# design 1

[src/rtl/stage_mem.sv]
// Memory-access pipeline stage: turns load/store micro-ops into single data-bus cycles,
// checks alignment, formats load data for write-back and stalls until the bus terminates.
module stage_mem (
  input  logic        clk_i,
  input  logic        rst_i,
  input  logic        valid_i,
  input  logic        is_ld_mem_i,
  input  logic        is_st_mem_i,
  input  logic [2:0]  funct3_i,
  input  logic [31:0] alu_d_i,
  input  logic [31:0] st_data_i,
  input  logic        flush_i,
  output logic [31:0] dwbm_addr_o,
  output logic [31:0] dwbm_dat_o,
  output logic [3:0]  dwbm_sel_o,
  output logic        dwbm_we_o,
  output logic        dwbm_cyc_o,
  output logic        dwbm_stb_o,
  input  logic [31:0] dwbm_dat_i,
  input  logic        dwbm_ack_i,
  input  logic        dwbm_err_i,
  output logic [31:0] mem_d_o,
  output logic        stall_o,
  output logic        e_ld_addr_mis_o,
  output logic        e_st_addr_mis_o,
  output logic        e_bus_err_o
);

  typedef enum logic {StIdle, StBus} state_e;

  state_e      state_q, state_d;
  logic        cyc_q, cyc_d;
  logic        stb_q, stb_d;
  logic        we_q, we_d;
  logic [31:0] addr_q, addr_d;
  logic [31:0] dat_q, dat_d;
  logic [3:0]  sel_q, sel_d;
  logic [1:0]  off_q, off_d;
  logic [2:0]  funct3_q, funct3_d;

  logic        req;
  logic        legal;
  logic        misaligned;
  logic        start;
  logic        done;
  logic [1:0]  off;
  logic [3:0]  st_sel;
  logic [31:0] st_dat;
  logic [31:0] lane;
  logic [31:0] ld_fmt;

  assign req = valid_i & (is_ld_mem_i | is_st_mem_i);
  assign off = alu_d_i[1:0];

  // Unsigned sizes exist only for loads; anything else is a silent no-op here.
  always_comb begin
    legal = 1'b0;
    unique case (funct3_i)
      3'b000, 3'b001, 3'b010: legal = 1'b1;
      3'b100, 3'b101:         legal = ~is_st_mem_i;
      default:                legal = 1'b0;
    endcase
  end

  always_comb begin
    misaligned = 1'b0;
    unique case (funct3_i[1:0])
      2'b01:   misaligned = off[0];
      2'b10:   misaligned = |off;
      default: misaligned = 1'b0;
    endcase
  end

  assign e_ld_addr_mis_o = req & legal & misaligned & ~is_st_mem_i;
  assign e_st_addr_mis_o = req & legal & misaligned & is_st_mem_i;

  assign start = req & legal & ~misaligned & ~flush_i & (state_q == StIdle);
  assign done  = (state_q == StBus) & (dwbm_ack_i | dwbm_err_i);

  always_comb begin
    st_sel = 4'b1111;
    st_dat = st_data_i;
    unique case (funct3_i[1:0])
      2'b00: begin
        st_sel = 4'b0001 << off;
        st_dat = {4{st_data_i[7:0]}};
      end
      2'b01: begin
        st_sel = off[1] ? 4'b1100 : 4'b0011;
        st_dat = {2{st_data_i[15:0]}};
      end
      default: begin
        st_sel = 4'b1111;
        st_dat = st_data_i;
      end
    endcase
  end

  always_comb begin
    state_d  = state_q;
    cyc_d    = cyc_q;
    stb_d    = stb_q;
    we_d     = we_q;
    addr_d   = addr_q;
    dat_d    = dat_q;
    sel_d    = sel_q;
    off_d    = off_q;
    funct3_d = funct3_q;
    unique case (state_q)
      StIdle: begin
        if (start) begin
          state_d  = StBus;
          cyc_d    = 1'b1;
          stb_d    = 1'b1;
          we_d     = is_st_mem_i;
          addr_d   = {alu_d_i[31:2], 2'b00};
          dat_d    = is_st_mem_i ? st_dat : 32'h0;
          sel_d    = is_st_mem_i ? st_sel : 4'b1111;
          off_d    = off;
          funct3_d = funct3_i;
        end
      end
      StBus: begin
        // An access in flight is never aborted; only ack/err ends it.
        if (done) begin
          state_d = StIdle;
          cyc_d   = 1'b0;
          stb_d   = 1'b0;
          we_d    = 1'b0;
        end
      end
      default: state_d = StIdle;
    endcase
  end

  always_ff @(posedge clk_i or posedge rst_i) begin
    if (rst_i) begin
      state_q  <= StIdle;
      cyc_q    <= 1'b0;
      stb_q    <= 1'b0;
      we_q     <= 1'b0;
      addr_q   <= 32'h0;
      dat_q    <= 32'h0;
      sel_q    <= 4'b0000;
      off_q    <= 2'b00;
      funct3_q <= 3'b000;
    end else begin
      state_q  <= state_d;
      cyc_q    <= cyc_d;
      stb_q    <= stb_d;
      we_q     <= we_d;
      addr_q   <= addr_d;
      dat_q    <= dat_d;
      sel_q    <= sel_d;
      off_q    <= off_d;
      funct3_q <= funct3_d;
    end
  end

  assign lane = dwbm_dat_i >> {off_q, 3'b000};

  always_comb begin
    ld_fmt = lane;
    unique case (funct3_q)
      3'b000:  ld_fmt = {{24{lane[7]}}, lane[7:0]};
      3'b001:  ld_fmt = {{16{lane[15]}}, lane[15:0]};
      3'b100:  ld_fmt = {24'h0, lane[7:0]};
      3'b101:  ld_fmt = {16'h0, lane[15:0]};
      default: ld_fmt = lane;
    endcase
  end

  // Error wins over a simultaneous ack, so load data is only presented on a clean ack.
  assign mem_d_o = ((state_q == StBus) & dwbm_ack_i & ~dwbm_err_i & ~we_q) ? ld_fmt : 32'h0;

  assign stall_o     = ((state_q == StIdle) & start) |
                       ((state_q == StBus) & ~(dwbm_ack_i | dwbm_err_i));
  assign e_bus_err_o = (state_q == StBus) & dwbm_err_i;

  assign dwbm_addr_o = addr_q;
  assign dwbm_dat_o  = dat_q;
  assign dwbm_sel_o  = sel_q;
  assign dwbm_we_o   = we_q;
  assign dwbm_cyc_o  = cyc_q;
  assign dwbm_stb_o  = stb_q;

endmodule

[config.mk]
export PLATFORM = sky130hd
export DESIGN_NAME = stage_mem
export DESIGN_NICKNAME = d
export VERILOG_FILES = /design/src/rtl/stage_mem.sv
export SDC_FILE = /design/constraint.sdc
export NUM_CORES = 1
export LEC_CHECK = 0
export ABC_AREA = 1
export CORE_ASPECT_RATIO = 1.5
export CORE_MARGIN = 2
export CORE_UTILIZATION = 37
export DETAILED_ROUTE_END_ITERATION = 7
export GPL_ROUTABILITY_DRIVEN = 0
export PLACE_DENSITY = 0.82
export REMOVE_ABC_BUFFERS = 1
export SYNTH_ARGS = -nofsm -noshare
export SYNTH_HDL_FRONTEND = slang
export SYNTH_SLANG_ARGS = --single-unit
[constraint.sdc]
create_clock -name clk_i -period 3.1 [get_ports clk_i]
set_input_delay 0.93 -clock clk_i [delete_from_list [all_inputs] [get_ports clk_i]]
set_output_delay 0.93 -clock clk_i [all_outputs]
set_load 0.01 [all_outputs]
==> run_results.csv <==
group,metric,value,unit
global_route,grt_max_degree,69,
clock_tree,cts_setup_buffers,2,
setup_path,end_kind,"primary output",
clock_tree,clockRootBuffer,"clkbuf_16",
synth,ys_cells,641,
setup_path,path_max_fanout,8,
final_timing,whs,0.468,ns
final_layout,inverters,38,
setup_path,endpoint,"mem_d_o[16]",
floorplanning,ios,214,
final_timing,fin_crit_sh,98.0,%
final_timing,worst_slack,0.0619,ns
synth,synth.cellmix.simpleShare,39.3,%
outcome,status,"complete, no violations",
clock_tree,cts_repair_resize_count,158,
global_route,top_usage_layer,"met2",
power,internal_power,2.59,mW
hold_path,hold_class,"reg -> reg",
setup_path,reg2regPathDepth,7,
power,p_clk_share,26.3,%
final_layout,fin_util,60.2,%
final_layout,seq_share,26.6,%
route,wire_per_inst,13.8,um
route,wl_met3,862,um
run,warnings,28,
final_timing,rsz0062_at_grt,"yes",
final_layout,n_fill_cell,1061,
synth,syn_area,0.00441,mm^2
final_layout,nNonClkBuffers,248,
global_route,grt_pass1_wl,22000,um
power,pwr-share-seq,34.1,%
global_route,grt_use_met3,4.32,%
global_route,use_met1,24.6,%
clock_tree,insertion_delay,0.33,ns
hold_path,whs_endpoint,"dwbm_addr_o[4]",
-- flip-flops by register name (all words and copies together), names as in the netlist --
signal / flops
dwbm_we_o: 1
state_q: 1
off_q: 2
funct3_q: 3
dwbm_sel_o: 4
dwbm_addr_o: 30
dwbm_dat_o: 32
dwbm_stb_o: 1
-- placed cells by master, fill, tap and decap left out, types with 3 or more instances in the layout --
cell type,count
buf_2,33
a21oi_1,24
clkinv_2,4
nor2_1,25
dlymetal6s2s_1,3
inv_2,6
o21ai_0,37
a31oi_1,7
inv_1,29
nand2_2,11
dfrtp_1,74
nor2_2,11
nand2_1,317
nand3_1,35
buf_4,34
dlygate4sd2_1,5
clkdlybuf4s50_1,167
clkbuf_16,9
-- synthesized netlist by cell type (2+ instances only) --
cell and number:
a21oi_1 24, a31oi_1 7, buf_1 2, buf_12 2, buf_2 12, buf_4 11
buf_6 3, clkbuf_1 10, dfrtp_1 74, ha_1 3, inv_1 31, inv_2 5
nand2_1 318, nand2_2 10, nand2_4 3, nand3_1 37, nand3_2 2, nor2_1 27
nor2_2 10, nor3_1 2, o21ai_0 38, o21ai_2 2
design_1/pinout.png
Scale: 3 px per um. Pins as bars across the die edge, other pins in grey.
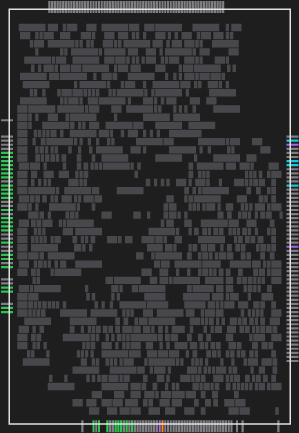
legend:
  purple:
    port: funct3_i
    pins: 3
    direction: input
    edge: 2 east, 1 south
  orange:
    port: flush_i
    pins: 1
    direction: input
    edge: south
  green:
    port: st_data_i
    pins: 32
    direction: input
    edge: 24 west, 8 south
  cyan:
    port: dwbm_sel_o
    pins: 4
    direction: output
    edge: east
I/O Buffers: 211
Chip Height: 138 um
Chip Width: 93.2 um

design_1/route_heat.png
Scale: 3 px per um. The die is cut into 19 by 28 equal tiles; dark blue is low, red is high, scaled to the fullest tile. Values are wire area over tile area, all layers added.
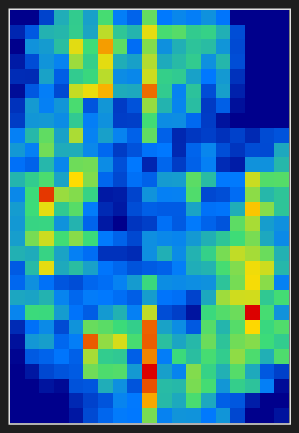
fullest tile: 0.55
emptiest ninth of the die: north-east
nearly empty tiles: 8.6%
tiles over half the peak: 20%

design_1/m2.png
Scale: 3 px per um.
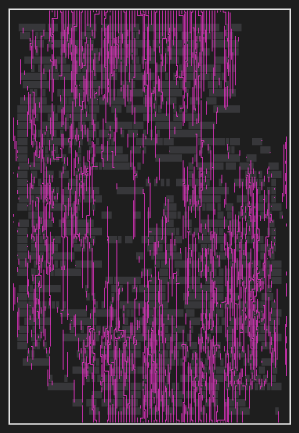
main direction: vertical
nets with wire on the layer: 770
longest straight run: 45.6 um
share of all routed wire: 51%
final WL: 14100 um
GR Layer Usage met2: 38.6%
vias after detailed routing: 4858


# design 2

==> config.mk <==
export PLATFORM = sky130hd
export DESIGN_NAME = axil_reg_slave
export DESIGN_NICKNAME = d
export VERILOG_FILES = /design/src/rtl/axil_reg_slave.sv
export SDC_FILE = /design/constraint.sdc
export NUM_CORES = 1
export LEC_CHECK = 0
export CAP_MARGIN = 30
export CORE_MARGIN = 2
export CORE_UTILIZATION = 51
export CTS_BUF_LIST = sky130_fd_sc_hd__clkbuf_4 sky130_fd_sc_hd__clkbuf_8
export CTS_CLUSTER_DIAMETER = 120
export DETAILED_ROUTE_END_ITERATION = 8
export PLACE_DENSITY = 0.83
export REMOVE_ABC_BUFFERS = 1
export SYNTH_ARGS = -nofsm -noshare
export SYNTH_HDL_FRONTEND = slang
export SYNTH_SLANG_ARGS = --single-unit
==> constraint.sdc <==
create_clock -name s_axi_aclk -period 2.54 [get_ports s_axi_aclk]
set_clock_uncertainty 0.2 [all_clocks]
set_input_delay 0.381 -clock s_axi_aclk [delete_from_list [all_inputs] [get_ports s_axi_aclk]]
set_output_delay 0.381 -clock s_axi_aclk [all_outputs]
set_load 0.02 [all_outputs]
==> src/rtl/axil_reg_slave.sv <==
// axil_reg_slave: AXI4-Lite register bank with parallel export and per-register write pulses.
// Define AXIL_REG_SLAVE_SLVERR_EN to answer out-of-range accesses with SLVERR instead of OKAY.
module axil_reg_slave #(
   parameter int DATA_WIDTH = 32,
   parameter int ADDR_WIDTH = 8,
   parameter int RESP_WIDTH = 3,
   parameter int NUM_REGS   = 4,
   parameter int BASE_ADDR  = 0
) (
   input  logic                           s_axi_aclk,
   input  logic                           s_axi_areset,
   input  logic [ADDR_WIDTH-1:0]          s_axi_awaddr,
   input  logic                           s_axi_awvalid,
   output logic                           s_axi_awready,
   input  logic [DATA_WIDTH-1:0]          s_axi_wdata,
   input  logic [DATA_WIDTH/8:0]          s_axi_wstrb,
   input  logic                           s_axi_wvalid,
   output logic                           s_axi_wready,
   output logic [RESP_WIDTH-1:0]          s_axi_bresp,
   output logic                           s_axi_bvalid,
   input  logic                           s_axi_bready,
   input  logic [ADDR_WIDTH-1:0]          s_axi_araddr,
   input  logic                           s_axi_arvalid,
   output logic                           s_axi_arready,
   output logic [DATA_WIDTH-1:0]          s_axi_rdata,
   output logic [RESP_WIDTH-1:0]          s_axi_rresp,
   output logic                           s_axi_rvalid,
   input  logic                           s_axi_rready,
   output logic [NUM_REGS*DATA_WIDTH-1:0] reg_out,
   output logic [NUM_REGS-1:0]            reg_wr_pulse
);
   localparam int STRB = DATA_WIDTH/8;
   localparam int IW   = NUM_REGS > 1 ? $clog2(NUM_REGS) : 1;
`ifdef AXIL_REG_SLAVE_SLVERR_EN
   localparam logic [RESP_WIDTH-1:0] MISS = RESP_WIDTH'(2);
`else
   localparam logic [RESP_WIDTH-1:0] MISS = '0;
`endif

   typedef enum logic {W_IDLE, W_RESP} w_state_e;
   typedef enum logic {R_IDLE, R_DATA} r_state_e;

   w_state_e                w_state_q, w_state_d;
   r_state_e                r_state_q, r_state_d;
   logic                    aw_have_q, aw_have_d, w_have_q, w_have_d;
   logic [ADDR_WIDTH-1:0]   awaddr_q, awaddr_d;
   logic [DATA_WIDTH-1:0]   wdata_q, wdata_d;
   logic [STRB-1:0]         wstrb_q, wstrb_d;
   logic                    awready_q, awready_d, wready_q, wready_d, arready_q, arready_d;
   logic                    bvalid_q, bvalid_d, rvalid_q, rvalid_d;
   logic [RESP_WIDTH-1:0]   bresp_q, bresp_d, rresp_q, rresp_d;
   logic [DATA_WIDTH-1:0]   rdata_q, rdata_d;
   logic [DATA_WIDTH-1:0]   regs_q [NUM_REGS];
   logic [DATA_WIDTH-1:0]   regs_d [NUM_REGS];
   logic [NUM_REGS-1:0]     pulse_q, pulse_d;
   logic [31:0]             w_off, r_off;
   logic                    w_hit, r_hit;
   logic [IW-1:0]           w_idx, r_idx;
   logic                    unused_strb;

   assign unused_strb = s_axi_wstrb[STRB];

   // Addresses below BASE_ADDR wrap to a huge offset and therefore miss.
   assign w_off = 32'(awaddr_q) - 32'(BASE_ADDR);
   assign r_off = 32'(s_axi_araddr) - 32'(BASE_ADDR);
   assign w_hit = w_off < 32'(4*NUM_REGS);
   assign r_hit = r_off < 32'(4*NUM_REGS);
   assign w_idx = w_off[IW+1:2];
   assign r_idx = r_off[IW+1:2];

   always_comb begin
      w_state_d = w_state_q;
      aw_have_d = aw_have_q;
      w_have_d  = w_have_q;
      awaddr_d  = awaddr_q;
      wdata_d   = wdata_q;
      wstrb_d   = wstrb_q;
      awready_d = awready_q;
      wready_d  = wready_q;
      bvalid_d  = bvalid_q;
      bresp_d   = bresp_q;
      regs_d    = regs_q;
      pulse_d   = '0;
      if (w_state_q == W_IDLE) begin
         if (aw_have_q && w_have_q) begin
            if (w_hit) begin
               for (int b = 0; b < STRB; b++)
                  if (wstrb_q[b]) regs_d[w_idx][b*8 +: 8] = wdata_q[b*8 +: 8];
               pulse_d[w_idx] = 1'b1;
            end
            bresp_d   = w_hit ? '0 : MISS;
            bvalid_d  = 1'b1;
            aw_have_d = 1'b0;
            w_have_d  = 1'b0;
            awready_d = 1'b0;
            wready_d  = 1'b0;
            w_state_d = W_RESP;
         end else begin
            if (s_axi_awvalid && awready_q) begin
               aw_have_d = 1'b1;
               awaddr_d  = s_axi_awaddr;
            end
            if (s_axi_wvalid && wready_q) begin
               w_have_d = 1'b1;
               wdata_d  = s_axi_wdata;
               wstrb_d  = s_axi_wstrb[STRB-1:0];
            end
            awready_d = !aw_have_d;
            wready_d  = !w_have_d;
         end
      end else if (s_axi_bready) begin
         bvalid_d  = 1'b0;
         awready_d = 1'b1;
         wready_d  = 1'b1;
         w_state_d = W_IDLE;
      end
   end

   // Reads sample regs_q, so a read on the commit edge sees the pre-write value.
   always_comb begin
      r_state_d = r_state_q;
      arready_d = arready_q;
      rvalid_d  = rvalid_q;
      rdata_d   = rdata_q;
      rresp_d   = rresp_q;
      if (r_state_q == R_IDLE) begin
         arready_d = 1'b1;
         if (s_axi_arvalid && arready_q) begin
            rdata_d   = r_hit ? regs_q[r_idx] : '0;
            rresp_d   = r_hit ? '0 : MISS;
            rvalid_d  = 1'b1;
            arready_d = 1'b0;
            r_state_d = R_DATA;
         end
      end else if (s_axi_rready) begin
         rvalid_d  = 1'b0;
         arready_d = 1'b1;
         r_state_d = R_IDLE;
      end
   end

   always_ff @(posedge s_axi_aclk) begin
      if (s_axi_areset) begin
         w_state_q <= W_IDLE;
         r_state_q <= R_IDLE;
         aw_have_q <= 1'b0;
         w_have_q  <= 1'b0;
         awaddr_q  <= '0;
         wdata_q   <= '0;
         wstrb_q   <= '0;
         awready_q <= 1'b0;
         wready_q  <= 1'b0;
         arready_q <= 1'b0;
         bvalid_q  <= 1'b0;
         rvalid_q  <= 1'b0;
         bresp_q   <= '0;
         rresp_q   <= '0;
         rdata_q   <= '0;
         regs_q    <= '{default: '0};
         pulse_q   <= '0;
      end else begin
         w_state_q <= w_state_d;
         r_state_q <= r_state_d;
         aw_have_q <= aw_have_d;
         w_have_q  <= w_have_d;
         awaddr_q  <= awaddr_d;
         wdata_q   <= wdata_d;
         wstrb_q   <= wstrb_d;
         awready_q <= awready_d;
         wready_q  <= wready_d;
         arready_q <= arready_d;
         bvalid_q  <= bvalid_d;
         rvalid_q  <= rvalid_d;
         bresp_q   <= bresp_d;
         rresp_q   <= rresp_d;
         rdata_q   <= rdata_d;
         regs_q    <= regs_d;
         pulse_q   <= pulse_d;
      end
   end

   assign s_axi_awready = awready_q;
   assign s_axi_wready  = wready_q;
   assign s_axi_arready = arready_q;
   assign s_axi_bvalid  = bvalid_q;
   assign s_axi_bresp   = bresp_q;
   assign s_axi_rvalid  = rvalid_q;
   assign s_axi_rresp   = rresp_q;
   assign s_axi_rdata   = rdata_q;
   assign reg_wr_pulse  = pulse_q;

   for (genvar g = 0; g < NUM_REGS; g++) begin : g_out
      assign reg_out[g*DATA_WIDTH +: DATA_WIDTH] = regs_q[g];
   end
endmodule
==> run_results.csv <==
group,metric,value,unit
outcome,status,"complete, no violations",
clock_tree,insertion_delay,0.51,ns
run,warnings,30,
route,wirelength,24100,um
synth,syn_avg_cell_area,10.8,um^2
route,via_per_inst,5.44,
route,drc,0,
setup_path,cp_slowest_cell,"clkdlybuf4s50_1",
setup_path,start_kind,"flop",
synth,largest_area_cell,"dfxtp_1",
floorplanning,ios,235,
clock_tree,cts_tree,"built",
setup_path,critical_path_class,"reg -> out",
clock_tree,clockRootBuffer,"clkbuf_8",
final_layout,n_antenna_cell,0,
clock_tree,htreeDepth,2,
floorplanning,initCoreUtil,52.5,%
placement,portBuffers,223,
==> per-layer routing <==
layer,GRT usage [%],part of all wire (%),vias to the layer above
li1,-,-,3441
met1,31.4,43,3469
met5,0,0,-
met2,43.3,49,199
met3,6.03,6.7,35
met4,7.10,1.8,0
==> registers in the layout (all words and copies together), names as in the netlist <==
| register | count |
|---|---|
| reg_out | 128 |
| s_axi_rdata | 32 |
| wdata_q | 32 |
| awaddr_q | 6 |
| reg_wr_pulse | 4 |
| wstrb_q | 4 |
| aw_have_q | 1 |
| r_state_q | 1 |
| s_axi_arready | 1 |
| s_axi_awready | 1 |
| s_axi_bvalid | 1 |
| s_axi_rvalid | 1 |
| s_axi_wready | 1 |
| w_have_q | 1 |
| w_state_q | 1 |
==> area by class of cell <==
type | instances | area, um^2
Fill cell | 1314 | 4960
Multi-Input combinational cell | 555 | 4480
Inverter | 3 | 11.3
Clock inverter | 2 | 35.0
Sequential cell | 215 | 4300
Timing Repair Buffer | 253 | 2540
Clock buffer | 61 | 746
Tap cell | 225 | 282
design_2/pinout.png
Scale: 3 px per um. Pins as bars across the die edge, other pins in grey.
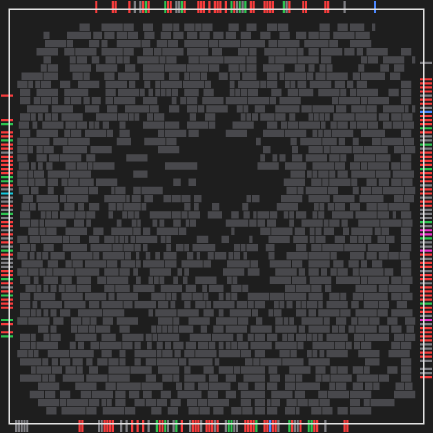
legend:
  green:
    port: s_axi_wdata
    pins: 32
    direction: input
    edge: 10 west, 9 south, 7 north, 6 east
  blue:
    port: s_axi_rresp
    pins: 3
    direction: output
    edge: 1 south, 1 east, 1 north
  red:
    port: reg_out
    pins: 128
    direction: output
    edge: 39 east, 33 south, 29 north, 27 west
  magenta:
    port: reg_wr_pulse
    pins: 4
    direction: output
    edge: east
  cyan:
    port: s_axi_wready
    pins: 1
    direction: output
    edge: west
all pins by edge: 74 east, 65 south, 51 west, 45 north


# design 3

<file path="config.mk">
export PLATFORM = sky130hd
export DESIGN_NAME = data_pipe_m2s_arbiter_flat
export DESIGN_NICKNAME = d
export VERILOG_FILES = /design/src/rtl/data_pipe_pkg.sv /design/src/rtl/data_pipe_m2s_arbiter_if.sv /design/src/rtl/rr_pick.sv /design/src/rtl/data_pipe_m2s_arbiter.sv /design/src/flat_wrapper.sv
export SDC_FILE = /design/constraint.sdc
export NUM_CORES = 1
export LEC_CHECK = 0
export ABC_AREA = 1
export CORE_ASPECT_RATIO = 2
export CORE_UTILIZATION = 50
export CTS_CLUSTER_DIAMETER = 150
export DETAILED_ROUTE_END_ITERATION = 10
export PLACE_DENSITY_LB_ADDON = 0.3
export SKIP_CTS_REPAIR_TIMING = 1
export SLEW_MARGIN = 25
export SYNTH_ARGS = -nofsm -noshare
export SYNTH_HDL_FRONTEND = slang
export SYNTH_HIERARCHICAL = 1
export SYNTH_SLANG_ARGS = --single-unit
export TNS_END_PERCENT = 30
</file>
<file path="constraint.sdc">
create_clock -name clock -period 5.4 [get_ports clock]
set_clock_uncertainty 0.2 [all_clocks]
set_input_delay 1.08 -clock clock [delete_from_list [all_inputs] [get_ports clock]]
set_output_delay 1.08 -clock clock [all_outputs]
set_load 0.01 [all_outputs]
</file>
<file path="src/rtl/data_pipe_pkg.sv">
// Shared definitions for the data_pipe M2S path arbiter and its interconnect.
// Contents:
//   state_e    - arbiter FSM states
//   CNT_W      - width of the beat and idle counters (holds values up to 255)
//   calc_nsize - index width for N requesters, ceil(log2(N)) with a floor of 1
package data_pipe_pkg;

   typedef enum logic [1:0] {
      ST_IDLE    = 2'd0,
      ST_SWITCH  = 2'd1,
      ST_GRANT   = 2'd2,
      ST_RELEASE = 2'd3
   } state_e;

   localparam int CNT_W = 8;

   function automatic int calc_nsize(input int n);
      int w;
      w = 1;
      // The loop stops at 30 so that 1 << i stays positive.
      for (int i = 1; i < 31; i++) begin
         if ((1 << i) < n) w = i + 1;
      end
      return w;
   endfunction

endpackage

</file>
<file path="src/rtl/data_pipe_m2s_arbiter_if.sv">
// Handshake/selection bundle between the upstream requesters, the M2S
// interconnect and the path arbiter.
//   req, hs, last : per-requester valid, accepted beat, end of packet
//   curr_path     : path the interconnect has actually latched
//   sw, vld_sw    : selected path and "upstream ready enabled" on that path
//   grant, busy   : one-hot of sw while vld_sw, and arbiter not idle
// modport master : the arbiter (drives the selection)
// modport slave  : the interconnect/requester side
interface data_pipe_m2s_arbiter_if
   import data_pipe_pkg::*;
#(
   parameter int NUM   = 8,
   parameter int NSIZE = calc_nsize(NUM)
);
   logic [NUM-1:0]   req;
   logic [NUM-1:0]   hs;
   logic [NUM-1:0]   last;
   logic [NSIZE-1:0] curr_path;
   logic [NSIZE-1:0] sw;
   logic             vld_sw;
   logic [NUM-1:0]   grant;
   logic             busy;

   modport master (
      input  req, hs, last, curr_path,
      output sw, vld_sw, grant, busy
   );

   modport slave (
      output req, hs, last, curr_path,
      input  sw, vld_sw, grant, busy
   );
endinterface

</file>
<file path="src/rtl/rr_pick.sv">
// Combinational round-robin search.
//   req    : request vector
//   rr_ptr : index that has highest priority this round
//   winner : first requesting index at or after rr_ptr (wrapping modulo NUM)
//   found  : at least one request present
module rr_pick
   import data_pipe_pkg::*;
#(
   parameter int NUM   = 8,
   parameter int NSIZE = calc_nsize(NUM)
) (
   input  logic [NUM-1:0]   req,
   input  logic [NSIZE-1:0] rr_ptr,
   output logic [NSIZE-1:0] winner,
   output logic             found
);

   logic [NUM-1:0]   rot;
   logic [NSIZE-1:0] rot_k;
   logic [NSIZE:0]   sum;

   always_comb begin
      // rot[k] is req[(rr_ptr + k) mod NUM]: doubling the vector makes the wrap free.
      rot   = NUM'({req, req} >> rr_ptr);
      rot_k = '0;
      found = 1'b0;
      // Walk downwards so the smallest offset (closest to rr_ptr) wins.
      for (int k = NUM - 1; k >= 0; k--) begin
         if (rot[k]) begin
            rot_k = NSIZE'(k);
            found = 1'b1;
         end
      end
      sum = {1'b0, rr_ptr} + {1'b0, rot_k};
      if (sum >= (NSIZE + 1)'(NUM)) sum = sum - (NSIZE + 1)'(NUM);
      winner = sum[NSIZE-1:0];
   end

endmodule

</file>
<file path="src/rtl/data_pipe_m2s_arbiter.sv">
// Round-robin path arbiter for the data_pipe M2S interconnect.
// A winner is chosen in IDLE, the arbiter waits in SWITCH until the
// interconnect reports that path as latched, opens the path in GRANT until
// end of packet / burst limit / idle timeout, then spends one cycle in
// RELEASE advancing the round-robin pointer past the old owner.
// Ports:
//   clock  : clock
//   rst_n  : synchronous active-low reset (wins over clk_en)
//   clk_en : clock enable, all state advances only when high
//   bus    : master modport (req/hs/last/curr_path in, sw/vld_sw/grant/busy out)
// All outputs come straight from flops.
module data_pipe_m2s_arbiter
   import data_pipe_pkg::*;
#(
   parameter int NUM       = 8,
   parameter int NSIZE     = calc_nsize(NUM),
   parameter int BURST_MAX = 16,
   parameter int IDLE_TO   = 8
) (
   input  logic                    clock,
   input  logic                    rst_n,
   input  logic                    clk_en,
   data_pipe_m2s_arbiter_if.master bus
);

   localparam logic [CNT_W-1:0] BURST_LAST = CNT_W'(BURST_MAX - 1);
   localparam logic [CNT_W-1:0] IDLE_LAST  = CNT_W'(IDLE_TO - 1);
   localparam logic [CNT_W-1:0] CNT_SAT    = '1;

   state_e           state_q, state_d;
   logic [NSIZE-1:0] sw_q, sw_d;
   logic [NSIZE-1:0] rr_ptr_q, rr_ptr_d;
   logic [CNT_W-1:0] beat_cnt_q, beat_cnt_d;
   logic [CNT_W-1:0] idle_cnt_q, idle_cnt_d;
   logic             vld_sw_q, vld_sw_d;
   logic             busy_q, busy_d;
   logic [NUM-1:0]   grant_q, grant_d;

   logic [NSIZE-1:0] winner;
   logic             found;
   logic             sel_req, sel_hs, sel_last;

   rr_pick #(
      .NUM   (NUM),
      .NSIZE (NSIZE)
   ) u_rr_pick (
      .req    (bus.req),
      .rr_ptr (rr_ptr_q),
      .winner (winner),
      .found  (found)
   );

   // Only the selected index matters; hs/last elsewhere are ignored.
   assign sel_req  = bus.req[sw_q];
   assign sel_hs   = bus.hs[sw_q];
   assign sel_last = bus.last[sw_q];

   always_comb begin
      state_d    = state_q;
      sw_d       = sw_q;
      rr_ptr_d   = rr_ptr_q;
      beat_cnt_d = beat_cnt_q;
      idle_cnt_d = idle_cnt_q;

      if (clk_en) begin
         case (state_q)
            ST_IDLE: begin
               if (found) begin
                  sw_d    = winner;
                  state_d = ST_SWITCH;
               end
            end
            ST_SWITCH: begin
               // A withdrawn request abandons the switch even if the path matches now.
               if (!sel_req) state_d = ST_IDLE;
               else if (bus.curr_path == sw_q) state_d = ST_GRANT;
            end
            ST_GRANT: begin
               if (sel_hs) beat_cnt_d = beat_cnt_q + 1'b1;
               if (sel_req) idle_cnt_d = '0;
               else if (idle_cnt_q != CNT_SAT) idle_cnt_d = idle_cnt_q + 1'b1;
               if ((sel_hs && (sel_last || beat_cnt_q == BURST_LAST)) ||
                   (!sel_req && idle_cnt_q == IDLE_LAST)) begin
                  state_d = ST_RELEASE;
               end
            end
            ST_RELEASE: begin
               rr_ptr_d   = (sw_q == NSIZE'(NUM - 1)) ? '0 : sw_q + 1'b1;
               beat_cnt_d = '0;
               idle_cnt_d = '0;
               state_d    = ST_IDLE;
            end
            default: state_d = ST_IDLE;
         endcase
      end

      // Outputs are decoded from the next state so they are registered
      // yet line up with the state register.
      vld_sw_d = (state_d == ST_GRANT);
      busy_d   = (state_d != ST_IDLE);
      grant_d  = '0;
      if (vld_sw_d) grant_d[sw_d] = 1'b1;
   end

   always_ff @(posedge clock) begin
      if (!rst_n) begin
         state_q    <= ST_IDLE;
         sw_q       <= '0;
         rr_ptr_q   <= '0;
         beat_cnt_q <= '0;
         idle_cnt_q <= '0;
         vld_sw_q   <= 1'b0;
         busy_q     <= 1'b0;
         grant_q    <= '0;
      end else begin
         state_q    <= state_d;
         sw_q       <= sw_d;
         rr_ptr_q   <= rr_ptr_d;
         beat_cnt_q <= beat_cnt_d;
         idle_cnt_q <= idle_cnt_d;
         vld_sw_q   <= vld_sw_d;
         busy_q     <= busy_d;
         grant_q    <= grant_d;
      end
   end

   assign bus.sw     = sw_q;
   assign bus.vld_sw = vld_sw_q;
   assign bus.grant  = grant_q;
   assign bus.busy   = busy_q;

endmodule

</file>
<file path="src/flat_wrapper.sv">
// flat-port wrapper written by rule: the top's interface ports become plain ports
module data_pipe_m2s_arbiter_flat import data_pipe_pkg::*;
#(
   parameter int NUM       = 8,
   parameter int NSIZE     = calc_nsize(NUM),
   parameter int BURST_MAX = 16,
   parameter int IDLE_TO   = 8
)
  (clock, rst_n, clk_en, bus_req, bus_hs, bus_last, bus_curr_path, bus_sw, bus_vld_sw, bus_grant, bus_busy);
  data_pipe_m2s_arbiter_if #(.NUM(NUM), .NSIZE(NSIZE)) bus_i ();
  input  logic clock;
  input  logic rst_n;
  input  logic clk_en;
  input wire logic [$bits(bus_i.req)-1:0] bus_req;
  input wire logic [$bits(bus_i.hs)-1:0] bus_hs;
  input wire logic [$bits(bus_i.last)-1:0] bus_last;
  input wire logic [$bits(bus_i.curr_path)-1:0] bus_curr_path;
  output wire logic [$bits(bus_i.sw)-1:0] bus_sw;
  output wire logic [$bits(bus_i.vld_sw)-1:0] bus_vld_sw;
  output wire logic [$bits(bus_i.grant)-1:0] bus_grant;
  output wire logic [$bits(bus_i.busy)-1:0] bus_busy;
  assign bus_i.req = bus_req;
  assign bus_i.hs = bus_hs;
  assign bus_i.last = bus_last;
  assign bus_i.curr_path = bus_curr_path;
  assign bus_sw = bus_i.sw;
  assign bus_vld_sw = bus_i.vld_sw;
  assign bus_grant = bus_i.grant;
  assign bus_busy = bus_i.busy;
  data_pipe_m2s_arbiter #(.NUM(NUM), .NSIZE(NSIZE), .BURST_MAX(BURST_MAX), .IDLE_TO(IDLE_TO)) u_core (.clock(clock), .rst_n(rst_n), .clk_en(clk_en), .bus(bus_i));
endmodule
</file>
design_3/congestion_map.png
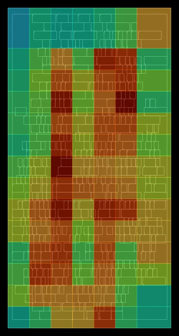
GRT met1 Usage: 22.5%
Top Usage Layer GRT: met2
final core occ: 63.0%
GR Layer Usage met2: 51.9%

design_3/route_heat.png
Scale: 4 px per um. The die is cut into 10 by 21 equal tiles; dark blue is low, red is high, scaled to the fullest tile. Values are wire area over tile area, all layers added.
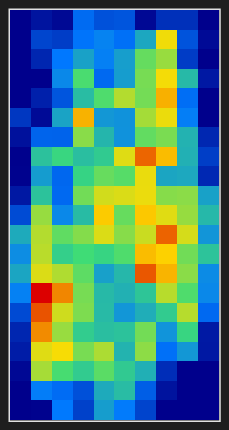
emptiest ninth of the die: north-west
nearly empty tiles: 12%
fullest tile: 0.50

design_3/m2.png
Scale: 6 px per um.
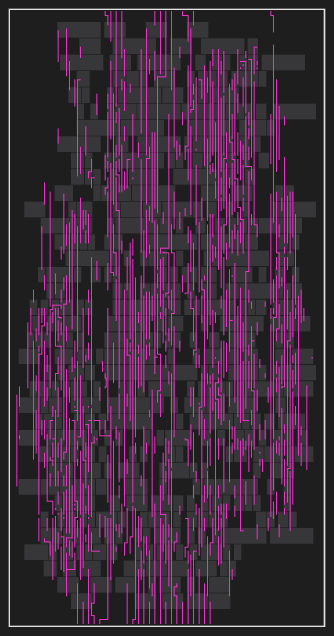
share of all routed wire: 58%
longest straight run: 40.5 um
wire length on this layer: 3770 um

==> run_results.csv <==
group,metric,value,unit
setup_path,cp_slowest_cell,"clkdlybuf4s50_1",
floorplanning,die_area,0.00537,mm^2
final_layout,ff_count,34,
route,wirelength,6500,um
power,pwr-share-comb,24.9,%
final_layout,n_fill_cell,497,
placement,post-place-ws,1.10,ns
synth,synth_cell_types,39,
setup_path,end_kind,"flop",
placement,dp_hpwl,4950,um
power,p_switching,206,uW
synth,numSynthFlops,34,
synth,netlist_instances,404,
final_layout,final_common_cell,"nand2_1",
final_layout,clkbuf_count,6,
hold_path,whs_endpoint,"u_core/idle_cnt_q[3]",
route,dr.first_iter.drc_count,50,
synth,yosys_warnings,6,
setup_path,crit_path_frequent_cell,"nand2_1",
outcome,status,"complete, no violations",
global_route,globalRouteTotalUtil,25.8,%
final_timing,rsz0062_at_grt,"no",
power,power,681,uW
run,cap_viol_max_count,0,
synth,syn_area,0.00253,mm^2
power,sw_frac_of_total,30.2,%
global_route,grt_overflow,0,
final_layout,area_share_nonclk_buffers,13.7,%
setup_path,reg2regPathDepth,24,
final_layout,biggestCellCategory,"multi-input combinational cells",
route,ant_nets,0,
final_timing,fin_crit_sh,74.6,%
setup_path,worstSetupPathDepth,23,
clock_tree,clk_pin_slew_worst_paths,0.07,ns
clock_tree,clockRootBuffer,"clkbuf_8",
final_layout,drive_gt1_share,11.7,%
synth,edf_count,0,
clock_tree,htreeDepth,2,
setup_path,critPathBufInv,4,
power,powerSeq,272,uW
power,power.group.top,"sequential cells",
power,power_clock,240,uW
setup_path,crit_chain,"clkdlybuf4s50_1 -> nand2_1 -> nand3_1 -> nand3_1 -> nand2_1 -> nand2_1 -> nand2_1 -> nand2_1 -> nand2_1 -> nand2_1 -> a21oi_1 -> ha_1 -> inv_1 -> fa_1 -> xor2_1 -> nand3b_1 -> nand2_1 -> inv_1 -> o21ai_1 -> inv_2 -> nor2_1 -> nand2_1 -> nor2_2",
route,firstDrtPassIters,5,
final_layout,comb_cells,313,
clock_tree,cts-root-to-sink-buffers,2,
final_layout,comb_area,0.00157,mm^2
power,internal_power,475,uW
final_layout,inverters,49,
final_timing,max_freq,248,MHz
setup_path,start_kind,"input pin",
clock_tree,cts_tree,"built",
route,via_per_inst,5.23,
final_timing,tns,0,ns
hold_path,hold_class,"reg -> reg",
synth,synth_nets,440,
final_timing,setup_viol,0,
floorplanning,fp.dieW,52.3,um
setup_path,crit_arrival,4.06,ns
final_layout,seq_share,22.2,%
hold_path,hp-start,"u_core/idle_cnt_q[3]",
setup_path,path_max_fanout,4,
final_layout,final_area,0.00306,mm^2
clock_tree,cts_num_sinks,34,
-- cells by family after synthesis --
family | synth area share (%)
simple gates | 47.5
buf+inv | 10.9
compound gates | 7.67
flops | 26.9
xor+xnor | 3.81
fa+ha+maj | 3.26
-- per-layer routing --
metal  routed length (um)  global-route usage [%]
met5                    0                       0
met4                  189                    12.1
met2                 3770                    51.9
met1                 2350                    22.5
met3                  186                    5.46
-- synth_stat cells (2+ instances only) --
cell	instances	area share (%)
nand2_4	2	0.89
nand2_2	13	3.2
nor2_1	42	6.2
xor2_1	4	1.4
nor2_2	8	2.0
dfxtp_1	34	27
nand2_1	131	19
nand3_2	4	1.6
xnor2_1	7	2.4
nand3b_1	2	0.59
nor3_1	10	2.0
inv_2	4	0.59
nand3_1	42	8.3
inv_4	3	0.74
ha_1	5	2.5
a21oi_1	17	3.4
o21ai_1	10	2.0
inv_1	39	5.8
buf_6	5	2.2
o21ai_0	2	0.40
o211ai_2	2	0.99
-- sequential cells by signal, summed over array words and instances (netlist names) --
signal	cells
u_core/beat_cnt_q	8
u_core/bus.busy	1
u_core/bus.grant	8
u_core/bus.sw	3
u_core/bus.vld_sw	1
u_core/idle_cnt_q	8
u_core/rr_ptr_q	3
u_core/state_q	2

# design 4

design_4/pinout.png
Scale: 6 px per um. Pins as bars across the die edge, other pins in grey.
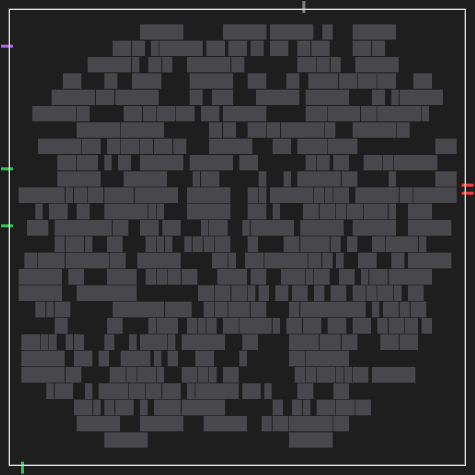
<file path="src/rtl/gps_pkg.sv">
// Shared types, widths, PRN tap table and small helpers for the GPS L1 C/A front-end.
package gps_pkg;

  localparam int ACC_W = 32;

  // 3-bit sign-magnitude ADC sample: value = +/-(2*mag+1)
  typedef struct packed {
    logic       neg;
    logic [1:0] mag;
  } sample_t;

  // Signed 2-bit mixed output, only -1/0/+1 are ever produced
  typedef logic signed [1:0] out_t;

  // First pipeline stage: sample plus the carrier/code signs seen with it
  typedef struct packed {
    logic    valid;
    sample_t smp;
    logic    carr_neg;
    logic    chip;
  } stage1_t;

  // G2 phase-select tap pairs for PRN 1..32, {tapA, tapB} as nibbles (10 = 'hA)
  localparam logic [7:0] PRN_TAPS [32] = '{
    8'h26, 8'h37, 8'h48, 8'h59, 8'h19, 8'h2A, 8'h18, 8'h29,
    8'h3A, 8'h23, 8'h34, 8'h56, 8'h67, 8'h78, 8'h89, 8'h9A,
    8'h14, 8'h25, 8'h36, 8'h47, 8'h58, 8'h69, 8'h13, 8'h46,
    8'h57, 8'h68, 8'h79, 8'h8A, 8'h16, 8'h27, 8'h38, 8'h49
  };

  // Map a sign bit (1 = negative) to a signed +/-1
  function automatic out_t sign_to_pm1(input logic neg);
    return neg ? 2'sb11 : 2'sb01;
  endfunction

endpackage

</file>
<file path="src/rtl/gps_frontend_top_ca_code_gen.sv">
// C/A Gold code generator: G1/G2 LFSRs with PRN-selected G2 phase taps.
module ca_code_gen
  import gps_pkg::*;
#(
  parameter int PRN = 1
) (
  input  logic CLK,
  input  logic RST,
  input  logic adv,
  output logic chip
);

  localparam logic [7:0] TAPS  = PRN_TAPS[PRN-1];
  localparam int         TAP_A = int'(TAPS[7:4]);
  localparam int         TAP_B = int'(TAPS[3:0]);

  // Registers numbered 1..10 so indices match the usual LFSR stage names
  logic [10:1] g1_q, g1_d;
  logic [10:1] g2_q, g2_d;

  // Shift both LFSRs one chip when advanced; output follows current state
  always_comb begin
    g1_d = g1_q;
    g2_d = g2_q;
    if (adv) begin
      g1_d = {g1_q[9:1], g1_q[3] ^ g1_q[10]};
      g2_d = {g2_q[9:1], g2_q[2] ^ g2_q[3] ^ g2_q[6] ^ g2_q[8] ^ g2_q[9] ^ g2_q[10]};
    end
    chip = g1_q[10] ^ g2_q[TAP_A] ^ g2_q[TAP_B];
  end

  // LFSR state, seeded to all ones so every reset restarts at chip 0
  always_ff @(posedge CLK) begin
    if (RST) begin
      g1_q <= 10'h3FF;
      g2_q <= 10'h3FF;
    end else begin
      g1_q <= g1_d;
      g2_q <= g2_d;
    end
  end

endmodule

</file>
<file path="src/rtl/gps_frontend_top.sv">
// GPS L1 C/A front-end: requantize, carrier wipe-off and code wipe-off, 2-clock latency.
module gps_frontend_top
  import gps_pkg::*;
#(
  parameter logic [ACC_W-1:0] CARRIER_FCW = 32'd1073741824,
  parameter logic [ACC_W-1:0] CODE_FCW    = 32'd439375154,
  parameter int               PRN         = 1,
  parameter int               MAG_THRESH  = 2
) (
  input  logic       CLK,
  input  logic       RST,
  input  logic [2:0] data_in,
  output logic [1:0] data_out
);

  localparam logic [1:0] THR = 2'(MAG_THRESH);

  logic [ACC_W-1:0] carr_acc_q, carr_acc_d;
  logic [ACC_W-1:0] code_acc_q, code_acc_d;
  logic             code_carry;
  logic             chip;
  stage1_t          stage1_q, stage1_d;
  out_t             out_q, out_d;

  ca_code_gen #(.PRN(PRN)) u_ca (
    .CLK  (CLK),
    .RST  (RST),
    .adv  (code_carry),
    .chip (chip)
  );

  // NCO updates, stage-1 capture and mixer product from stage 1
  always_comb begin
    carr_acc_d = carr_acc_q + CARRIER_FCW;
    {code_carry, code_acc_d} = {1'b0, code_acc_q} + {1'b0, CODE_FCW};

    stage1_d.valid    = 1'b1;
    stage1_d.smp      = sample_t'(data_in);
    stage1_d.carr_neg = carr_acc_q[ACC_W-1];
    stage1_d.chip     = chip;

    // valid keeps the flushed stage from producing a nonzero output at any threshold
    out_d = '0;
    if (stage1_q.valid && (stage1_q.smp.mag >= THR)) begin
      out_d = sign_to_pm1(stage1_q.smp.neg ^ stage1_q.carr_neg ^ stage1_q.chip);
    end
  end

  // Accumulators and pipeline registers, all cleared by reset
  always_ff @(posedge CLK) begin
    if (RST) begin
      carr_acc_q <= '0;
      code_acc_q <= '0;
      stage1_q   <= '0;
      out_q      <= '0;
    end else begin
      carr_acc_q <= carr_acc_d;
      code_acc_q <= code_acc_d;
      stage1_q   <= stage1_d;
      out_q      <= out_d;
    end
  end

  assign data_out = out_q;

endmodule

</file>
<file path="config.mk">
export PLATFORM = sky130hd
export DESIGN_NAME = gps_frontend_top
export DESIGN_NICKNAME = d
export VERILOG_FILES = /design/src/rtl/gps_pkg.sv /design/src/rtl/gps_frontend_top_ca_code_gen.sv /design/src/rtl/gps_frontend_top.sv
export SDC_FILE = /design/constraint.sdc
export NUM_CORES = 1
export LEC_CHECK = 0
export CAP_MARGIN = 20
export CORE_UTILIZATION = 50
export CTS_BUF_LIST = sky130_fd_sc_hd__clkbuf_8
export DETAILED_ROUTE_END_ITERATION = 8
export PLACE_DENSITY = 0.69
export SLEW_MARGIN = 20
export SYNTH_ARGS = -nofsm -noshare
export SYNTH_HDL_FRONTEND = slang
export SYNTH_HIERARCHICAL = 1
export SYNTH_SLANG_ARGS = --single-unit
export TNS_END_PERCENT = 30
</file>
<file path="constraint.sdc">
create_clock -name CLK -period 2.2 [get_ports CLK]
set_input_delay 0.44 -clock CLK [delete_from_list [all_inputs] [get_ports CLK]]
set_output_delay 0.44 -clock CLK [all_outputs]
set_load 0.03 [all_outputs]
</file>
==> run_results.csv <==
group,metric,value,unit
route,dr.first_iter.drc_count,125,
synth,synthTopCellsByCount,"dfxtp_1, nor2_1, nor2b_1",
final_timing,final.min_clock_period,2.05,ns
final_layout,comb_cells,211,
placement,gp_congestion,0.805,
final_timing,whs,0.434,ns
placement,placed_cells,381,
setup_path,reg2regPathDepth,8,
route,drt-met1-wl,2560,um
global_route,grt_use_met3,4.50,%
final_timing,max_freq,487,MHz
outcome,status,"complete, no violations",
final_layout,stdcell_count,397,
final_timing,fin_crit_sh,93.4,%
global_route,antenna_found_initial,0,
global_route,grt_overflow,0,
final_layout,comb_area,0.00145,mm^2
hold_path,min_path_cells,2,
placement,dp_hpwl,3520,um
setup_path,crit_arrival,2.27,ns
final_timing,setup_viol,0,
synth,top_area_share,44.2,%
final_layout,inverters,5,
global_route,grt_max_degree,42,
final_layout,n_fill_cell,429,
placement,post-place-ws,0.0923,ns
synth,syn_area,0.00272,mm^2
floorplanning,die_area,0.00574,mm^2
clock_tree,cts_made_buffers,9,
About design_4/pinout.png:
legend:
  green:
    port: data_in
    pins: 3
    direction: input
    edge: 2 west, 1 south
  purple:
    port: CLK
    pins: 1
    direction: input
    edge: west
  red:
    port: data_out
    pins: 2
    direction: output
    edge: east

[state kept, by name, summed over array words and instances, names as in the netlist]
name and flops:
carr_acc_q 2, code_acc_q 31, data_out 2, stage1_q 5, u_ca/g1_q 10, u_ca/g2_q 10
[cells by family (layout without fill, tap and decap cells)]
| group | count (synthesis) | count (layout) | share of synthesized area [%] |
|---|---|---|---|
| buf+inv | 19 | 56 | 3.13 |
| simple gates | 109 | 109 | 21.3 |
| xor+xnor | 25 | 25 | 8.05 |
| fa+ha+maj | 1 | 1 | 0.460 |
| compound gates | 73 | 73 | 21.5 |
| flops | 60 | 60 | 44.2 |
| mux | 3 | 3 | 1.38 |
[worst max-delay path, stage by stage, from the launching register on]
cell and delay [ns]:
dfxtp_1 0.31, or3b_1 0.43, nor2_2 0.12, o21ai_0 0.12, o21ai_0 0.15, and4_1 0.26
buf_12 0.21, a21oi_1 0.08, or2_2 0.27
[report_power, final]
part	internal [mW]	leakage, nW	switching (mW)
Combinational	0.220	0.648	0.219
Sequential	1.17	0.493	0.0737
Clock	0.577	0.104	0.419
Total	1.96	1.25	0.711

# design 5

design_5/pinout.png
Scale: 0.5 px per um. Pins as bars across the die edge, other pins in grey.
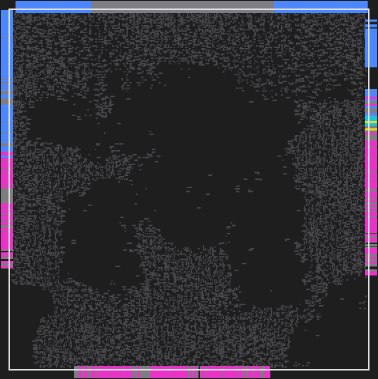
design_5/congestion_map.png
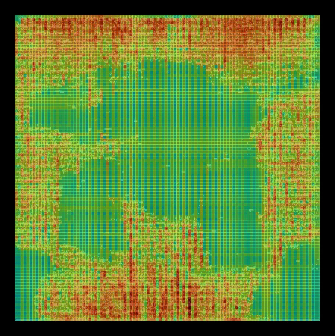
design_5/route_heat.png
Scale: 0.5 px per um. The die is cut into 36 by 36 equal tiles; dark blue is low, red is high, scaled to the fullest tile. Values are wire area over tile area, all layers added.
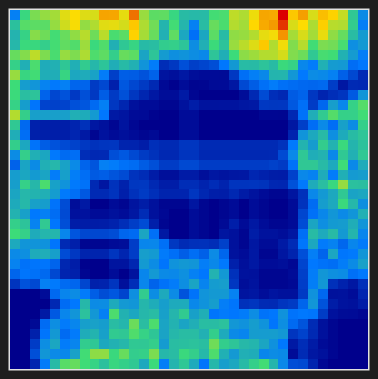
===== src/rtl/sha256_pkg.sv =====
// Shared SHA-256 definitions: word sizes, IV, ME state encodings, controller states.
package sha256_pkg;

    localparam int unsigned WORD_W     = 32;
    localparam int unsigned NUM_WORDS  = 8;
    localparam int unsigned HASH_W     = WORD_W * NUM_WORDS;
    localparam int unsigned BLK_W      = 512;
    localparam int unsigned ROUND_W    = 7;
    localparam int unsigned KIDX_W     = 6;
    localparam int unsigned NUM_ROUNDS = 64;

    // Index of the final compression round, at the ME round-counter width.
    localparam logic [ROUND_W-1:0] LAST_ROUND = ROUND_W'(NUM_ROUNDS - 1);

    // Initial hash value H0..H7, H0 in the top word.
    localparam logic [HASH_W-1:0] IV = {
        32'h6a09e667, 32'hbb67ae85, 32'h3c6ef372, 32'ha54ff53a,
        32'h510e527f, 32'h9b05688c, 32'h1f83d9ab, 32'h5be0cd19
    };

    // Message expander FSM encodings as reported on i_me_state.
    typedef enum logic [1:0] {
        ME_IDLE   = 2'b00,
        ME_R0_15  = 2'b01,
        ME_R16_63 = 2'b10,
        ME_R64    = 2'b11
    } me_state_e;

    // Block controller states.
    typedef enum logic [2:0] {
        S_IDLE   = 3'd0,
        S_LOAD   = 3'd1,
        S_RUN    = 3'd2,
        S_UPDATE = 3'd3,
        S_DRAIN  = 3'd4
    } ctrl_state_e;

endpackage


===== src/rtl/sha256_h_update.sv =====
// Feed-forward adder: eight independent modulo-2^32 sums H_i + working variable i.
module sha256_h_update
    import sha256_pkg::*;
#(
    parameter int unsigned WORD_W_P = WORD_W
) (
    input  logic [NUM_WORDS*WORD_W_P-1:0] i_hash,
    input  logic [NUM_WORDS*WORD_W_P-1:0] i_state,
    output logic [NUM_WORDS*WORD_W_P-1:0] o_sum
);

    // One adder per word; carries never cross word boundaries.
    for (genvar gi = 0; gi < NUM_WORDS; gi++) begin : g_word
        assign o_sum[gi*WORD_W_P +: WORD_W_P] =
            i_hash[gi*WORD_W_P +: WORD_W_P] + i_state[gi*WORD_W_P +: WORD_W_P];
    end

endmodule


===== src/rtl/sha256_block_sched.sv =====
// SHA-256 block controller: accepts blocks, sequences ME/compression, owns H0..H7.
module sha256_block_sched
    import sha256_pkg::*;
#(
    parameter int unsigned DATA_WIDTH = 32
) (
    input  logic                 clk,
    input  logic                 rst_n,
    input  logic                 i_blk_valid,
    output logic                 o_blk_ready,
    input  logic                 i_blk_first,
    input  logic                 i_blk_last,
    input  logic [BLK_W-1:0]     i_blk_data,
    output logic                 o_me_load,
    output logic [BLK_W-1:0]     o_me_words,
    input  logic [ROUND_W-1:0]   i_me_round,
    input  logic [1:0]           i_me_state,
    output logic                 o_comp_init,
    output logic                 o_comp_en,
    output logic [KIDX_W-1:0]    o_round,
    input  logic [HASH_W-1:0]    i_comp_state,
    output logic [HASH_W-1:0]    o_hash,
    output logic [HASH_W-1:0]    o_digest,
    output logic                 o_digest_valid,
    output logic                 o_busy
);

    ctrl_state_e         r_state;
    ctrl_state_e         w_next_state;
    logic                r_last;
    logic [HASH_W-1:0]   r_hash;
    logic [HASH_W-1:0]   r_digest;
    logic [BLK_W-1:0]    r_me_words;
    logic                r_me_load;
    logic                r_comp_init;
    logic                r_digest_valid;
    logic                r_busy;
    logic                w_accept;
    logic                w_blk_ready;
    logic                w_comp_en;
    logic                w_me_idle;
    logic                w_me_running;
    logic [HASH_W-1:0]   w_sum;

    assign w_me_idle    = (i_me_state == ME_IDLE);
    assign w_me_running = (i_me_state == ME_R0_15) || (i_me_state == ME_R16_63);

    sha256_h_update #(
        .WORD_W_P (DATA_WIDTH)
    ) u_h_update (
        .i_hash  (r_hash),
        .i_state (i_comp_state),
        .o_sum   (w_sum)
    );

    // State register.
    always_ff @(posedge clk or negedge rst_n) begin
        if (!rst_n) begin
            r_state <= S_IDLE;
        end else begin
            r_state <= w_next_state;
        end
    end

    // Next-state decode plus the handshake and round-enable strobes.
    always_comb begin
        w_next_state = r_state;
        w_blk_ready  = 1'b0;
        w_accept     = 1'b0;
        w_comp_en    = 1'b0;
        case (r_state)
            S_IDLE: begin
                w_blk_ready = w_me_idle;
                if (i_blk_valid && w_me_idle) begin
                    w_accept     = 1'b1;
                    w_next_state = S_LOAD;
                end
            end
            S_LOAD: begin
                w_next_state = S_RUN;
            end
            S_RUN: begin
                // Any ME state other than a round phase is out of sequence: abandon the block.
                if (w_me_running) begin
                    w_comp_en = 1'b1;
                    if (i_me_round == LAST_ROUND) begin
                        w_next_state = S_UPDATE;
                    end
                end else begin
                    w_next_state = S_DRAIN;
                end
            end
            S_UPDATE: begin
                w_next_state = S_DRAIN;
            end
            S_DRAIN: begin
                if (w_me_idle) begin
                    w_next_state = S_IDLE;
                end
            end
            default: begin
                w_next_state = S_IDLE;
            end
        endcase
    end

    // Block capture, chaining-hash update, digest and strobe registers.
    always_ff @(posedge clk or negedge rst_n) begin
        if (!rst_n) begin
            r_hash         <= IV;
            r_digest       <= '0;
            r_me_words     <= '0;
            r_last         <= 1'b0;
            r_me_load      <= 1'b0;
            r_comp_init    <= 1'b0;
            r_digest_valid <= 1'b0;
            r_busy         <= 1'b0;
        end else begin
            r_me_load      <= w_accept;
            r_comp_init    <= w_accept;
            r_digest_valid <= 1'b0;
            r_busy         <= (w_next_state != S_IDLE);
            if (w_accept) begin
                r_me_words <= i_blk_data;
                r_last     <= i_blk_last;
                if (i_blk_first) begin
                    r_hash <= IV;
                end
            end
            if (r_state == S_UPDATE) begin
                r_hash <= w_sum;
                if (r_last) begin
                    r_digest       <= w_sum;
                    r_digest_valid <= 1'b1;
                end
            end
        end
    end

    assign o_blk_ready    = w_blk_ready;
    assign o_comp_en      = w_comp_en;
    assign o_round        = i_me_round[KIDX_W-1:0];
    assign o_me_load      = r_me_load;
    assign o_comp_init    = r_comp_init;
    assign o_me_words     = r_me_words;
    assign o_hash         = r_hash;
    assign o_digest       = r_digest;
    assign o_digest_valid = r_digest_valid;
    assign o_busy         = r_busy;

endmodule

===== config.mk =====
export PLATFORM = sky130hd
export DESIGN_NAME = sha256_block_sched
export DESIGN_NICKNAME = d
export VERILOG_FILES = /design/src/rtl/sha256_pkg.sv /design/src/rtl/sha256_h_update.sv /design/src/rtl/sha256_block_sched.sv
export SDC_FILE = /design/constraint.sdc
export NUM_CORES = 2
export LEC_CHECK = 0
export ABC_AREA = 1
export CELL_PAD_IN_SITES_DETAIL_PLACEMENT = 1
export CELL_PAD_IN_SITES_GLOBAL_PLACEMENT = 1
export CORE_AREA = 2 2 714 716
export DETAILED_ROUTE_END_ITERATION = 10
export DIE_AREA = 0 0 716 718
export HOLD_SLACK_MARGIN = 0.15
export PLACE_DENSITY = 0.44
export SLEW_MARGIN = 20
export SYNTH_ARGS = -nofsm -noshare
export SYNTH_HDL_FRONTEND = slang
export SYNTH_HIERARCHICAL = 1
export SYNTH_SLANG_ARGS = --single-unit

===== constraint.sdc =====
create_clock -name clk -period 2.13 [get_ports clk]
set_clock_uncertainty 0.1 [all_clocks]
set_input_delay 0.639 -clock clk [delete_from_list [all_inputs] [get_ports clk]]
set_output_delay 0.639 -clock clk [all_outputs]
set_load 0.01 [all_outputs]

==> run_results.csv <==
group,metric,value,unit
floorplanning,fp-row-count,262,
floorplanning,ios,1818,
final_layout,comb_cells,6147,
final_timing,tns,-111.27,ns
placement,placed_cells,18000,
synth,largest_area_cell,"dfrtp_1",
final_timing,worst_slack,-0.399,ns
clock_tree,cts_num_sinks,1031,
route,dr.first_iter.drc_count,4131,
final_layout,ff_count,1031,
synth,synth_cell_types,29,
outcome,status,"finished with violations",
power,sw_frac_of_total,44.6,%
hold_path,hold_class,"in -> reg",
placement,dp_hpwl,396000,um
global_route,gr-usage-met2,26.1,%
global_route,antenna_found_initial,162,
final_layout,seq_share,23.4,%
outcome,violations,"setup timing",
power,power,170,mW
synth,netlist_instances,8511,
power,p_clk_share,16.3,%
synth,async_flop_share,100,%
setup_path,critPathMaxStageDelay,0.46,ns
clock_tree,clockRootBuffer,"clkbuf_16",
power,peakVddDrop,0.608,mV
final_layout,area_growth_syn_to_layout,88.8,%
global_route,grt_overflow,0,
final_layout,stdcell_count,19000,
floorplanning,die_area,0.514,mm^2
placement,gp_congestion,0.977,
final_layout,largest_reg_flops,512,
final_layout,n_antenna_cell,65,
synth,synth_chip_area,0.0589,mm^2
final_layout,clkbuf_count,234,
final_layout,fin_util,21.9,%
synth,ys_sh_xor,1.90,%
final_timing,setup_viol,1241,
floorplanning,core_area,0.507,mm^2
## Picture notes: design_5/pinout.png
legend:
  green:
    port: i_blk_last
    pins: 1
    direction: input
    edge: west
  blue:
    port: o_me_words
    pins: 512
    direction: output
    edge: 334 north, 119 west, 59 east
  magenta:
    port: i_comp_state
    pins: 256
    direction: input
    edge: 127 south, 73 east, 56 west
  yellow:
    port: i_me_state
    pins: 2
    direction: input
    edge: east
  cyan:
    port: i_me_round
    pins: 7
    direction: input
    edge: east
all pins by edge: 762 north, 397 south, 363 west, 296 east
Chip Width: 716 um
I/O Buffers: 1817
Chip Height: 718 um

## Picture notes: design_5/congestion_map.png
Total Routing Usage GR: 17.5%
GRT met1 Usage: 24.2%

## Picture notes: design_5/route_heat.png
emptiest ninth of the die: centre
fullest tile: 0.59
nearly empty tiles: 12%
mean over tiles: 0.15
tiles over half the peak: 11%
vias after detailed routing: 69.5k
final WL: 470000 um
detailed-route wire length per cell: 24.7 um

-- final timing paths --
kind	startpoint	cells after the start	to	slack (ns)
max in group asynchronous	rst_n	4	o_me_words[148]	0.69
min in group asynchronous	rst_n	3	o_me_words[16]	0.48
max	i_me_state[1]	21	o_busy	-0.40
max reg2reg	o_hash[64]	13	o_hash[78]	-0.35
min	i_blk_data[507]	3	o_me_words[507]	0.26
min reg2reg	o_me_words[485]	2	o_me_words[485]	0.38
-- power groups by stage --
| stage | Combinational, mW | Clock [mW] | Sequential, mW |
|---|---|---|---|
| after floorplan | 28.0 | 0 | 40.1 |
| after detailed placement | 91.7 | 0 | 38.1 |
| after global routing | 112 | 29.5 | 40.2 |
| after global placement | 91.6 | 0 | 38.0 |
| after CTS | 99.6 | 28.9 | 38.8 |
| final | 103 | 27.7 | 39.1 |
-- repair_timing --
action | CTS | global route
hold buffers | 224 | 0
endpoints found under the hold margin | 762 | 0
endpoints found under the setup margin | 1422 | 1682
pin swaps | 2 | 235
resized | 5061 | 1002
setup buffers | 391 | 73
gates cloned | 0 | 10

# design 6

File: config.mk
export PLATFORM = sky130hd
export DESIGN_NAME = verificador_tabla_verdad
export DESIGN_NICKNAME = d
export VERILOG_FILES = /design/src/rtl/verif_pkg.sv /design/src/rtl/contador_vectores.sv /design/src/rtl/verificador_tabla_verdad.sv
export SDC_FILE = /design/constraint.sdc
export NUM_CORES = 1
export LEC_CHECK = 0
export ABC_AREA = 1
export CAP_MARGIN = 20
export CORE_MARGIN = 2
export CORE_UTILIZATION = 49
export CTS_CLUSTER_DIAMETER = 40
export DETAILED_ROUTE_END_ITERATION = 8
export PLACE_DENSITY = 0.87
export SETUP_SLACK_MARGIN = 0.05
export SYNTH_ARGS = -nofsm -noshare
export SYNTH_HDL_FRONTEND = slang
export SYNTH_HIERARCHICAL = 1
export SYNTH_SLANG_ARGS = --single-unit
File: constraint.sdc
create_clock -name clk -period 2 [get_ports clk]
set_input_delay 0.6 -clock clk [delete_from_list [all_inputs] [get_ports clk]]
set_output_delay 0.6 -clock clk [all_outputs]
set_load 0.01 [all_outputs]
File: src/rtl/verif_pkg.sv
// Shared definitions for the truth-table verifier: default sizes, FSM encoding
// and the expected-entry lookup.
package verif_pkg;

    localparam int N_IN_DEF  = 5;
    localparam int N_OUT_DEF = 3;

    localparam logic [1:0] ST_IDLE  = 2'd0;
    localparam logic [1:0] ST_DRIVE = 2'd1;
    localparam logic [1:0] ST_CHECK = 2'd2;
    localparam logic [1:0] ST_DONE  = 2'd3;

    typedef enum logic [1:0] {
        IDLE  = ST_IDLE,
        DRIVE = ST_DRIVE,
        CHECK = ST_CHECK,
        DONE  = ST_DONE
    } state_t;

    // Entry i of the packed table occupies bits [i*N_OUT +: N_OUT].
    function automatic logic [N_OUT_DEF-1:0] exp_slice(
        input logic [N_OUT_DEF*(2**N_IN_DEF)-1:0] tbl,
        input logic [N_IN_DEF-1:0]                idx
    );
        return tbl[int'(idx)*N_OUT_DEF +: N_OUT_DEF];
    endfunction

endpackage

File: src/rtl/contador_vectores.sv
// Vector index and settle-window counter; the index stops at the terminal
// vector, it is the FSM that ends the run there.
module contador_vectores
    import verif_pkg::*;
#(
    parameter int N_IN   = N_IN_DEF,
    parameter int SETTLE = 2
) (
    input  logic            clk,
    input  logic            rst_n,
    input  logic            clr,
    input  logic            adv,
    input  logic            tick,
    output logic [N_IN-1:0] idx,
    output logic            settle_done,
    output logic            last
);

    localparam int SW = (SETTLE > 1) ? $clog2(SETTLE) : 1;

    logic [N_IN-1:0] idx_q, idx_d;
    logic [SW-1:0]   settle_q, settle_d;

    assign idx         = idx_q;
    assign settle_done = (settle_q == SW'(SETTLE - 1));
    assign last        = (idx_q == {N_IN{1'b1}});

    always_comb begin
        idx_d    = idx_q;
        settle_d = settle_q;
        if (clr) begin
            idx_d    = '0;
            settle_d = '0;
        end else if (adv) begin
            idx_d    = idx_q + N_IN'(1);
            settle_d = '0;
        end else if (tick && !settle_done) begin
            settle_d = settle_q + SW'(1);
        end
    end

    always_ff @(posedge clk) begin
        if (!rst_n) begin
            idx_q    <= '0;
            settle_q <= '0;
        end else begin
            idx_q    <= idx_d;
            settle_q <= settle_d;
        end
    end

endmodule

File: src/rtl/verificador_tabla_verdad.sv
// Exhaustive truth-table checker: walks every input vector, samples the DUT
// after a settle window and records mismatch count and first failing vector.
module verificador_tabla_verdad
    import verif_pkg::*;
#(
    parameter int                          N_IN     = N_IN_DEF,
    parameter int                          N_OUT    = N_OUT_DEF,
    parameter int                          SETTLE   = 2,
    parameter logic [N_OUT*(2**N_IN)-1:0]  EXPECTED = '0
) (
    input  logic             clk,
    input  logic             rst_n,
    input  logic             start,
    input  logic [N_OUT-1:0] dut_out,
    output logic [N_IN-1:0]  vec_out,
    output logic             busy,
    output logic             done,
    output logic             pass,
    output logic [N_IN:0]    err_count,
    output logic [N_IN-1:0]  first_err_idx,
    output logic             first_err_valid
);

    localparam int EW = N_IN + 1;

    state_t          state_q, state_d;
    logic [EW-1:0]   err_q, err_d;
    logic [N_IN-1:0] fidx_q, fidx_d;
    logic            fval_q, fval_d;
    logic            pass_q, pass_d;

    logic            clr, adv, tick;
    logic [N_IN-1:0] idx;
    logic            settle_done, last;
    logic [N_OUT-1:0] exp_bits;
    logic            mismatch;

    contador_vectores #(
        .N_IN   (N_IN),
        .SETTLE (SETTLE)
    ) u_cnt (
        .clk         (clk),
        .rst_n       (rst_n),
        .clr         (clr),
        .adv         (adv),
        .tick        (tick),
        .idx         (idx),
        .settle_done (settle_done),
        .last        (last)
    );

    // The package helper is sized for the default geometry; other sizes index directly.
    if (N_IN == N_IN_DEF && N_OUT == N_OUT_DEF) begin : g_pkg_slice
        assign exp_bits = exp_slice(EXPECTED, idx);
    end else begin : g_direct_slice
        assign exp_bits = EXPECTED[int'(idx)*N_OUT +: N_OUT];
    end

    assign mismatch = (dut_out != exp_bits);

    always_comb begin
        state_d = state_q;
        err_d   = err_q;
        fidx_d  = fidx_q;
        fval_d  = fval_q;
        pass_d  = pass_q;
        clr     = 1'b0;
        adv     = 1'b0;
        tick    = 1'b0;
        case (state_q)
            IDLE, DONE: begin
                if (start) begin
                    clr     = 1'b1;
                    state_d = DRIVE;
                    err_d   = '0;
                    fidx_d  = '0;
                    fval_d  = 1'b0;
                    pass_d  = 1'b0;
                end
            end
            DRIVE: begin
                tick = 1'b1;
                if (settle_done) begin
                    state_d = CHECK;
                end
            end
            CHECK: begin
                if (mismatch) begin
                    err_d = err_q + EW'(1);
                    if (!fval_q) begin
                        fidx_d = idx;
                        fval_d = 1'b1;
                    end
                end
                // pass must include the verdict of the vector checked on this edge.
                if (last) begin
                    state_d = DONE;
                    pass_d  = (err_d == '0);
                end else begin
                    adv     = 1'b1;
                    state_d = DRIVE;
                end
            end
            default: state_d = IDLE;
        endcase
    end

    always_ff @(posedge clk) begin
        if (!rst_n) begin
            state_q <= IDLE;
            err_q   <= '0;
            fidx_q  <= '0;
            fval_q  <= 1'b0;
            pass_q  <= 1'b0;
        end else begin
            state_q <= state_d;
            err_q   <= err_d;
            fidx_q  <= fidx_d;
            fval_q  <= fval_d;
            pass_q  <= pass_d;
        end
    end

    assign vec_out         = idx;
    assign busy            = (state_q == DRIVE) || (state_q == CHECK);
    assign done            = (state_q == DONE);
    assign pass            = pass_q;
    assign err_count       = err_q;
    assign first_err_idx   = fidx_q;
    assign first_err_valid = fval_q;

endmodule

==> run_results.csv <==
group,metric,value,unit
power,power.leakage,0.624,nW
synth,flop_cell,"dfxtp_1",
placement,post-place-ws,0.0618,ns
floorplanning,die-height,52.1,um
final_layout,final_common_cell,"nand2_1",
final_layout,drive_gt1_share,13.0,%
clock_tree,cts_setup_buffers,0,
placement,placed_cells,224,
setup_path,critical_path_class,"reg -> out",
synth,syn_area,0.00113,mm^2
setup_path,cp_data_required_time,1.40,ns
synth,yosys_warnings,6,
synth,largest_area_cell,"dfxtp_1",
hold_path,whs_endpoint,"first_err_idx[3]",
route,wirelength,2610,um
setup_path,critPathMaxStageDelay,0.57,ns
final_timing,tns,0,ns
clock_tree,cts_repair_resize_count,3,
synth,edf_count,0,
setup_path,r2r-end,"u_cnt/idx[3]",
synth,synth.cellmix.simpleShare,35.2,%
final_timing,setup_viol,0,
route,dr.first_iter.drc_count,28,
placement,gp_congestion,0.831,
route,ant_nets,0,
final_timing,final.min_clock_period,1.90,ns
setup_path,cp_slowest_cell,"clkdlybuf4s50_1",
global_route,antenna_found_initial,0,
global_route,grt_overflow,0,
route,firstDrtPassIters,4,
synth,area_leaders,"dfxtp_1, nand2_1, ha_1",
synth,ys_cells,168,
synth,ys_sh_aoi,11.7,%
final_layout,stdcell_count,228,
final_layout,layout_top_cells,"nand2_1, inv_1, clkdlybuf4s50_1",
synth,netlist_instances,168,
outcome,status,"complete, no violations",
final_timing,fin_crit_sh,94.8,%
synth,most_common_cell,"nand2_1",
floorplanning,ios,26,
global_route,grt_max_degree,15,
placement,placed_cell_area,0.00145,mm^2
synth,synth.logic.top_family,"simple AND/OR/NAND/NOR gates",
synth,synth_cell_types,19,
floorplanning,core_area,0.00219,mm^2
synth,fa_ha_area_share,7.73,%
synth,async_flop_share,0,%
clock_tree,clockRootBuffer,"clkbuf_4",
clock_tree,cts_made_buffers,3,
setup_path,reg2regPathDepth,9,
setup_path,r2r_setup_slack,0.32,ns
final_timing,rsz0062_at_grt,"no",
clock_tree,clk_pin_slew_worst_paths,0.12,ns
clock_tree,cts_tree,"built",
setup_path,path_max_fanout,4,
floorplanning,fp.dieW,52.1,um
placement,dp_hpwl,2000,um
final_layout,n_antenna_cell,0,
clock_tree,insertion_delay,0.30,ns
final_layout,final_area,0.00147,mm^2
synth,numSynthFlops,21,
[through the flow]
stage          utilization [%]  power [mW]  hold slack [ns]
3_5_place_dp              66.0       0.652            0.458
5_1_grt                   67.3       0.900            0.501
2_1_floorplan                -       0.572            0.469
6_report                  67.3       0.844            0.474
4_1_cts                   67.2       0.848            0.476
3_3_place_gp              66.0       0.643            0.456
[final cells by class]
type	instances	area [um^2]
Fill cell	198	717
Multi-Input combinational cell	122	619
Sequential cell	21	428
Timing Repair Buffer	29	274
Inverter	24	90.1
Tap cell	28	35.0
Clock buffer	3	22.5
Clock inverter	1	5.00
[worst register-to-register path, stage by stage, from the launching register on]
cell     delay, ns
dfxtp_2       0.37
ha_1          0.23
and3_1        0.19
ha_1          0.19
nor2_1        0.23
nand2_2       0.09
nor2_2        0.14
nand2_1       0.07
nand2_1       0.05
nor2_1        0.04
[power breakdown]
| group | switching (mW) | internal, mW |
|---|---|---|
| registers | 0.0106 | 0.434 |
| logic | 0.121 | 0.0726 |
| clock network | 0.132 | 0.0747 |
[per-layer routing]
metal  part of all wire (%)  wire length (um)  global-route usage [%]
met1                     43              1110                    23.8
met2                     52              1370                    39.7
met3                    4.2               110                    5.46
met4                   0.61                16                    8.77
met5                      0                 0                       0
design_6/pinout.png
Scale: 10 px per um. Pins as bars across the die edge, other pins in grey.
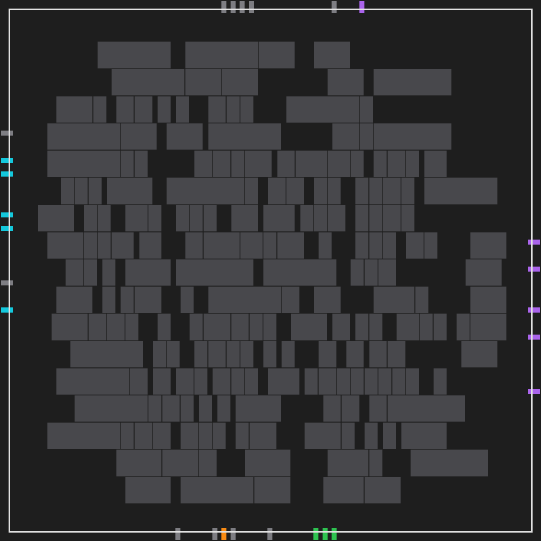
legend:
  purple:
    port: err_count
    pins: 6
    direction: output
    edge: 5 east, 1 north
  cyan:
    port: vec_out
    pins: 5
    direction: output
    edge: west
  orange:
    port: start
    pins: 1
    direction: input
    edge: south
  green:
    port: dut_out
    pins: 3
    direction: input
    edge: south

design_6/congestion_map.png
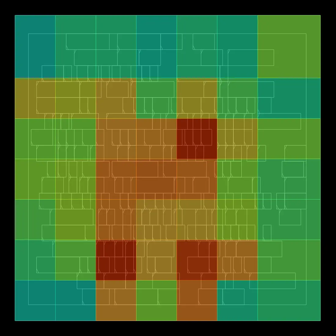
met3 Use GR: 5.46%
final core occ: 67.3%
detailed-route wire length per cell: 11.4 um
GRT met1 Usage: 23.8%
Top Usage Layer GRT: met2

design_6/m3.png
Scale: 10 px per um.
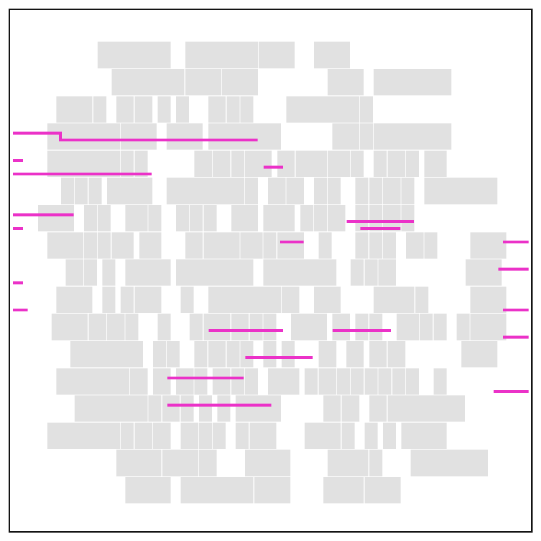
longest straight run: 19.5 um
nets with wire on the layer: 19
wire length on this layer: 110 um
main direction: horizontal


# design 7

design_7/congestion_map.png
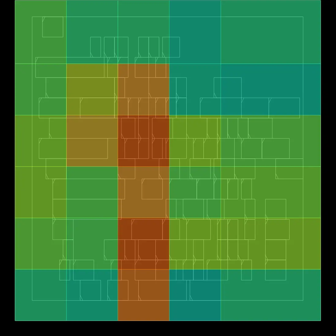
design_7/route_heat.png
Scale: 8 px per um. The die is cut into 8 by 9 equal tiles; dark blue is low, red is high, scaled to the fullest tile. Values are wire area over tile area, all layers added.
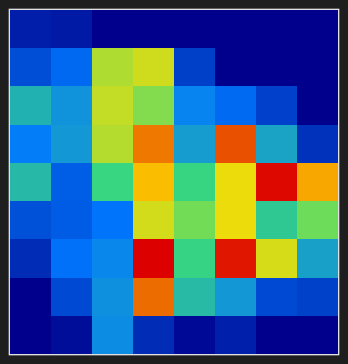
design_7/m3.png
Scale: 12 px per um.
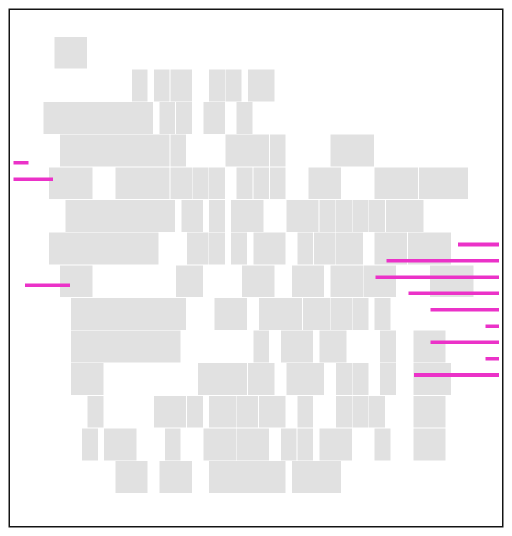
### src/rtl/pipe_ctrl_pkg.sv
// Shared types and constants for the pipeline controller.
package pipe_ctrl_pkg;
   typedef enum logic [1:0] {
      RUN      = 2'd0,
      MEM_WAIT = 2'd1,
      ERR      = 2'd2
   } state_e;

   localparam int DMEM_TIMEOUT_DEF = 16;
endpackage

### src/rtl/pipe_ctrl_sat_counter.sv
// Saturating up-counter with enable; holds at all-ones once it gets there.
module sat_counter #(
   parameter int W = 32
) (
   input  logic         clk,
   input  logic         rst_n,
   input  logic         en,
   output logic [W-1:0] cnt
);
   logic [W-1:0] cnt_q, cnt_d;

   always_comb begin
      cnt_d = cnt_q;
      if (en && (cnt_q != '1)) cnt_d = cnt_q + W'(1);
   end

   always_ff @(posedge clk or negedge rst_n) begin
      if (!rst_n) cnt_q <= '0;
      else        cnt_q <= cnt_d;
   end

   assign cnt = cnt_q;
endmodule

### src/rtl/pipe_ctrl.sv
// Pipeline stall/flush controller with data-memory wait timeout.
// Optional perf counters when PIPE_CTRL_PERF_EN is defined.
module pipe_ctrl
   import pipe_ctrl_pkg::*;
#(
   parameter int DMEM_TIMEOUT = DMEM_TIMEOUT_DEF
) (
   input  logic        clk,
   input  logic        rst_n,
   input  logic        load_use_hazard,
   input  logic        branch_taken_ex,
   input  logic        dmem_req_ex,
   input  logic        dmem_ready,
   input  logic        imem_ready,
   output logic        pc_en,
   output logic        if_id_en,
   output logic        if_id_flush,
   output logic        id_ex_flush,
   output logic        ex_hold,
   output logic        halt,
   output logic        dmem_err
`ifdef PIPE_CTRL_PERF_EN
   ,
   output logic [31:0] stall_cycles,
   output logic [31:0] flush_count
`endif
);
   localparam int CW = $clog2(DMEM_TIMEOUT);

   state_e        state_q, state_d;
   logic [CW-1:0] cnt_q, cnt_d;

   always_comb begin
      state_d     = state_q;
      cnt_d       = cnt_q;
      pc_en       = 1'b1;
      if_id_en    = 1'b1;
      if_id_flush = 1'b0;
      id_ex_flush = 1'b0;
      ex_hold     = 1'b0;
      halt        = 1'b0;
      dmem_err    = 1'b0;
      unique case (state_q)
         RUN: begin
            if (dmem_req_ex && !dmem_ready) begin
               pc_en    = 1'b0;
               if_id_en = 1'b0;
               ex_hold  = 1'b1;
               state_d  = MEM_WAIT;
               cnt_d    = '0;
            end else if (branch_taken_ex) begin
               if_id_flush = 1'b1;
               id_ex_flush = 1'b1;
            end else if (load_use_hazard) begin
               pc_en       = 1'b0;
               if_id_en    = 1'b0;
               id_ex_flush = 1'b1;
            end else if (!imem_ready) begin
               pc_en       = 1'b0;
               if_id_flush = 1'b1;
            end
         end
         MEM_WAIT: begin
            if (!dmem_ready) begin
               pc_en    = 1'b0;
               if_id_en = 1'b0;
               ex_hold  = 1'b1;
               // Leave before the counter could wrap.
               if (cnt_q == CW'(DMEM_TIMEOUT - 1)) state_d = ERR;
               else                                 cnt_d   = cnt_q + CW'(1);
            end else begin
               state_d = RUN;
               if (load_use_hazard) begin
                  pc_en       = 1'b0;
                  if_id_en    = 1'b0;
                  id_ex_flush = 1'b1;
               end else if (!imem_ready) begin
                  pc_en       = 1'b0;
                  if_id_flush = 1'b1;
               end
            end
         end
         ERR: begin
            pc_en    = 1'b0;
            if_id_en = 1'b0;
            ex_hold  = 1'b1;
            halt     = 1'b1;
            dmem_err = 1'b1;
         end
         default: state_d = RUN;
      endcase
   end

   always_ff @(posedge clk or negedge rst_n) begin
      if (!rst_n) begin
         state_q <= RUN;
         cnt_q   <= '0;
      end else begin
         state_q <= state_d;
         cnt_q   <= cnt_d;
      end
   end

`ifdef PIPE_CTRL_PERF_EN
   sat_counter #(.W(32)) u_stall_cnt (
      .clk   (clk),
      .rst_n (rst_n),
      .en    (!pc_en),
      .cnt   (stall_cycles)
   );

   sat_counter #(.W(32)) u_flush_cnt (
      .clk   (clk),
      .rst_n (rst_n),
      .en    (id_ex_flush),
      .cnt   (flush_count)
   );
`endif
endmodule

### config.mk
export PLATFORM = sky130hd
export DESIGN_NAME = pipe_ctrl
export DESIGN_NICKNAME = d
export VERILOG_FILES = /design/src/rtl/pipe_ctrl_pkg.sv /design/src/rtl/pipe_ctrl_sat_counter.sv /design/src/rtl/pipe_ctrl.sv
export SDC_FILE = /design/constraint.sdc
export NUM_CORES = 1
export LEC_CHECK = 0
export ABC_AREA = 1
export CORE_AREA = 2 2 39 41
export DETAILED_ROUTE_END_ITERATION = 8
export DIE_AREA = 0 0 41 43
export SYNTH_ARGS = -nofsm -noshare
export SYNTH_HDL_FRONTEND = slang
export SYNTH_SLANG_ARGS = --single-unit
### constraint.sdc
create_clock -name clk -period 1.3 [get_ports clk]
set_input_delay 0.26 -clock clk [delete_from_list [all_inputs] [get_ports clk]]
set_output_delay 0.26 -clock clk [all_outputs]
set_load 0.02 [all_outputs]
==> run_results.csv <==
group,metric,value,unit
setup_path,reg2regPathDepth,6,
clock_tree,cts_num_sinks,6,
floorplanning,die_area,0.00176,mm^2
final_layout,stdcell_count,117,
run,cap_viol_max_count,0,
synth,syn_area,448,um^2
synth,netlist_instances,70,
outcome,status,"finished with violations",
final_layout,area_growth_syn_to_layout,67.9,%
global_route,grt_pass1_vias,486,
route,top_layer,"met4",
route,drc,0,
final_layout,fin_util,54.3,%
synth,area_leaders,"dfrtp_1, nand2_1, nand3_1",
final_layout,final_common_cell,"nand2_1",
setup_path,critPathMaxStageDelay,0.41,ns
placement,dp_hpwl,869,um
final_timing,setup_viol,7,
setup_path,worstSetupPathDepth,6,
synth,synthTopCellsByCount,"nand2_1, inv_1, nand3_1",
final_timing,worst_slack,-0.205,ns
setup_path,start_kind,"flop",
final_layout,n_antenna_cell,0,
synth,ys_cells,70,
outcome,violations,"setup timing",
floorplanning,die-height,43,um
final_timing,hold_violations,0,
route,dr.first_iter.drc_count,3,
final_timing,tns,-1.14,ns
synth,flop_cell,"dfrtp_1",
synth,syn_avg_cell_area,6.40,um^2
setup_path,crit_chain,"inv_1 -> nand2_2 -> o21ai_2 -> nand2_1 -> nand2_1 -> buf_4",
final_timing,whs,0.254,ns
synth,top_area_share,33.5,%
synth,synth_chip_area,448,um^2
clock_tree,cts_setup_buffers,0,
route,ant_nets,0,
final_layout,layout_top_cells,"nand2_1, buf_4, inv_1",
synth,edf_count,0,
synth,numSynthFlops,6,
route,via_per_inst,4.60,
Notes on design_7/congestion_map.png above:
Total Routing Usage GR: 15.6%
Top Usage Layer GRT: met2
GR Layer Usage met2: 24.1%
GRT met1 Usage: 17.7%
detailed-route wire length per cell: 9.26 um

Notes on design_7/route_heat.png above:
emptiest ninth of the die: north-east
tiles over half the peak: 26%
nearly empty tiles: 21%
fullest tile: 0.30
vias after detailed routing: 538
final WL: 1080 um

Notes on design_7/m3.png above:
main direction: horizontal
longest straight run: 10.0 um
met3 Use GR: 3.14%

==> state kept, by name, indices dropped and copies added, names as in the netlist <==
register / cells
cnt_q: 4
state_q: 2
==> where the power goes <==
part | internal [mW] | total [mW] | switching (mW)
Clock | 0.104 | 0.161 | 0.0569
Sequential | 0.188 | 0.188 | 0
Combinational | 0.0274 | 0.0466 | 0.0192
Total | 0.319 | 0.395 | 0.0761
==> kinds of logic (layout without fill, tap and decap cells) <==
logic type / after synthesis / count (layout) / share of synthesized area [%]
flip-flops: 6 / 6 / 33.5
AND-OR/OR-AND: 2 / 2 / 3.07
buffers and inverters: 12 / 43 / 10.9
AND/OR/NAND/NOR: 49 / 49 / 49.7
adder cells (fa/ha/maj): 1 / 1 / 2.79
==> area by class of cell <==
| class | instances | share of cell area, % |
|---|---|---|
| Tap cell | 16 | 2.66 |
| Inverter | 11 | 5.49 |
| Clock buffer | 3 | 3.00 |
| Multi-Input combinational cell | 52 | 37.1 |
| Sequential cell | 6 | 20.1 |
| Timing Repair Buffer | 29 | 31.6 |
==> worst reg2reg max path: stages (launching register included) <==
cell	delay, ns
dfrtp_1	0.38
ha_1	0.22
nand3_2	0.12
nand3_4	0.12
clkinv_1	0.09
nand2_1	0.06
nand2_1	0.05

# design 8

design_8/congestion_map.png
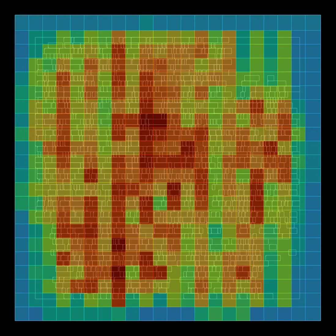
design_8/pinout.png
Scale: 3 px per um. Pins as bars across the die edge, other pins in grey.
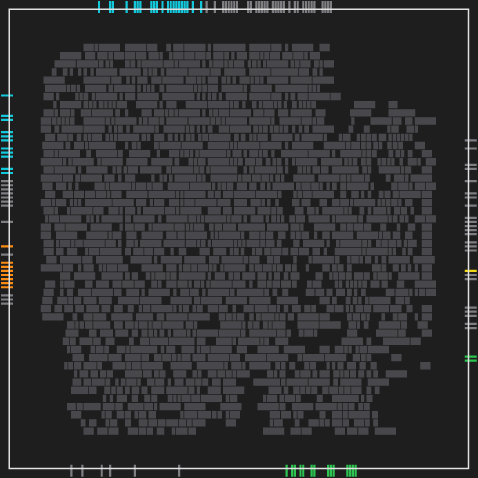
$ cat config.mk
export PLATFORM = sky130hd
export DESIGN_NAME = ipv4_handler_flat
export DESIGN_NICKNAME = d
export VERILOG_FILES = /design/src/rtl/ethernet_pkg.sv /design/src/rtl/axi_stream_if.sv /design/src/rtl/ipv4_csum_acc.sv /design/src/rtl/ipv4_handler.sv /design/src/flat_wrapper.sv
export SDC_FILE = /design/constraint.sdc
export NUM_CORES = 1
export LEC_CHECK = 0
export CAP_MARGIN = 10
export CORE_MARGIN = 10
export CORE_UTILIZATION = 60
export CTS_BUF_LIST = sky130_fd_sc_hd__clkbuf_16
export CTS_CLUSTER_SIZE = 40
export DETAILED_ROUTE_END_ITERATION = 16
export PLACE_DENSITY = 0.89
export SLEW_MARGIN = 20
export SYNTH_ARGS = -nofsm -noshare
export SYNTH_HDL_FRONTEND = slang
export SYNTH_HIERARCHICAL = 1
export SYNTH_SLANG_ARGS = --single-unit
$ cat constraint.sdc
create_clock -name clk -period 6.05 [get_ports clk]
set_input_delay 0.605 -clock clk [delete_from_list [all_inputs] [get_ports clk]]
set_output_delay 0.605 -clock clk [all_outputs]
set_load 0.02 [all_outputs]
$ cat src/rtl/ethernet_pkg.sv
// Shared IPv4 constants, the handler FSM state type and a one's-complement add helper.
package ethernet_pkg;
   localparam int         IPV4_MIN_HDR_BYTES = 20;
   localparam logic [3:0] IPV4_VERSION       = 4'd4;
   localparam logic [7:0] IP_PROTO_TCP       = 8'h06;

   typedef enum logic [2:0] {IDLE, HDR, OPTS, META, FWD, DRAIN} ipv4_state_t;

   // 16-bit one's-complement add; a single end-around fold always suffices.
   function automatic logic [15:0] csum_add(input logic [15:0] a, input logic [15:0] b);
      logic [16:0] s;
      s = {1'b0, a} + {1'b0, b};
      return s[15:0] + {15'd0, s[16]};
   endfunction
endpackage

$ cat src/rtl/axi_stream_if.sv
// Byte-stream handshake bundle with producer (master) and consumer (slave) views.
interface axi_stream_if #(parameter int DATA_WIDTH = 8);
   logic [DATA_WIDTH-1:0] tdata;
   logic                  tvalid;
   logic                  tready;
   logic                  tlast;

   modport master (output tdata, tvalid, tlast, input tready);
   modport slave  (input tdata, tvalid, tlast, output tready);
endinterface

$ cat src/rtl/ipv4_csum_acc.sv
// Byte-serial one's-complement accumulator; pairs bytes big-endian into 16-bit words.
module ipv4_csum_acc import ethernet_pkg::*; (
   input  logic        clk,
   input  logic        rst,
   input  logic        clr,
   input  logic        byte_vld,
   input  logic [7:0]  byte_data,
   output logic [15:0] sum
);
   logic       odd;
   logic [7:0] hi;

   // clr together with byte_vld starts a fresh sum with this byte as the high half
   always_ff @(posedge clk) begin
      if (rst) begin
         sum <= '0;
         odd <= 1'b0;
         hi  <= '0;
      end else if (byte_vld) begin
         if (clr || !odd) begin
            hi  <= byte_data;
            odd <= 1'b1;
            if (clr) sum <= '0;
         end else begin
            sum <= csum_add(sum, {hi, byte_data});
            odd <= 1'b0;
         end
      end else if (clr) begin
         sum <= '0;
         odd <= 1'b0;
      end
   end
endmodule

$ cat src/rtl/ipv4_handler.sv
// IPv4 header parser/validator: emits metadata and forwards the L4 segment of accepted datagrams.
module ipv4_handler import ethernet_pkg::*; #(
   parameter int         DATA_WIDTH   = 8,
   parameter logic [7:0] ACCEPT_PROTO = IP_PROTO_TCP
) (
   input  logic         clk,
   input  logic         rst,
   axi_stream_if.slave  s_axis,
   axi_stream_if.master m_axis,
   output logic         meta_valid,
   input  logic         meta_ready,
   output logic [31:0]  meta_src_ip,
   output logic [31:0]  meta_dst_ip,
   output logic [7:0]   meta_protocol,
   output logic [15:0]  meta_l4_len,
   output logic [15:0]  drop_count
);
   ipv4_state_t state, next;

   logic [DATA_WIDTH-1:0] din, m_data;
   logic [5:0]  cnt, ihl4, hdr_last;
   logic [7:0]  vihl, tl_hi;
   logic [15:0] tot_len, rem, csum;
   logic [12:0] frag_off;
   logic        mf, tlast_seen, meta_pend, m_vld, m_last;
   logic        s_ready, acc, hdr_ok, drop, is_last;

   assign din      = s_axis.tdata;
   assign acc      = s_ready && s_axis.tvalid;
   assign ihl4     = {vihl[3:0], 2'b00};
   assign hdr_last = (ihl4 < 6'(IPV4_MIN_HDR_BYTES)) ? 6'(IPV4_MIN_HDR_BYTES - 1) : ihl4 - 6'd1;
   assign is_last  = (cnt == hdr_last);

   assign s_axis.tready = s_ready;
   assign m_axis.tdata  = m_data;
   assign m_axis.tvalid = m_vld;
   assign m_axis.tlast  = m_last;

   ipv4_csum_acc u_csum (
      .clk       (clk),
      .rst       (rst),
      .clr       (state == IDLE && acc),
      .byte_vld  (acc && (state == IDLE || state == HDR || state == OPTS)),
      .byte_data (din),
      .sum       (csum)
   );

   // A header whose last byte carried tlast but still owes L4 bytes counts as truncated
   always_comb begin
      hdr_ok = (vihl[7:4] == IPV4_VERSION) && (ihl4 >= 6'(IPV4_MIN_HDR_BYTES)) &&
               (tot_len >= {10'd0, ihl4}) && (meta_protocol == ACCEPT_PROTO) &&
               !mf && (frag_off == '0) && (csum == 16'hFFFF) &&
               !(tlast_seen && meta_l4_len != '0);
   end

   always_ff @(posedge clk) begin
      if (rst) state <= IDLE;
      else     state <= next;
   end

   always_comb begin
      next = state;
      drop = 1'b0;
      case (state)
         IDLE: if (acc) begin
            next = s_axis.tlast ? IDLE : HDR;
            drop = s_axis.tlast;
         end
         HDR: if (acc) begin
            if (is_last)                                     next = META;
            else if (s_axis.tlast)                           begin next = IDLE; drop = 1'b1; end
            else if (cnt == 6'(IPV4_MIN_HDR_BYTES - 1))      next = OPTS;
         end
         OPTS: if (acc) begin
            if (is_last)           next = META;
            else if (s_axis.tlast) begin next = IDLE; drop = 1'b1; end
         end
         META: begin
            if (hdr_ok) next = (meta_l4_len != '0) ? FWD : (tlast_seen ? IDLE : DRAIN);
            else begin
               drop = 1'b1;
               next = tlast_seen ? IDLE : DRAIN;
            end
         end
         FWD: if (acc) begin
            if (rem == 16'd1)      next = s_axis.tlast ? IDLE : DRAIN;
            else if (s_axis.tlast) begin next = IDLE; drop = 1'b1; end
         end
         DRAIN: if (acc && s_axis.tlast) next = IDLE;
         default: next = IDLE;
      endcase
   end

   always_comb begin
      s_ready    = 1'b0;
      meta_valid = meta_pend || (state == META && hdr_ok);
      case (state)
         IDLE:             s_ready = !meta_pend || meta_ready;
         HDR, OPTS, DRAIN: s_ready = 1'b1;
         FWD:              s_ready = !m_vld || m_axis.tready;
         default:          s_ready = 1'b0;
      endcase
      if (rst) s_ready = 1'b0;
   end

   always_ff @(posedge clk) begin
      if (rst) begin
         cnt <= '0; vihl <= '0; tl_hi <= '0; tot_len <= '0; mf <= 1'b0; frag_off <= '0;
         tlast_seen <= 1'b0; meta_pend <= 1'b0; rem <= '0;
         meta_src_ip <= '0; meta_dst_ip <= '0; meta_protocol <= '0; meta_l4_len <= '0;
         drop_count <= '0; m_data <= '0; m_vld <= 1'b0; m_last <= 1'b0;
      end else begin
         if (drop && drop_count != 16'hFFFF) drop_count <= drop_count + 16'd1;

         if (state == META && hdr_ok && !meta_ready) meta_pend <= 1'b1;
         else if (meta_ready)                        meta_pend <= 1'b0;

         if (m_vld && m_axis.tready) m_vld <= 1'b0;

         case (state)
            IDLE: if (acc) begin
               vihl       <= din;
               cnt        <= 6'd1;
               tlast_seen <= 1'b0;
            end
            HDR, OPTS: if (acc) begin
               cnt        <= cnt + 6'd1;
               tlast_seen <= s_axis.tlast;
               case (cnt)
                  6'd2: tl_hi <= din;
                  6'd3: begin
                     tot_len     <= {tl_hi, din};
                     meta_l4_len <= {tl_hi, din} - {10'd0, ihl4};
                  end
                  6'd6: begin mf <= din[5]; frag_off[12:8] <= din[4:0]; end
                  6'd7: frag_off[7:0] <= din;
                  6'd9: meta_protocol <= din;
                  6'd12, 6'd13, 6'd14, 6'd15: meta_src_ip <= {meta_src_ip[23:0], din};
                  6'd16, 6'd17, 6'd18, 6'd19: meta_dst_ip <= {meta_dst_ip[23:0], din};
                  default: ;
               endcase
            end
            META: rem <= meta_l4_len;
            FWD: if (acc) begin
               m_data <= din;
               m_vld  <= 1'b1;
               m_last <= (rem == 16'd1) || s_axis.tlast;
               rem    <= rem - 16'd1;
            end
            default: ;
         endcase
      end
   end
endmodule

$ cat src/flat_wrapper.sv
// flat-port wrapper written by rule: the top's interface ports become plain ports
module ipv4_handler_flat import ethernet_pkg::*;
#(
   parameter int         DATA_WIDTH   = 8,
   parameter logic [7:0] ACCEPT_PROTO = IP_PROTO_TCP
)
  (clk, rst, meta_valid, meta_ready, meta_src_ip, meta_dst_ip, meta_protocol, meta_l4_len, drop_count, s_axis_tdata, s_axis_tvalid, s_axis_tlast, s_axis_tready, m_axis_tdata, m_axis_tvalid, m_axis_tlast, m_axis_tready);
  axi_stream_if #(.DATA_WIDTH(DATA_WIDTH)) s_axis_i ();
  axi_stream_if #(.DATA_WIDTH(DATA_WIDTH)) m_axis_i ();
  input  logic clk;
  input  logic rst;
  output logic meta_valid;
  input  logic meta_ready;
  output logic [31:0] meta_src_ip;
  output logic [31:0] meta_dst_ip;
  output logic [7:0] meta_protocol;
  output logic [15:0] meta_l4_len;
  output logic [15:0] drop_count;
  input wire logic [$bits(s_axis_i.tdata)-1:0] s_axis_tdata;
  input wire logic [$bits(s_axis_i.tvalid)-1:0] s_axis_tvalid;
  input wire logic [$bits(s_axis_i.tlast)-1:0] s_axis_tlast;
  output wire logic [$bits(s_axis_i.tready)-1:0] s_axis_tready;
  output wire logic [$bits(m_axis_i.tdata)-1:0] m_axis_tdata;
  output wire logic [$bits(m_axis_i.tvalid)-1:0] m_axis_tvalid;
  output wire logic [$bits(m_axis_i.tlast)-1:0] m_axis_tlast;
  input wire logic [$bits(m_axis_i.tready)-1:0] m_axis_tready;
  assign s_axis_i.tdata = s_axis_tdata;
  assign s_axis_i.tvalid = s_axis_tvalid;
  assign s_axis_i.tlast = s_axis_tlast;
  assign s_axis_tready = s_axis_i.tready;
  assign m_axis_tdata = m_axis_i.tdata;
  assign m_axis_tvalid = m_axis_i.tvalid;
  assign m_axis_tlast = m_axis_i.tlast;
  assign m_axis_i.tready = m_axis_tready;
  ipv4_handler #(.DATA_WIDTH(DATA_WIDTH), .ACCEPT_PROTO(ACCEPT_PROTO)) u_core (.clk(clk), .rst(rst), .s_axis(s_axis_i), .m_axis(m_axis_i), .meta_valid(meta_valid), .meta_ready(meta_ready), .meta_src_ip(meta_src_ip), .meta_dst_ip(meta_dst_ip), .meta_protocol(meta_protocol), .meta_l4_len(meta_l4_len), .drop_count(drop_count));
endmodule
==> run_results.csv <==
group,metric,value,unit
floorplanning,fp-row-count,48,
final_layout,inverters,23,
route,drt-met1-wl,12200,um
global_route,gr-usage-met2,41.2,%
hold_path,hp-start,"u_core/meta_src_ip[29]",
run,cap_viol_max_count,0,
final_timing,rsz0062_at_grt,"no",
global_route,antenna_found_initial,0,
synth,area_leaders,"dfxtp_1, nand2_1, a21oi_1",
setup_path,r2r_setup_slack,2.04,ns
setup_path,worstSetupPathDepth,18,
synth,numSynthFlops,210,
synth,syn_avg_cell_area,8.21,um^2
final_layout,ff_latch_area,0.00420,mm^2
hold_path,hold_class,"reg -> reg",
final_layout,clk_share,6.01,%
outcome,status,"complete, no violations",
synth,synth.cellmix.simpleShare,25.6,%
floorplanning,initCoreUtil,61.2,%
final_layout,ff_count,210,
clock_tree,cts_num_sinks,210,
placement,placed_cell_area,0.0119,mm^2
route,firstDrtPassIters,6,
synth,largest_area_cell,"dfxtp_1",
power,power_clock,1.42,mW
placement,placed_cells,1572,
floorplanning,well_tap_count,225,
synth,yosys_warnings,6,
final_timing,whs,0.458,ns
synth,flop_cell,"dfxtp_1",
route,top_layer,"met4",
clock_tree,insertion_delay,0.53,ns
setup_path,critical_path_class,"in -> reg",
setup_path,crit_path_frequent_cell,"ha_1",
final_timing,worst_slack,1.52,ns
run,warnings,33,
final_timing,tns,0,ns
global_route,grt_use_met3,5.08,%
setup_path,crit_path_start,"s_axis_tdata[0]",
synth,synth_seq_share,39.9,%
setup_path,reg2reg_from,"u_core/u_csum/sum[9]",
final_timing,setup_viol,0,
synth,fa_ha_area_share,4.53,%
power,peakVddDrop,0.230,mV
power,powerSeq,1.40,mW
final_layout,area_growth_syn_to_layout,20.2,%
setup_path,crit_chain,"clkdlybuf4s50_1 -> ha_1 -> fa_1 -> a211oi_2 -> o211a_4 -> nor3_1 -> o22ai_1 -> o21bai_1 -> a21o_1 -> ha_1 -> ha_1 -> nand2_1 -> nor3_4 -> nor4b_2 -> a31oi_1 -> a211oi_2 -> xnor2_1 -> o21ai_1",
power,p_per_area,237,mW/mm^2
clock_tree,cts_setup_buffers,0,
placement,gp_congestion,0.923,
global_route,globalRouteTotalUtil,24.0,%
power,power,3.00,mW
synth,syn_area,0.0105,mm^2
final_layout,drive_gt1_share,6.70,%
route,via_per_inst,6.28,
setup_path,r2r-end,"u_core/u_csum/sum[10]",
final_timing,fin_skew,0.0275,ns
route,ant_nets,0,
final_layout,n_fill_cell,1249,
final_timing,hold_violations,0,
global_route,grt_pass1_vias,9338,
final_layout,final_area,0.0127,mm^2
clock_tree,cts_hold_buffers,0,
final_layout,comb_cells,970,
## Picture notes: design_8/congestion_map.png
detailed-route wire length per cell: 18.9 um
GRT met1 Usage: 29.4%
final core occ: 73.5%

## Picture notes: design_8/pinout.png
legend:
  cyan:
    port: meta_dst_ip
    pins: 32
    direction: output
    edge: 21 north, 11 west
  green:
    port: drop_count
    pins: 16
    direction: output
    edge: 14 south, 2 east
  orange:
    port: meta_protocol
    pins: 8
    direction: output
    edge: west
  yellow:
    port: m_axis_tlast
    pins: 1
    direction: output
    edge: east
all pins by edge: 53 north, 31 west, 26 east, 20 south
Chip Width: 153 um
Chip Height: 153 um
I/O Buffers: 129

==> cells in the final DEF (no fill, tap or decap), types with 22 or more instances in the layout <==
cell             instances
dfxtp_1                210
ha_1                    35
nand4_1                 22
inv_1                   26
a21oi_1                121
nand2_1                217
clkbuf_16               23
nor2_1                 136
nor3_1                  23
o21ai_0                 47
nand3_1                 24
clkdlybuf4s50_1        128
mux2i_1                 58
a211oi_1                22
==> sequential cells by signal (all words and copies together) (netlist names), 3 cells and up <==
| name | count |
|---|---|
| u_core/frag_off | 13 |
| u_core/cnt | 6 |
| u_core/m_axis.tdata | 8 |
| u_core/vihl | 8 |
| u_core/tot_len | 14 |
| u_core/rem | 16 |
| u_core/meta_src_ip | 32 |
| u_core/drop_count | 16 |
| u_core/u_csum/hi | 8 |
| u_core/u_csum/sum | 16 |
| u_core/meta_l4_len | 16 |
| u_core/tl_hi | 8 |
| u_core/meta_dst_ip | 32 |
| u_core/meta_protocol | 8 |
| u_core/state | 3 |
==> tightest hold or removal path, cell delays in order (launching register included) <==
cell,delay (ns)
dfxtp_1,0.31
nand2_1,0.05
a21oi_1,0.05

# design 9

design_9/m3.png
Scale: 4 px per um.
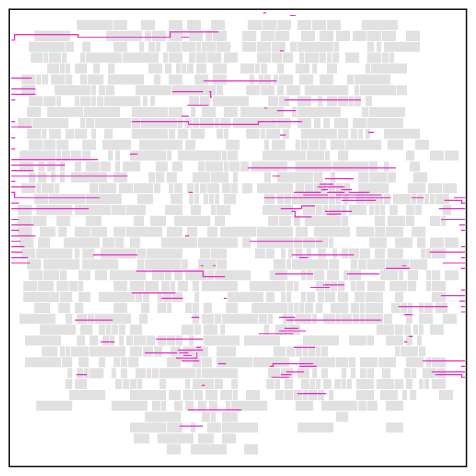
design_9/route_heat.png
Scale: 3 px per um. The die is cut into 23 by 23 equal tiles; dark blue is low, red is high, scaled to the fullest tile. Values are wire area over tile area, all layers added.
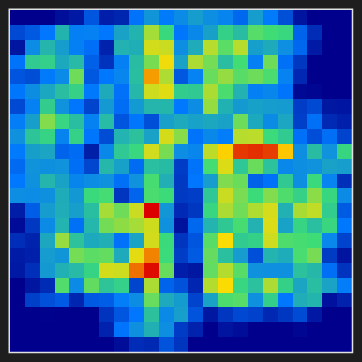
## src/rtl/field_extract_if.sv

```systemverilog
// Packet-in / field-out stream bundle for field_extract.
// The "slave" modport is the extractor's view; "master" is the source/sink side.
interface field_extract_if #(
  parameter int DATA_WIDTH = 32,
  parameter int FIELD_SIZE = 16
);
  logic [DATA_WIDTH-1:0] in_data;
  logic                  in_valid;
  logic                  in_sop;
  logic                  in_eop;
  logic                  in_ready;
  logic [FIELD_SIZE-1:0] field;
  logic                  valid;
  logic                  clear;
  logic                  ready;

  modport master (
    output in_data, in_valid, in_sop, in_eop, ready,
    input  in_ready, field, valid, clear
  );

  modport slave (
    input  in_data, in_valid, in_sop, in_eop, ready,
    output in_ready, field, valid, clear
  );
endinterface

```

## src/rtl/field_extract.sv

```systemverilog
// Pulls a 2-byte big-endian field at a byte offset out of each packet and
// emits it with a per-window clear flag; packets ending early are counted.
module field_extract #(
  parameter int DATA_WIDTH = 32,
  parameter int FIELD_SIZE = 16
) (
  input  logic              sys_clk,
  input  logic              reset_n,
  field_extract_if.slave    bus,
  input  logic [15:0]       offset,
  input  logic [15:0]       window,
  output logic [15:0]       short_cnt
);
  typedef enum logic [1:0] {IDLE, SCAN, SPLIT, DRAIN} state_t;

  function automatic logic [15:0] sat_add16(input logic [15:0] a, input logic [1:0] b);
    logic [16:0] s;
    s = {1'b0, a} + {15'd0, b};
    return s[16] ? 16'hFFFF : s[15:0];
  endfunction

  state_t                r_state, w_state_nxt;
  logic [15:0]           r_off, r_wcnt, r_win_cnt, r_short;
  logic [7:0]            r_msb;
  logic [FIELD_SIZE-1:0] r_field_p1;
  logic                  r_vld_p1, r_clr_p1;

  logic        w_acc, w_scan, w_cap, w_msb_ld, w_off_ld, w_clr_nxt;
  logic [15:0] w_off_eff, w_idx, w_k, w_wcnt_nxt, w_cap_data, w_win_eff, w_win_nxt;
  logic [1:0]  w_lane, w_short_inc;
  logic [7:0]  w_b0, w_b1, w_b2, w_b3;

  assign w_b0 = bus.in_data[DATA_WIDTH-1  -: 8];
  assign w_b1 = bus.in_data[DATA_WIDTH-9  -: 8];
  assign w_b2 = bus.in_data[DATA_WIDTH-17 -: 8];
  assign w_b3 = bus.in_data[DATA_WIDTH-25 -: 8];

  // A held sample blocks input so the word that would overwrite it is never taken.
  assign bus.in_ready = !(r_vld_p1 && !bus.ready);
  assign w_acc        = bus.in_valid && bus.in_ready;

  // An accepted sop is processed as word 0 with the live offset in any state.
  assign w_off_eff = bus.in_sop ? offset : r_off;
  assign w_idx     = bus.in_sop ? 16'd0 : r_wcnt;
  assign w_k       = {2'b00, w_off_eff[15:2]};
  assign w_lane    = w_off_eff[1:0];
  assign w_scan    = w_acc && (bus.in_sop || r_state == SCAN);

  always_comb begin
    w_state_nxt = r_state;
    w_cap       = 1'b0;
    w_cap_data  = 16'd0;
    w_msb_ld    = 1'b0;
    w_off_ld    = 1'b0;
    w_wcnt_nxt  = r_wcnt;
    w_short_inc = 2'd0;
    if (w_acc && bus.in_sop) begin
      w_off_ld = 1'b1;
      if (r_state == SCAN || r_state == SPLIT) w_short_inc = 2'd1;
    end
    if (w_scan) begin
      if (w_idx == w_k) begin
        if (w_lane != 2'd3) begin
          w_cap = 1'b1;
          case (w_lane)
            2'd0:    w_cap_data = {w_b0, w_b1};
            2'd1:    w_cap_data = {w_b1, w_b2};
            default: w_cap_data = {w_b2, w_b3};
          endcase
          w_state_nxt = bus.in_eop ? IDLE : DRAIN;
        end else if (bus.in_eop) begin
          w_short_inc = w_short_inc + 2'd1;
          w_state_nxt = IDLE;
        end else begin
          w_msb_ld    = 1'b1;
          w_state_nxt = SPLIT;
        end
      end else if (bus.in_eop) begin
        w_short_inc = w_short_inc + 2'd1;
        w_state_nxt = IDLE;
      end else begin
        w_wcnt_nxt  = sat_add16(w_idx, 2'd1);
        w_state_nxt = SCAN;
      end
    end else if (w_acc) begin
      case (r_state)
        SPLIT: begin
          w_cap       = 1'b1;
          w_cap_data  = {r_msb, w_b0};
          w_state_nxt = bus.in_eop ? IDLE : DRAIN;
        end
        DRAIN:   if (bus.in_eop) w_state_nxt = IDLE;
        default: ;
      endcase
    end
  end

  // A stale counter at or above a shrunken window restarts the window.
  assign w_win_eff = (r_win_cnt >= window) ? 16'd0 : r_win_cnt;
  assign w_clr_nxt = (window != 16'd0) && (w_win_eff == 16'd0);
  assign w_win_nxt = ((w_win_eff + 16'd1) >= window) ? 16'd0 : (w_win_eff + 16'd1);

  always_ff @(posedge sys_clk or negedge reset_n) begin
    if (!reset_n) r_state <= IDLE;
    else          r_state <= w_state_nxt;
  end

  // ---- capture stage -> output register (p1) ----
  always_ff @(posedge sys_clk or negedge reset_n) begin
    if (!reset_n) begin
      r_off      <= 16'd0;
      r_wcnt     <= 16'd0;
      r_win_cnt  <= 16'd0;
      r_short    <= 16'd0;
      r_field_p1 <= '0;
      r_vld_p1   <= 1'b0;
      r_clr_p1   <= 1'b0;
    end else begin
      if (w_off_ld) r_off <= offset;
      r_wcnt  <= w_wcnt_nxt;
      r_short <= sat_add16(r_short, w_short_inc);
      if (w_cap) begin
        r_field_p1 <= FIELD_SIZE'(w_cap_data);
        r_vld_p1   <= 1'b1;
        r_clr_p1   <= w_clr_nxt;
        r_win_cnt  <= w_win_nxt;
      end else if (r_vld_p1 && bus.ready) begin
        r_vld_p1 <= 1'b0;
      end
    end
  end

  always_ff @(posedge sys_clk) begin
    if (w_msb_ld) r_msb <= w_b3;
  end

  assign bus.field = r_field_p1;
  assign bus.valid = r_vld_p1;
  assign bus.clear = r_clr_p1;
  assign short_cnt = r_short;
endmodule

```

## src/flat_wrapper.sv

```systemverilog
// flat-port wrapper written by rule: the top's interface ports become plain ports
module field_extract_flat 
#(
  parameter int DATA_WIDTH = 32,
  parameter int FIELD_SIZE = 16
)
  (sys_clk, reset_n, offset, window, short_cnt, bus_in_data, bus_in_valid, bus_in_sop, bus_in_eop, bus_ready, bus_in_ready, bus_field, bus_valid, bus_clear);
  field_extract_if #(.DATA_WIDTH(DATA_WIDTH), .FIELD_SIZE(FIELD_SIZE)) bus_i ();
  input  logic sys_clk;
  input  logic reset_n;
  input  logic [15:0] offset;
  input  logic [15:0] window;
  output logic [15:0] short_cnt;
  input wire logic [$bits(bus_i.in_data)-1:0] bus_in_data;
  input wire logic [$bits(bus_i.in_valid)-1:0] bus_in_valid;
  input wire logic [$bits(bus_i.in_sop)-1:0] bus_in_sop;
  input wire logic [$bits(bus_i.in_eop)-1:0] bus_in_eop;
  input wire logic [$bits(bus_i.ready)-1:0] bus_ready;
  output wire logic [$bits(bus_i.in_ready)-1:0] bus_in_ready;
  output wire logic [$bits(bus_i.field)-1:0] bus_field;
  output wire logic [$bits(bus_i.valid)-1:0] bus_valid;
  output wire logic [$bits(bus_i.clear)-1:0] bus_clear;
  assign bus_i.in_data = bus_in_data;
  assign bus_i.in_valid = bus_in_valid;
  assign bus_i.in_sop = bus_in_sop;
  assign bus_i.in_eop = bus_in_eop;
  assign bus_i.ready = bus_ready;
  assign bus_in_ready = bus_i.in_ready;
  assign bus_field = bus_i.field;
  assign bus_valid = bus_i.valid;
  assign bus_clear = bus_i.clear;
  field_extract #(.DATA_WIDTH(DATA_WIDTH), .FIELD_SIZE(FIELD_SIZE)) u_core (.sys_clk(sys_clk), .reset_n(reset_n), .bus(bus_i), .offset(offset), .window(window), .short_cnt(short_cnt));
endmodule
```

## config.mk

```make
export PLATFORM = sky130hd
export DESIGN_NAME = field_extract_flat
export DESIGN_NICKNAME = d
export VERILOG_FILES = /design/src/rtl/field_extract_if.sv /design/src/rtl/field_extract.sv /design/src/flat_wrapper.sv
export SDC_FILE = /design/constraint.sdc
export NUM_CORES = 1
export LEC_CHECK = 0
export CORE_MARGIN = 1.5
export CORE_UTILIZATION = 50
export CTS_CLUSTER_SIZE = 20
export DETAILED_ROUTE_END_ITERATION = 10
export PLACE_DENSITY = 0.76
export SYNTH_ARGS = -nofsm -noshare
export SYNTH_HDL_FRONTEND = slang
export SYNTH_SLANG_ARGS = --single-unit
```

## constraint.sdc

```tcl
create_clock -name sys_clk -period 4.68 [get_ports sys_clk]
set_clock_uncertainty 0.1 [all_clocks]
set_input_delay 0.936 -clock sys_clk [delete_from_list [all_inputs] [get_ports sys_clk]]
set_output_delay 0.936 -clock sys_clk [all_outputs]
set_load 0.01 [all_outputs]
```

==> run_results.csv <==
group,metric,value,unit
outcome,status,"complete, no violations",
final_layout,area_share_nonclk_buffers,15.8,%
setup_path,crit_path_start,"window[5]",
final_layout,stdcell_count,937,
setup_path,start_kind,"input pin",
route,ant_nets,0,
synth,most_common_cell,"dfrtp_1",
route,wire_per_inst,17.2,um
setup_path,reg2reg_from,"u_core.r_win_cnt[0]",
final_timing,whs,0.402,ns
final_layout,ff_count,92,
synth,synthTopCellsByCount,"dfrtp_1, inv_1, nand2_1",
synth,synth_chip_area,0.00615,mm^2
final_layout,layout_top_cells,"clkdlybuf4s50_1, dfrtp_1, inv_1",
final_layout,clkbuf_count,12,
final_layout,seq_share,30.4,%
synth,async_flop_share,91.3,%
power,power,3.42,mW
final_layout,area_growth_syn_to_layout,25.3,%
route,drt-met1-wl,7060,um
final_layout,comb_area,0.00346,mm^2
run,warnings,28,
run,cap_viol_max_count,0,
final_timing,hold_violations,0,
setup_path,crit_arrival,4.64,ns
final_timing,fin_crit_sh,96.1,%
global_route,gr-usage-met2,40.8,%
synth,edf_count,8,
clock_tree,cts_num_sinks,92,
setup_path,endpoint,"u_core.r_win_cnt[7]",
final_layout,biggestCellCategory,"multi-input combinational cells",
final_layout,fin_util,64.1,%
final_layout,comb_cells,494,
synth,flop_cell,"dfrtp_1",
global_route,globalRouteTotalUtil,24.9,%
synth,synth_nets,787,
final_layout,clk_share,3.52,%
synth,ys_sh_aoi,19.9,%
clock_tree,clockRootBuffer,"clkbuf_16",
floorplanning,fp-row-count,40,
route,dr.first_iter.drc_count,358,
floorplanning,die_area,0.0130,mm^2
placement,placed_cell_area,0.00742,mm^2
route,via_per_inst,6.02,
power,peakVddDrop,0.249,mV
final_layout,final_area,0.00770,mm^2
setup_path,critical_path_class,"in -> reg",
setup_path,path_max_fanout,14,
final_layout,final_common_cell,"clkdlybuf4s50_1",
clock_tree,htreeDepth,3,
synth,syn_area,0.00615,mm^2
synth,synth.logic.top_family,"AND-OR/OR-AND gates",
Notes on design_9/m3.png above:
wire length on this layer: 863 um
longest straight run: 36.8 um
main direction: horizontal
nets with wire on the layer: 102
met3 Use GR: 4.14%
final WL: 16100 um
vias after detailed routing: 5638

Notes on design_9/route_heat.png above:
tiles over half the peak: 20%
mean over tiles: 0.20
fullest tile: 0.63
nearly empty tiles: 12%

[worst max-delay path, stage by stage]
cell and delay [ns]:
clkdlybuf4s50_1 0.48, inv_1 0.07, ha_1 0.31, and3_1 0.20, a221o_1 0.33, a31oi_1 0.23
o41ai_2 0.15, a21oi_1 0.17, ha_1 0.28, a21o_1 0.19, a211oi_1 0.29, o211ai_1 0.16
a21oi_2 0.19, buf_4 0.20, o211ai_4 0.19, o211ai_1 0.25
[flip-flops by register name (all words and copies together), names as in the netlist]
signal            count
u_core.r_msb          8
u_core.r_state        2
u_core.short_cnt     16
u_core.bus.clear      1
u_core.r_win_cnt     16
u_core.r_wcnt        16
u_core.bus.valid      1
u_core.bus.field     16
u_core.r_off         16
[timing repair]
| item | in CTS | in global routing |
|---|---|---|
| hold endpoints to repair | 0 | 0 |
| hold buffers | 0 | 0 |
| endpoints found under the setup margin | 0 | 4 |
| gates resized | 0 | 3 |
| setup buffers | 0 | 0 |
[power breakdown]
part	total, mW	switching [mW]	internal, mW	leakage [nW]
logic	1.49	0.783	0.703	2.12
registers	1.27	0.250	1.02	1.12
clock network	0.666	0.292	0.374	0.137

# design 10

design_10/m2.png
Scale: 8 px per um.
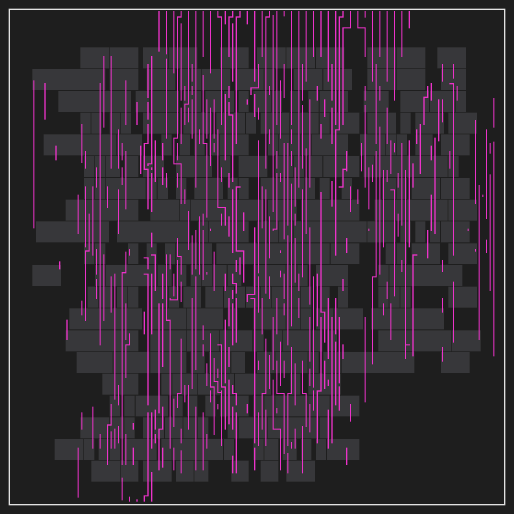
design_10/congestion_map.png
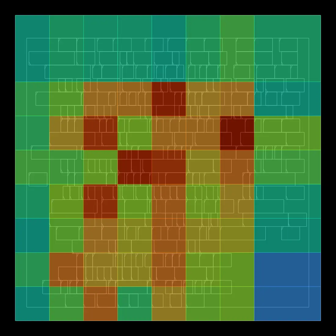
design_10/m3.png
Scale: 8 px per um.
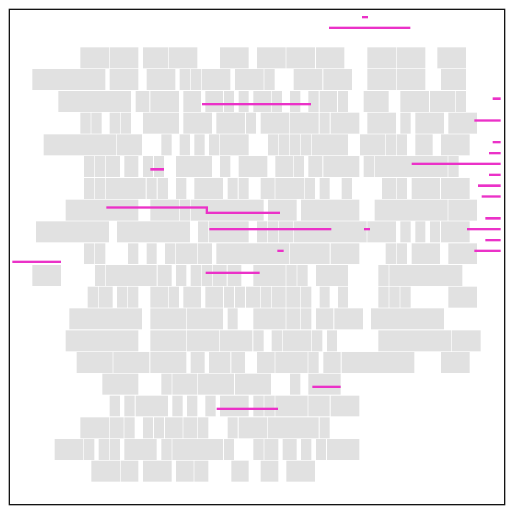
==> src/rtl/adder_arbiter_4b.sv <==
// adder_arbiter_4b: four requesters share one 4-bit adder through a
// three-state FSM (IDLE -> CAPT -> RESP). Round-robin arbitration by default.
// Define ARB_FIXED_PRIO_EN for fixed priority (req[0] highest).

// Per-requester operand gate: passes this lane's slices only when granted,
// so the shared adder sees an OR of one-hot-masked operands.
module adder_arbiter_4b_lane #(
   parameter int VEC_W = 4
) (
   input  logic             sel,
   input  logic [VEC_W-1:0] a_in,
   input  logic [VEC_W-1:0] b_in,
   output logic [VEC_W-1:0] a_out,
   output logic [VEC_W-1:0] b_out
);
   assign a_out = sel ? a_in : '0;
   assign b_out = sel ? b_in : '0;
endmodule

module adder_arbiter_4b (
   input  logic        clk,
   input  logic        rst_n,
   input  logic [3:0]  req,
   input  logic [15:0] a_bus,
   input  logic [15:0] b_bus,
   output logic [3:0]  gnt,
   output logic [3:0]  ack,
   output logic [3:0]  sum,
   output logic        carry,
   output logic        busy
);
   localparam int NUM_LANES = 4;
   localparam int VEC_W     = 4;
   localparam int PTR_W     = 2;

   localparam logic [1:0] IDLE = 2'd0;
   localparam logic [1:0] CAPT = 2'd1;
   localparam logic [1:0] RESP = 2'd2;

   logic [1:0]                          state;
   logic [NUM_LANES-1:0][VEC_W-1:0]     a_vec, b_vec, a_m, b_m;
   logic [VEC_W-1:0]                    a_sel, b_sel;
   logic [VEC_W:0]                      add_res;
   logic [NUM_LANES-1:0]                win_oh;

   assign a_vec = a_bus;
   assign b_vec = b_bus;
   assign busy  = (state != IDLE);

`ifdef ARB_FIXED_PRIO_EN
   // Fixed priority: lowest-numbered requesting lane wins.
   always_comb begin
      win_oh = '0;
      for (int i = 0; i < NUM_LANES; i++) begin
         if (req[i] && (win_oh == '0)) win_oh[i] = 1'b1;
      end
   end
`else
   logic [PTR_W-1:0] ptr, ptr_nxt, idx;

   // Round-robin: search ptr, ptr+1, ... wrapping; next ptr is winner+1.
   always_comb begin
      win_oh  = '0;
      ptr_nxt = ptr;
      idx     = '0;
      for (int k = 0; k < NUM_LANES; k++) begin
         idx = ptr + PTR_W'(k);
         if (req[idx] && (win_oh == '0)) begin
            win_oh[idx] = 1'b1;
            ptr_nxt     = idx + PTR_W'(1);
         end
      end
   end

   // Pointer advances only when a grant is issued from IDLE.
   always_ff @(posedge clk or negedge rst_n) begin
      if (!rst_n)                    ptr <= '0;
      else if (state == IDLE && |req) ptr <= ptr_nxt;
   end
`endif

   // Operand gating per lane, driven by the registered one-hot grant.
   for (genvar i = 0; i < NUM_LANES; i++) begin : g_lane
      adder_arbiter_4b_lane #(.VEC_W(VEC_W)) u_lane (
         .sel   (gnt[i]),
         .a_in  (a_vec[i]),
         .b_in  (b_vec[i]),
         .a_out (a_m[i]),
         .b_out (b_m[i])
      );
   end

   // OR-reduce the masked slices into the shared adder inputs.
   always_comb begin
      a_sel = '0;
      b_sel = '0;
      for (int i = 0; i < NUM_LANES; i++) begin
         a_sel = a_sel | a_m[i];
         b_sel = b_sel | b_m[i];
      end
   end

   assign add_res = {1'b0, a_sel} + {1'b0, b_sel};

   // Main FSM: grant in IDLE, capture/add in CAPT, one-cycle ack in RESP.
   always_ff @(posedge clk or negedge rst_n) begin
      if (!rst_n) begin
         state <= IDLE;
         gnt   <= '0;
         ack   <= '0;
         sum   <= '0;
         carry <= 1'b0;
      end else begin
         case (state)
            IDLE: begin
               ack <= '0;
               if (|req) begin
                  gnt   <= win_oh;
                  state <= CAPT;
               end
            end
            CAPT: begin
               {carry, sum} <= add_res;
               ack          <= gnt;
               state        <= RESP;
            end
            RESP: begin
               ack   <= '0;
               gnt   <= '0;
               state <= IDLE;
            end
            default: begin
               ack   <= '0;
               gnt   <= '0;
               state <= IDLE;
            end
         endcase
      end
   end
endmodule

==> config.mk <==
export PLATFORM = sky130hd
export DESIGN_NAME = adder_arbiter_4b
export DESIGN_NICKNAME = d
export VERILOG_FILES = /design/src/rtl/adder_arbiter_4b.sv
export SDC_FILE = /design/constraint.sdc
export NUM_CORES = 1
export LEC_CHECK = 0
export ABC_AREA = 1
export ABC_CLOCK_PERIOD_IN_PS = 2900
export CORE_MARGIN = 2
export CORE_UTILIZATION = 48
export CTS_BUF_LIST = sky130_fd_sc_hd__clkbuf_8
export CTS_CLUSTER_SIZE = 8
export DETAILED_ROUTE_END_ITERATION = 10
export PLACE_DENSITY = 0.91
export SLEW_MARGIN = 20
export SYNTH_ARGS = -nofsm -noshare
export SYNTH_HDL_FRONTEND = slang
export SYNTH_SLANG_ARGS = --single-unit
==> constraint.sdc <==
create_clock -name clk -period 2.9 [get_ports clk]
set_input_delay 0.58 -clock clk [delete_from_list [all_inputs] [get_ports clk]]
set_output_delay 0.58 -clock clk [all_outputs]
set_load 0.005 [all_outputs]
==> run_results.csv <==
group,metric,value,unit
final_timing,drv_slew,0,
final_layout,nNonClkBuffers,52,
synth,ys_sh_xor,0.547,%
setup_path,reg2regPathDepth,18,
clock_tree,clk_pin_slew_worst_paths,0.06,ns
final_timing,worst_slack,0.306,ns
hold_path,whs_endpoint,"state[1]",
route,dr.first_iter.drc_count,76,
clock_tree,htreeDepth,1,
final_timing,fin_skew,0.00373,ns
outcome,status,"complete, no violations",
placement,placed_cells,305,
run,cap_viol_max_count,0,
setup_path,crit_family,"simple AND/OR/NAND/NOR gates",
final_layout,area_growth_syn_to_layout,35.6,%
final_layout,stdcell_count,309,
final_layout,drive_gt1_share,13.2,%
final_layout,comb_cells,168,
global_route,globalRouteTotalUtil,23.4,%
## Picture notes: design_10/m2.png
share of all routed wire: 52%
nets with wire on the layer: 252

## Picture notes: design_10/congestion_map.png
met3 Use GR: 5.38%
final core occ: 69.9%
Top Usage Layer GRT: met2
GRT met1 Usage: 30.5%
GR Layer Usage met2: 39.2%

## Picture notes: design_10/m3.png
wire length on this layer: 117 um
nets with wire on the layer: 21
vias after detailed routing: 1538
final WL: 3980 um

[layout by cell type (no fill, tap or decap), drive strengths merged]
cell type / instances
nand2: 73
clkdlybuf4s50: 51
nor2: 27
inv: 25
nand3: 24
dfrtp: 17
ha: 12
nand4: 7
o21ai: 6
a22o: 5
a21oi: 3
clkbuf: 3
and2: 2
o211ai: 1
a31oi: 1
a21boi: 1
and3: 1
nor4: 1
o21bai: 1
or2: 1
xor2: 1
fa: 1
buf: 1
[sequential cells by signal, indices dropped and copies added, names as in the netlist]
register and count:
state 2, ptr 2, gnt 4, sum 4, carry 1, ack 4
[per-stage QoR]
stage	hold WS, ns	power, mW	area, um^2	utilization [%]
after floorplan	0.284	1.88	1600	-
after global placement	0.456	2.30	2120	68.5
after detailed placement	0.466	2.34	2120	68.5
after CTS	0.473	2.54	2170	69.9
after global routing	0.492	2.81	2170	69.9
final	0.468	2.53	2170	69.9
[power breakdown]
group	switching (mW)	internal, mW	total [mW]
combinational	1.15	0.772	1.92
clock	0.0762	0.0938	0.170
sequential	0.104	0.335	0.439

# design 11

design_11/route_heat.png
Scale: 4 px per um. The die is cut into 13 by 16 equal tiles; dark blue is low, red is high, scaled to the fullest tile. Values are wire area over tile area, all layers added.
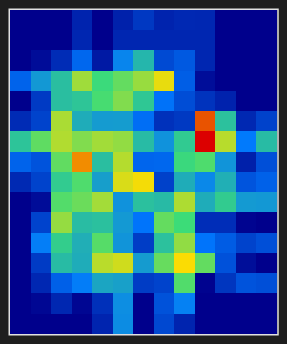
design_11/congestion_map.png
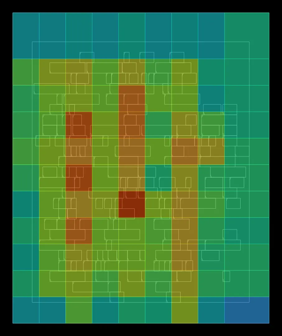
design_11/m2.png
Scale: 6 px per um.
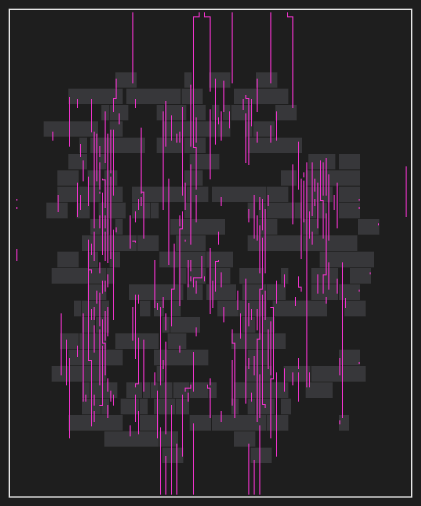
==> config.mk <==
export PLATFORM = sky130hd
export DESIGN_NAME = comp_result_tracker
export DESIGN_NICKNAME = d
export VERILOG_FILES = /design/src/rtl/comp_result_tracker.sv
export SDC_FILE = /design/constraint.sdc
export NUM_CORES = 1
export LEC_CHECK = 0
export CORE_ASPECT_RATIO = 1.25
export CORE_MARGIN = 5
export CORE_UTILIZATION = 35
export DETAILED_ROUTE_END_ITERATION = 7
export GPL_TIMING_DRIVEN = 0
export HOLD_SLACK_MARGIN = 0.12
export PLACE_DENSITY = 0.55
export SYNTH_ARGS = -nofsm -noshare
export SYNTH_HDL_FRONTEND = slang
export SYNTH_SLANG_ARGS = --single-unit
==> constraint.sdc <==
create_clock -name clk -period 2.24 [get_ports clk]
set_input_delay 0.56 -clock clk [delete_from_list [all_inputs] [get_ports clk]]
set_output_delay 0.56 -clock clk [all_outputs]
set_load 0.05 [all_outputs]
==> src/rtl/comp_result_tracker.sv <==
// comp_result_tracker: consumes the gt/eq/lt flags of a 4-bit comparator.
// It tallies each valid comparison over a frame of FRAME_LEN samples and
// counts any sample whose flags are not one-hot as an error. The frame
// totals are offered downstream over a valid/ready handshake.
// Optional feature macro: COMP_TRACK_STREAK_EN adds the max_streak output,
// which reports the longest run of identical legal results in the frame.
module comp_result_tracker #(
  parameter int FRAME_LEN = 16,
  parameter int CNT_W     = 5
) (
  input  logic             clk,
  input  logic             rst_n,
  input  logic             start,
  input  logic             in_valid,
  input  logic             gt,
  input  logic             eq,
  input  logic             lt,
  input  logic             out_ready,
  output logic             busy,
  output logic             out_valid,
  output logic [CNT_W-1:0] gt_cnt,
  output logic [CNT_W-1:0] eq_cnt,
  output logic [CNT_W-1:0] lt_cnt,
  output logic [CNT_W-1:0] err_cnt
`ifdef COMP_TRACK_STREAK_EN
  ,
  output logic [CNT_W-1:0] max_streak
`endif
);

  localparam logic [CNT_W-1:0] LAST_IDX = CNT_W'(FRAME_LEN - 1);
  localparam logic [CNT_W-1:0] ONE      = CNT_W'(1);

  typedef enum logic [1:0] {
    IDLE  = 2'd0,
    COUNT = 2'd1,
    HOLD  = 2'd2
  } state_t;

  state_t           state_q;
  state_t           state_d;
  logic [CNT_W-1:0] sample_cnt;

  logic             is_gt;
  logic             is_eq;
  logic             is_lt;
  logic             legal;
  logic             frame_start;
  logic             take;
  logic             last_sample;

  assign is_gt = gt & ~eq & ~lt;
  assign is_eq = ~gt & eq & ~lt;
  assign is_lt = ~gt & ~eq & lt;
  assign legal = is_gt | is_eq | is_lt;

  // A new frame starts from IDLE, or from HOLD when the totals are accepted
  // in the same cycle; the latter gives back-to-back frames with no gap.
  assign frame_start = start & ((state_q == IDLE) |
                                ((state_q == HOLD) & out_ready));
  assign take        = (state_q == COUNT) & in_valid;
  assign last_sample = take & (sample_cnt == LAST_IDX);

  // State register.
  always_ff @(posedge clk or negedge rst_n) begin
    if (!rst_n) begin
      state_q <= IDLE;
    end else begin
      state_q <= state_d;
    end
  end

  // Next-state logic.
  always_comb begin
    state_d = state_q;
    case (state_q)
      IDLE: begin
        if (start) state_d = COUNT;
      end
      COUNT: begin
        if (last_sample) state_d = HOLD;
      end
      HOLD: begin
        if (out_ready) state_d = start ? COUNT : IDLE;
      end
      default: state_d = IDLE;
    endcase
  end

  // Handshake/status outputs decoded straight from the state register.
  always_comb begin
    busy      = 1'b0;
    out_valid = 1'b0;
    case (state_q)
      COUNT:   busy      = 1'b1;
      HOLD:    out_valid = 1'b1;
      default: ;
    endcase
  end

  // Frame counters: cleared at frame start, advanced on each counted sample.
  always_ff @(posedge clk or negedge rst_n) begin
    if (!rst_n) begin
      sample_cnt <= '0;
      gt_cnt     <= '0;
      eq_cnt     <= '0;
      lt_cnt     <= '0;
      err_cnt    <= '0;
    end else if (frame_start) begin
      sample_cnt <= '0;
      gt_cnt     <= '0;
      eq_cnt     <= '0;
      lt_cnt     <= '0;
      err_cnt    <= '0;
    end else if (take) begin
      sample_cnt <= sample_cnt + ONE;
      if (is_gt) gt_cnt  <= gt_cnt + ONE;
      if (is_eq) eq_cnt  <= eq_cnt + ONE;
      if (is_lt) lt_cnt  <= lt_cnt + ONE;
      if (!legal) err_cnt <= err_cnt + ONE;
    end
  end

`ifdef COMP_TRACK_STREAK_EN
  logic [1:0]       res_code;
  logic [1:0]       last_code;
  logic [CNT_W-1:0] run_len;
  logic [CNT_W-1:0] run_len_d;

  assign res_code  = is_lt ? 2'd2 : (is_eq ? 2'd1 : 2'd0);
  // run_len == 0 means no run in progress, so last_code is stale then.
  assign run_len_d = ((run_len != '0) && (res_code == last_code)) ?
                     run_len + ONE : ONE;

  // Streak tracking: gaps in in_valid keep the run, error samples end it.
  always_ff @(posedge clk or negedge rst_n) begin
    if (!rst_n) begin
      run_len    <= '0;
      last_code  <= '0;
      max_streak <= '0;
    end else if (frame_start) begin
      run_len    <= '0;
      last_code  <= '0;
      max_streak <= '0;
    end else if (take) begin
      if (legal) begin
        run_len   <= run_len_d;
        last_code <= res_code;
        if (run_len_d > max_streak) max_streak <= run_len_d;
      end else begin
        run_len <= '0;
      end
    end
  end
`endif

endmodule

==> run_results.csv <==
group,metric,value,unit
outcome,status,"complete, no violations",
global_route,use_met1,16.1,%
setup_path,endpoint,"err_cnt[0]",
route,wl_met3,143,um
synth,syn_area,0.00141,mm^2
final_layout,area_growth_syn_to_layout,28.1,%
hold_path,hold_class,"in -> async",
synth,yosys_warnings,0,
final_layout,biggestCellCategory,"multi-input combinational cells",
floorplanning,well_tap_count,54,
placement,portBuffers,29,
final_layout,area_share_nonclk_buffers,17.5,%
power,comb_power,986,uW
final_layout,n_fill_cell,389,
final_timing,max_freq,474,MHz
power,power_clock,283,uW
setup_path,critPathBufInv,1,
setup_path,cp_data_required_time,1.68,ns
route,wire_per_inst,13.7,um
floorplanning,core_area,0.00385,mm^2
final_timing,tns,0,ns
Notes on design_11/route_heat.png above:
densest ninth of the die: centre
fullest tile: 0.34
nearly empty tiles: 24%

Notes on design_11/congestion_map.png above:
Total Routing Usage GR: 12.2%
Top Usage Layer GRT: met2

Notes on design_11/m2.png above:
share of all routed wire: 47%
wire length on this layer: 1380 um
longest straight run: 37.4 um
final WL: 2930 um
vias after detailed routing: 1034

[metrics by stage]
step / std cells / cell area (um^2) / worst slack, ns / utilization (%)
after global placement: 209 / 1770 / -0.0563 / 46.0
after detailed placement: 209 / 1770 / -0.0876 / 46.0
final: 213 / 1810 / 0.131 / 47.0
after CTS: 213 / 1810 / 0.106 / 47.2
after floorplan: 126 / 1410 / 0.510 / -
after global routing: 213 / 1810 / 0.0597 / 47.0
[repair_timing]
item / CTS / global route
setup endpoints to repair: 2 / 0
hold endpoints to repair: 0 / 0
gates resized: 2 / 0
[synthesized netlist by cell type]
cell type and number:
nor4_4 1, nand2b_1 1, nand3b_4 1, and3b_1 2
and2b_1 1, and2_1 3, or4b_4 1, buf_6 2
nor4bb_1 1, nand3_1 6, nor3b_1 2, and3_1 1
o2bb2ai_1 1, o31ai_1 1, a21oi_1 1, nor3b_2 1
o31ai_2 3, o21ai_0 1, xor2_1 9, dfrtp_1 27
ha_1 6, nor2_1 15, nand4_1 6, or4b_1 1
clkbuf_1 3, nor2b_1 1, o211ai_2 3, a22o_1 2
nand2_1 10, mux2i_1 6, inv_1 3, o211ai_1 1
xnor2_1 2, nand3b_1 1

# design 12

design_12/congestion_map.png
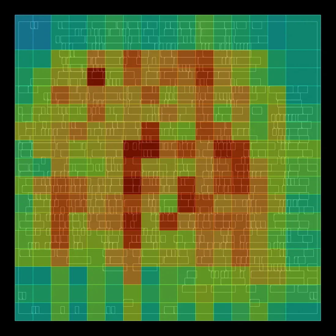
--- config.mk ---
export PLATFORM = sky130hd
export DESIGN_NAME = imem_boot_loader
export DESIGN_NICKNAME = d
export VERILOG_FILES = /design/src/rtl/imem_boot_loader.sv
export SDC_FILE = /design/constraint.sdc
export NUM_CORES = 1
export LEC_CHECK = 0
export CELL_PAD_IN_SITES_DETAIL_PLACEMENT = 0
export CELL_PAD_IN_SITES_GLOBAL_PLACEMENT = 1
export CORE_UTILIZATION = 44
export CTS_CLUSTER_DIAMETER = 100
export DETAILED_ROUTE_END_ITERATION = 7
export PLACE_DENSITY = 0.95
export SYNTH_ARGS = -nofsm -noshare
export SYNTH_HDL_FRONTEND = slang
export SYNTH_SLANG_ARGS = --single-unit
--- constraint.sdc ---
create_clock -name clock -period 4.2 [get_ports clock]
set_input_delay 1.26 -clock clock [delete_from_list [all_inputs] [get_ports clock]]
set_output_delay 1.26 -clock clock [all_outputs]
set_load 0.01 [all_outputs]
--- src/rtl/imem_boot_loader.sv ---
// Boot loader: parses a length-prefixed little-endian byte stream into instruction-memory
// writes, holding the core in reset until the image is in place.
module imem_boot_loader #(
   parameter int WIDTH       = 32,
   parameter int IMEM_DEPTH  = 512,
   parameter int HOLD_CYCLES = 4
) (
   input  logic             clock,
   input  logic             reset,
   input  logic             start,
   input  logic             abort,
   input  logic             in_valid,
   input  logic [7:0]       in_data,
   output logic             in_ready,
   output logic             insMemEn,
   output logic [WIDTH-1:0] insMemAddr,
   output logic [WIDTH-1:0] insMemDataIn,
   output logic             cpu_reset,
   output logic             busy,
   output logic             done,
   output logic             error,
   output logic [15:0]      word_cnt
);

   localparam int          HOLD_W    = (HOLD_CYCLES > 1) ? $clog2(HOLD_CYCLES) : 1;
   localparam logic [HOLD_W-1:0] HOLD_LAST = HOLD_W'(HOLD_CYCLES - 1);
   localparam logic [16:0] DEPTH_MAX = 17'(IMEM_DEPTH);

   typedef enum logic [2:0] {
      S_IDLE,
      S_LEN0,
      S_LEN1,
      S_DATA,
      S_FLUSH,
      S_RUN,
      S_ERROR
   } state_t;

   state_t            state;
   logic [15:0]       len_q;
   logic [1:0]        byte_cnt;
   logic [23:0]       asm_q;
   logic [HOLD_W-1:0] hold_q;

   logic        accept;
   logic        load_req;
   logic [15:0] len_full;
   logic        last_word;

   assign accept    = in_valid & in_ready;
   assign load_req  = start & ((state == S_IDLE) | (state == S_RUN) | (state == S_ERROR));
   assign len_full  = {in_data, len_q[7:0]};
   assign last_word = ((word_cnt + 16'd1) == len_q);

   always_ff @(posedge clock or negedge reset) begin
      if (!reset) begin
         state        <= S_IDLE;
         len_q        <= '0;
         byte_cnt     <= '0;
         asm_q        <= '0;
         hold_q       <= '0;
         in_ready     <= 1'b0;
         insMemEn     <= 1'b0;
         insMemAddr   <= '0;
         insMemDataIn <= '0;
         cpu_reset    <= 1'b1;
         busy         <= 1'b0;
         done         <= 1'b0;
         error        <= 1'b0;
         word_cnt     <= '0;
      end else begin
         // NOTE: the write strobe defaults low every cycle so it can only ever be a one-cycle pulse;
         // later non-blocking assignments in this block override the default.
         insMemEn <= 1'b0;

         if (abort) begin
            state     <= S_IDLE;
            in_ready  <= 1'b0;
            cpu_reset <= 1'b1;
            busy      <= 1'b0;
            done      <= 1'b0;
            error     <= 1'b0;
         end else if (load_req) begin
            state     <= S_LEN0;
            in_ready  <= 1'b1;
            cpu_reset <= 1'b1;
            busy      <= 1'b1;
            done      <= 1'b0;
            error     <= 1'b0;
            word_cnt  <= '0;
            byte_cnt  <= '0;
            len_q     <= '0;
         end else begin
            case (state)
               S_LEN0: begin
                  if (accept) begin
                     len_q[7:0] <= in_data;
                     state      <= S_LEN1;
                  end
               end

               S_LEN1: begin
                  if (accept) begin
                     len_q[15:8] <= in_data;
                     if (len_full == 16'd0) begin
                        state    <= S_FLUSH;
                        in_ready <= 1'b0;
                        hold_q   <= '0;
                     end else if ({1'b0, len_full} > DEPTH_MAX) begin
                        state    <= S_ERROR;
                        in_ready <= 1'b0;
                        busy     <= 1'b0;
                        error    <= 1'b1;
                     end else begin
                        state <= S_DATA;
                     end
                  end
               end

               S_DATA: begin
                  if (accept) begin
                     byte_cnt <= byte_cnt + 2'd1;
                     if (byte_cnt == 2'd3) begin
                        insMemEn     <= 1'b1;
                        insMemDataIn <= WIDTH'({in_data, asm_q});
                        insMemAddr   <= WIDTH'(word_cnt);
                        word_cnt     <= word_cnt + 16'd1;
                        // Drop ready together with the final strobe so no byte past the image is taken.
                        if (last_word) begin
                           state    <= S_FLUSH;
                           in_ready <= 1'b0;
                           hold_q   <= '0;
                        end
                     end else begin
                        asm_q <= {in_data, asm_q[23:8]};
                     end
                  end
               end

               S_FLUSH: begin
                  if (hold_q == HOLD_LAST) begin
                     state     <= S_RUN;
                     cpu_reset <= 1'b0;
                     busy      <= 1'b0;
                     done      <= 1'b1;
                  end else begin
                     hold_q <= hold_q + 1'b1;
                  end
               end

               default: ;
            endcase
         end
      end
   end

endmodule

==> run_results.csv <==
group,metric,value,unit
route,wl_met2,6530,um
global_route,gr-usage-met2,35.2,%
power,p_per_area,471,mW/mm^2
synth,netlist_instances,633,
clock_tree,clockRootBuffer,"clkbuf_16",
clock_tree,cts-root-to-sink-buffers,2,
final_timing,fin_skew,0.00916,ns
route,dr.first_iter.drc_count,327,
route,wirelength,14000,um
outcome,status,"complete, no violations",
synth,area_leaders,"dfrtp_1, nand2_1, mux2_2",
placement,gp_congestion,0.911,
final_layout,comb_cells,474,
power,power.leakage,3.45,nW
final_timing,drv_slew,0,
Notes on design_12/congestion_map.png above:
GRT met1 Usage: 29.5%
final core occ: 57.3%
Top Usage Layer GRT: met2
met3 Use GR: 6.18%
Total Routing Usage GR: 22.5%

## power by group
| group | switching, mW | leakage [nW] | total [mW] | internal, mW |
|---|---|---|---|---|
| logic | 0.350 | 1.55 | 0.597 | 0.247 |
| registers | 0.130 | 1.62 | 1.36 | 1.23 |
| clock network | 0.520 | 0.288 | 1.48 | 0.962 |
## critical path, cell delays in order
cell	delay, ns
clkdlybuf4s50_1	0.72
nor3b_4	0.11
and3_1	0.26
o22ai_1	0.94
o21ai_0	0.24
o21ai_0	0.14
## flip-flops by register name, summed over array words and instances (netlist names)
name          cells
insMemEn          1
done              1
len_q            16
insMemAddr       16
cpu_reset         1
byte_cnt          2
asm_q            24
in_ready          1
insMemDataIn     32
hold_q            2
word_cnt         16
error             1
busy              1
state             3
## through the flow
| step | cells | power (mW) | setup slack (ns) | hold WS (ns) |
|---|---|---|---|---|
| 3_3_place_gp | 859 | 1.94 | 0.563 | 0.448 |
| 6_report | 891 | 3.43 | 0.856 | 0.461 |
| 2_1_floorplan | 648 | 1.78 | 1.32 | 0.435 |
| 5_1_grt | 891 | 3.59 | 0.577 | 0.486 |
| 3_5_place_dp | 859 | 1.96 | 0.406 | 0.450 |
| 4_1_cts | 891 | 3.45 | 0.837 | 0.463 |

# design 13

design_13/route_heat.png
Scale: 3 px per um. The die is cut into 20 by 24 equal tiles; dark blue is low, red is high, scaled to the fullest tile. Values are wire area over tile area, all layers added.
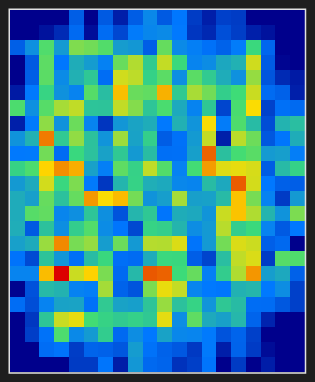
design_13/congestion_map.png
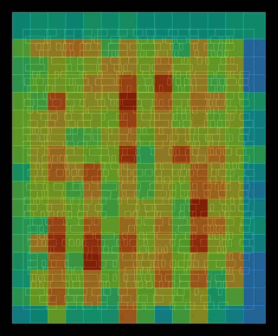
==> config.mk <==
export PLATFORM = sky130hd
export DESIGN_NAME = stack_seq_ctrl
export DESIGN_NICKNAME = d
export VERILOG_FILES = /design/src/rtl/stack_seq_ctrl_pkg.sv /design/src/rtl/stack_seq_ctrl.sv
export SDC_FILE = /design/constraint.sdc
export NUM_CORES = 1
export LEC_CHECK = 0
export CELL_PAD_IN_SITES_DETAIL_PLACEMENT = 1
export CELL_PAD_IN_SITES_GLOBAL_PLACEMENT = 1
export CORE_ASPECT_RATIO = 1.25
export CORE_MARGIN = 4
export CORE_UTILIZATION = 35
export CTS_BUF_LIST = sky130_fd_sc_hd__clkbuf_4 sky130_fd_sc_hd__clkbuf_8
export CTS_CLUSTER_SIZE = 25
export DETAILED_ROUTE_END_ITERATION = 10
export HOLD_SLACK_MARGIN = 0.03
export PLACE_DENSITY_LB_ADDON = 0.1
export RECOVER_POWER = 100
export SYNTH_ARGS = -nofsm -noshare
export SYNTH_HDL_FRONTEND = slang
export SYNTH_SLANG_ARGS = --single-unit
export TNS_END_PERCENT = 50
==> constraint.sdc <==
create_clock -name clk -period 5.5 [get_ports clk]
set_input_delay 1.1 -clock clk [delete_from_list [all_inputs] [get_ports clk]]
set_output_delay 1.1 -clock clk [all_outputs]
set_load 0.05 [all_outputs]
==> src/rtl/stack_seq_ctrl_pkg.sv <==
// Shared types and constants for the return-stack sequencer.
// Holds the FSM state enum, fault codes and default widths.
package stack_seq_ctrl_pkg;

    localparam int DATA_W_DEF  = 19;
    localparam int SP_W_DEF    = 4;
    localparam int FLAGS_W_DEF = 4;

    localparam logic [DATA_W_DEF-1:0] IRQ_VECTOR_DEF = 19'h00010;

    localparam logic [1:0] FAULT_NONE = 2'd0;
    localparam logic [1:0] FAULT_OVF  = 2'd1;
    localparam logic [1:0] FAULT_UNF  = 2'd2;

    typedef enum logic [2:0] {
        IDLE,
        CALL_PUSH,
        RET_POP,
        IRQ_PUSH_PC,
        IRQ_PUSH_FLG,
        RETI_POP_FLG,
        RETI_POP_PC,
        FINISH
    } state_t;

endpackage

==> src/rtl/stack_seq_ctrl.sv <==
// Return-stack sequencer: turns CALL/RET/IRQ/RETI into push/pop strobes.
// Build option STACK_FAULT_STICKY_EN makes fault/fault_code sticky until fault_clr.
module stack_seq_ctrl
    import stack_seq_ctrl_pkg::*;
#(
    parameter int                 DATA_W     = DATA_W_DEF,
    parameter int                 SP_W       = SP_W_DEF,
    parameter int                 FLAGS_W    = FLAGS_W_DEF,
    parameter logic [DATA_W-1:0]  IRQ_VECTOR = IRQ_VECTOR_DEF
) (
    input  logic               clk,
    input  logic               reset,
    input  logic               call_req,
    input  logic [DATA_W-1:0]  call_target,
    input  logic               ret_req,
    input  logic               irq_req,
    input  logic               reti_req,
    input  logic [DATA_W-1:0]  pc,
    input  logic [FLAGS_W-1:0] flags_in,
    input  logic               fault_clr,
    output logic               stk_push,
    output logic               stk_pop,
    output logic [DATA_W-1:0]  stk_push_data,
    input  logic [DATA_W-1:0]  stk_pop_data,
    input  logic [SP_W-1:0]    stk_sp,
    input  logic               stk_empty,
    input  logic               stk_full,
    output logic               busy,
    output logic               done,
    output logic               pc_load,
    output logic [DATA_W-1:0]  pc_next,
    output logic               flags_restore,
    output logic [FLAGS_W-1:0] flags_out,
    output logic               fault,
    output logic [1:0]         fault_code
);

    // An IRQ needs two free slots; a RETI needs two occupied ones.
    localparam logic [SP_W-1:0] IRQ_MIN_SP  = SP_W'(2);
    localparam logic [SP_W-1:0] RETI_MAX_SP = SP_W'((1 << SP_W) - 3);

    state_t             state_q, state_d;
    logic [DATA_W-1:0]  pc_q, pc_d;
    logic [DATA_W-1:0]  target_q, target_d;
    logic [FLAGS_W-1:0] flags_q, flags_d;
    logic [DATA_W-1:0]  pc_next_q, pc_next_d;
    logic [FLAGS_W-1:0] flags_out_q, flags_out_d;
    logic               restore_q, restore_d;
    logic [1:0]         code_q, code_d;
    logic               faultDetect;

    always_ff @(posedge clk) begin
        if (reset) begin
            state_q     <= IDLE;
            pc_q        <= '0;
            target_q    <= '0;
            flags_q     <= '0;
            pc_next_q   <= '0;
            flags_out_q <= '0;
            restore_q   <= 1'b0;
            code_q      <= FAULT_NONE;
        end else begin
            state_q     <= state_d;
            pc_q        <= pc_d;
            target_q    <= target_d;
            flags_q     <= flags_d;
            pc_next_q   <= pc_next_d;
            flags_out_q <= flags_out_d;
            restore_q   <= restore_d;
            code_q      <= code_d;
        end
    end

    always_comb begin
        state_d       = state_q;
        pc_d          = pc_q;
        target_d      = target_q;
        flags_d       = flags_q;
        pc_next_d     = pc_next_q;
        flags_out_d   = flags_out_q;
        restore_d     = restore_q;
        code_d        = code_q;
        faultDetect   = 1'b0;
        stk_push      = 1'b0;
        stk_pop       = 1'b0;
        stk_push_data = '0;
        done          = 1'b0;
        pc_load       = 1'b0;
        flags_restore = 1'b0;

        case (state_q)
            IDLE: begin
                if (irq_req || reti_req || call_req || ret_req) begin
                    pc_d      = pc;
                    target_d  = call_target;
                    flags_d   = flags_in;
                    restore_d = 1'b0;
                    code_d    = FAULT_NONE;
                end
                // A failed capacity check skips straight to FINISH without touching the stack.
                if (irq_req) begin
                    if (stk_sp < IRQ_MIN_SP) begin
                        code_d  = FAULT_OVF;
                        state_d = FINISH;
                    end else begin
                        state_d = IRQ_PUSH_PC;
                    end
                end else if (reti_req) begin
                    if (stk_sp > RETI_MAX_SP) begin
                        code_d  = FAULT_UNF;
                        state_d = FINISH;
                    end else begin
                        state_d = RETI_POP_FLG;
                    end
                end else if (call_req) begin
                    if (stk_full) begin
                        code_d  = FAULT_OVF;
                        state_d = FINISH;
                    end else begin
                        state_d = CALL_PUSH;
                    end
                end else if (ret_req) begin
                    if (stk_empty) begin
                        code_d  = FAULT_UNF;
                        state_d = FINISH;
                    end else begin
                        state_d = RET_POP;
                    end
                end
                faultDetect = (code_d != FAULT_NONE) && (state_d == FINISH);
            end
            CALL_PUSH: begin
                stk_push      = 1'b1;
                stk_push_data = pc_q + DATA_W'(1);
                pc_next_d     = target_q;
                state_d       = FINISH;
            end
            RET_POP: begin
                stk_pop   = 1'b1;
                pc_next_d = stk_pop_data;
                state_d   = FINISH;
            end
            IRQ_PUSH_PC: begin
                stk_push      = 1'b1;
                stk_push_data = pc_q;
                state_d       = IRQ_PUSH_FLG;
            end
            IRQ_PUSH_FLG: begin
                stk_push      = 1'b1;
                stk_push_data = DATA_W'(flags_q);
                pc_next_d     = IRQ_VECTOR;
                state_d       = FINISH;
            end
            RETI_POP_FLG: begin
                stk_pop     = 1'b1;
                flags_out_d = stk_pop_data[FLAGS_W-1:0];
                state_d     = RETI_POP_PC;
            end
            RETI_POP_PC: begin
                stk_pop   = 1'b1;
                pc_next_d = stk_pop_data;
                restore_d = 1'b1;
                state_d   = FINISH;
            end
            FINISH: begin
                done          = 1'b1;
                pc_load       = (code_q == FAULT_NONE);
                flags_restore = restore_q;
                restore_d     = 1'b0;
                state_d       = IDLE;
            end
            default: state_d = IDLE;
        endcase
    end

`ifdef STACK_FAULT_STICKY_EN
    logic       stickyFault_q;
    logic [1:0] stickyCode_q;

    // The first fault wins; fault_clr beats a fault detected in the same cycle.
    always_ff @(posedge clk) begin
        if (reset) begin
            stickyFault_q <= 1'b0;
            stickyCode_q  <= FAULT_NONE;
        end else if (fault_clr) begin
            stickyFault_q <= 1'b0;
            stickyCode_q  <= FAULT_NONE;
        end else if (faultDetect && !stickyFault_q) begin
            stickyFault_q <= 1'b1;
            stickyCode_q  <= code_d;
        end
    end

    assign fault      = stickyFault_q;
    assign fault_code = stickyCode_q;
`else
    logic unused_fault_clr;
    logic unused_fault_detect;

    assign unused_fault_clr    = fault_clr;
    assign unused_fault_detect = faultDetect;
    assign fault      = (state_q == FINISH) && (code_q != FAULT_NONE);
    assign fault_code = fault ? code_q : FAULT_NONE;
`endif

    assign busy      = (state_q != IDLE);
    assign pc_next   = pc_next_q;
    assign flags_out = flags_out_q;

endmodule

==> run_results.csv <==
group,metric,value,unit
synth,fa_ha_area_share,0.351,%
synth,synth.cellmix.simpleShare,27.9,%
setup_path,crit_path_start,"state_q[2]",
clock_tree,cts-root-to-sink-buffers,2,
route,wl_met3,670,um
synth,synth_seq_share,39.9,%
placement,placed_cells,683,
power,pwr-share-seq,42.3,%
run,cap_viol_max_count,1,
synth,netlist_instances,471,
final_layout,biggestCellCategory,"multi-input combinational cells",
synth,ys_sh_aoi,22.6,%
floorplanning,die_area,0.0119,mm^2
route,drc,0,
final_layout,clk_share,4.14,%
final_timing,max_freq,224,MHz
global_route,grt_overflow,0,
placement,gp_congestion,0.818,
power,pwr-share-comb,26.5,%
route,top_layer,"met4",
floorplanning,fp.dieW,98.2,um
synth,edf_count,0,
final_timing,tns,0,ns
final_timing,fin_crit_sh,81.2,%
synth,numSynthFlops,71,
floorplanning,initCoreUtil,36.5,%
power,peakVddDrop,0.119,mV
placement,post-place-ws,1.73,ns
final_layout,inverters,4,
final_layout,sh_comb_area,39.2,%
clock_tree,cts_setup_buffers,0,
floorplanning,die-height,121,um
final_timing,tightest_slew,1.69,ns
setup_path,reg2regPathDepth,5,
synth,yosys_warnings,0,
hold_path,hp-start,"target_q[13]",
final_layout,ff_count,71,
clock_tree,cts_hold_buffers,0,
synth,synth_nets,546,
setup_path,r2r-end,"code_q[1]",
clock_tree,htreeDepth,3,
final_timing,fin_skew,0.0114,ns
global_route,antenna_found_initial,0,
placement,placed_cell_area,0.00482,mm^2
hold_path,min_path_cells,2,
setup_path,reg2reg_from,"state_q[1]",
power,power,1.40,mW
synth,flop_cell,"dfxtp_1",
final_layout,finalNetCount,643,
final_layout,stdcell_count,699,
clock_tree,clockRootBuffer,"clkbuf_8",
route,dr.first_iter.drc_count,112,
run,warnings,28,
route,ant_nets,0,
final_timing,worst_slack,1.04,ns
outcome,status,"finished with violations",
setup_path,start_kind,"flop",
synth,synth.logic.top_family,"simple AND/OR/NAND/NOR gates",
setup_path,crit_arrival,3.36,ns
setup_path,end_kind,"primary output",
final_layout,n_fill_cell,1206,
final_layout,final_area,0.00502,mm^2
final_layout,n_antenna_cell,0,
outcome,violations,"capacitance limit, slew limit",
synth,ys_sh_xor,2.46,%
final_timing,whs,0.458,ns
final_timing,drv_slew,45,
Notes on design_13/route_heat.png above:
tiles over half the peak: 24%
nearly empty tiles: 8.3%
fullest tile: 0.44
mean over tiles: 0.16
Total Routing Usage GR: 19.9%
final WL: 11700 um
detailed-route wire length per cell: 16.8 um
vias after detailed routing: 3776

Notes on design_13/congestion_map.png above:
Top Usage Layer GRT: met2
met3 Use GR: 5.65%
GR Layer Usage met2: 35.9%
final core occ: 51.4%

==> worst max-delay path, stage by stage, from the launching register on <==
cell and delay [ns]:
dfxtp_1 0.30, clkbuf_2 0.52, nand2b_1 0.67, nor3_1 0.33, a21oi_1 0.07, o21ai_0 0.20, dlygate4sd3_1 0.92
==> worst max path at each step <==
| stage | end | slack (ns) | depth (start not counted) |
|---|---|---|---|
| after floorplan | stk_push_data[17] | 2.14 | 4 |
| after global placement | stk_push_data[18] | 1.79 | 5 |
| after detailed placement | code_q[1] | 1.73 | 5 |
| after CTS | stk_push_data[18] | 1.34 | 5 |
| after global routing | stk_push_data[3] | 0.77 | 6 |
| final | stk_push_data[3] | 1.04 | 6 |
==> power by group through the flow <==
stage / sequential, mW / combinational [mW] / clock [mW]
3_5_place_dp: 0.605 / 0.384 / 0
4_1_cts: 0.593 / 0.386 / 0.451
5_1_grt: 0.599 / 0.405 / 0.471
6_report: 0.592 / 0.372 / 0.437
2_1_floorplan: 0.648 / 0.188 / 0
3_3_place_gp: 0.602 / 0.375 / 0
==> state kept, by name, summed over array words and instances, names as in the netlist <==
register / cells
pc_q: 19
target_q: 19
restore_q: 1
state_q: 3
flags_out: 4
pc_next: 19
flags_q: 4
code_q: 2

# design 14

design_14/pinout.png
Scale: 4 px per um. Pins as bars across the die edge, other pins in grey.
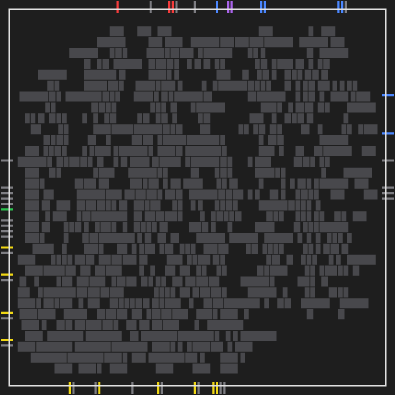
design_14/congestion_map.png
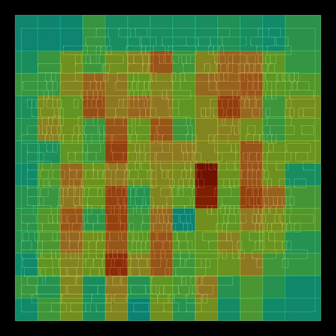
design_14/m2.png
Scale: 4 px per um.
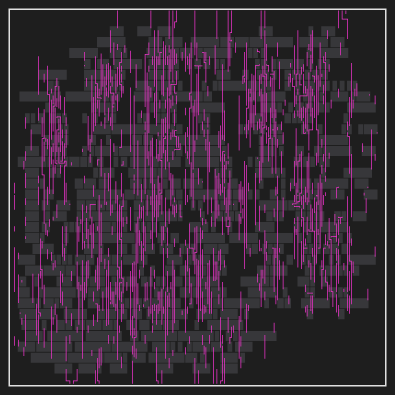
File: src/rtl/fight_pkg.sv
// Shared encodings and combat constants for the fighting-game round controller.
// Imported by the round controller and its per-attacker hit detector.
package fight_pkg;

  typedef enum logic [1:0] {
    GS_IDLE      = 2'd0,
    GS_COUNTDOWN = 2'd1,
    GS_FIGHT     = 2'd2,
    GS_KO        = 2'd3
  } game_state_e;

  typedef enum logic [1:0] {
    WIN_NONE = 2'd0,
    WIN_P1   = 2'd1,
    WIN_P2   = 2'd2,
    WIN_DRAW = 2'd3
  } winner_e;

  localparam logic [2:0]  ST_ATTACK    = 3'd6;
  localparam logic [10:0] RANGE_BASIC  = 11'd40;
  localparam logic [10:0] RANGE_DIR    = 11'd56;
  localparam logic [2:0]  DMG_BASIC    = 3'd1;
  localparam logic [2:0]  DMG_DIR      = 3'd2;
  localparam logic [3:0]  STUN_BASIC   = 4'd10;
  localparam logic [3:0]  STUN_DIR     = 4'd15;
  localparam logic [2:0]  START_HEALTH = 3'd5;
  localparam logic [10:0] SPRITE_W     = 11'd64;

  function automatic logic [2:0] sat_sub(
    input logic [2:0] a,
    input logic [2:0] b
  );
    return (a > b) ? (a - b) : 3'd0;
  endfunction

  // Overlapping sprites read as a negative gap; treat that as touching.
  function automatic logic [10:0] calc_gap(
    input logic [9:0] p1x,
    input logic [9:0] p2x
  );
    logic [10:0] g;
    g = {1'b0, p2x} - {1'b0, p1x} - SPRITE_W;
    return g[10] ? 11'd0 : g;
  endfunction

  function automatic logic [3:0] stun_next(
    input logic [3:0] cur,
    input logic       hit,
    input logic [3:0] len
  );
    if (hit) return len;
    return (cur != 4'd0) ? (cur - 4'd1) : 4'd0;
  endfunction

endpackage

File: src/rtl/round_controller_hit_detector.sv
// One attacker's hit test: range check, stun gating and a
// one-hit-per-active-window latch.
module hit_detector
  import fight_pkg::*;
(
  input  logic        clk,
  input  logic        reset,
  input  logic        en_i,
  input  logic [2:0]  state_i,
  input  logic        dir_i,
  input  logic [10:0] gap_i,
  input  logic        opp_stun_i,
  output logic        hit_o,
  output logic [2:0]  dmg_o,
  output logic [3:0]  stun_len_o
);

  logic latch_q, latch_d;
  logic active, in_range;

  assign active   = en_i && (state_i == ST_ATTACK);
  assign in_range = gap_i <= (dir_i ? RANGE_DIR : RANGE_BASIC);

  assign hit_o      = active && in_range && !opp_stun_i && !latch_q;
  assign dmg_o      = dir_i ? DMG_DIR : DMG_BASIC;
  assign stun_len_o = dir_i ? STUN_DIR : STUN_BASIC;

  // Latch stays set for the rest of the active window once it lands.
  assign latch_d = active && (latch_q || hit_o);

  always_ff @(posedge clk) begin
    if (reset) latch_q <= 1'b0;
    else       latch_q <= latch_d;
  end

endmodule

File: src/rtl/round_controller.sv
// Round sequencing for a two-player fighter: countdown, timed fight,
// hit/damage/stun resolution and KO hold with winner decision.
module round_controller
  import fight_pkg::*;
#(
  parameter int ROUND_SECONDS    = 60,
  parameter int FRAMES_PER_SEC   = 60,
  parameter int COUNTDOWN_FRAMES = 180,
  parameter int KO_HOLD_FRAMES   = 120
) (
  input  logic       clk,
  input  logic       reset,
  input  logic       btn_start,
  input  logic [2:0] p1_state,
  input  logic [2:0] p2_state,
  input  logic       p1_dir,
  input  logic       p2_dir,
  input  logic [9:0] p1_x,
  input  logic [9:0] p2_x,
  output logic       fighters_reset,
  output logic [1:0] game_state,
  output logic [2:0] p1_health,
  output logic [2:0] p2_health,
  output logic       p1_stun,
  output logic       p2_stun,
  output logic [6:0] seconds_left,
  output logic [1:0] winner
);

  localparam int CM1 = (COUNTDOWN_FRAMES > KO_HOLD_FRAMES)
                     ? COUNTDOWN_FRAMES : KO_HOLD_FRAMES;
  localparam int CMX = (CM1 > FRAMES_PER_SEC) ? CM1 : FRAMES_PER_SEC;
  localparam int CW  = $clog2(CMX + 1);

  localparam logic [CW-1:0] CD_LAST = CW'(COUNTDOWN_FRAMES - 1);
  localparam logic [CW-1:0] KO_LAST = CW'(KO_HOLD_FRAMES - 1);
  localparam logic [CW-1:0] FR_LAST = CW'(FRAMES_PER_SEC - 1);
  localparam logic [6:0]    SEC_INIT = 7'(ROUND_SECONDS);

  game_state_e   state_q, state_d;
  logic [CW-1:0] cnt_q, cnt_d;
  logic [6:0]    sec_q, sec_d;
  logic [2:0]    h1_q, h1_d, h2_q, h2_d;
  logic [3:0]    st1_q, st1_d, st2_q, st2_d;
  winner_e       win_q, win_d;
  logic          fres_q, fres_d;

  logic        fight, end_round, hit_en;
  logic [10:0] gap;
  logic        hit1, hit2;
  logic [2:0]  dmg1, dmg2;
  logic [3:0]  len1, len2;

  assign gap       = calc_gap(p1_x, p2_x);
  assign fight     = (state_q == GS_FIGHT);
  assign end_round = fight &&
                     ((h1_q == 3'd0) || (h2_q == 3'd0) || (sec_q == 7'd0));
  assign hit_en    = fight && !end_round;

  hit_detector u_hit_p1 (
    .clk        (clk),
    .reset      (reset),
    .en_i       (hit_en),
    .state_i    (p1_state),
    .dir_i      (p1_dir),
    .gap_i      (gap),
    .opp_stun_i (st2_q != 4'd0),
    .hit_o      (hit1),
    .dmg_o      (dmg1),
    .stun_len_o (len1)
  );

  hit_detector u_hit_p2 (
    .clk        (clk),
    .reset      (reset),
    .en_i       (hit_en),
    .state_i    (p2_state),
    .dir_i      (p2_dir),
    .gap_i      (gap),
    .opp_stun_i (st1_q != 4'd0),
    .hit_o      (hit2),
    .dmg_o      (dmg2),
    .stun_len_o (len2)
  );

  always_comb begin
    state_d = state_q;
    cnt_d   = cnt_q;
    sec_d   = sec_q;
    h1_d    = h1_q;
    h2_d    = h2_q;
    st1_d   = st1_q;
    st2_d   = st2_q;
    win_d   = win_q;
    unique case (state_q)
      GS_IDLE: begin
        if (btn_start) begin
          state_d = GS_COUNTDOWN;
          cnt_d   = '0;
          sec_d   = SEC_INIT;
          h1_d    = START_HEALTH;
          h2_d    = START_HEALTH;
          st1_d   = 4'd0;
          st2_d   = 4'd0;
          win_d   = WIN_NONE;
        end
      end
      GS_COUNTDOWN: begin
        if (cnt_q == CD_LAST) begin
          state_d = GS_FIGHT;
          cnt_d   = '0;
        end else begin
          cnt_d = cnt_q + CW'(1);
        end
      end
      GS_FIGHT: begin
        if (end_round) begin
          state_d = GS_KO;
          cnt_d   = '0;
          st1_d   = 4'd0;
          st2_d   = 4'd0;
          unique case (1'b1)
            h1_q > h2_q:  win_d = WIN_P1;
            h2_q > h1_q:  win_d = WIN_P2;
            h1_q == h2_q: win_d = WIN_DRAW;
          endcase
        end else begin
          if (cnt_q == FR_LAST) begin
            cnt_d = '0;
            sec_d = (sec_q != 7'd0) ? (sec_q - 7'd1) : 7'd0;
          end else begin
            cnt_d = cnt_q + CW'(1);
          end
          // Trades resolve naturally: each side's hit only touches the other.
          h1_d  = sat_sub(h1_q, hit2 ? dmg2 : 3'd0);
          h2_d  = sat_sub(h2_q, hit1 ? dmg1 : 3'd0);
          st1_d = stun_next(st1_q, hit2, len2);
          st2_d = stun_next(st2_q, hit1, len1);
        end
      end
      GS_KO: begin
        if (cnt_q == KO_LAST) begin
          state_d = GS_IDLE;
          cnt_d   = '0;
        end else begin
          cnt_d = cnt_q + CW'(1);
        end
      end
    endcase
    fres_d = (state_d != GS_FIGHT);
  end

  always_ff @(posedge clk) begin
    if (reset) begin
      state_q <= GS_IDLE;
      cnt_q   <= '0;
      sec_q   <= SEC_INIT;
      h1_q    <= START_HEALTH;
      h2_q    <= START_HEALTH;
      st1_q   <= 4'd0;
      st2_q   <= 4'd0;
      win_q   <= WIN_NONE;
      fres_q  <= 1'b1;
    end else begin
      state_q <= state_d;
      cnt_q   <= cnt_d;
      sec_q   <= sec_d;
      h1_q    <= h1_d;
      h2_q    <= h2_d;
      st1_q   <= st1_d;
      st2_q   <= st2_d;
      win_q   <= win_d;
      fres_q  <= fres_d;
    end
  end

  assign fighters_reset = fres_q;
  assign game_state     = state_q;
  assign p1_health      = h1_q;
  assign p2_health      = h2_q;
  assign p1_stun        = (st1_q != 4'd0);
  assign p2_stun        = (st2_q != 4'd0);
  assign seconds_left   = sec_q;
  assign winner         = win_q;

endmodule

File: config.mk
export PLATFORM = sky130hd
export DESIGN_NAME = round_controller
export DESIGN_NICKNAME = d
export VERILOG_FILES = /design/src/rtl/fight_pkg.sv /design/src/rtl/round_controller_hit_detector.sv /design/src/rtl/round_controller.sv
export SDC_FILE = /design/constraint.sdc
export NUM_CORES = 1
export LEC_CHECK = 0
export ABC_AREA = 1
export CORE_MARGIN = 1.5
export CORE_UTILIZATION = 40
export CTS_CLUSTER_DIAMETER = 60
export DETAILED_ROUTE_END_ITERATION = 10
export SETUP_SLACK_MARGIN = 0.02
export SYNTH_ARGS = -nofsm -noshare
export SYNTH_HDL_FRONTEND = slang
export SYNTH_HIERARCHICAL = 1
export SYNTH_SLANG_ARGS = --single-unit
File: constraint.sdc
create_clock -name clk -period 4.3 [get_ports clk]
set_clock_uncertainty 0.2 [all_clocks]
set_input_delay 0.86 -clock clk [delete_from_list [all_inputs] [get_ports clk]]
set_output_delay 0.86 -clock clk [all_outputs]
set_load 0.01 [all_outputs]
==> run_results.csv <==
group,metric,value,unit
synth,synth.logic.top_family,"simple AND/OR/NAND/NOR gates",
placement,gp_congestion,0.867,
outcome,status,"complete, no violations",
route,ant_nets,0,
final_layout,nNonClkBuffers,95,
synth,ys_sh_mux,0,%
synth,syn_avg_cell_area,6.14,um^2
setup_path,reg2reg_from,"seconds_left[0]",
floorplanning,fp-row-count,32,
global_route,grt_pass1_vias,3235,
final_timing,tightest_slew,0.560,ns
final_layout,seq_share,15.4,%
floorplanning,ios,51,
final_layout,layout_top_cells,"nand2_1, inv_1, nand3_1",
setup_path,path_max_fanout,3,
floorplanning,die_area,0.00878,mm^2
power,pwr-share-comb,39.9,%
synth,largest_area_cell,"dfxtp_1",
synth,ys_sh_aoi,9.58,%
synth,async_flop_share,0,%
setup_path,crit_path_frequent_cell,"nand2_1",
final_timing,drv_slew,0,
final_layout,area_share_nonclk_buffers,18.7,%
## Picture notes: design_14/pinout.png
legend:
  green:
    port: reset
    pins: 1
    direction: input
    edge: west
  yellow:
    port: p2_x
    pins: 10
    direction: input
    edge: 6 south, 4 west
  purple:
    port: winner
    pins: 2
    direction: output
    edge: north
  red:
    port: p2_health
    pins: 3
    direction: output
    edge: north
  blue:
    port: seconds_left
    pins: 7
    direction: output
    edge: 5 north, 2 east

## Picture notes: design_14/congestion_map.png
GRT met1 Usage: 23.5%
GR Layer Usage met2: 34.3%
Top Usage Layer GRT: met2

## Picture notes: design_14/m2.png
share of all routed wire: 50%
longest straight run: 28.4 um
main direction: vertical
nets with wire on the layer: 530

[layer usage]
metal  share of wire (%)  vias up  GRT usage [%]
met5                   0        -              0
met4                0.53        0           3.98
met3                 3.9        2           3.16
met2                  50       56           34.3
met1                  46     1564           23.5
li1                    -     1828              -
[worst max path at each step]
stage	start	depth (start not counted)	slack (ns)	endpoint
6_report	p2_x[8]	28	0.27	p1_health[2]
3_5_place_dp	p1_x[1]	27	-0.52	p2_health[2]
2_1_floorplan	p1_x[5]	27	0.04	p1_health[2]
4_1_cts	p2_x[6]	27	0.02	p2_health[2]
3_3_place_gp	p1_x[3]	24	-0.47	p1_health[2]
5_1_grt	p2_x[7]	28	0.04	p1_health[2]
[sequential cells by signal, indices dropped and copies added, names as in the netlist]
| register | flops |
|---|---|
| winner | 2 |
| st2_q | 4 |
| u_hit_p2/latch_q | 1 |
| fighters_reset | 1 |
| game_state | 2 |
| seconds_left | 7 |
| st1_q | 4 |
| cnt_q | 8 |
| p1_health | 3 |
| u_hit_p1/latch_q | 1 |
| p2_health | 3 |
[what timing repair did]
item / 4_1_cts / 5_1_grt
setup buffers: 15 / 1
pin swaps: 44 / 39
resized: 48 / 65
endpoints found under the setup margin: 6 / 8
gates cloned: 0 / 0

# design 15

design_15/route_heat.png
Scale: 4 px per um. The die is cut into 18 by 18 equal tiles; dark blue is low, red is high, scaled to the fullest tile. Values are wire area over tile area, all layers added.
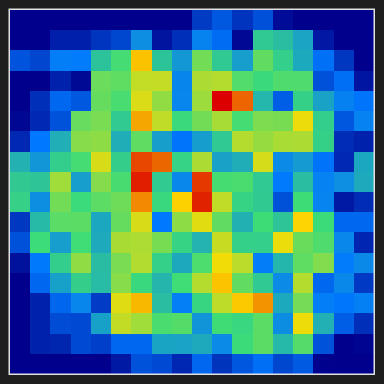
design_15/pinout.png
Scale: 4 px per um. Pins as bars across the die edge, other pins in grey.
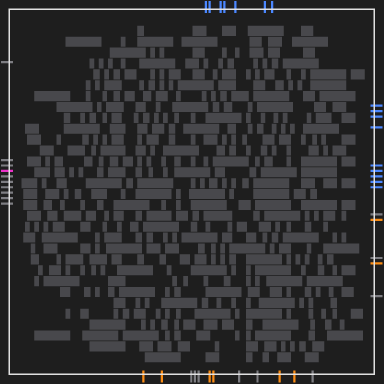
design_15/congestion_map.png
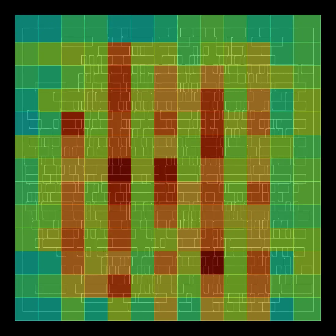
**src/rtl/fifo_pkg.sv**
```systemverilog
// rtl/fifo_pkg.sv - shared types and constants for the fifo block and its drain engine
package fifo_pkg;

  typedef enum logic [1:0] {
    IDLE  = 2'd0,
    BURST = 2'd1,
    FLUSH = 2'd2
  } drain_state_t;

  localparam int DRAIN_BUF_DEPTH = 3;
  localparam int DRAIN_CNT_WIDTH = 16;

  function automatic logic [1:0] drain_ptr_inc(input logic [1:0] ptr);
    return (ptr == 2'(DRAIN_BUF_DEPTH - 1)) ? 2'd0 : ptr + 2'd1;
  endfunction

endpackage

```
**src/rtl/fifo_drain_if.sv**
```systemverilog
// rtl/fifo_drain_if.sv - fifo read port plus valid/ready output stream of the drain engine
interface fifo_drain_if #(
  parameter int DATA_WIDTH = 8
);

  logic                  fifo_empty;
  logic                  fifo_thr_trig;
  logic                  fifo_rd;
  logic [DATA_WIDTH-1:0] fifo_rd_data;
  logic                  m_valid;
  logic                  m_ready;
  logic [DATA_WIDTH-1:0] m_data;

  modport master (
    input  fifo_empty,
    input  fifo_thr_trig,
    input  fifo_rd_data,
    input  m_ready,
    output fifo_rd,
    output m_valid,
    output m_data
  );

  modport slave (
    output fifo_empty,
    output fifo_thr_trig,
    output fifo_rd_data,
    output m_ready,
    input  fifo_rd,
    input  m_valid,
    input  m_data
  );

endinterface

```
**src/rtl/fifo_drain_skid_buf.sv**
```systemverilog
// rtl/fifo_drain_skid_buf.sv - 3-entry circular buffer absorbing fifo read latency and backpressure
module drain_skid_buf
  import fifo_pkg::*;
#(
  parameter int DATA_WIDTH = 8
) (
  input  logic                  clk,
  input  logic                  rst,
  input  logic                  push,
  input  logic [DATA_WIDTH-1:0] push_data,
  input  logic                  pop,
  output logic [DATA_WIDTH-1:0] head_data,
  output logic [1:0]            count
);

  logic [DATA_WIDTH-1:0] mem [DRAIN_BUF_DEPTH];
  logic [1:0]            wr_ptr;
  logic [1:0]            rd_ptr;

  assign head_data = mem[rd_ptr];

  always_ff @(posedge clk or posedge rst) begin
    if (rst) begin
      wr_ptr <= 2'd0;
      rd_ptr <= 2'd0;
      count  <= 2'd0;
      for (int i = 0; i < DRAIN_BUF_DEPTH; i++) begin
        mem[i] <= '0;
      end
    end else begin
      if (push) begin
        mem[wr_ptr] <= push_data;
        wr_ptr      <= drain_ptr_inc(wr_ptr);
      end
      if (pop) begin
        rd_ptr <= drain_ptr_inc(rd_ptr);
      end
      case ({push, pop})
        2'b10:   count <= count + 2'd1;
        2'b01:   count <= count - 2'd1;
        default: count <= count;
      endcase
    end
  end

endmodule

```
**src/rtl/fifo_drain.sv**
```systemverilog
// rtl/fifo_drain.sv - drains the fifo in threshold-triggered bursts or full flushes onto a valid/ready stream
module fifo_drain
  import fifo_pkg::*;
#(
  parameter int DATA_WIDTH = 8,
  parameter int BURST_LEN  = 4
) (
  input  logic                       clk,
  input  logic                       rst,
  input  logic                       en,
  input  logic                       flush,
  fifo_drain_if.master               bus,
  output logic                       busy,
  output logic                       done,
  output logic [DRAIN_CNT_WIDTH-1:0] words_sent
);

  drain_state_t          state;
  logic [7:0]            issue_cnt;
  logic                  inflight;
  logic [1:0]            buf_count;
  logic [DATA_WIDTH-1:0] head_data;
  logic                  active;
  logic                  rd;
  logic                  pop;
  logic                  room;
  logic                  nothing_to_issue;
  logic                  buf_drains;
  logic                  finish;

  assign active = (state != IDLE);
  assign busy   = active;

  // Room counts the word already in flight so the buffer can never overflow.
  assign room = ({1'b0, buf_count} + {2'b00, inflight}) < 3'(DRAIN_BUF_DEPTH);
  assign rd   = active && en && !bus.fifo_empty && room &&
                ((state == FLUSH) || (issue_cnt != 8'd0));

  assign bus.fifo_rd = rd;
  assign bus.m_valid = (buf_count != 2'd0);
  assign bus.m_data  = head_data;
  assign pop         = bus.m_valid && bus.m_ready;

  // Completion is judged on the post-edge view so done lands the cycle after the last handshake.
  assign nothing_to_issue = !en || bus.fifo_empty ||
                            ((state == BURST) && (issue_cnt == 8'd0));
  assign buf_drains       = (buf_count == 2'd0) || ((buf_count == 2'd1) && pop);
  assign finish           = active && !rd && !inflight && nothing_to_issue && buf_drains;

  drain_skid_buf #(
    .DATA_WIDTH(DATA_WIDTH)
  ) u_buf (
    .clk       (clk),
    .rst       (rst),
    .push      (inflight),
    .push_data (bus.fifo_rd_data),
    .pop       (pop),
    .head_data (head_data),
    .count     (buf_count)
  );

  always_ff @(posedge clk or posedge rst) begin
    if (rst) begin
      state      <= IDLE;
      issue_cnt  <= 8'd0;
      inflight   <= 1'b0;
      done       <= 1'b0;
      words_sent <= '0;
    end else begin
      done     <= 1'b0;
      inflight <= rd;
      if (pop) begin
        words_sent <= words_sent + DRAIN_CNT_WIDTH'(1);
      end
      case (state)
        IDLE: begin
          if (en && flush) begin
            state <= FLUSH;
          end else if (en && bus.fifo_thr_trig) begin
            state     <= BURST;
            issue_cnt <= 8'(BURST_LEN);
          end
        end
        BURST, FLUSH: begin
          if (rd && (state == BURST)) begin
            issue_cnt <= issue_cnt - 8'd1;
          end
          if (finish) begin
            state     <= IDLE;
            issue_cnt <= 8'd0;
            done      <= 1'b1;
          end
        end
        default: state <= IDLE;
      endcase
    end
  end

endmodule
```
**src/flat_wrapper.sv**
```systemverilog
// flat-port wrapper written by rule: the top's interface ports become plain ports
module fifo_drain_flat import fifo_pkg::*;
#(
  parameter int DATA_WIDTH = 8,
  parameter int BURST_LEN  = 4
)
  (clk, rst, en, flush, busy, done, words_sent, bus_fifo_empty, bus_fifo_thr_trig, bus_fifo_rd_data, bus_m_ready, bus_fifo_rd, bus_m_valid, bus_m_data);
  fifo_drain_if #(.DATA_WIDTH(DATA_WIDTH)) bus_i ();
  input  logic clk;
  input  logic rst;
  input  logic en;
  input  logic flush;
  output logic busy;
  output logic done;
  output logic [DRAIN_CNT_WIDTH-1:0] words_sent;
  input wire logic [$bits(bus_i.fifo_empty)-1:0] bus_fifo_empty;
  input wire logic [$bits(bus_i.fifo_thr_trig)-1:0] bus_fifo_thr_trig;
  input wire logic [$bits(bus_i.fifo_rd_data)-1:0] bus_fifo_rd_data;
  input wire logic [$bits(bus_i.m_ready)-1:0] bus_m_ready;
  output wire logic [$bits(bus_i.fifo_rd)-1:0] bus_fifo_rd;
  output wire logic [$bits(bus_i.m_valid)-1:0] bus_m_valid;
  output wire logic [$bits(bus_i.m_data)-1:0] bus_m_data;
  assign bus_i.fifo_empty = bus_fifo_empty;
  assign bus_i.fifo_thr_trig = bus_fifo_thr_trig;
  assign bus_i.fifo_rd_data = bus_fifo_rd_data;
  assign bus_i.m_ready = bus_m_ready;
  assign bus_fifo_rd = bus_i.fifo_rd;
  assign bus_m_valid = bus_i.m_valid;
  assign bus_m_data = bus_i.m_data;
  fifo_drain #(.DATA_WIDTH(DATA_WIDTH), .BURST_LEN(BURST_LEN)) u_core (.clk(clk), .rst(rst), .en(en), .flush(flush), .bus(bus_i), .busy(busy), .done(done), .words_sent(words_sent));
endmodule
```
**config.mk**
```make
export PLATFORM = sky130hd
export DESIGN_NAME = fifo_drain_flat
export DESIGN_NICKNAME = d
export VERILOG_FILES = /design/src/rtl/fifo_pkg.sv /design/src/rtl/fifo_drain_if.sv /design/src/rtl/fifo_drain_skid_buf.sv /design/src/rtl/fifo_drain.sv /design/src/flat_wrapper.sv
export SDC_FILE = /design/constraint.sdc
export NUM_CORES = 1
export LEC_CHECK = 0
export ABC_AREA = 1
export ABC_CLOCK_PERIOD_IN_PS = 2000
export CELL_PAD_IN_SITES_DETAIL_PLACEMENT = 1
export CELL_PAD_IN_SITES_GLOBAL_PLACEMENT = 1
export CORE_MARGIN = 2
export CORE_UTILIZATION = 40
export CTS_BUF_LIST = sky130_fd_sc_hd__clkbuf_16
export CTS_CLUSTER_SIZE = 30
export DETAILED_ROUTE_END_ITERATION = 6
export PLACE_DENSITY = 0.81
export SLEW_MARGIN = 0
export SYNTH_ARGS = -nofsm -noshare
export SYNTH_HDL_FRONTEND = slang
export SYNTH_HIERARCHICAL = 1
export SYNTH_SLANG_ARGS = --single-unit
```
**constraint.sdc**
```tcl
create_clock -name clk -period 2 [get_ports clk]
set_input_delay 0.3 -clock clk [delete_from_list [all_inputs] [get_ports clk]]
set_output_delay 0.3 -clock clk [all_outputs]
set_load 0.02 [all_outputs]
```
==> run_results.csv <==
group,metric,value,unit
outcome,status,"complete, no violations",
final_timing,tightest_slew,0.423,ns
setup_path,reg2regPathDepth,11,
setup_path,worstSetupPathDepth,8,
setup_path,reg2reg_from,"u_core/state[1]",
route,drt-met1-wl,3560,um
final_layout,n_antenna_cell,0,
floorplanning,fp.dieW,90.9,um
final_layout,final_area,0.00395,mm^2
final_layout,clkbuf_count,9,
synth,area_leaders,"dfrtp_1, nand2_1, inv_1",
power,p_clk_share,21.2,%
synth,most_common_cell,"nand2_1",
placement,gp_congestion,0.798,
setup_path,cp_slowest_cell,"dfrtp_1",
power,p_switching,2.74,mW
setup_path,critical_path_class,"reg -> out",
setup_path,crit_family,"flip-flops",
floorplanning,core_area,0.00729,mm^2
final_layout,ff_count,58,
final_timing,rsz0062_at_grt,"yes",
route,top_layer,"met4",
synth,ys_cells,356,
synth,flop_cell,"dfrtp_1",
synth,synth.logic.top_family,"simple AND/OR/NAND/NOR gates",
placement,post-place-ws,-0.153,ns
clock_tree,cts_hold_buffers,0,
synth,ys_sh_mux,0,%
synth,fa_ha_area_share,3.73,%
power,peakVddDrop,0.626,mV
global_route,grt_overflow,0,
synth,ys_sh_xor,5.80,%
setup_path,path_max_fanout,2,
placement,placed_cell_area,0.00365,mm^2
clock_tree,cts_num_sinks,58,
floorplanning,initCoreUtil,41.4,%
synth,top_area_share,48.1,%
setup_path,critPathBufInv,2,
final_timing,drv_slew,0,
final_layout,drive_gt1_share,15.8,%
Notes on design_15/route_heat.png above:
nearly empty tiles: 12%
densest ninth of the die: centre
emptiest ninth of the die: north-west
fullest tile: 0.41
Total Routing Usage GR: 21.3%
vias after detailed routing: 2592
final WL: 8100 um

Notes on design_15/pinout.png above:
legend:
  orange:
    port: bus_fifo_rd_data
    pins: 8
    direction: input
    edge: 6 south, 2 east
  blue:
    port: words_sent
    pins: 16
    direction: output
    edge: 9 east, 7 north
  magenta:
    port: bus_m_ready
    pins: 1
    direction: input
    edge: west
all pins by edge: 14 east, 12 south, 10 west, 7 north

Notes on design_15/congestion_map.png above:
GR Layer Usage met2: 37.4%
met3 Use GR: 4.09%
final core occ: 54.2%
detailed-route wire length per cell: 15.3 um
Top Usage Layer GRT: met2

## registers in the layout, summed over array words and instances, names as in the netlist
register / flops
u_core/issue_cnt: 8
u_core/state: 2
u_core/inflight: 1
u_core/u_buf/rd_ptr: 2
u_core/u_buf/count: 2
u_core/words_sent: 16
u_core/done: 1
u_core/u_buf/mem: 24
u_core/u_buf/wr_ptr: 2
## layout by cell type (no fill, tap or decap), drive strengths merged, types with 3 or more instances in the layout
master,instances
nand4,5
nor2,28
nand3,32
dfrtp,58
ha,9
dlygate4sd2,9
xor2,13
nand2,111
nor3,3
clkbuf,9
inv,50
clkinv,4
buf,21
o21ai,33
xnor2,7
clkdlybuf4s50,32
## how the worst min path moves through the flow
stage,startpoint,end,slack [ns],cells past startpoint
floorplan,rst,u_core/done,0.37,1
global placement,u_core/issue_cnt[5],u_core/issue_cnt[5],0.46,2
detailed placement,u_core/u_buf/mem[14],u_core/u_buf/mem[14],0.48,2
CTS,rst,u_core/u_buf/mem[3],0.39,3
global route,rst,u_core/u_buf/mem[6],0.41,3
finish,rst,u_core/u_buf/mem[3],0.39,3

# design 16

design_16/route_heat.png
Scale: 4 px per um. The die is cut into 16 by 11 equal tiles; dark blue is low, red is high, scaled to the fullest tile. Values are wire area over tile area, all layers added.
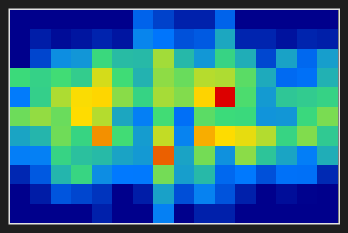
design_16/pinout.png
Scale: 6 px per um. Pins as bars across the die edge, other pins in grey.
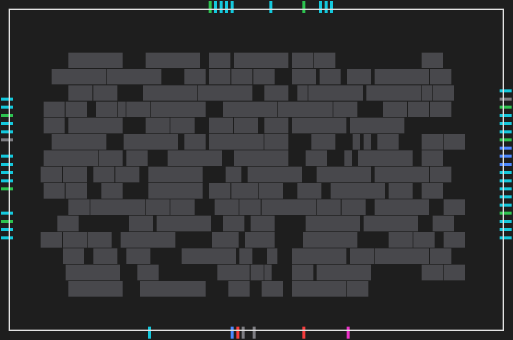
===== src/rtl/demux_tdm_rx_pkg.sv =====
// demux_tdm_rx shared types and helpers.
// Lane-width helper, one-hot decode and error-counter width.
package demux_pkg;

    localparam int MAX_LANES = 16;
    localparam int ERR_CNT_W = 8;

    function automatic int lane_w(input int lanes);
        return (lanes < 2) ? 1 : $clog2(lanes);
    endfunction

    function automatic logic [MAX_LANES-1:0] onehot(input logic [3:0] idx);
        logic [MAX_LANES-1:0] r;
        r = '0;
        r[idx] = 1'b1;
        return r;
    endfunction

endpackage


===== src/rtl/demux_tdm_rx_if.sv =====
// TDM receive bus: serial word in, parallel lanes out.
// SYNC_ERR_EN adds sync_err and err_count.
interface demux_tdm_rx_if
    import demux_pkg::*;
#(
    parameter int WIDTH  = 8,
    parameter int LANES  = 4,
    localparam int LANE_W = lane_w(LANES)
);
    logic [WIDTH-1:0]       data_in;
    logic                   valid_in;
    logic                   sync_in;
    logic [LANES*WIDTH-1:0] data_out;
    logic [LANES-1:0]       valid_out;
    logic                   frame_done;
    logic [LANE_W-1:0]      lane_idx;
`ifdef SYNC_ERR_EN
    logic                   sync_err;
    logic [ERR_CNT_W-1:0]   err_count;
`endif

    modport master (
        output data_in, valid_in, sync_in,
        input  data_out, valid_out, frame_done, lane_idx
`ifdef SYNC_ERR_EN
        , input sync_err, err_count
`endif
    );

    modport slave (
        input  data_in, valid_in, sync_in,
        output data_out, valid_out, frame_done, lane_idx
`ifdef SYNC_ERR_EN
        , output sync_err, err_count
`endif
    );

endinterface


===== src/rtl/demux_tdm_rx_lane_ptr.sv =====
// Lane pointer: round-robin counter with wrap and sync-forced return
// to lane 0; the pointer state is the frame position.
module demux_tdm_rx_lane_ptr
    import demux_pkg::*;
#(
    parameter int LANES  = 4,
    localparam int LANE_W = lane_w(LANES)
) (
    input  logic              clk,
    input  logic              reset_L,
    input  logic              valid_in,
    input  logic              sync_in,
    output logic [LANE_W-1:0] target,
    output logic [LANE_W-1:0] next_idx,
    output logic [LANE_W-1:0] lane_idx,
    output logic              wrap,
    output logic              trunc
);

    always_comb begin
        target   = sync_in ? '0 : lane_idx;
        wrap     = (target == LANE_W'(LANES - 1));
        next_idx = wrap ? '0 : target + 1'b1;
        trunc    = valid_in & sync_in & (lane_idx != '0);
    end

    always_ff @(posedge clk or negedge reset_L) begin
        if (!reset_L) begin
            lane_idx <= '0;
        end else if (valid_in) begin
            lane_idx <= next_idx;
        end
    end

endmodule


===== src/rtl/demux_tdm_rx.sv =====
// TDM receive demux: scatters words round-robin into lane registers.
// SYNC_ERR_EN enables truncation reporting (sync_err, err_count).
module demux_tdm_rx
    import demux_pkg::*;
#(
    parameter int WIDTH  = 8,
    parameter int LANES  = 4,
    localparam int LANE_W = lane_w(LANES)
) (
    input  logic           clk,
    input  logic           reset_L,
    demux_tdm_rx_if.slave  bus
);

    logic [LANE_W-1:0]    target;
    logic [LANE_W-1:0]    next_idx;
    logic                 wrap;
    logic                 trunc;
    logic [MAX_LANES-1:0] hot;

    demux_tdm_rx_lane_ptr #(.LANES(LANES)) u_ptr (
        .clk      (clk),
        .reset_L  (reset_L),
        .valid_in (bus.valid_in),
        .sync_in  (bus.sync_in),
        .target   (target),
        .next_idx (next_idx),
        .lane_idx (bus.lane_idx),
        .wrap     (wrap),
        .trunc    (trunc)
    );

    assign hot = onehot(4'(target));

    always_ff @(posedge clk or negedge reset_L) begin
        if (!reset_L) begin
            bus.data_out   <= '0;
            bus.valid_out  <= '0;
            bus.frame_done <= 1'b0;
        end else begin
            bus.valid_out  <= bus.valid_in ? hot[LANES-1:0] : '0;
            bus.frame_done <= bus.valid_in & wrap;
            for (int k = 0; k < LANES; k++) begin
                if (bus.valid_in && hot[k]) begin
                    bus.data_out[k*WIDTH +: WIDTH] <= bus.data_in;
                end
            end
        end
    end

`ifdef SYNC_ERR_EN
    // Counter saturates so a noisy link cannot roll it back to a small value.
    always_ff @(posedge clk or negedge reset_L) begin
        if (!reset_L) begin
            bus.sync_err  <= 1'b0;
            bus.err_count <= '0;
        end else begin
            bus.sync_err <= trunc;
            if (trunc && bus.err_count != '1) begin
                bus.err_count <= bus.err_count + 1'b1;
            end
        end
    end
`endif

endmodule

===== src/flat_wrapper.sv =====
// flat-port wrapper written by rule: the top's interface ports become plain ports
module demux_tdm_rx_flat import demux_pkg::*;
#(
    parameter int WIDTH  = 8,
    parameter int LANES  = 4,
    localparam int LANE_W = lane_w(LANES)
)
  (clk, reset_L, bus_data_in, bus_valid_in, bus_sync_in, bus_data_out, bus_valid_out, bus_frame_done, bus_lane_idx);
  demux_tdm_rx_if #(.WIDTH(WIDTH), .LANES(LANES)) bus_i ();
  input  logic clk;
  input  logic reset_L;
  input wire logic [$bits(bus_i.data_in)-1:0] bus_data_in;
  input wire logic [$bits(bus_i.valid_in)-1:0] bus_valid_in;
  input wire logic [$bits(bus_i.sync_in)-1:0] bus_sync_in;
  output wire logic [$bits(bus_i.data_out)-1:0] bus_data_out;
  output wire logic [$bits(bus_i.valid_out)-1:0] bus_valid_out;
  output wire logic [$bits(bus_i.frame_done)-1:0] bus_frame_done;
  output wire logic [$bits(bus_i.lane_idx)-1:0] bus_lane_idx;
  assign bus_i.data_in = bus_data_in;
  assign bus_i.valid_in = bus_valid_in;
  assign bus_i.sync_in = bus_sync_in;
  assign bus_data_out = bus_i.data_out;
  assign bus_valid_out = bus_i.valid_out;
  assign bus_frame_done = bus_i.frame_done;
  assign bus_lane_idx = bus_i.lane_idx;
  demux_tdm_rx #(.WIDTH(WIDTH), .LANES(LANES)) u_core (.clk(clk), .reset_L(reset_L), .bus(bus_i));
endmodule

===== config.mk =====
export PLATFORM = sky130hd
export DESIGN_NAME = demux_tdm_rx_flat
export DESIGN_NICKNAME = d
export VERILOG_FILES = /design/src/rtl/demux_tdm_rx_pkg.sv /design/src/rtl/demux_tdm_rx_if.sv /design/src/rtl/demux_tdm_rx_lane_ptr.sv /design/src/rtl/demux_tdm_rx.sv /design/src/flat_wrapper.sv
export SDC_FILE = /design/constraint.sdc
export NUM_CORES = 1
export LEC_CHECK = 0
export CORE_ASPECT_RATIO = 0.6
export CORE_MARGIN = 5
export CORE_UTILIZATION = 47
export CTS_BUF_LIST = sky130_fd_sc_hd__clkbuf_16
export DETAILED_ROUTE_END_ITERATION = 12
export PLACE_DENSITY = 0.83
export SYNTH_ARGS = -nofsm -noshare
export SYNTH_HDL_FRONTEND = slang
export SYNTH_HIERARCHICAL = 1
export SYNTH_SLANG_ARGS = --single-unit

===== constraint.sdc =====
create_clock -name clk -period 2.6 [get_ports clk]
set_input_delay 0.26 -clock clk [delete_from_list [all_inputs] [get_ports clk]]
set_output_delay 0.26 -clock clk [all_outputs]
set_load 0.05 [all_outputs]

==> run_results.csv <==
group,metric,value,unit
final_layout,inverters,3,
synth,synth_nets,99,
setup_path,end_kind,"flop",
final_timing,timing.slew.headroom,45.6,%
final_timing,final.min_clock_period,1.75,ns
run,warnings,26,
power,p_per_area,1420,mW/mm^2
global_route,globalRouteTotalUtil,17.2,%
global_route,grt_max_degree,40,
clock_tree,cts_setup_buffers,0,
clock_tree,cts_made_buffers,5,
placement,dp_hpwl,2380,um
global_route,grt_overflow,0,
outcome,status,"complete, no violations",
clock_tree,cts_repair_resize_count,0,
clock_tree,cts_hold_buffers,0,
final_layout,biggestCellCategory,"sequential cells",
final_timing,fin_skew,0.00343,ns
setup_path,crit_path_start,"bus_valid_in",
global_route,gr-usage-met2,28.7,%
route,wirelength,3240,um
final_timing,tightest_slew,0.816,ns
final_layout,clkbuf_count,5,
clock_tree,clockRootBuffer,"clkbuf_16",
power,power.leakage,0.963,nW
About design_16/route_heat.png:
fullest tile: 0.38
mean over tiles: 0.12
emptiest ninth of the die: south-east
nearly empty tiles: 17%
tiles over half the peak: 22%
vias after detailed routing: 929
detailed-route wire length per cell: 17.4 um

About design_16/pinout.png:
legend:
  red:
    port: bus_lane_idx
    pins: 2
    direction: output
    edge: south
  green:
    port: bus_data_in
    pins: 8
    direction: input
    edge: 3 west, 3 east, 2 north
  magenta:
    port: bus_frame_done
    pins: 1
    direction: output
    edge: south
  blue:
    port: bus_valid_out
    pins: 4
    direction: output
    edge: 3 east, 1 south
  cyan:
    port: bus_data_out
    pins: 32
    direction: output
    edge: 12 east, 11 west, 8 north, 1 south
all pins by edge: 19 east, 15 west, 10 north, 7 south

report_power, final:
part           total, mW  switching, mW  internal, mW
clock              0.665          0.218         0.446
sequential         0.935          0.117         0.818
combinational       1.49          0.960         0.529
critical path: cells and delay by family:
| kind | cells | cell delay [ns] |
|---|---|---|
| buffers and inverters | 2 | 0.90 |
| muxes | 1 | 0.34 |
| and+or+nand+nor | 1 | 0.42 |
state kept, by name, summed over array words and instances (netlist names):
name and flops:
u_core/bus.valid_out 4, u_core/bus.data_out 32, u_core/u_ptr/lane_idx 2, u_core/bus.frame_done 1
final timing paths:
kind	endpoint	slack, ns	cells past startpoint
min in group clk	u_core/bus.data_out[19]	0.50	1
worst max-delay path	u_core/bus.data_out[1]	0.85	4
worst max register to register	u_core/bus.data_out[1]	0.95	4
max in group asynchronous	u_core/bus.data_out[21]	2.00	1
worst min-delay path	u_core/bus.data_out[17]	0.07	1
worst min register to register	u_core/bus.data_out[19]	0.50	1
cells in the final DEF (no fill, tap or decap), types with 2 or more instances in the layout:
cell and instances:
clkdlybuf4s50_1 49, dfrtp_1 39, mux2_2 32, clkbuf_16 5
inv_1 3, nand3b_2 2

# design 17

==> config.mk <==
export PLATFORM = sky130hd
export DESIGN_NAME = read_address_traversal
export DESIGN_NICKNAME = d
export VERILOG_FILES = /design/src/rtl/read_address_traversal.sv
export SDC_FILE = /design/constraint.sdc
export NUM_CORES = 1
export LEC_CHECK = 0
export CORE_ASPECT_RATIO = 0.6
export CORE_UTILIZATION = 42
export CTS_CLUSTER_SIZE = 30
export DETAILED_ROUTE_END_ITERATION = 10
export PLACE_DENSITY = 0.81
export SLEW_MARGIN = 0
export SYNTH_ARGS = -nofsm -noshare
export SYNTH_HDL_FRONTEND = slang
export SYNTH_SLANG_ARGS = --single-unit
export TNS_END_PERCENT = 50
==> constraint.sdc <==
create_clock -name clk -period 2.55 [get_ports clk]
set_clock_uncertainty 0.05 [all_clocks]
set_input_delay 0.51 -clock clk [delete_from_list [all_inputs] [get_ports clk]]
set_output_delay 0.51 -clock clk [all_outputs]
set_load 0.01 [all_outputs]
==> src/rtl/read_address_traversal.sv <==
// Read-side walker for the circular telemetry buffer: issues single-word SRAM reads
// from read_addr up to write_addr and hands each word to the consumer via valid/ready.
module read_address_traversal #(
  parameter int                    ADDR_WIDTH   = 17,
  parameter int                    DATA_WIDTH   = 16,
  parameter logic [ADDR_WIDTH-1:0] START_ADDR   = '0,
  parameter logic [ADDR_WIDTH-1:0] END_ADDR     = '1,
  parameter int                    READ_LATENCY = 1
) (
  input  logic                  clk,
  input  logic                  reset,
  input  logic                  enable,
  input  logic                  rewind,
  input  logic [ADDR_WIDTH-1:0] write_addr,
  output logic                  mem_re,
  output logic [ADDR_WIDTH-1:0] mem_addr,
  input  logic [DATA_WIDTH-1:0] mem_rdata,
  output logic [DATA_WIDTH-1:0] out_data,
  output logic                  out_valid,
  input  logic                  out_ready,
  output logic [ADDR_WIDTH-1:0] read_addr,
  output logic                  empty,
  output logic [15:0]           words_read
);

  typedef enum logic [1:0] {IDLE, READ, WAIT, HOLD} state_t;

  localparam logic [2:0] LAT_LAST = 3'(READ_LATENCY - 1);

  state_t     state, state_nxt;
  logic [2:0] lat_cnt;
  logic       issue, capture, accept;

  assign empty = (read_addr == write_addr);

  always_ff @(posedge clk or negedge reset) begin
    if (!reset) state <= IDLE;
    else        state <= state_nxt;
  end

  // rewind overrides every transition, including a same-cycle handshake
  always_comb begin
    state_nxt = state;
    issue     = 1'b0;
    capture   = 1'b0;
    accept    = 1'b0;
    if (rewind) begin
      state_nxt = IDLE;
    end else begin
      case (state)
        IDLE: if (enable && !empty) begin
          state_nxt = READ;
          issue     = 1'b1;
        end
        READ: state_nxt = WAIT;
        WAIT: if (lat_cnt == LAT_LAST) begin
          state_nxt = HOLD;
          capture   = 1'b1;
        end
        HOLD: if (out_ready) begin
          state_nxt = IDLE;
          accept    = 1'b1;
        end
        default: state_nxt = IDLE;
      endcase
    end
  end

  always_ff @(posedge clk or negedge reset) begin
    if (!reset) begin
      mem_re     <= 1'b0;
      mem_addr   <= START_ADDR;
      lat_cnt    <= '0;
      out_data   <= '0;
      out_valid  <= 1'b0;
      read_addr  <= START_ADDR;
      words_read <= '0;
    end else begin
      mem_re    <= issue;
      out_valid <= (state_nxt == HOLD);
      lat_cnt   <= (state == WAIT) ? lat_cnt + 3'd1 : 3'd0;
      if (issue)
        mem_addr <= read_addr;
      if (capture)
        out_data <= mem_rdata;
      if (rewind)
        read_addr <= START_ADDR;
      else if (accept)
        read_addr <= (read_addr == END_ADDR) ? START_ADDR : read_addr + ADDR_WIDTH'(1);
      if (accept)
        words_read <= words_read + 16'd1;
    end
  end

endmodule

design_17/pinout.png
Scale: 6 px per um. Pins as bars across the die edge, other pins in grey.
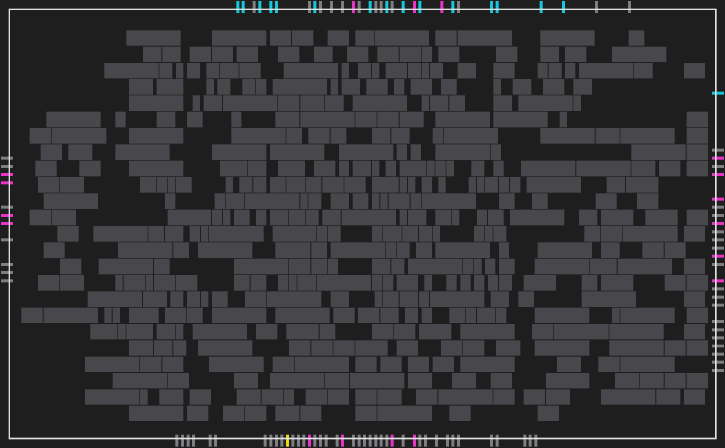
legend:
  cyan:
    port: words_read
    pins: 16
    direction: output
    edge: 15 north, 1 east
  magenta:
    port: read_addr
    pins: 17
    direction: output
    edge: 6 east, 4 west, 4 south, 3 north
  yellow:
    port: out_valid
    pins: 1
    direction: output
    edge: south
all pins by edge: 41 south, 30 north, 25 east, 11 west
I/O Buffers: 106
Chip Width: 118 um

-- state kept, by name (all words and copies together) (netlist names) --
register    cells
lat_cnt         3
read_addr      17
out_data       16
words_read     16
mem_addr       17
out_valid       1
state           2
mem_re          1
-- metal layers --
layer	wire [um]	part of all wire (%)
met1	4030	49
met2	3870	47
met3	286	3.5
met4	46	0.56
met5	0	0
-- what timing repair did --
item	CTS	global route
pin swaps	3	4
resized	6	0
buffers inserted	1	0
hold buffers	0	0
endpoints found under the setup margin	1	13
-- how the worst max path moves through the flow --
| stage | slack [ns] | from | endpoint |
|---|---|---|---|
| after floorplan | 0.06 | read_addr[0] | read_addr[2] |
| after global placement | -0.41 | write_addr[9] | empty |
| after detailed placement | -0.48 | write_addr[9] | empty |
| after CTS | 0.02 | write_addr[12] | empty |
| after global routing | 0.009 | write_addr[12] | mem_addr[6] |
| final | 0.05 | write_addr[13] | mem_addr[6] |
-- per-stage QoR --
stage	area [um^2]	util, %
floorplan	3370	-
global placement	4740	63.2
detailed placement	4740	63.2
CTS	5020	66.8
global route	5020	66.8
finish	5020	66.8
==> run_results.csv <==
group,metric,value,unit
outcome,status,"complete, no violations",
final_layout,layout_top_cells,"clkdlybuf4s50_1, dfrtp_1, buf_4",
final_timing,whs,0.136,ns
final_layout,nNonClkBuffers,137,
power,comb_power,690,uW
setup_path,critPathBufInv,4,
final_timing,hold_violations,0,
power,p_per_area,638,mW/mm^2
setup_path,critPathMaxStageDelay,0.42,ns
final_layout,area_share_nonclk_buffers,26.4,%
final_layout,n_fill_cell,547,
power,internal_power,2.42,mW
final_layout,area_growth_syn_to_layout,49.2,%
setup_path,cp_data_required_time,2.71,ns
global_route,grt_pass1_vias,2706,
final_layout,stdcell_count,529,
final_timing,tns,0,ns
global_route,grt_use_met3,5.33,%
setup_path,r2r-end,"read_addr[14]",
floorplanning,initCoreUtil,44.8,%
synth,ys_sh_aoi,6.33,%
synth,numSynthFlops,73,
route,via_per_inst,5.05,
route,firstDrtPassIters,4,
hold_path,hold_class,"in -> async",

# design 18

[src/rtl/mips_mem_bridge_pkg.sv]
// Shared types for the MIPS core <-> ideal memory bridge: channel FSM states,
// request record, wait-counter width and the byte-strobe merge helper.
package mips_mem_bridge_pkg;

    localparam int CNT_W = 4;

    typedef enum logic [1:0] {
        ST_IDLE,
        ST_WAIT,
        ST_ACCESS,
        ST_RESP
    } chan_state_t;

    typedef struct packed {
        logic [31:0] addr;
        logic        we;
        logic [3:0]  wstrb;
        logic [31:0] wdata;
    } chan_req_t;

    // Byte i of the result comes from new_word when strb[i] is set, else from old_word.
    function automatic logic [31:0] strb_merge(input logic [31:0] old_word,
                                               input logic [31:0] new_word,
                                               input logic [3:0]  strb);
        logic [31:0] m;
        m = old_word;
        for (int i = 0; i < 4; i++)
            if (strb[i]) m[8*i +: 8] = new_word[8*i +: 8];
        return m;
    endfunction

endpackage

[src/rtl/mips_mem_chan.sv]
// One bridge channel: IDLE -> WAIT (LAT cycles) -> ACCESS (1 cycle) -> RESP.
// MIPS_MEM_BRIDGE_ALIGN_CHECK_EN additionally flags misaligned addresses as errors.
module mips_mem_chan
    import mips_mem_bridge_pkg::*;
#(
    parameter int ADDR_WIDTH = 10,
    parameter int LAT        = 2
) (
    input  logic                  clk,
    input  logic                  rst,
    input  logic                  req_valid,
    output logic                  req_ready,
    input  chan_req_t             req,
    output logic [ADDR_WIDTH-1:0] word_idx,
    output logic                  rd_en,
    output logic                  wr_en,
    output logic [3:0]            acc_wstrb,
    output logic [31:0]           acc_wdata,
    input  logic [31:0]           rd_data,
    output logic                  resp_valid,
    output logic [31:0]           rdata,
    output logic                  err
);

    localparam logic [CNT_W-1:0] LAT_CNT = CNT_W'(LAT);

    chan_state_t      state;
    logic [CNT_W-1:0] cnt;
    chan_req_t        held;
    logic             bad;

`ifdef MIPS_MEM_BRIDGE_ALIGN_CHECK_EN
    assign bad = (|held.addr[31:ADDR_WIDTH]) || (|held.addr[1:0]);
`else
    // Byte offset is ignored: the access goes to the containing word.
    logic unused_lsb;
    assign unused_lsb = ^held.addr[1:0];
    assign bad = |held.addr[31:ADDR_WIDTH];
`endif

    assign req_ready = (state == ST_IDLE) && !rst;
    assign rd_en     = (state == ST_ACCESS) && !bad;
    // Reset in the access cycle must not let a half-finished store reach memory.
    assign wr_en     = rd_en && held.we && (|held.wstrb) && !rst;
    assign word_idx  = {2'b00, held.addr[ADDR_WIDTH-1:2]};
    assign acc_wstrb = held.wstrb;
    assign acc_wdata = held.wdata;

    always_ff @(posedge clk) begin
        if (rst) begin
            state      <= ST_IDLE;
            cnt        <= '0;
            held       <= '0;
            resp_valid <= 1'b0;
            rdata      <= '0;
            err        <= 1'b0;
        end else begin
            resp_valid <= 1'b0;
            case (state)
                ST_IDLE: begin
                    if (req_valid) begin
                        held  <= req;
                        cnt   <= LAT_CNT;
                        state <= (LAT == 0) ? ST_ACCESS : ST_WAIT;
                    end
                end
                ST_WAIT: begin
                    cnt <= cnt - 1'b1;
                    if (cnt == 1) state <= ST_ACCESS;
                end
                ST_ACCESS: begin
                    rdata      <= bad ? '0 : rd_data;
                    err        <= bad;
                    resp_valid <= 1'b1;
                    state      <= ST_RESP;
                end
                ST_RESP: state <= ST_IDLE;
                default: state <= ST_IDLE;
            endcase
        end
    end

endmodule

[src/rtl/mips_mem_bridge.sv]
// Bridge between the multi-cycle MIPS core and the ideal memory: IF channel on read
// port 1, DM channel on read port 2 + write port. Option: MIPS_MEM_BRIDGE_ALIGN_CHECK_EN.
module mips_mem_bridge
    import mips_mem_bridge_pkg::*;
#(
    parameter int ADDR_WIDTH = 10,
    parameter int LAT        = 2
) (
    input  logic                  clk,
    input  logic                  rst,
    input  logic                  if_req_valid,
    output logic                  if_req_ready,
    input  logic [31:0]           if_addr,
    output logic                  if_resp_valid,
    output logic [31:0]           if_rdata,
    output logic                  if_err,
    input  logic                  dm_req_valid,
    output logic                  dm_req_ready,
    input  logic [31:0]           dm_addr,
    input  logic                  dm_we,
    input  logic [3:0]            dm_wstrb,
    input  logic [31:0]           dm_wdata,
    output logic                  dm_resp_valid,
    output logic [31:0]           dm_rdata,
    output logic                  dm_err,
    output logic [ADDR_WIDTH-1:0] mem_Raddr1,
    output logic [ADDR_WIDTH-1:0] mem_Raddr2,
    output logic [ADDR_WIDTH-1:0] mem_Waddr,
    output logic                  mem_Rden1,
    output logic                  mem_Rden2,
    output logic                  mem_Wren,
    output logic [31:0]           mem_Wdata,
    input  logic [31:0]           mem_Rdata1,
    input  logic [31:0]           mem_Rdata2
);

    chan_req_t             if_req, dm_req;
    logic [ADDR_WIDTH-1:0] dm_idx;
    logic [3:0]            dm_acc_wstrb;
    logic [31:0]           dm_acc_wdata;
    logic                  if_wr_en_unused;
    logic [3:0]            if_wstrb_unused;
    logic [31:0]           if_wdata_unused;

    assign if_req = '{addr: if_addr, we: 1'b0, wstrb: 4'h0, wdata: 32'h0};
    assign dm_req = '{addr: dm_addr, we: dm_we, wstrb: dm_wstrb, wdata: dm_wdata};

    mips_mem_chan #(.ADDR_WIDTH(ADDR_WIDTH), .LAT(LAT)) u_if (
        .clk        (clk),
        .rst        (rst),
        .req_valid  (if_req_valid),
        .req_ready  (if_req_ready),
        .req        (if_req),
        .word_idx   (mem_Raddr1),
        .rd_en      (mem_Rden1),
        .wr_en      (if_wr_en_unused),
        .acc_wstrb  (if_wstrb_unused),
        .acc_wdata  (if_wdata_unused),
        .rd_data    (mem_Rdata1),
        .resp_valid (if_resp_valid),
        .rdata      (if_rdata),
        .err        (if_err)
    );

    mips_mem_chan #(.ADDR_WIDTH(ADDR_WIDTH), .LAT(LAT)) u_dm (
        .clk        (clk),
        .rst        (rst),
        .req_valid  (dm_req_valid),
        .req_ready  (dm_req_ready),
        .req        (dm_req),
        .word_idx   (dm_idx),
        .rd_en      (mem_Rden2),
        .wr_en      (mem_Wren),
        .acc_wstrb  (dm_acc_wstrb),
        .acc_wdata  (dm_acc_wdata),
        .rd_data    (mem_Rdata2),
        .resp_valid (dm_resp_valid),
        .rdata      (dm_rdata),
        .err        (dm_err)
    );

    // Store word = new bytes merged over the old word read asynchronously on port 2.
    assign mem_Raddr2 = dm_idx;
    assign mem_Waddr  = dm_idx;
    assign mem_Wdata  = strb_merge(mem_Rdata2, dm_acc_wdata, dm_acc_wstrb);

endmodule
[config.mk]
export PLATFORM = sky130hd
export DESIGN_NAME = mips_mem_bridge
export DESIGN_NICKNAME = d
export VERILOG_FILES = /design/src/rtl/mips_mem_bridge_pkg.sv /design/src/rtl/mips_mem_chan.sv /design/src/rtl/mips_mem_bridge.sv
export SDC_FILE = /design/constraint.sdc
export NUM_CORES = 1
export LEC_CHECK = 0
export ABC_CLOCK_PERIOD_IN_PS = 1900
export CAP_MARGIN = 40
export CORE_UTILIZATION = 43
export CTS_CLUSTER_DIAMETER = 80
export DETAILED_ROUTE_END_ITERATION = 8
export HOLD_SLACK_MARGIN = 0.1
export PLACE_DENSITY = 0.77
export SKIP_LAST_GASP = 1
export SYNTH_ARGS = -nofsm -noshare
export SYNTH_HDL_FRONTEND = slang
export SYNTH_SLANG_ARGS = --single-unit
[constraint.sdc]
create_clock -name clk -period 1.9 [get_ports clk]
set_clock_uncertainty 0.2 [all_clocks]
set_input_delay 0.19 -clock clk [delete_from_list [all_inputs] [get_ports clk]]
set_output_delay 0.19 -clock clk [all_outputs]
set_load 0.03 [all_outputs]
design_18/m3.png
Scale: 4 px per um.
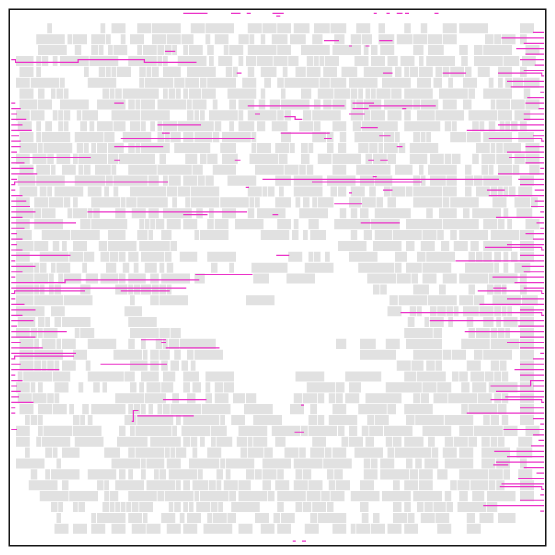
longest straight run: 58.9 um
main direction: horizontal
nets with wire on the layer: 184
share of all routed wire: 6.7%
wire length on this layer: 1550 um
vias after detailed routing: 7138
met3 Use GR: 6.73%
final WL: 23200 um

==> run_results.csv <==
group,metric,value,unit
outcome,status,"finished with violations",
outcome,violations,"setup timing",
global_route,antenna_found_initial,1,
synth,area_leaders,"dfxtp_1, a21oi_1, nand2_1",
clock_tree,htreeDepth,4,
synth,async_flop_share,0,%
route,via_per_inst,5.04,
synth,synth_chip_area,0.00747,mm^2
final_layout,final_common_cell,"clkdlybuf4s50_1",
setup_path,critPathBufInv,1,
setup_path,start_kind,"flop",
global_route,grt_max_degree,62,
power,powerSeq,4.62,mW
clock_tree,cts_num_sinks,177,
global_route,grt_overflow,0,
final_timing,tns,-0.973,ns
placement,placed_cells,1358,
setup_path,worstSetupPathDepth,5,
setup_path,end_kind,"primary output",
power,power,13.3,mW
final_timing,worst_slack,-0.422,ns
clock_tree,cts_setup_buffers,4,
route,firstDrtPassIters,7,
setup_path,r2r_setup_slack,-0.01,ns
final_layout,fin_util,69.4,%
synth,most_common_cell,"nand2_1",
synth,synthTopCellsByCount,"nand2_1, dfxtp_1, a21oi_1",
synth,syn_avg_cell_area,8.38,um^2
final_timing,tightest_slew,0.526,ns
power,comb_power,5.38,mW
floorplanning,fp-row-count,47,
synth,syn_area,0.00747,mm^2
final_layout,finalNetCount,1363,
hold_path,min_path_cells,3,
synth,largest_area_cell,"dfxtp_1",
placement,gp_congestion,0.843,
setup_path,r2r-end,"u_dm.rdata[16]",
clock_tree,cts_repair_resize_count,91,
placement,portBuffers,293,
final_layout,layout_top_cells,"clkdlybuf4s50_1, nand2_1, dfxtp_1",
final_timing,final.min_clock_period,2.32,ns
global_route,grt_pass1_wl,34600,um
floorplanning,initCoreUtil,44.6,%
clock_tree,clockRootBuffer,"clkbuf_16",
power,p_switching,4.80,mW
floorplanning,die-height,134,um
final_timing,max_freq,431,MHz
floorplanning,fp.dieW,134,um
setup_path,crit_arrival,1.93,ns
final_timing,timing.slew.headroom,64.6,%
power,sw_frac_of_total,36.2,%
power,power_clock,3.27,mW
power,power.leakage,4.67,nW
power,pwr-share-comb,40.6,%
final_timing,setup_viol,6,
final_timing,fin_crit_sh,122,%
setup_path,cp_data_required_time,1.51,ns
final_layout,stdcell_count,1417,
floorplanning,ios,304,
synth,synth_seq_share,47.5,%
setup_path,reg2reg_from,"u_dm.held[54]",
clock_tree,cts_tree,"built",
setup_path,endpoint,"mem_Wren",
setup_path,critical_path_class,"reg -> out",
## per-layer routing
| layer | track usage (%) | share of wire, % | vias up | wire (um) |
|---|---|---|---|---|
| met5 | 0 | 0 | - | 0 |
| met4 | 10.7 | 3.5 | 0 | 809 |
| met3 | 6.73 | 6.7 | 49 | 1550 |
| met2 | 41.7 | 49 | 245 | 11400 |
| met1 | 29.1 | 41 | 3322 | 9480 |
| li1 | - | - | 3522 | - |
## layout make-up
class | instances | area (um^2) | share of cell area [%]
timing repair buffer | 363 | 3710 | 31.9
multi-input combinational | 616 | 3500 | 30.1
clock inverter | 13 | 105 | 0.904
inverter | 8 | 30.0 | 0.258
sequential | 177 | 3560 | 30.6
tap | 220 | 275 | 2.37
clock buffer | 19 | 443 | 3.81
antenna | 1 | 2.50 | 0.0215
## cell families (layout without fill, tap and decap cells)
family	count (synthesis)	in the layout	share of synthesized area [%]
compound gates	181	181	12.4
fa+ha+maj	11	11	1.84
buf+inv	103	403	7.72
flops	177	177	47.5
mux	34	34	5.09
other cells	1	7	0.0502
simple gates	384	384	25.4
## worst reg2reg max path, delay by kind of cell (launching register included)
family	cells	cell delay, ns
flops	1	0.32
compound gates	1	0.16
simple gates	3	0.75
buf+inv	2	0.39

# design 19

design_19/m3.png
Scale: 6 px per um.
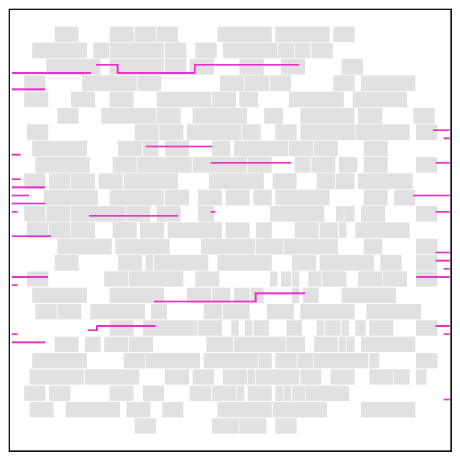
design_19/pinout.png
Scale: 6 px per um. Pins as bars across the die edge, other pins in grey.
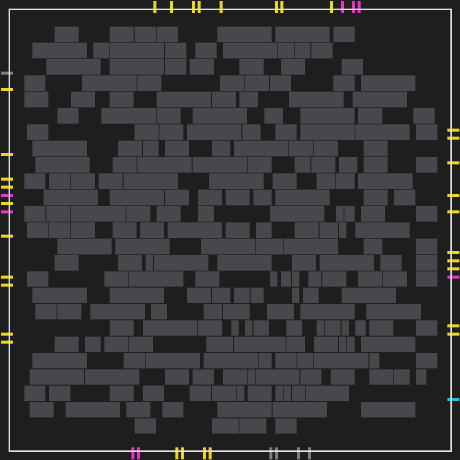
## src/rtl/rts_packer_if.sv

```systemverilog
// RTS/RTR bundle for rts_packer: narrow element side in, wide word side out.
// Extra IN_LAST / OUT_CNT signals exist only with PACKER_FLUSH_EN.
interface rts_packer_if #(
  parameter int WORDLENGTH = 8,
  parameter int LOG2_RATIO = 2
);
  localparam int RATIO = 1 << LOG2_RATIO;

  logic                        IN_RTS;
  logic                        IN_RTR;
  logic [WORDLENGTH-1:0]       IN_DAT;
  logic                        OUT_RTS;
  logic                        OUT_RTR;
  logic [WORDLENGTH*RATIO-1:0] OUT_DAT;
`ifdef PACKER_FLUSH_EN
  logic                        IN_LAST;
  logic [LOG2_RATIO:0]         OUT_CNT;

  modport master (
    output IN_RTS, IN_DAT, IN_LAST, OUT_RTR,
    input  IN_RTR, OUT_RTS, OUT_DAT, OUT_CNT
  );
  modport slave (
    input  IN_RTS, IN_DAT, IN_LAST, OUT_RTR,
    output IN_RTR, OUT_RTS, OUT_DAT, OUT_CNT
  );
`else
  modport master (
    output IN_RTS, IN_DAT, OUT_RTR,
    input  IN_RTR, OUT_RTS, OUT_DAT
  );
  modport slave (
    input  IN_RTS, IN_DAT, OUT_RTR,
    output IN_RTR, OUT_RTS, OUT_DAT
  );
`endif
endinterface

```

## src/rtl/rts_packer.sv

```systemverilog
// Packs 2^LOG2_RATIO elements into one wide word, lane 0 first.
// Optional PACKER_FLUSH_EN: IN_LAST closes a short, zero-padded word.
module rts_packer #(
  parameter int WORDLENGTH = 8,
  parameter int LOG2_RATIO = 2
) (
  input logic        clk,
  input logic        rst_,
  rts_packer_if.slave bus
);
  localparam int W     = WORDLENGTH;
  localparam int RATIO = 1 << LOG2_RATIO;
  localparam logic [LOG2_RATIO-1:0] LAST =
    LOG2_RATIO'(RATIO - 1);

  logic [LOG2_RATIO-1:0]  cnt;
  logic [(RATIO-1)*W-1:0] asm_q;
  logic                   vld;
  logic [RATIO*W-1:0]     dat;
  logic [RATIO*W-1:0]     lanes;
  logic [RATIO*W-1:0]     word;
  logic                   closing;
  logic                   in_xfc;
  logic                   out_xfc;
`ifdef PACKER_FLUSH_EN
  logic [LOG2_RATIO:0]    ocnt;

  assign closing     = (cnt == LAST) | bus.IN_LAST;
  assign bus.OUT_CNT = ocnt;
`else
  assign closing     = (cnt == LAST);
`endif

  assign in_xfc      = bus.IN_RTS & bus.IN_RTR;
  assign out_xfc     = vld & bus.OUT_RTR;
  assign bus.IN_RTR  = ~closing | ~vld | bus.OUT_RTR;
  assign bus.OUT_RTS = vld;
  assign bus.OUT_DAT = dat;

  // Top lane padded with zero so short words come out clean.
  assign lanes = {W'(0), asm_q};

  always_comb begin
    word = '0;
    for (int i = 0; i < RATIO; i++) begin
      if (i == int'(cnt))
        word[i*W +: W] = bus.IN_DAT;
      else if (i < int'(cnt))
        word[i*W +: W] = lanes[i*W +: W];
    end
  end

  always_ff @(posedge clk or negedge rst_) begin
    if (!rst_) begin
      cnt   <= '0;
      asm_q <= '0;
      vld   <= 1'b0;
      dat   <= '0;
`ifdef PACKER_FLUSH_EN
      ocnt  <= '0;
`endif
    end else begin
      if (out_xfc)
        vld <= 1'b0;
      if (in_xfc) begin
        if (closing) begin
          dat  <= word;
          vld  <= 1'b1;
          cnt  <= '0;
`ifdef PACKER_FLUSH_EN
          ocnt <= {1'b0, cnt} + 1'b1;
`endif
        end else begin
          for (int i = 0; i < RATIO - 1; i++)
            if (cnt == LOG2_RATIO'(i))
              asm_q[i*W +: W] <= bus.IN_DAT;
          cnt <= cnt + 1'b1;
        end
      end
    end
  end
endmodule

```

## src/flat_wrapper.sv

```systemverilog
// flat-port wrapper written by rule: the top's interface ports become plain ports
module rts_packer_flat 
#(
  parameter int WORDLENGTH = 8,
  parameter int LOG2_RATIO = 2
)
  (clk, rst_, bus_IN_RTS, bus_IN_DAT, bus_OUT_RTR, bus_IN_RTR, bus_OUT_RTS, bus_OUT_DAT);
  rts_packer_if #(.WORDLENGTH(WORDLENGTH), .LOG2_RATIO(LOG2_RATIO)) bus_i ();
  input logic clk;
  input logic rst_;
  input wire logic [$bits(bus_i.IN_RTS)-1:0] bus_IN_RTS;
  input wire logic [$bits(bus_i.IN_DAT)-1:0] bus_IN_DAT;
  input wire logic [$bits(bus_i.OUT_RTR)-1:0] bus_OUT_RTR;
  output wire logic [$bits(bus_i.IN_RTR)-1:0] bus_IN_RTR;
  output wire logic [$bits(bus_i.OUT_RTS)-1:0] bus_OUT_RTS;
  output wire logic [$bits(bus_i.OUT_DAT)-1:0] bus_OUT_DAT;
  assign bus_i.IN_RTS = bus_IN_RTS;
  assign bus_i.IN_DAT = bus_IN_DAT;
  assign bus_i.OUT_RTR = bus_OUT_RTR;
  assign bus_IN_RTR = bus_i.IN_RTR;
  assign bus_OUT_RTS = bus_i.OUT_RTS;
  assign bus_OUT_DAT = bus_i.OUT_DAT;
  rts_packer #(.WORDLENGTH(WORDLENGTH), .LOG2_RATIO(LOG2_RATIO)) u_core (.clk(clk), .rst_(rst_), .bus(bus_i));
endmodule
```

## config.mk

```make
export PLATFORM = sky130hd
export DESIGN_NAME = rts_packer_flat
export DESIGN_NICKNAME = d
export VERILOG_FILES = /design/src/rtl/rts_packer_if.sv /design/src/rtl/rts_packer.sv /design/src/flat_wrapper.sv
export SDC_FILE = /design/constraint.sdc
export NUM_CORES = 1
export LEC_CHECK = 0
export ABC_CLOCK_PERIOD_IN_PS = 2000
export CAP_MARGIN = 20
export CORE_MARGIN = 2
export CORE_UTILIZATION = 54
export CTS_BUF_LIST = sky130_fd_sc_hd__clkbuf_4
export DETAILED_ROUTE_END_ITERATION = 10
export PLACE_DENSITY_LB_ADDON = 0.2
export SLEW_MARGIN = 0
export SYNTH_ARGS = -nofsm -noshare
export SYNTH_HDL_FRONTEND = slang
export SYNTH_SLANG_ARGS = --single-unit
```

## constraint.sdc

```tcl
create_clock -name clk -period 2 [get_ports clk]
set_input_delay 0.3 -clock clk [delete_from_list [all_inputs] [get_ports clk]]
set_output_delay 0.3 -clock clk [all_outputs]
set_load 0.05 [all_outputs]
```

==> run_results.csv <==
group,metric,value,unit
synth,syn_area,0.00260,mm^2
clock_tree,cts_setup_buffers,0,
placement,dp_hpwl,3390,um
floorplanning,core_area,0.00469,mm^2
final_layout,ff_latch_area,0.00148,mm^2
final_layout,clkbuf_count,10,
floorplanning,fp-row-count,25,
setup_path,path_max_fanout,3,
final_timing,hold_violations,0,
final_timing,tightest_slew,0.720,ns
final_timing,final.min_clock_period,1.90,ns
setup_path,r2r-end,"u_core.asm_q[6]",
run,warnings,31,
synth,ys_sh_aoi,4.81,%
final_timing,drv_slew,0,
synth,syn_avg_cell_area,14.6,um^2
setup_path,critPathMaxStageDelay,0.82,ns
final_layout,drive_gt1_share,36.2,%
power,p_clk_share,10.4,%
setup_path,crit_arrival,1.60,ns
setup_path,reg2reg_from,"u_core.cnt[1]",
route,dr.first_iter.drc_count,44,
outcome,status,"complete, no violations",
floorplanning,initCoreUtil,55.4,%
synth,fa_ha_area_share,2.89,%
power,internal_power,3.41,mW
setup_path,crit_family,"buffers and inverters",
synth,ys_sh_xor,0,%
route,wire_per_inst,17.0,um
power,power,5.90,mW
floorplanning,fp.dieW,73.4,um
power,p_switching,2.49,mW
clock_tree,cts_num_sinks,59,
synth,netlist_instances,178,
setup_path,cp_slowest_cell,"clkdlybuf4s50_1",
power,pwr-share-comb,54.4,%
route,drc,0,
synth,synth_cell_types,21,
clock_tree,cts_tree,"built",
final_layout,layout_top_cells,"mux2_2, dfrtp_1, clkdlybuf4s50_1",
final_timing,max_freq,526,MHz
global_route,globalRouteTotalUtil,20.9,%
route,firstDrtPassIters,4,
synth,yosys_warnings,0,
global_route,antenna_found_initial,0,
floorplanning,ios,46,
final_timing,setup_viol,0,
synth,numSynthFlops,59,
final_layout,sh_comb_area,33.2,%
global_route,grt_overflow,0,
final_layout,n_fill_cell,343,
power,peakVddDrop,1.24,mV
setup_path,critical_path_class,"reg -> out",
power,p_per_area,1840,mW/mm^2
final_layout,seq_share,46.0,%
synth,area_leaders,"dfrtp_1, mux2_2, a22o_1",
final_layout,n_antenna_cell,0,
global_route,grt_max_degree,60,
## Picture notes: design_19/m3.png
nets with wire on the layer: 26
share of all routed wire: 4.0%
longest straight run: 17.2 um
wire length on this layer: 192 um

## Picture notes: design_19/pinout.png
legend:
  magenta:
    port: bus_IN_DAT
    pins: 8
    direction: input
    edge: 3 north, 2 south, 2 west, 1 east
  cyan:
    port: rst_
    pins: 1
    direction: input
    edge: east
  yellow:
    port: bus_OUT_DAT
    pins: 32
    direction: output
    edge: 10 west, 10 east, 8 north, 4 south
all pins by edge: 13 west, 12 east, 11 north, 10 south
I/O Buffers: 45
Chip Height: 73.4 um

## cells in the mapped netlist (all sizes together), types with 2 or more instances
cell,instances
mux2,66
dfrtp,59
a22o,12
nand2,11
buf,6
ha,6
o21ai,4
clkbuf,3
nor2b,3
inv,2
nand3b,2
## metal layers
metal | track usage [%] | up-vias | share of wire, %
li1 | - | 746 | -
met1 | 27.7 | 814 | 46
met2 | 31.8 | 36 | 49
met3 | 7.41 | 6 | 3.9
met4 | 7.88 | 0 | 1.0
met5 | 0 | - | 0
## through the flow
stage	setup WS, ns	hold WS [ns]	std cells	instance area (um^2)
2_1_floorplan	0.110	0.00441	178	2600
3_3_place_gp	0.183	0.468	274	3130
3_5_place_dp	0.133	0.481	274	3130
4_1_cts	0.0719	0.0556	286	3210
5_1_grt	0.0285	0.0709	286	3210
6_report	0.0978	0.0469	286	3210
## power groups by stage
stage,combinational [mW],clock [mW],sequential [mW]
floorplan,1.28,0,3.06
global placement,3.16,0,2.05
detailed placement,3.24,0,2.09
CTS,3.24,0.632,2.08
global route,3.41,0.689,2.15
finish,3.21,0.614,2.08

# design 20

$ cat config.mk
export PLATFORM = sky130hd
export DESIGN_NAME = sha_msg_padder_flat
export DESIGN_NICKNAME = d
export VERILOG_FILES = /design/src/rtl/sha_msg_padder_pkg.sv /design/src/rtl/sha_msg_padder_if.sv /design/src/rtl/sha_msg_padder.sv /design/src/flat_wrapper.sv
export SDC_FILE = /design/constraint.sdc
export NUM_CORES = 1
export LEC_CHECK = 0
export CAP_MARGIN = 20
export CORE_AREA = 2 2 219 221
export DETAILED_ROUTE_END_ITERATION = 8
export DIE_AREA = 0 0 221 223
export GPL_TIMING_DRIVEN = 0
export PLACE_DENSITY = 0.86
export SLEW_MARGIN = 25
export SYNTH_ARGS = -nofsm -noshare
export SYNTH_HDL_FRONTEND = slang
export SYNTH_SLANG_ARGS = --single-unit
$ cat constraint.sdc
create_clock -name i_clk -period 4 [get_ports i_clk]
set_clock_uncertainty 0.15 [all_clocks]
set_input_delay 0.8 -clock i_clk [delete_from_list [all_inputs] [get_ports i_clk]]
set_output_delay 0.8 -clock i_clk [all_outputs]
set_load 0.05 [all_outputs]
$ cat src/rtl/sha_msg_padder_pkg.sv
// SHA-256 message padder: shared widths, FSM encoding, padding constants and
// the word-to-bit-position helper used for the 512-bit block layout.
package sha_msg_padder_pkg;

    localparam int unsigned WORD_W      = 32;
    localparam int unsigned BLOCK_W     = 512;
    localparam int unsigned LEN_W       = 64;
    localparam int unsigned PTR_W       = 5;
    localparam int unsigned NUM_WORDS   = 16;
    localparam int unsigned LEN_WORD_HI = 14;
    localparam int unsigned LEN_WORD_LO = 15;

    localparam logic [WORD_W-1:0] PAD_WORD = 32'h8000_0000;

    typedef enum logic [1:0] {
        ST_FILL = 2'd0,
        ST_PAD  = 2'd1,
        ST_LEN  = 2'd2,
        ST_OUT  = 2'd3
    } state_t;

    // LSB position of block word j; word 0 sits in the top 32 bits.
    function automatic logic [8:0] idx32_lsb(input logic [3:0] j);
        logic [3:0] w_slot;
        w_slot = 4'd15 - j;
        return {w_slot, 5'd0};
    endfunction

endpackage

$ cat src/rtl/sha_msg_padder_if.sv
// Word-in / block-out handshake bundle of the SHA-256 message padder.
interface sha_msg_padder_if;
    import sha_msg_padder_pkg::*;

    logic                 i_valid;
    logic [WORD_W-1:0]    i_data;
    logic                 i_last;
    logic [1:0]           i_last_bytes;
    logic                 o_ready;
    logic [BLOCK_W-1:0]   o_block;
    logic                 o_block_valid;
    logic                 o_block_last;
    logic                 i_block_ready;

    // Padder side
    modport slave (
        input  i_valid, i_data, i_last, i_last_bytes, i_block_ready,
        output o_ready, o_block, o_block_valid, o_block_last
    );

    // Host / compression-core side
    modport master (
        output i_valid, i_data, i_last, i_last_bytes, i_block_ready,
        input  o_ready, o_block, o_block_valid, o_block_last
    );

endinterface

$ cat src/rtl/sha_msg_padder.sv
// SHA-256 message padder: packs 32-bit big-endian words into 512-bit blocks,
// appends the 0x80 marker, zero fill and the 64-bit bit length.
module sha_msg_padder
    import sha_msg_padder_pkg::*;
(
    input  logic              i_clk,
    input  logic              i_rst,
    sha_msg_padder_if.slave   bus
);

    state_t               r_state;
    state_t               w_next_state;
    logic [BLOCK_W-1:0]   r_buf;
    logic [BLOCK_W-1:0]   w_buf_nxt;
    logic [PTR_W-1:0]     r_ptr;
    logic [PTR_W-1:0]     w_ptr_nxt;
    logic [PTR_W-1:0]     w_ptr_inc;
    logic [LEN_W-1:0]     r_len;
    logic [LEN_W-1:0]     w_len_nxt;
    logic                 r_pad_pend;
    logic                 w_pad_pend_nxt;
    logic                 r_len_owed;
    logic                 w_len_owed_nxt;
    logic                 r_block_valid;
    logic                 r_block_last;
    logic                 w_block_last_nxt;
    logic                 w_in_fire;
    logic                 w_out_fire;
    logic                 w_short_last;
    logic                 w_room_for_len;
    logic                 w_ptr_full;

    // Keep the k valid leading bytes, insert 0x80 right after them, zero the rest.
    function automatic logic [WORD_W-1:0] pad_last_word(input logic [WORD_W-1:0] data,
                                                        input logic [1:0]        nbytes);
        logic [WORD_W-1:0] w_res;
        case (nbytes)
            2'd1:    w_res = (data & 32'hFF00_0000) | 32'h0080_0000;
            2'd2:    w_res = (data & 32'hFFFF_0000) | 32'h0000_8000;
            2'd3:    w_res = (data & 32'hFFFF_FF00) | 32'h0000_0080;
            default: w_res = data;
        endcase
        return w_res;
    endfunction

    assign w_in_fire      = bus.i_valid && (r_state == ST_FILL);
    assign w_out_fire     = (r_state == ST_OUT) && bus.i_block_ready;
    assign w_ptr_inc      = r_ptr + PTR_W'(1);
    assign w_short_last   = bus.i_last && (bus.i_last_bytes != 2'd0);
    assign w_room_for_len = (w_ptr_inc <= PTR_W'(LEN_WORD_HI));
    assign w_ptr_full     = (w_ptr_inc == PTR_W'(NUM_WORDS));

    // State register
    always_ff @(posedge i_clk) begin
        if (i_rst) r_state <= ST_FILL;
        else       r_state <= w_next_state;
    end

    // Next-state decode
    always_comb begin
        w_next_state = r_state;
        case (r_state)
            ST_FILL: begin
                if (w_in_fire) begin
                    if (!bus.i_last)      w_next_state = w_ptr_full     ? ST_OUT : ST_FILL;
                    else if (w_short_last) w_next_state = w_room_for_len ? ST_LEN : ST_OUT;
                    else                  w_next_state = w_ptr_full     ? ST_OUT : ST_PAD;
                end
            end
            ST_PAD:  w_next_state = w_room_for_len ? ST_LEN : ST_OUT;
            ST_LEN:  w_next_state = ST_OUT;
            ST_OUT: begin
                if (w_out_fire) begin
                    if (r_pad_pend)      w_next_state = ST_PAD;
                    else if (r_len_owed) w_next_state = ST_LEN;
                    else                 w_next_state = ST_FILL;
                end
            end
            default: w_next_state = ST_FILL;
        endcase
    end

    // Buffer, pointer, length and flag updates per state
    always_comb begin
        w_buf_nxt        = r_buf;
        w_ptr_nxt        = r_ptr;
        w_len_nxt        = r_len;
        w_pad_pend_nxt   = r_pad_pend;
        w_len_owed_nxt   = r_len_owed;
        w_block_last_nxt = r_block_last;
        case (r_state)
            ST_FILL: begin
                if (w_in_fire) begin
                    w_buf_nxt[idx32_lsb(r_ptr[3:0]) +: WORD_W] =
                        w_short_last ? pad_last_word(bus.i_data, bus.i_last_bytes) : bus.i_data;
                    w_ptr_nxt = w_ptr_inc;
                    w_len_nxt = r_len + (w_short_last ? LEN_W'({bus.i_last_bytes, 3'b000})
                                                      : LEN_W'(WORD_W));
                    if (w_short_last && !w_room_for_len)               w_len_owed_nxt = 1'b1;
                    if (bus.i_last && !w_short_last && w_ptr_full)     w_pad_pend_nxt = 1'b1;
                end
            end
            ST_PAD: begin
                w_buf_nxt[idx32_lsb(r_ptr[3:0]) +: WORD_W] = PAD_WORD;
                w_ptr_nxt = w_ptr_inc;
                if (!w_room_for_len) w_len_owed_nxt = 1'b1;
            end
            ST_LEN: begin
                w_buf_nxt[idx32_lsb(4'(LEN_WORD_HI)) +: WORD_W] = r_len[63:32];
                w_buf_nxt[idx32_lsb(4'(LEN_WORD_LO)) +: WORD_W] = r_len[31:0];
                w_block_last_nxt = 1'b1;
            end
            ST_OUT: begin
                if (w_out_fire) begin
                    // Clearing here provides the zero fill of the next block.
                    w_buf_nxt = '0;
                    w_ptr_nxt = '0;
                    if (r_block_last) begin
                        w_len_nxt        = '0;
                        w_pad_pend_nxt   = 1'b0;
                        w_len_owed_nxt   = 1'b0;
                        w_block_last_nxt = 1'b0;
                    end else if (r_pad_pend) begin
                        w_pad_pend_nxt = 1'b0;
                    end else if (r_len_owed) begin
                        w_len_owed_nxt = 1'b0;
                    end
                end
            end
            default: ;
        endcase
    end

    // Datapath and block-output registers
    always_ff @(posedge i_clk) begin
        if (i_rst) begin
            r_buf         <= '0;
            r_ptr         <= '0;
            r_len         <= '0;
            r_pad_pend    <= 1'b0;
            r_len_owed    <= 1'b0;
            r_block_valid <= 1'b0;
            r_block_last  <= 1'b0;
        end else begin
            r_buf         <= w_buf_nxt;
            r_ptr         <= w_ptr_nxt;
            r_len         <= w_len_nxt;
            r_pad_pend    <= w_pad_pend_nxt;
            r_len_owed    <= w_len_owed_nxt;
            r_block_valid <= (w_next_state == ST_OUT);
            r_block_last  <= w_block_last_nxt;
        end
    end

    // Output decode: input ready is a pure state decode
    always_comb begin
        bus.o_ready = (r_state == ST_FILL);
    end

    assign bus.o_block       = r_buf;
    assign bus.o_block_valid = r_block_valid;
    assign bus.o_block_last  = r_block_last;

endmodule

$ cat src/flat_wrapper.sv
// flat-port wrapper written by rule: the top's interface ports become plain ports
module sha_msg_padder_flat import sha_msg_padder_pkg::*;
  (i_clk, i_rst, bus_i_valid, bus_i_data, bus_i_last, bus_i_last_bytes, bus_i_block_ready, bus_o_ready, bus_o_block, bus_o_block_valid, bus_o_block_last);
  sha_msg_padder_if bus_i ();
  input  logic i_clk;
  input  logic i_rst;
  input wire logic [$bits(bus_i.i_valid)-1:0] bus_i_valid;
  input wire logic [$bits(bus_i.i_data)-1:0] bus_i_data;
  input wire logic [$bits(bus_i.i_last)-1:0] bus_i_last;
  input wire logic [$bits(bus_i.i_last_bytes)-1:0] bus_i_last_bytes;
  input wire logic [$bits(bus_i.i_block_ready)-1:0] bus_i_block_ready;
  output wire logic [$bits(bus_i.o_ready)-1:0] bus_o_ready;
  output wire logic [$bits(bus_i.o_block)-1:0] bus_o_block;
  output wire logic [$bits(bus_i.o_block_valid)-1:0] bus_o_block_valid;
  output wire logic [$bits(bus_i.o_block_last)-1:0] bus_o_block_last;
  assign bus_i.i_valid = bus_i_valid;
  assign bus_i.i_data = bus_i_data;
  assign bus_i.i_last = bus_i_last;
  assign bus_i.i_last_bytes = bus_i_last_bytes;
  assign bus_i.i_block_ready = bus_i_block_ready;
  assign bus_o_ready = bus_i.o_ready;
  assign bus_o_block = bus_i.o_block;
  assign bus_o_block_valid = bus_i.o_block_valid;
  assign bus_o_block_last = bus_i.o_block_last;
  sha_msg_padder u_core (.i_clk(i_clk), .i_rst(i_rst), .bus(bus_i));
endmodule
design_20/pinout.png
Scale: 2 px per um. Pins as bars across the die edge, other pins in grey.
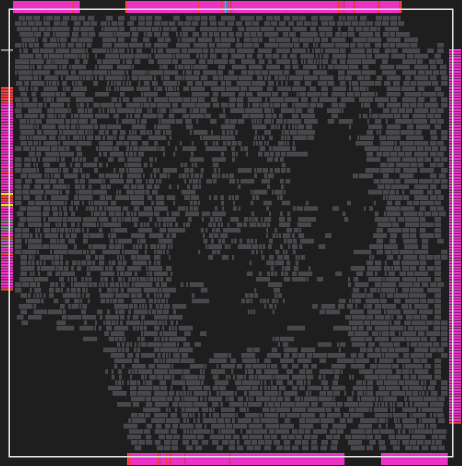
legend:
  cyan:
    port: bus_o_ready
    pins: 1
    direction: output
    edge: north
  red:
    port: bus_i_data
    pins: 32
    direction: input
    edge: 12 west, 11 north, 8 south, 1 east
  magenta:
    port: bus_o_block
    pins: 512
    direction: output
    edge: 173 north, 146 south, 137 east, 56 west
  yellow:
    port: bus_i_last_bytes
    pins: 2
    direction: input
    edge: west
all pins by edge: 186 north, 154 south, 138 east, 76 west
I/O Buffers: 536
Chip Width: 221 um
Chip Height: 223 um

design_20/congestion_map.png
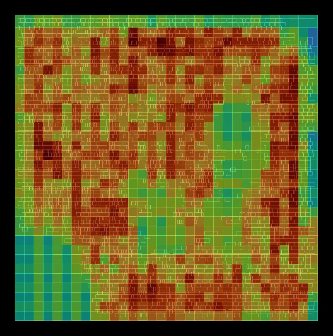
GR Layer Usage met2: 54.8%
Total Routing Usage GR: 34.2%
met3 Use GR: 8.19%
detailed-route wire length per cell: 26.5 um
final core occ: 62.2%

==> run_results.csv <==
group,metric,value,unit
final_layout,n_fill_cell,3690,
hold_path,hp-start,"u_core.bus.o_block[290]",
synth,synth_nets,2184,
power,p_clk_share,43.0,%
synth,ys_sh_xor,1.51,%
power,comb_power,1.14,mW
route,drt-met1-wl,34300,um
route,drc,0,
setup_path,crit_family,"buffers and inverters",
clock_tree,clockRootBuffer,"clkbuf_16",
route,top_layer,"met5",
placement,placed_cells,3288,
route,num_vias,21400,
run,cap_viol_max_count,0,
route,ant_nets,0,
synth,syn_avg_cell_area,10.0,um^2
placement,post-place-ws,-0.596,ns
clock_tree,cts_num_sinks,584,
setup_path,critical_path_class,"in -> reg",
clock_tree,clk_pin_slew_worst_paths,0.06,ns
clock_tree,cts_repair_resize_count,0,
floorplanning,initCoreUtil,45.3,%
global_route,grt_pass1_wl,129000,um
floorplanning,core_area,0.0471,mm^2
global_route,grt_pass1_vias,20200,
power,sw_frac_of_total,26.5,%
clock_tree,cts_hold_buffers,0,
setup_path,start_kind,"input pin",
power,pwr-share-comb,9.2,%
global_route,grt_overflow,0,
power,peakVddDrop,0.396,mV
synth,synth_cell_types,75,
final_timing,hold_violations,0,
synth,numSynthFlops,584,
global_route,antenna_found_initial,6,
final_timing,rsz0062_at_grt,"no",
clock_tree,cts-root-to-sink-buffers,3,
final_timing,fin_crit_sh,95.7,%
setup_path,reg2reg_from,"u_core.r_ptr[0]",
placement,dp_hpwl,65000,um
floorplanning,ios,554,
synth,ys_sh_mux,0.193,%
final_timing,tns,0,ns
synth,fa_ha_area_share,0.563,%
global_route,top_usage_layer,"met2",
clock_tree,cts_made_buffers,56,
synth,top_area_share,54.8,%
synth,ys_sh_aoi,25.8,%
final_layout,layout_top_cells,"dfxtp_1, clkdlybuf4s50_1, nor2_1",
synth,netlist_instances,2136,
final_layout,stdcell_count,3391,
clock_tree,insertion_delay,0.63,ns
final_layout,final_area,0.0293,mm^2
placement,placed_cell_area,0.0275,mm^2
final_layout,finalNetCount,2779,
outcome,status,"complete, no violations",
final_timing,whs,0.308,ns
route,firstDrtPassIters,6,
setup_path,end_kind,"flop",
setup_path,path_max_fanout,11,
synth,yosys_warnings,0,
power,powerSeq,5.90,mW
power,p_switching,3.27,mW
design_20/m2.png
Scale: 2 px per um.
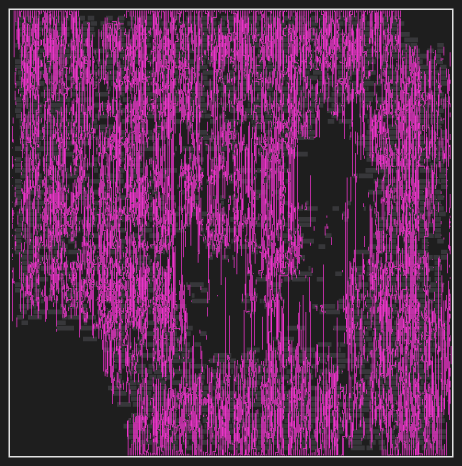
longest straight run: 92.5 um
wire length on this layer: 40.9 mm
main direction: vertical

==> path summary, 6_finish.rpt <==
check	endpoint	slack, ns	cells after the start
worst max-delay path	u_core.r_len[58]	0.17	10
worst min-delay path	u_core.bus.o_block[290]	0.31	2
worst max register to register	u_core.bus.o_block[54]	0.45	9
worst min register to register	u_core.bus.o_block[290]	0.31	2
==> kinds of logic after synthesis <==
kind of cell | after synthesis
buf+inv | 237
xor+xnor | 36
simple gates | 569
compound gates | 697
fa+ha+maj | 9
mux | 4
flops | 584
==> area by class of cell <==
type	instances	area [um^2]	area share, %
sequential	584	11700	39.8
multi-input combinational	1315	8730	29.7
tap	615	769	2.62
clock inverter	22	230	0.785
buffer	216	877	2.99
antenna	4	10.0	0.0341
clock buffer	77	1580	5.39
inverter	21	82.6	0.281
timing repair buffer	537	5380	18.3
==> synth_stat cells, types with 21 or more instances <==
library cell	instances
a22oi_1	62
a32o_1	113
o2bb2ai_1	46
nand3_1	43
and2_1	26
nand4_1	24
clkbuf_1	176
buf_2	27
dfxtp_1	584
a22o_1	160
nor2_1	185
a32oi_1	67
o21ai_0	102
nand2_1	157
a21oi_1	70
nor2b_1	21

# design 21

design_21/m2.png
Scale: 3 px per um.
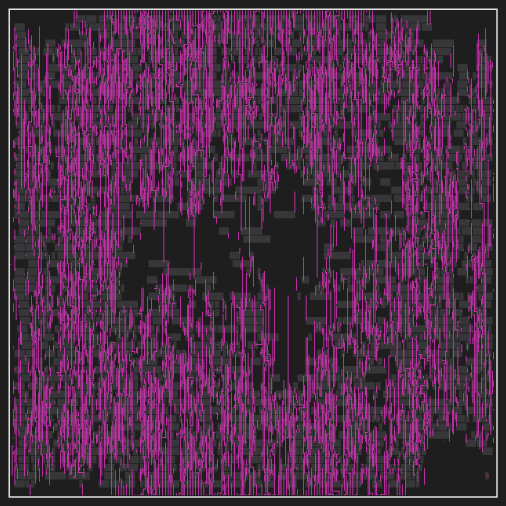
===== src/rtl/mbit_sel_pkg.sv =====
// Shared types and default parameters for the mbit_sel_pipe AND-OR selector.
package mbit_sel_pkg;

  localparam int unsigned DefWidth    = 130;
  localparam int unsigned DefChannels = 2;
  localparam int unsigned DefCntW     = 8;

  // Occupancy of the 2-entry output buffer.
  typedef enum logic [1:0] {
    StEmpty,
    StOne,
    StFull
  } buf_state_e;

endpackage


===== src/rtl/mbit_andor_merge.sv =====
// Combinational replicate-and-mask AND-OR merge of CHANNELS words under a select vector.
module mbit_andor_merge
  import mbit_sel_pkg::*;
#(
  parameter int unsigned WIDTH    = DefWidth,
  parameter int unsigned CHANNELS = DefChannels
) (
  input  logic [CHANNELS-1:0]       sel_i,
  input  logic [CHANNELS*WIDTH-1:0] data_i,
  output logic [WIDTH-1:0]          word_o
);

  // Multi-hot selects OR the chosen channels together; all-zero select yields zero.
  always_comb begin
    word_o = '0;
    for (int unsigned i = 0; i < CHANNELS; i++) begin
      word_o = word_o | ({WIDTH{sel_i[i]}} & data_i[i*WIDTH +: WIDTH]);
    end
  end

endmodule


===== src/rtl/mbit_sel_pipe.sv =====
// Registered AND-OR multi-bit selector with a 2-entry valid/ready output buffer.
// Optional one-hot checking (out_err flag, err_count) under MBIT_SEL_ONEHOT_CHK_EN.
module mbit_sel_pipe
  import mbit_sel_pkg::*;
#(
  parameter int unsigned WIDTH    = DefWidth,
  parameter int unsigned CHANNELS = DefChannels,
  parameter int unsigned CNT_W    = DefCntW
) (
  input  logic                      clock,
  input  logic                      reset,
  input  logic                      in_valid,
  output logic                      in_ready,
  input  logic [CHANNELS-1:0]       in_sel,
  input  logic [CHANNELS*WIDTH-1:0] in_data,
  output logic                      out_valid,
  input  logic                      out_ready,
  output logic [WIDTH-1:0]          out_data,
  output logic                      out_err,
  output logic [CNT_W-1:0]          err_count
);

  buf_state_e       state_q, state_d;
  logic [WIDTH-1:0] head_q, head_d;
  logic [WIDTH-1:0] tail_q, tail_d;
  logic [WIDTH-1:0] merged;
  logic             push, pop;
  logic             head_ld_new, head_ld_tail, tail_ld;

  mbit_andor_merge #(
    .WIDTH    (WIDTH),
    .CHANNELS (CHANNELS)
  ) u_merge (
    .sel_i  (in_sel),
    .data_i (in_data),
    .word_o (merged)
  );

  assign in_ready  = !reset && (state_q != StFull);
  assign out_valid = (state_q != StEmpty);
  assign push      = in_valid && in_ready;
  assign pop       = out_valid && out_ready;
  assign out_data  = head_q;

  always_comb begin
    state_d      = state_q;
    head_ld_new  = 1'b0;
    head_ld_tail = 1'b0;
    tail_ld      = 1'b0;
    unique case (state_q)
      StEmpty: begin
        if (push) begin
          state_d     = StOne;
          head_ld_new = 1'b1;
        end
      end
      StOne: begin
        // Push with pop replaces the head in place, occupancy unchanged.
        if (push && pop) begin
          head_ld_new = 1'b1;
        end else if (push) begin
          state_d = StFull;
          tail_ld = 1'b1;
        end else if (pop) begin
          state_d = StEmpty;
        end
      end
      StFull: begin
        if (pop) begin
          state_d      = StOne;
          head_ld_tail = 1'b1;
        end
      end
      default: state_d = StEmpty;
    endcase
  end

  always_comb begin
    head_d = head_q;
    tail_d = tail_q;
    if (head_ld_new) begin
      head_d = merged;
    end else if (head_ld_tail) begin
      head_d = tail_q;
    end
    if (tail_ld) begin
      tail_d = merged;
    end
  end

  always_ff @(posedge clock) begin
    if (reset) begin
      state_q <= StEmpty;
      head_q  <= '0;
      tail_q  <= '0;
    end else begin
      state_q <= state_d;
      head_q  <= head_d;
      tail_q  <= tail_d;
    end
  end

`ifdef MBIT_SEL_ONEHOT_CHK_EN
  logic             multi_hot;
  logic             head_err_q, head_err_d;
  logic             tail_err_q, tail_err_d;
  logic [CNT_W-1:0] cnt_q, cnt_d;

  // x & (x - 1) is non-zero exactly when more than one bit is set.
  assign multi_hot = |(in_sel & (in_sel - CHANNELS'(1)));

  always_comb begin
    head_err_d = head_err_q;
    tail_err_d = tail_err_q;
    cnt_d      = cnt_q;
    if (head_ld_new) begin
      head_err_d = multi_hot;
    end else if (head_ld_tail) begin
      head_err_d = tail_err_q;
    end
    if (tail_ld) begin
      tail_err_d = multi_hot;
    end
    if (push && multi_hot && (cnt_q != {CNT_W{1'b1}})) begin
      cnt_d = cnt_q + CNT_W'(1);
    end
  end

  always_ff @(posedge clock) begin
    if (reset) begin
      head_err_q <= 1'b0;
      tail_err_q <= 1'b0;
      cnt_q      <= '0;
    end else begin
      head_err_q <= head_err_d;
      tail_err_q <= tail_err_d;
      cnt_q      <= cnt_d;
    end
  end

  assign out_err   = head_err_q;
  assign err_count = cnt_q;
`else
  assign out_err   = 1'b0;
  assign err_count = '0;
`endif

endmodule


===== config.mk =====
export PLATFORM = sky130hd
export DESIGN_NAME = mbit_sel_pipe
export DESIGN_NICKNAME = d
export VERILOG_FILES = /design/src/rtl/mbit_sel_pkg.sv /design/src/rtl/mbit_andor_merge.sv /design/src/rtl/mbit_sel_pipe.sv
export SDC_FILE = /design/constraint.sdc
export NUM_CORES = 1
export LEC_CHECK = 0
export ABC_AREA = 1
export CAP_MARGIN = 10
export CORE_MARGIN = 1
export CORE_UTILIZATION = 51
export CTS_CLUSTER_SIZE = 12
export DETAILED_ROUTE_END_ITERATION = 6
export PLACE_DENSITY = 0.9
export SLEW_MARGIN = 20
export SYNTH_ARGS = -nofsm -noshare
export SYNTH_HDL_FRONTEND = slang
export SYNTH_SLANG_ARGS = --single-unit

===== constraint.sdc =====
create_clock -name clock -period 4.2 [get_ports clock]
set_input_delay 0.84 -clock clock [delete_from_list [all_inputs] [get_ports clock]]
set_output_delay 0.84 -clock clock [all_outputs]
set_load 0.005 [all_outputs]

==> run_results.csv <==
group,metric,value,unit
final_timing,fin_skew,0.0153,ns
floorplanning,die-height,162,um
route,drc,0,
outcome,status,"complete, no violations",
setup_path,crit_arrival,3.20,ns
power,p_switching,1.52,mW
route,dr.first_iter.drc_count,924,
global_route,grt_use_met3,5.36,%
final_layout,layout_top_cells,"nand2_1, clkdlybuf4s50_1, dfxtp_1",
hold_path,min_path_cells,2,
floorplanning,well_tap_count,330,
route,wl_met3,3040,um
final_layout,clk_share,4.59,%
clock_tree,cts_hold_buffers,0,
route,wl_met2,20200,um
global_route,globalRouteTotalUtil,29.8,%
final_layout,drive_gt1_share,3.72,%
clock_tree,cts-root-to-sink-buffers,3,
power,p_clk_share,37.9,%
final_layout,ff_count,262,
route,drt-met1-wl,16400,um
synth,yosys_warnings,0,
setup_path,reg2reg_from,"state_q[0]",
About design_21/m2.png:
longest straight run: 54.9 um
nets with wire on the layer: 1977
wire length on this layer: 20.2 mm
main direction: vertical
share of all routed wire: 49%
GR Layer Usage met2: 53.9%
vias after detailed routing: 14.2k
final WL: 40900 um

-- cell families after synthesis --
kind of cell,after synthesis,synth area share (%)
other,1,0.0287
AND-OR/OR-AND,523,20.1
flip-flops,262,40.1
AND/OR/NAND/NOR,923,28.9
buffers and inverters,316,10.8
-- cell usage after synthesis (6+ instances only) --
cell type / n
o21ai_1: 51
buf_2: 63
clkbuf_1: 86
dfxtp_1: 262
nand3_2: 20
nand2_1: 783
inv_1: 133
nand3_1: 111
buf_6: 6
o21ai_0: 209
buf_4: 16
a21oi_1: 260
-- critical path, stage by stage --
cell,delay [ns]
buf_4,0.29
inv_4,0.11
buf_4,0.47
nand3_4,0.22
nor2_4,0.13
buf_4,0.68
nand2_1,0.16
nand2_1,0.14
a21oi_1,0.08
-- per-stage QoR --
| step | power (mW) | util (%) | hold WS (ns) |
|---|---|---|---|
| final | 5.95 | 69.8 | 0.474 |
| after global routing | 6.18 | 69.8 | 0.494 |
| after CTS | 5.97 | 69.8 | 0.477 |
| after detailed placement | 3.74 | 66.6 | 0.469 |
| after global placement | 3.71 | 66.6 | 0.466 |
| after floorplan | 3.19 | - | 0.472 |
-- state kept, by name (all words and copies together) (netlist names) --
register and flops:
tail_q 130, out_data 130, state_q 2

# design 22

===== src/rtl/lif_neuron_array.sv =====
// Array of leaky integrate-and-fire neurons stepped together by step_en, with run-time
// threshold, shift leak and refractory period. Define SPIKE_COUNT_EN for per-channel spike counters.
module lif_neuron_array #(
    parameter int unsigned NUM_NEURONS = 4,
    parameter int unsigned IW          = 8,
    parameter int unsigned VW          = 12,
    parameter int unsigned RW          = 4
`ifdef SPIKE_COUNT_EN
    ,
    parameter int unsigned CW          = 8
`endif
) (
    input  logic                        clk,
    input  logic                        reset,
    input  logic                        step_en,
    input  logic [NUM_NEURONS*IW-1:0]   input_current,
    input  logic [VW-1:0]               threshold,
    input  logic [4:0]                  leak_shift,
    input  logic [RW-1:0]               refrac_cycles,
    output logic [NUM_NEURONS-1:0]      spike,
    output logic                        spike_any,
    output logic [NUM_NEURONS*VW-1:0]   v_mem
`ifdef SPIKE_COUNT_EN
    ,
    output logic [NUM_NEURONS*CW-1:0]   spike_count
`endif
);

    logic [VW-1:0]          v_q     [NUM_NEURONS];
    logic [VW-1:0]          v_d     [NUM_NEURONS];
    logic [RW-1:0]          rc_q    [NUM_NEURONS];
    logic [RW-1:0]          rc_d    [NUM_NEURONS];
    logic [VW:0]            v_sum   [NUM_NEURONS];
    logic [VW-1:0]          v_sat   [NUM_NEURONS];
    logic [NUM_NEURONS-1:0] spike_q;
    logic [NUM_NEURONS-1:0] spike_d;
    logic                   spike_any_q;
    logic                   spike_any_d;
`ifdef SPIKE_COUNT_EN
    logic [CW-1:0]          cnt_q   [NUM_NEURONS];
    logic [CW-1:0]          cnt_d   [NUM_NEURONS];
`endif

    // Per-channel step: leak, integrate with saturation, fire or serve refractory time
    always_comb begin
        spike_d = '0;
        for (int i = 0; i < NUM_NEURONS; i++) begin
            v_d[i]  = v_q[i];
            rc_d[i] = rc_q[i];
            // v - (v >> s) never underflows, so VW+1 bits hold the sum with headroom
            v_sum[i] = (VW+1)'(v_q[i]) - (VW+1)'(v_q[i] >> leak_shift)
                     + (VW+1)'(input_current[i*IW +: IW]);
            v_sat[i] = v_sum[i][VW] ? {VW{1'b1}} : v_sum[i][VW-1:0];
            if (step_en) begin
                if (rc_q[i] != '0) begin
                    rc_d[i] = rc_q[i] - RW'(1);
                    v_d[i]  = '0;
                end else if (v_sat[i] >= threshold) begin
                    spike_d[i] = 1'b1;
                    v_d[i]     = '0;
                    rc_d[i]    = refrac_cycles;
                end else begin
                    v_d[i] = v_sat[i];
                end
            end
        end
        spike_any_d = |spike_d;
    end

`ifdef SPIKE_COUNT_EN
    // Saturating spike counters, cleared only by reset
    always_comb begin
        for (int i = 0; i < NUM_NEURONS; i++) begin
            cnt_d[i] = cnt_q[i];
            if (spike_d[i] && (cnt_q[i] != {CW{1'b1}})) begin
                cnt_d[i] = cnt_q[i] + CW'(1);
            end
        end
    end

    always_ff @(posedge clk) begin
        for (int i = 0; i < NUM_NEURONS; i++) begin
            if (reset) begin
                cnt_q[i] <= '0;
            end else begin
                cnt_q[i] <= cnt_d[i];
            end
        end
    end
`endif

    always_ff @(posedge clk) begin
        if (reset) begin
            spike_q     <= '0;
            spike_any_q <= 1'b0;
            for (int i = 0; i < NUM_NEURONS; i++) begin
                v_q[i]  <= '0;
                rc_q[i] <= '0;
            end
        end else begin
            spike_q     <= spike_d;
            spike_any_q <= spike_any_d;
            for (int i = 0; i < NUM_NEURONS; i++) begin
                v_q[i]  <= v_d[i];
                rc_q[i] <= rc_d[i];
            end
        end
    end

    assign spike     = spike_q;
    assign spike_any = spike_any_q;

    for (genvar gi = 0; gi < NUM_NEURONS; gi++) begin : g_out
        assign v_mem[gi*VW +: VW] = v_q[gi];
`ifdef SPIKE_COUNT_EN
        assign spike_count[gi*CW +: CW] = cnt_q[gi];
`endif
    end

endmodule

===== config.mk =====
export PLATFORM = sky130hd
export DESIGN_NAME = lif_neuron_array
export DESIGN_NICKNAME = d
export VERILOG_FILES = /design/src/rtl/lif_neuron_array.sv
export SDC_FILE = /design/constraint.sdc
export NUM_CORES = 1
export LEC_CHECK = 0
export CAP_MARGIN = 10
export CORE_UTILIZATION = 45
export DETAILED_ROUTE_END_ITERATION = 10
export GPL_ROUTABILITY_DRIVEN = 1
export PLACE_DENSITY_LB_ADDON = 0.12
export SYNTH_ARGS = -nofsm -noshare
export SYNTH_HDL_FRONTEND = slang
export SYNTH_SLANG_ARGS = --single-unit
export TNS_END_PERCENT = 20

===== constraint.sdc =====
create_clock -name clk -period 6.2 [get_ports clk]
set_clock_uncertainty 0.05 [all_clocks]
set_input_delay 0.93 -clock clk [delete_from_list [all_inputs] [get_ports clk]]
set_output_delay 0.93 -clock clk [all_outputs]
set_load 0.03 [all_outputs]

design_22/m3.png
Scale: 3 px per um.
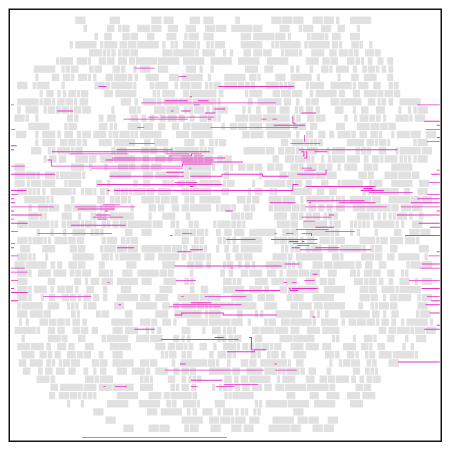
longest straight run: 59.6 um
share of all routed wire: 5.9%

==> run_results.csv <==
group,metric,value,unit
outcome,status,"complete, no violations",
setup_path,critPathBufInv,4,
route,num_vias,9263,
setup_path,reg2regPathDepth,24,
synth,synth_seq_share,15.3,%
synth,top_area_share,16.7,%
synth,ys_sh_aoi,25.2,%
hold_path,hp-start,"rc_q[3][1]",
placement,gp_congestion,0.934,
setup_path,critical_path_class,"in -> reg",
final_layout,stdcell_count,1654,
synth,syn_area,0.00901,mm^2
synth,ys_sh_mux,8.21,%
floorplanning,die_area,0.0206,mm^2
setup_path,end_kind,"flop",
global_route,grt_max_degree,32,
synth,syn_avg_cell_area,7.78,um^2
final_timing,fin_crit_sh,96.4,%
setup_path,worstSetupPathDepth,24,
global_route,grt_overflow,0,
hold_path,min_path_cells,2,
floorplanning,die-height,143,um
synth,edf_count,0,
synth,yosys_warnings,0,
run,warnings,26,
final_layout,area_growth_syn_to_layout,31.7,%
route,dr.first_iter.drc_count,676,
clock_tree,cts_tree,"built",
-- cells by family after synthesis --
logic type	Yosys count
and+or+nand+nor	304
buffers and inverters	209
xor gates and xnor gates	37
DFF	69
muxes	58
AOI/OAI and AO/OA	329
adders and majority gates	152
-- sequential cells by signal (all words and copies together), names as in the netlist --
name and cells:
spike_any 1, v_q 48, rc_q 16, spike 4
-- layout make-up --
class	instances	area share [%]
multi-input combinational	880	58.2
timing repair buffer	265	19.8
sequential	69	11.6
inverter	159	5.03
tap	265	2.79
clock buffer	12	2.25
clock inverter	4	0.253
-- what timing repair did --
item                       4_1_cts  5_1_grt
buffers inserted                 0        8
setup endpoints to repair        0       57
gates resized                    0       23
-- layer usage --
layer	routed length, um	track usage, %	up-vias
met5	0	0	-
met4	666	8.29	0
met3	1720	4.17	42
met2	13700	48.3	308
met1	12800	36.8	4387
li1	-	-	4526


## Gallery

Routing congestion.
Plate I
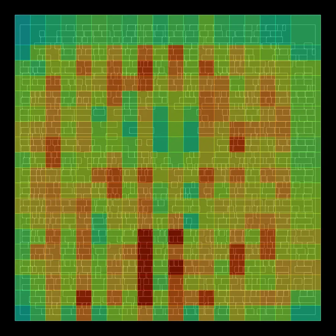
Plate II
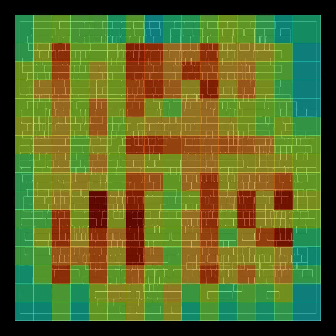
Plate III
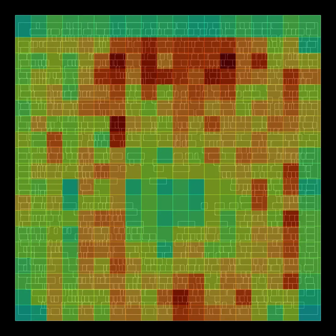
Plate IV
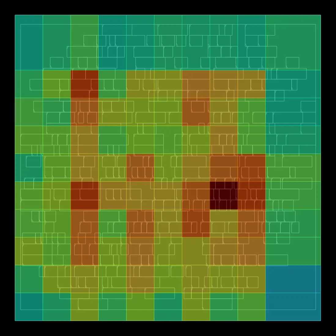
Plate V
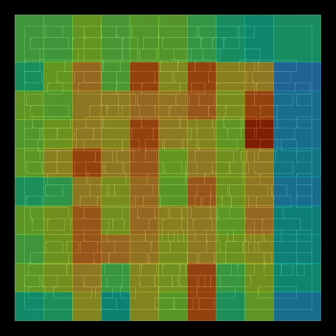
Plate VI
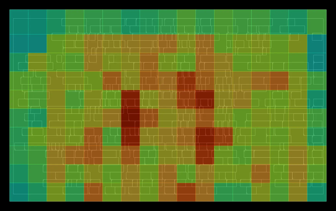
Of these, least wire per cell: Plate IV
Plate III -> design 18
Plate I -> design 2
Plate VI -> design 17
Plate II -> design 9
Plate IV -> design 4
Plate V -> design 19


==> screenshots <==
Pin placement.
shot_01.png
Scale: 3 px per um. Pins as bars across the die edge, other pins in grey.
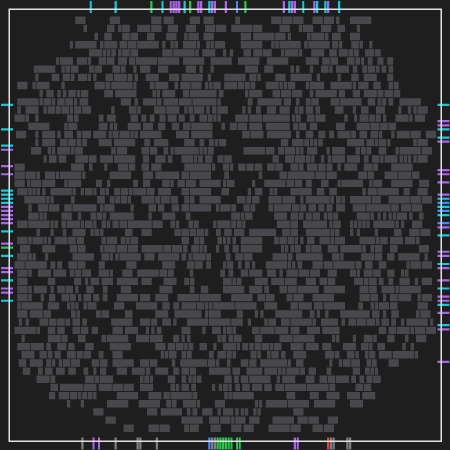
shot_02.png
Scale: 8 px per um. Pins as bars across the die edge, other pins in grey.
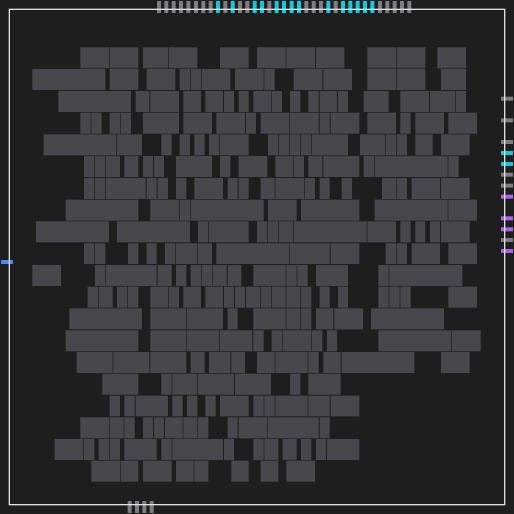
shot_03.png
Scale: 4 px per um. Pins as bars across the die edge, other pins in grey.
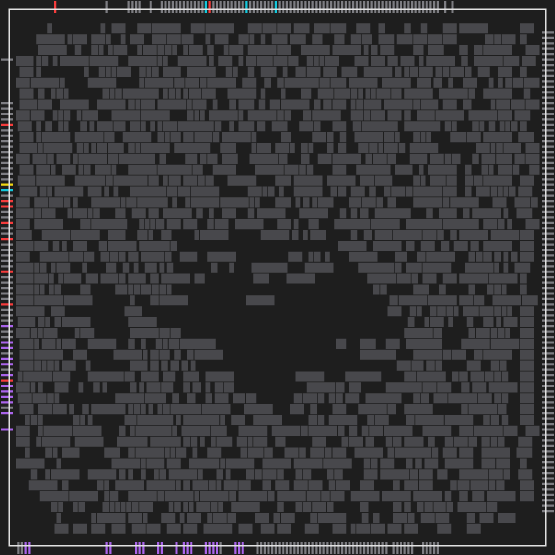
shot_04.png
Scale: 3 px per um. Pins as bars across the die edge, other pins in grey.
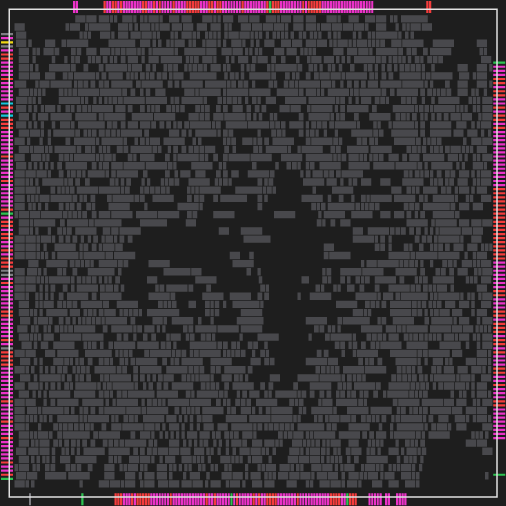
shot_05.png
Scale: 4 px per um. Pins as bars across the die edge, other pins in grey.
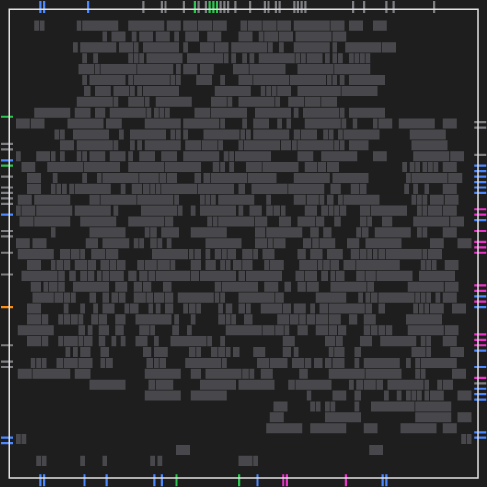
shot_06.png
Scale: 4 px per um. Pins as bars across the die edge, other pins in grey.
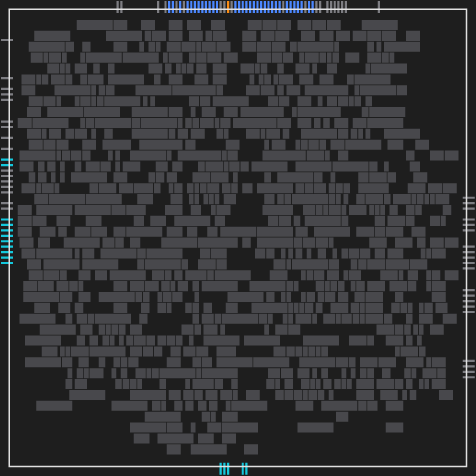
The one with the smallest die is shot_02.png.
The one with the most pins is shot_04.png.
shot_05.png is design 12.
shot_06.png is design 9.
shot_01.png is design 22.
shot_03.png is design 18.
shot_02.png is design 10.
shot_04.png is design 21.

Key to shot_04.png:
legend:
  green:
    port: err_count
    pins: 8
    direction: output
    edge: 3 south, 2 east, 2 west, 1 north
  cyan:
    port: in_sel
    pins: 2
    direction: input
    edge: west
  magenta:
    port: in_data
    pins: 260
    direction: input
    edge: 70 south, 70 north, 69 west, 51 east
  yellow:
    port: out_valid
    pins: 1
    direction: output
    edge: west
  red:
    port: out_data
    pins: 130
    direction: output
    edge: 41 east, 31 west, 31 north, 27 south

Power is estimated from default activity; no workload was simulated.
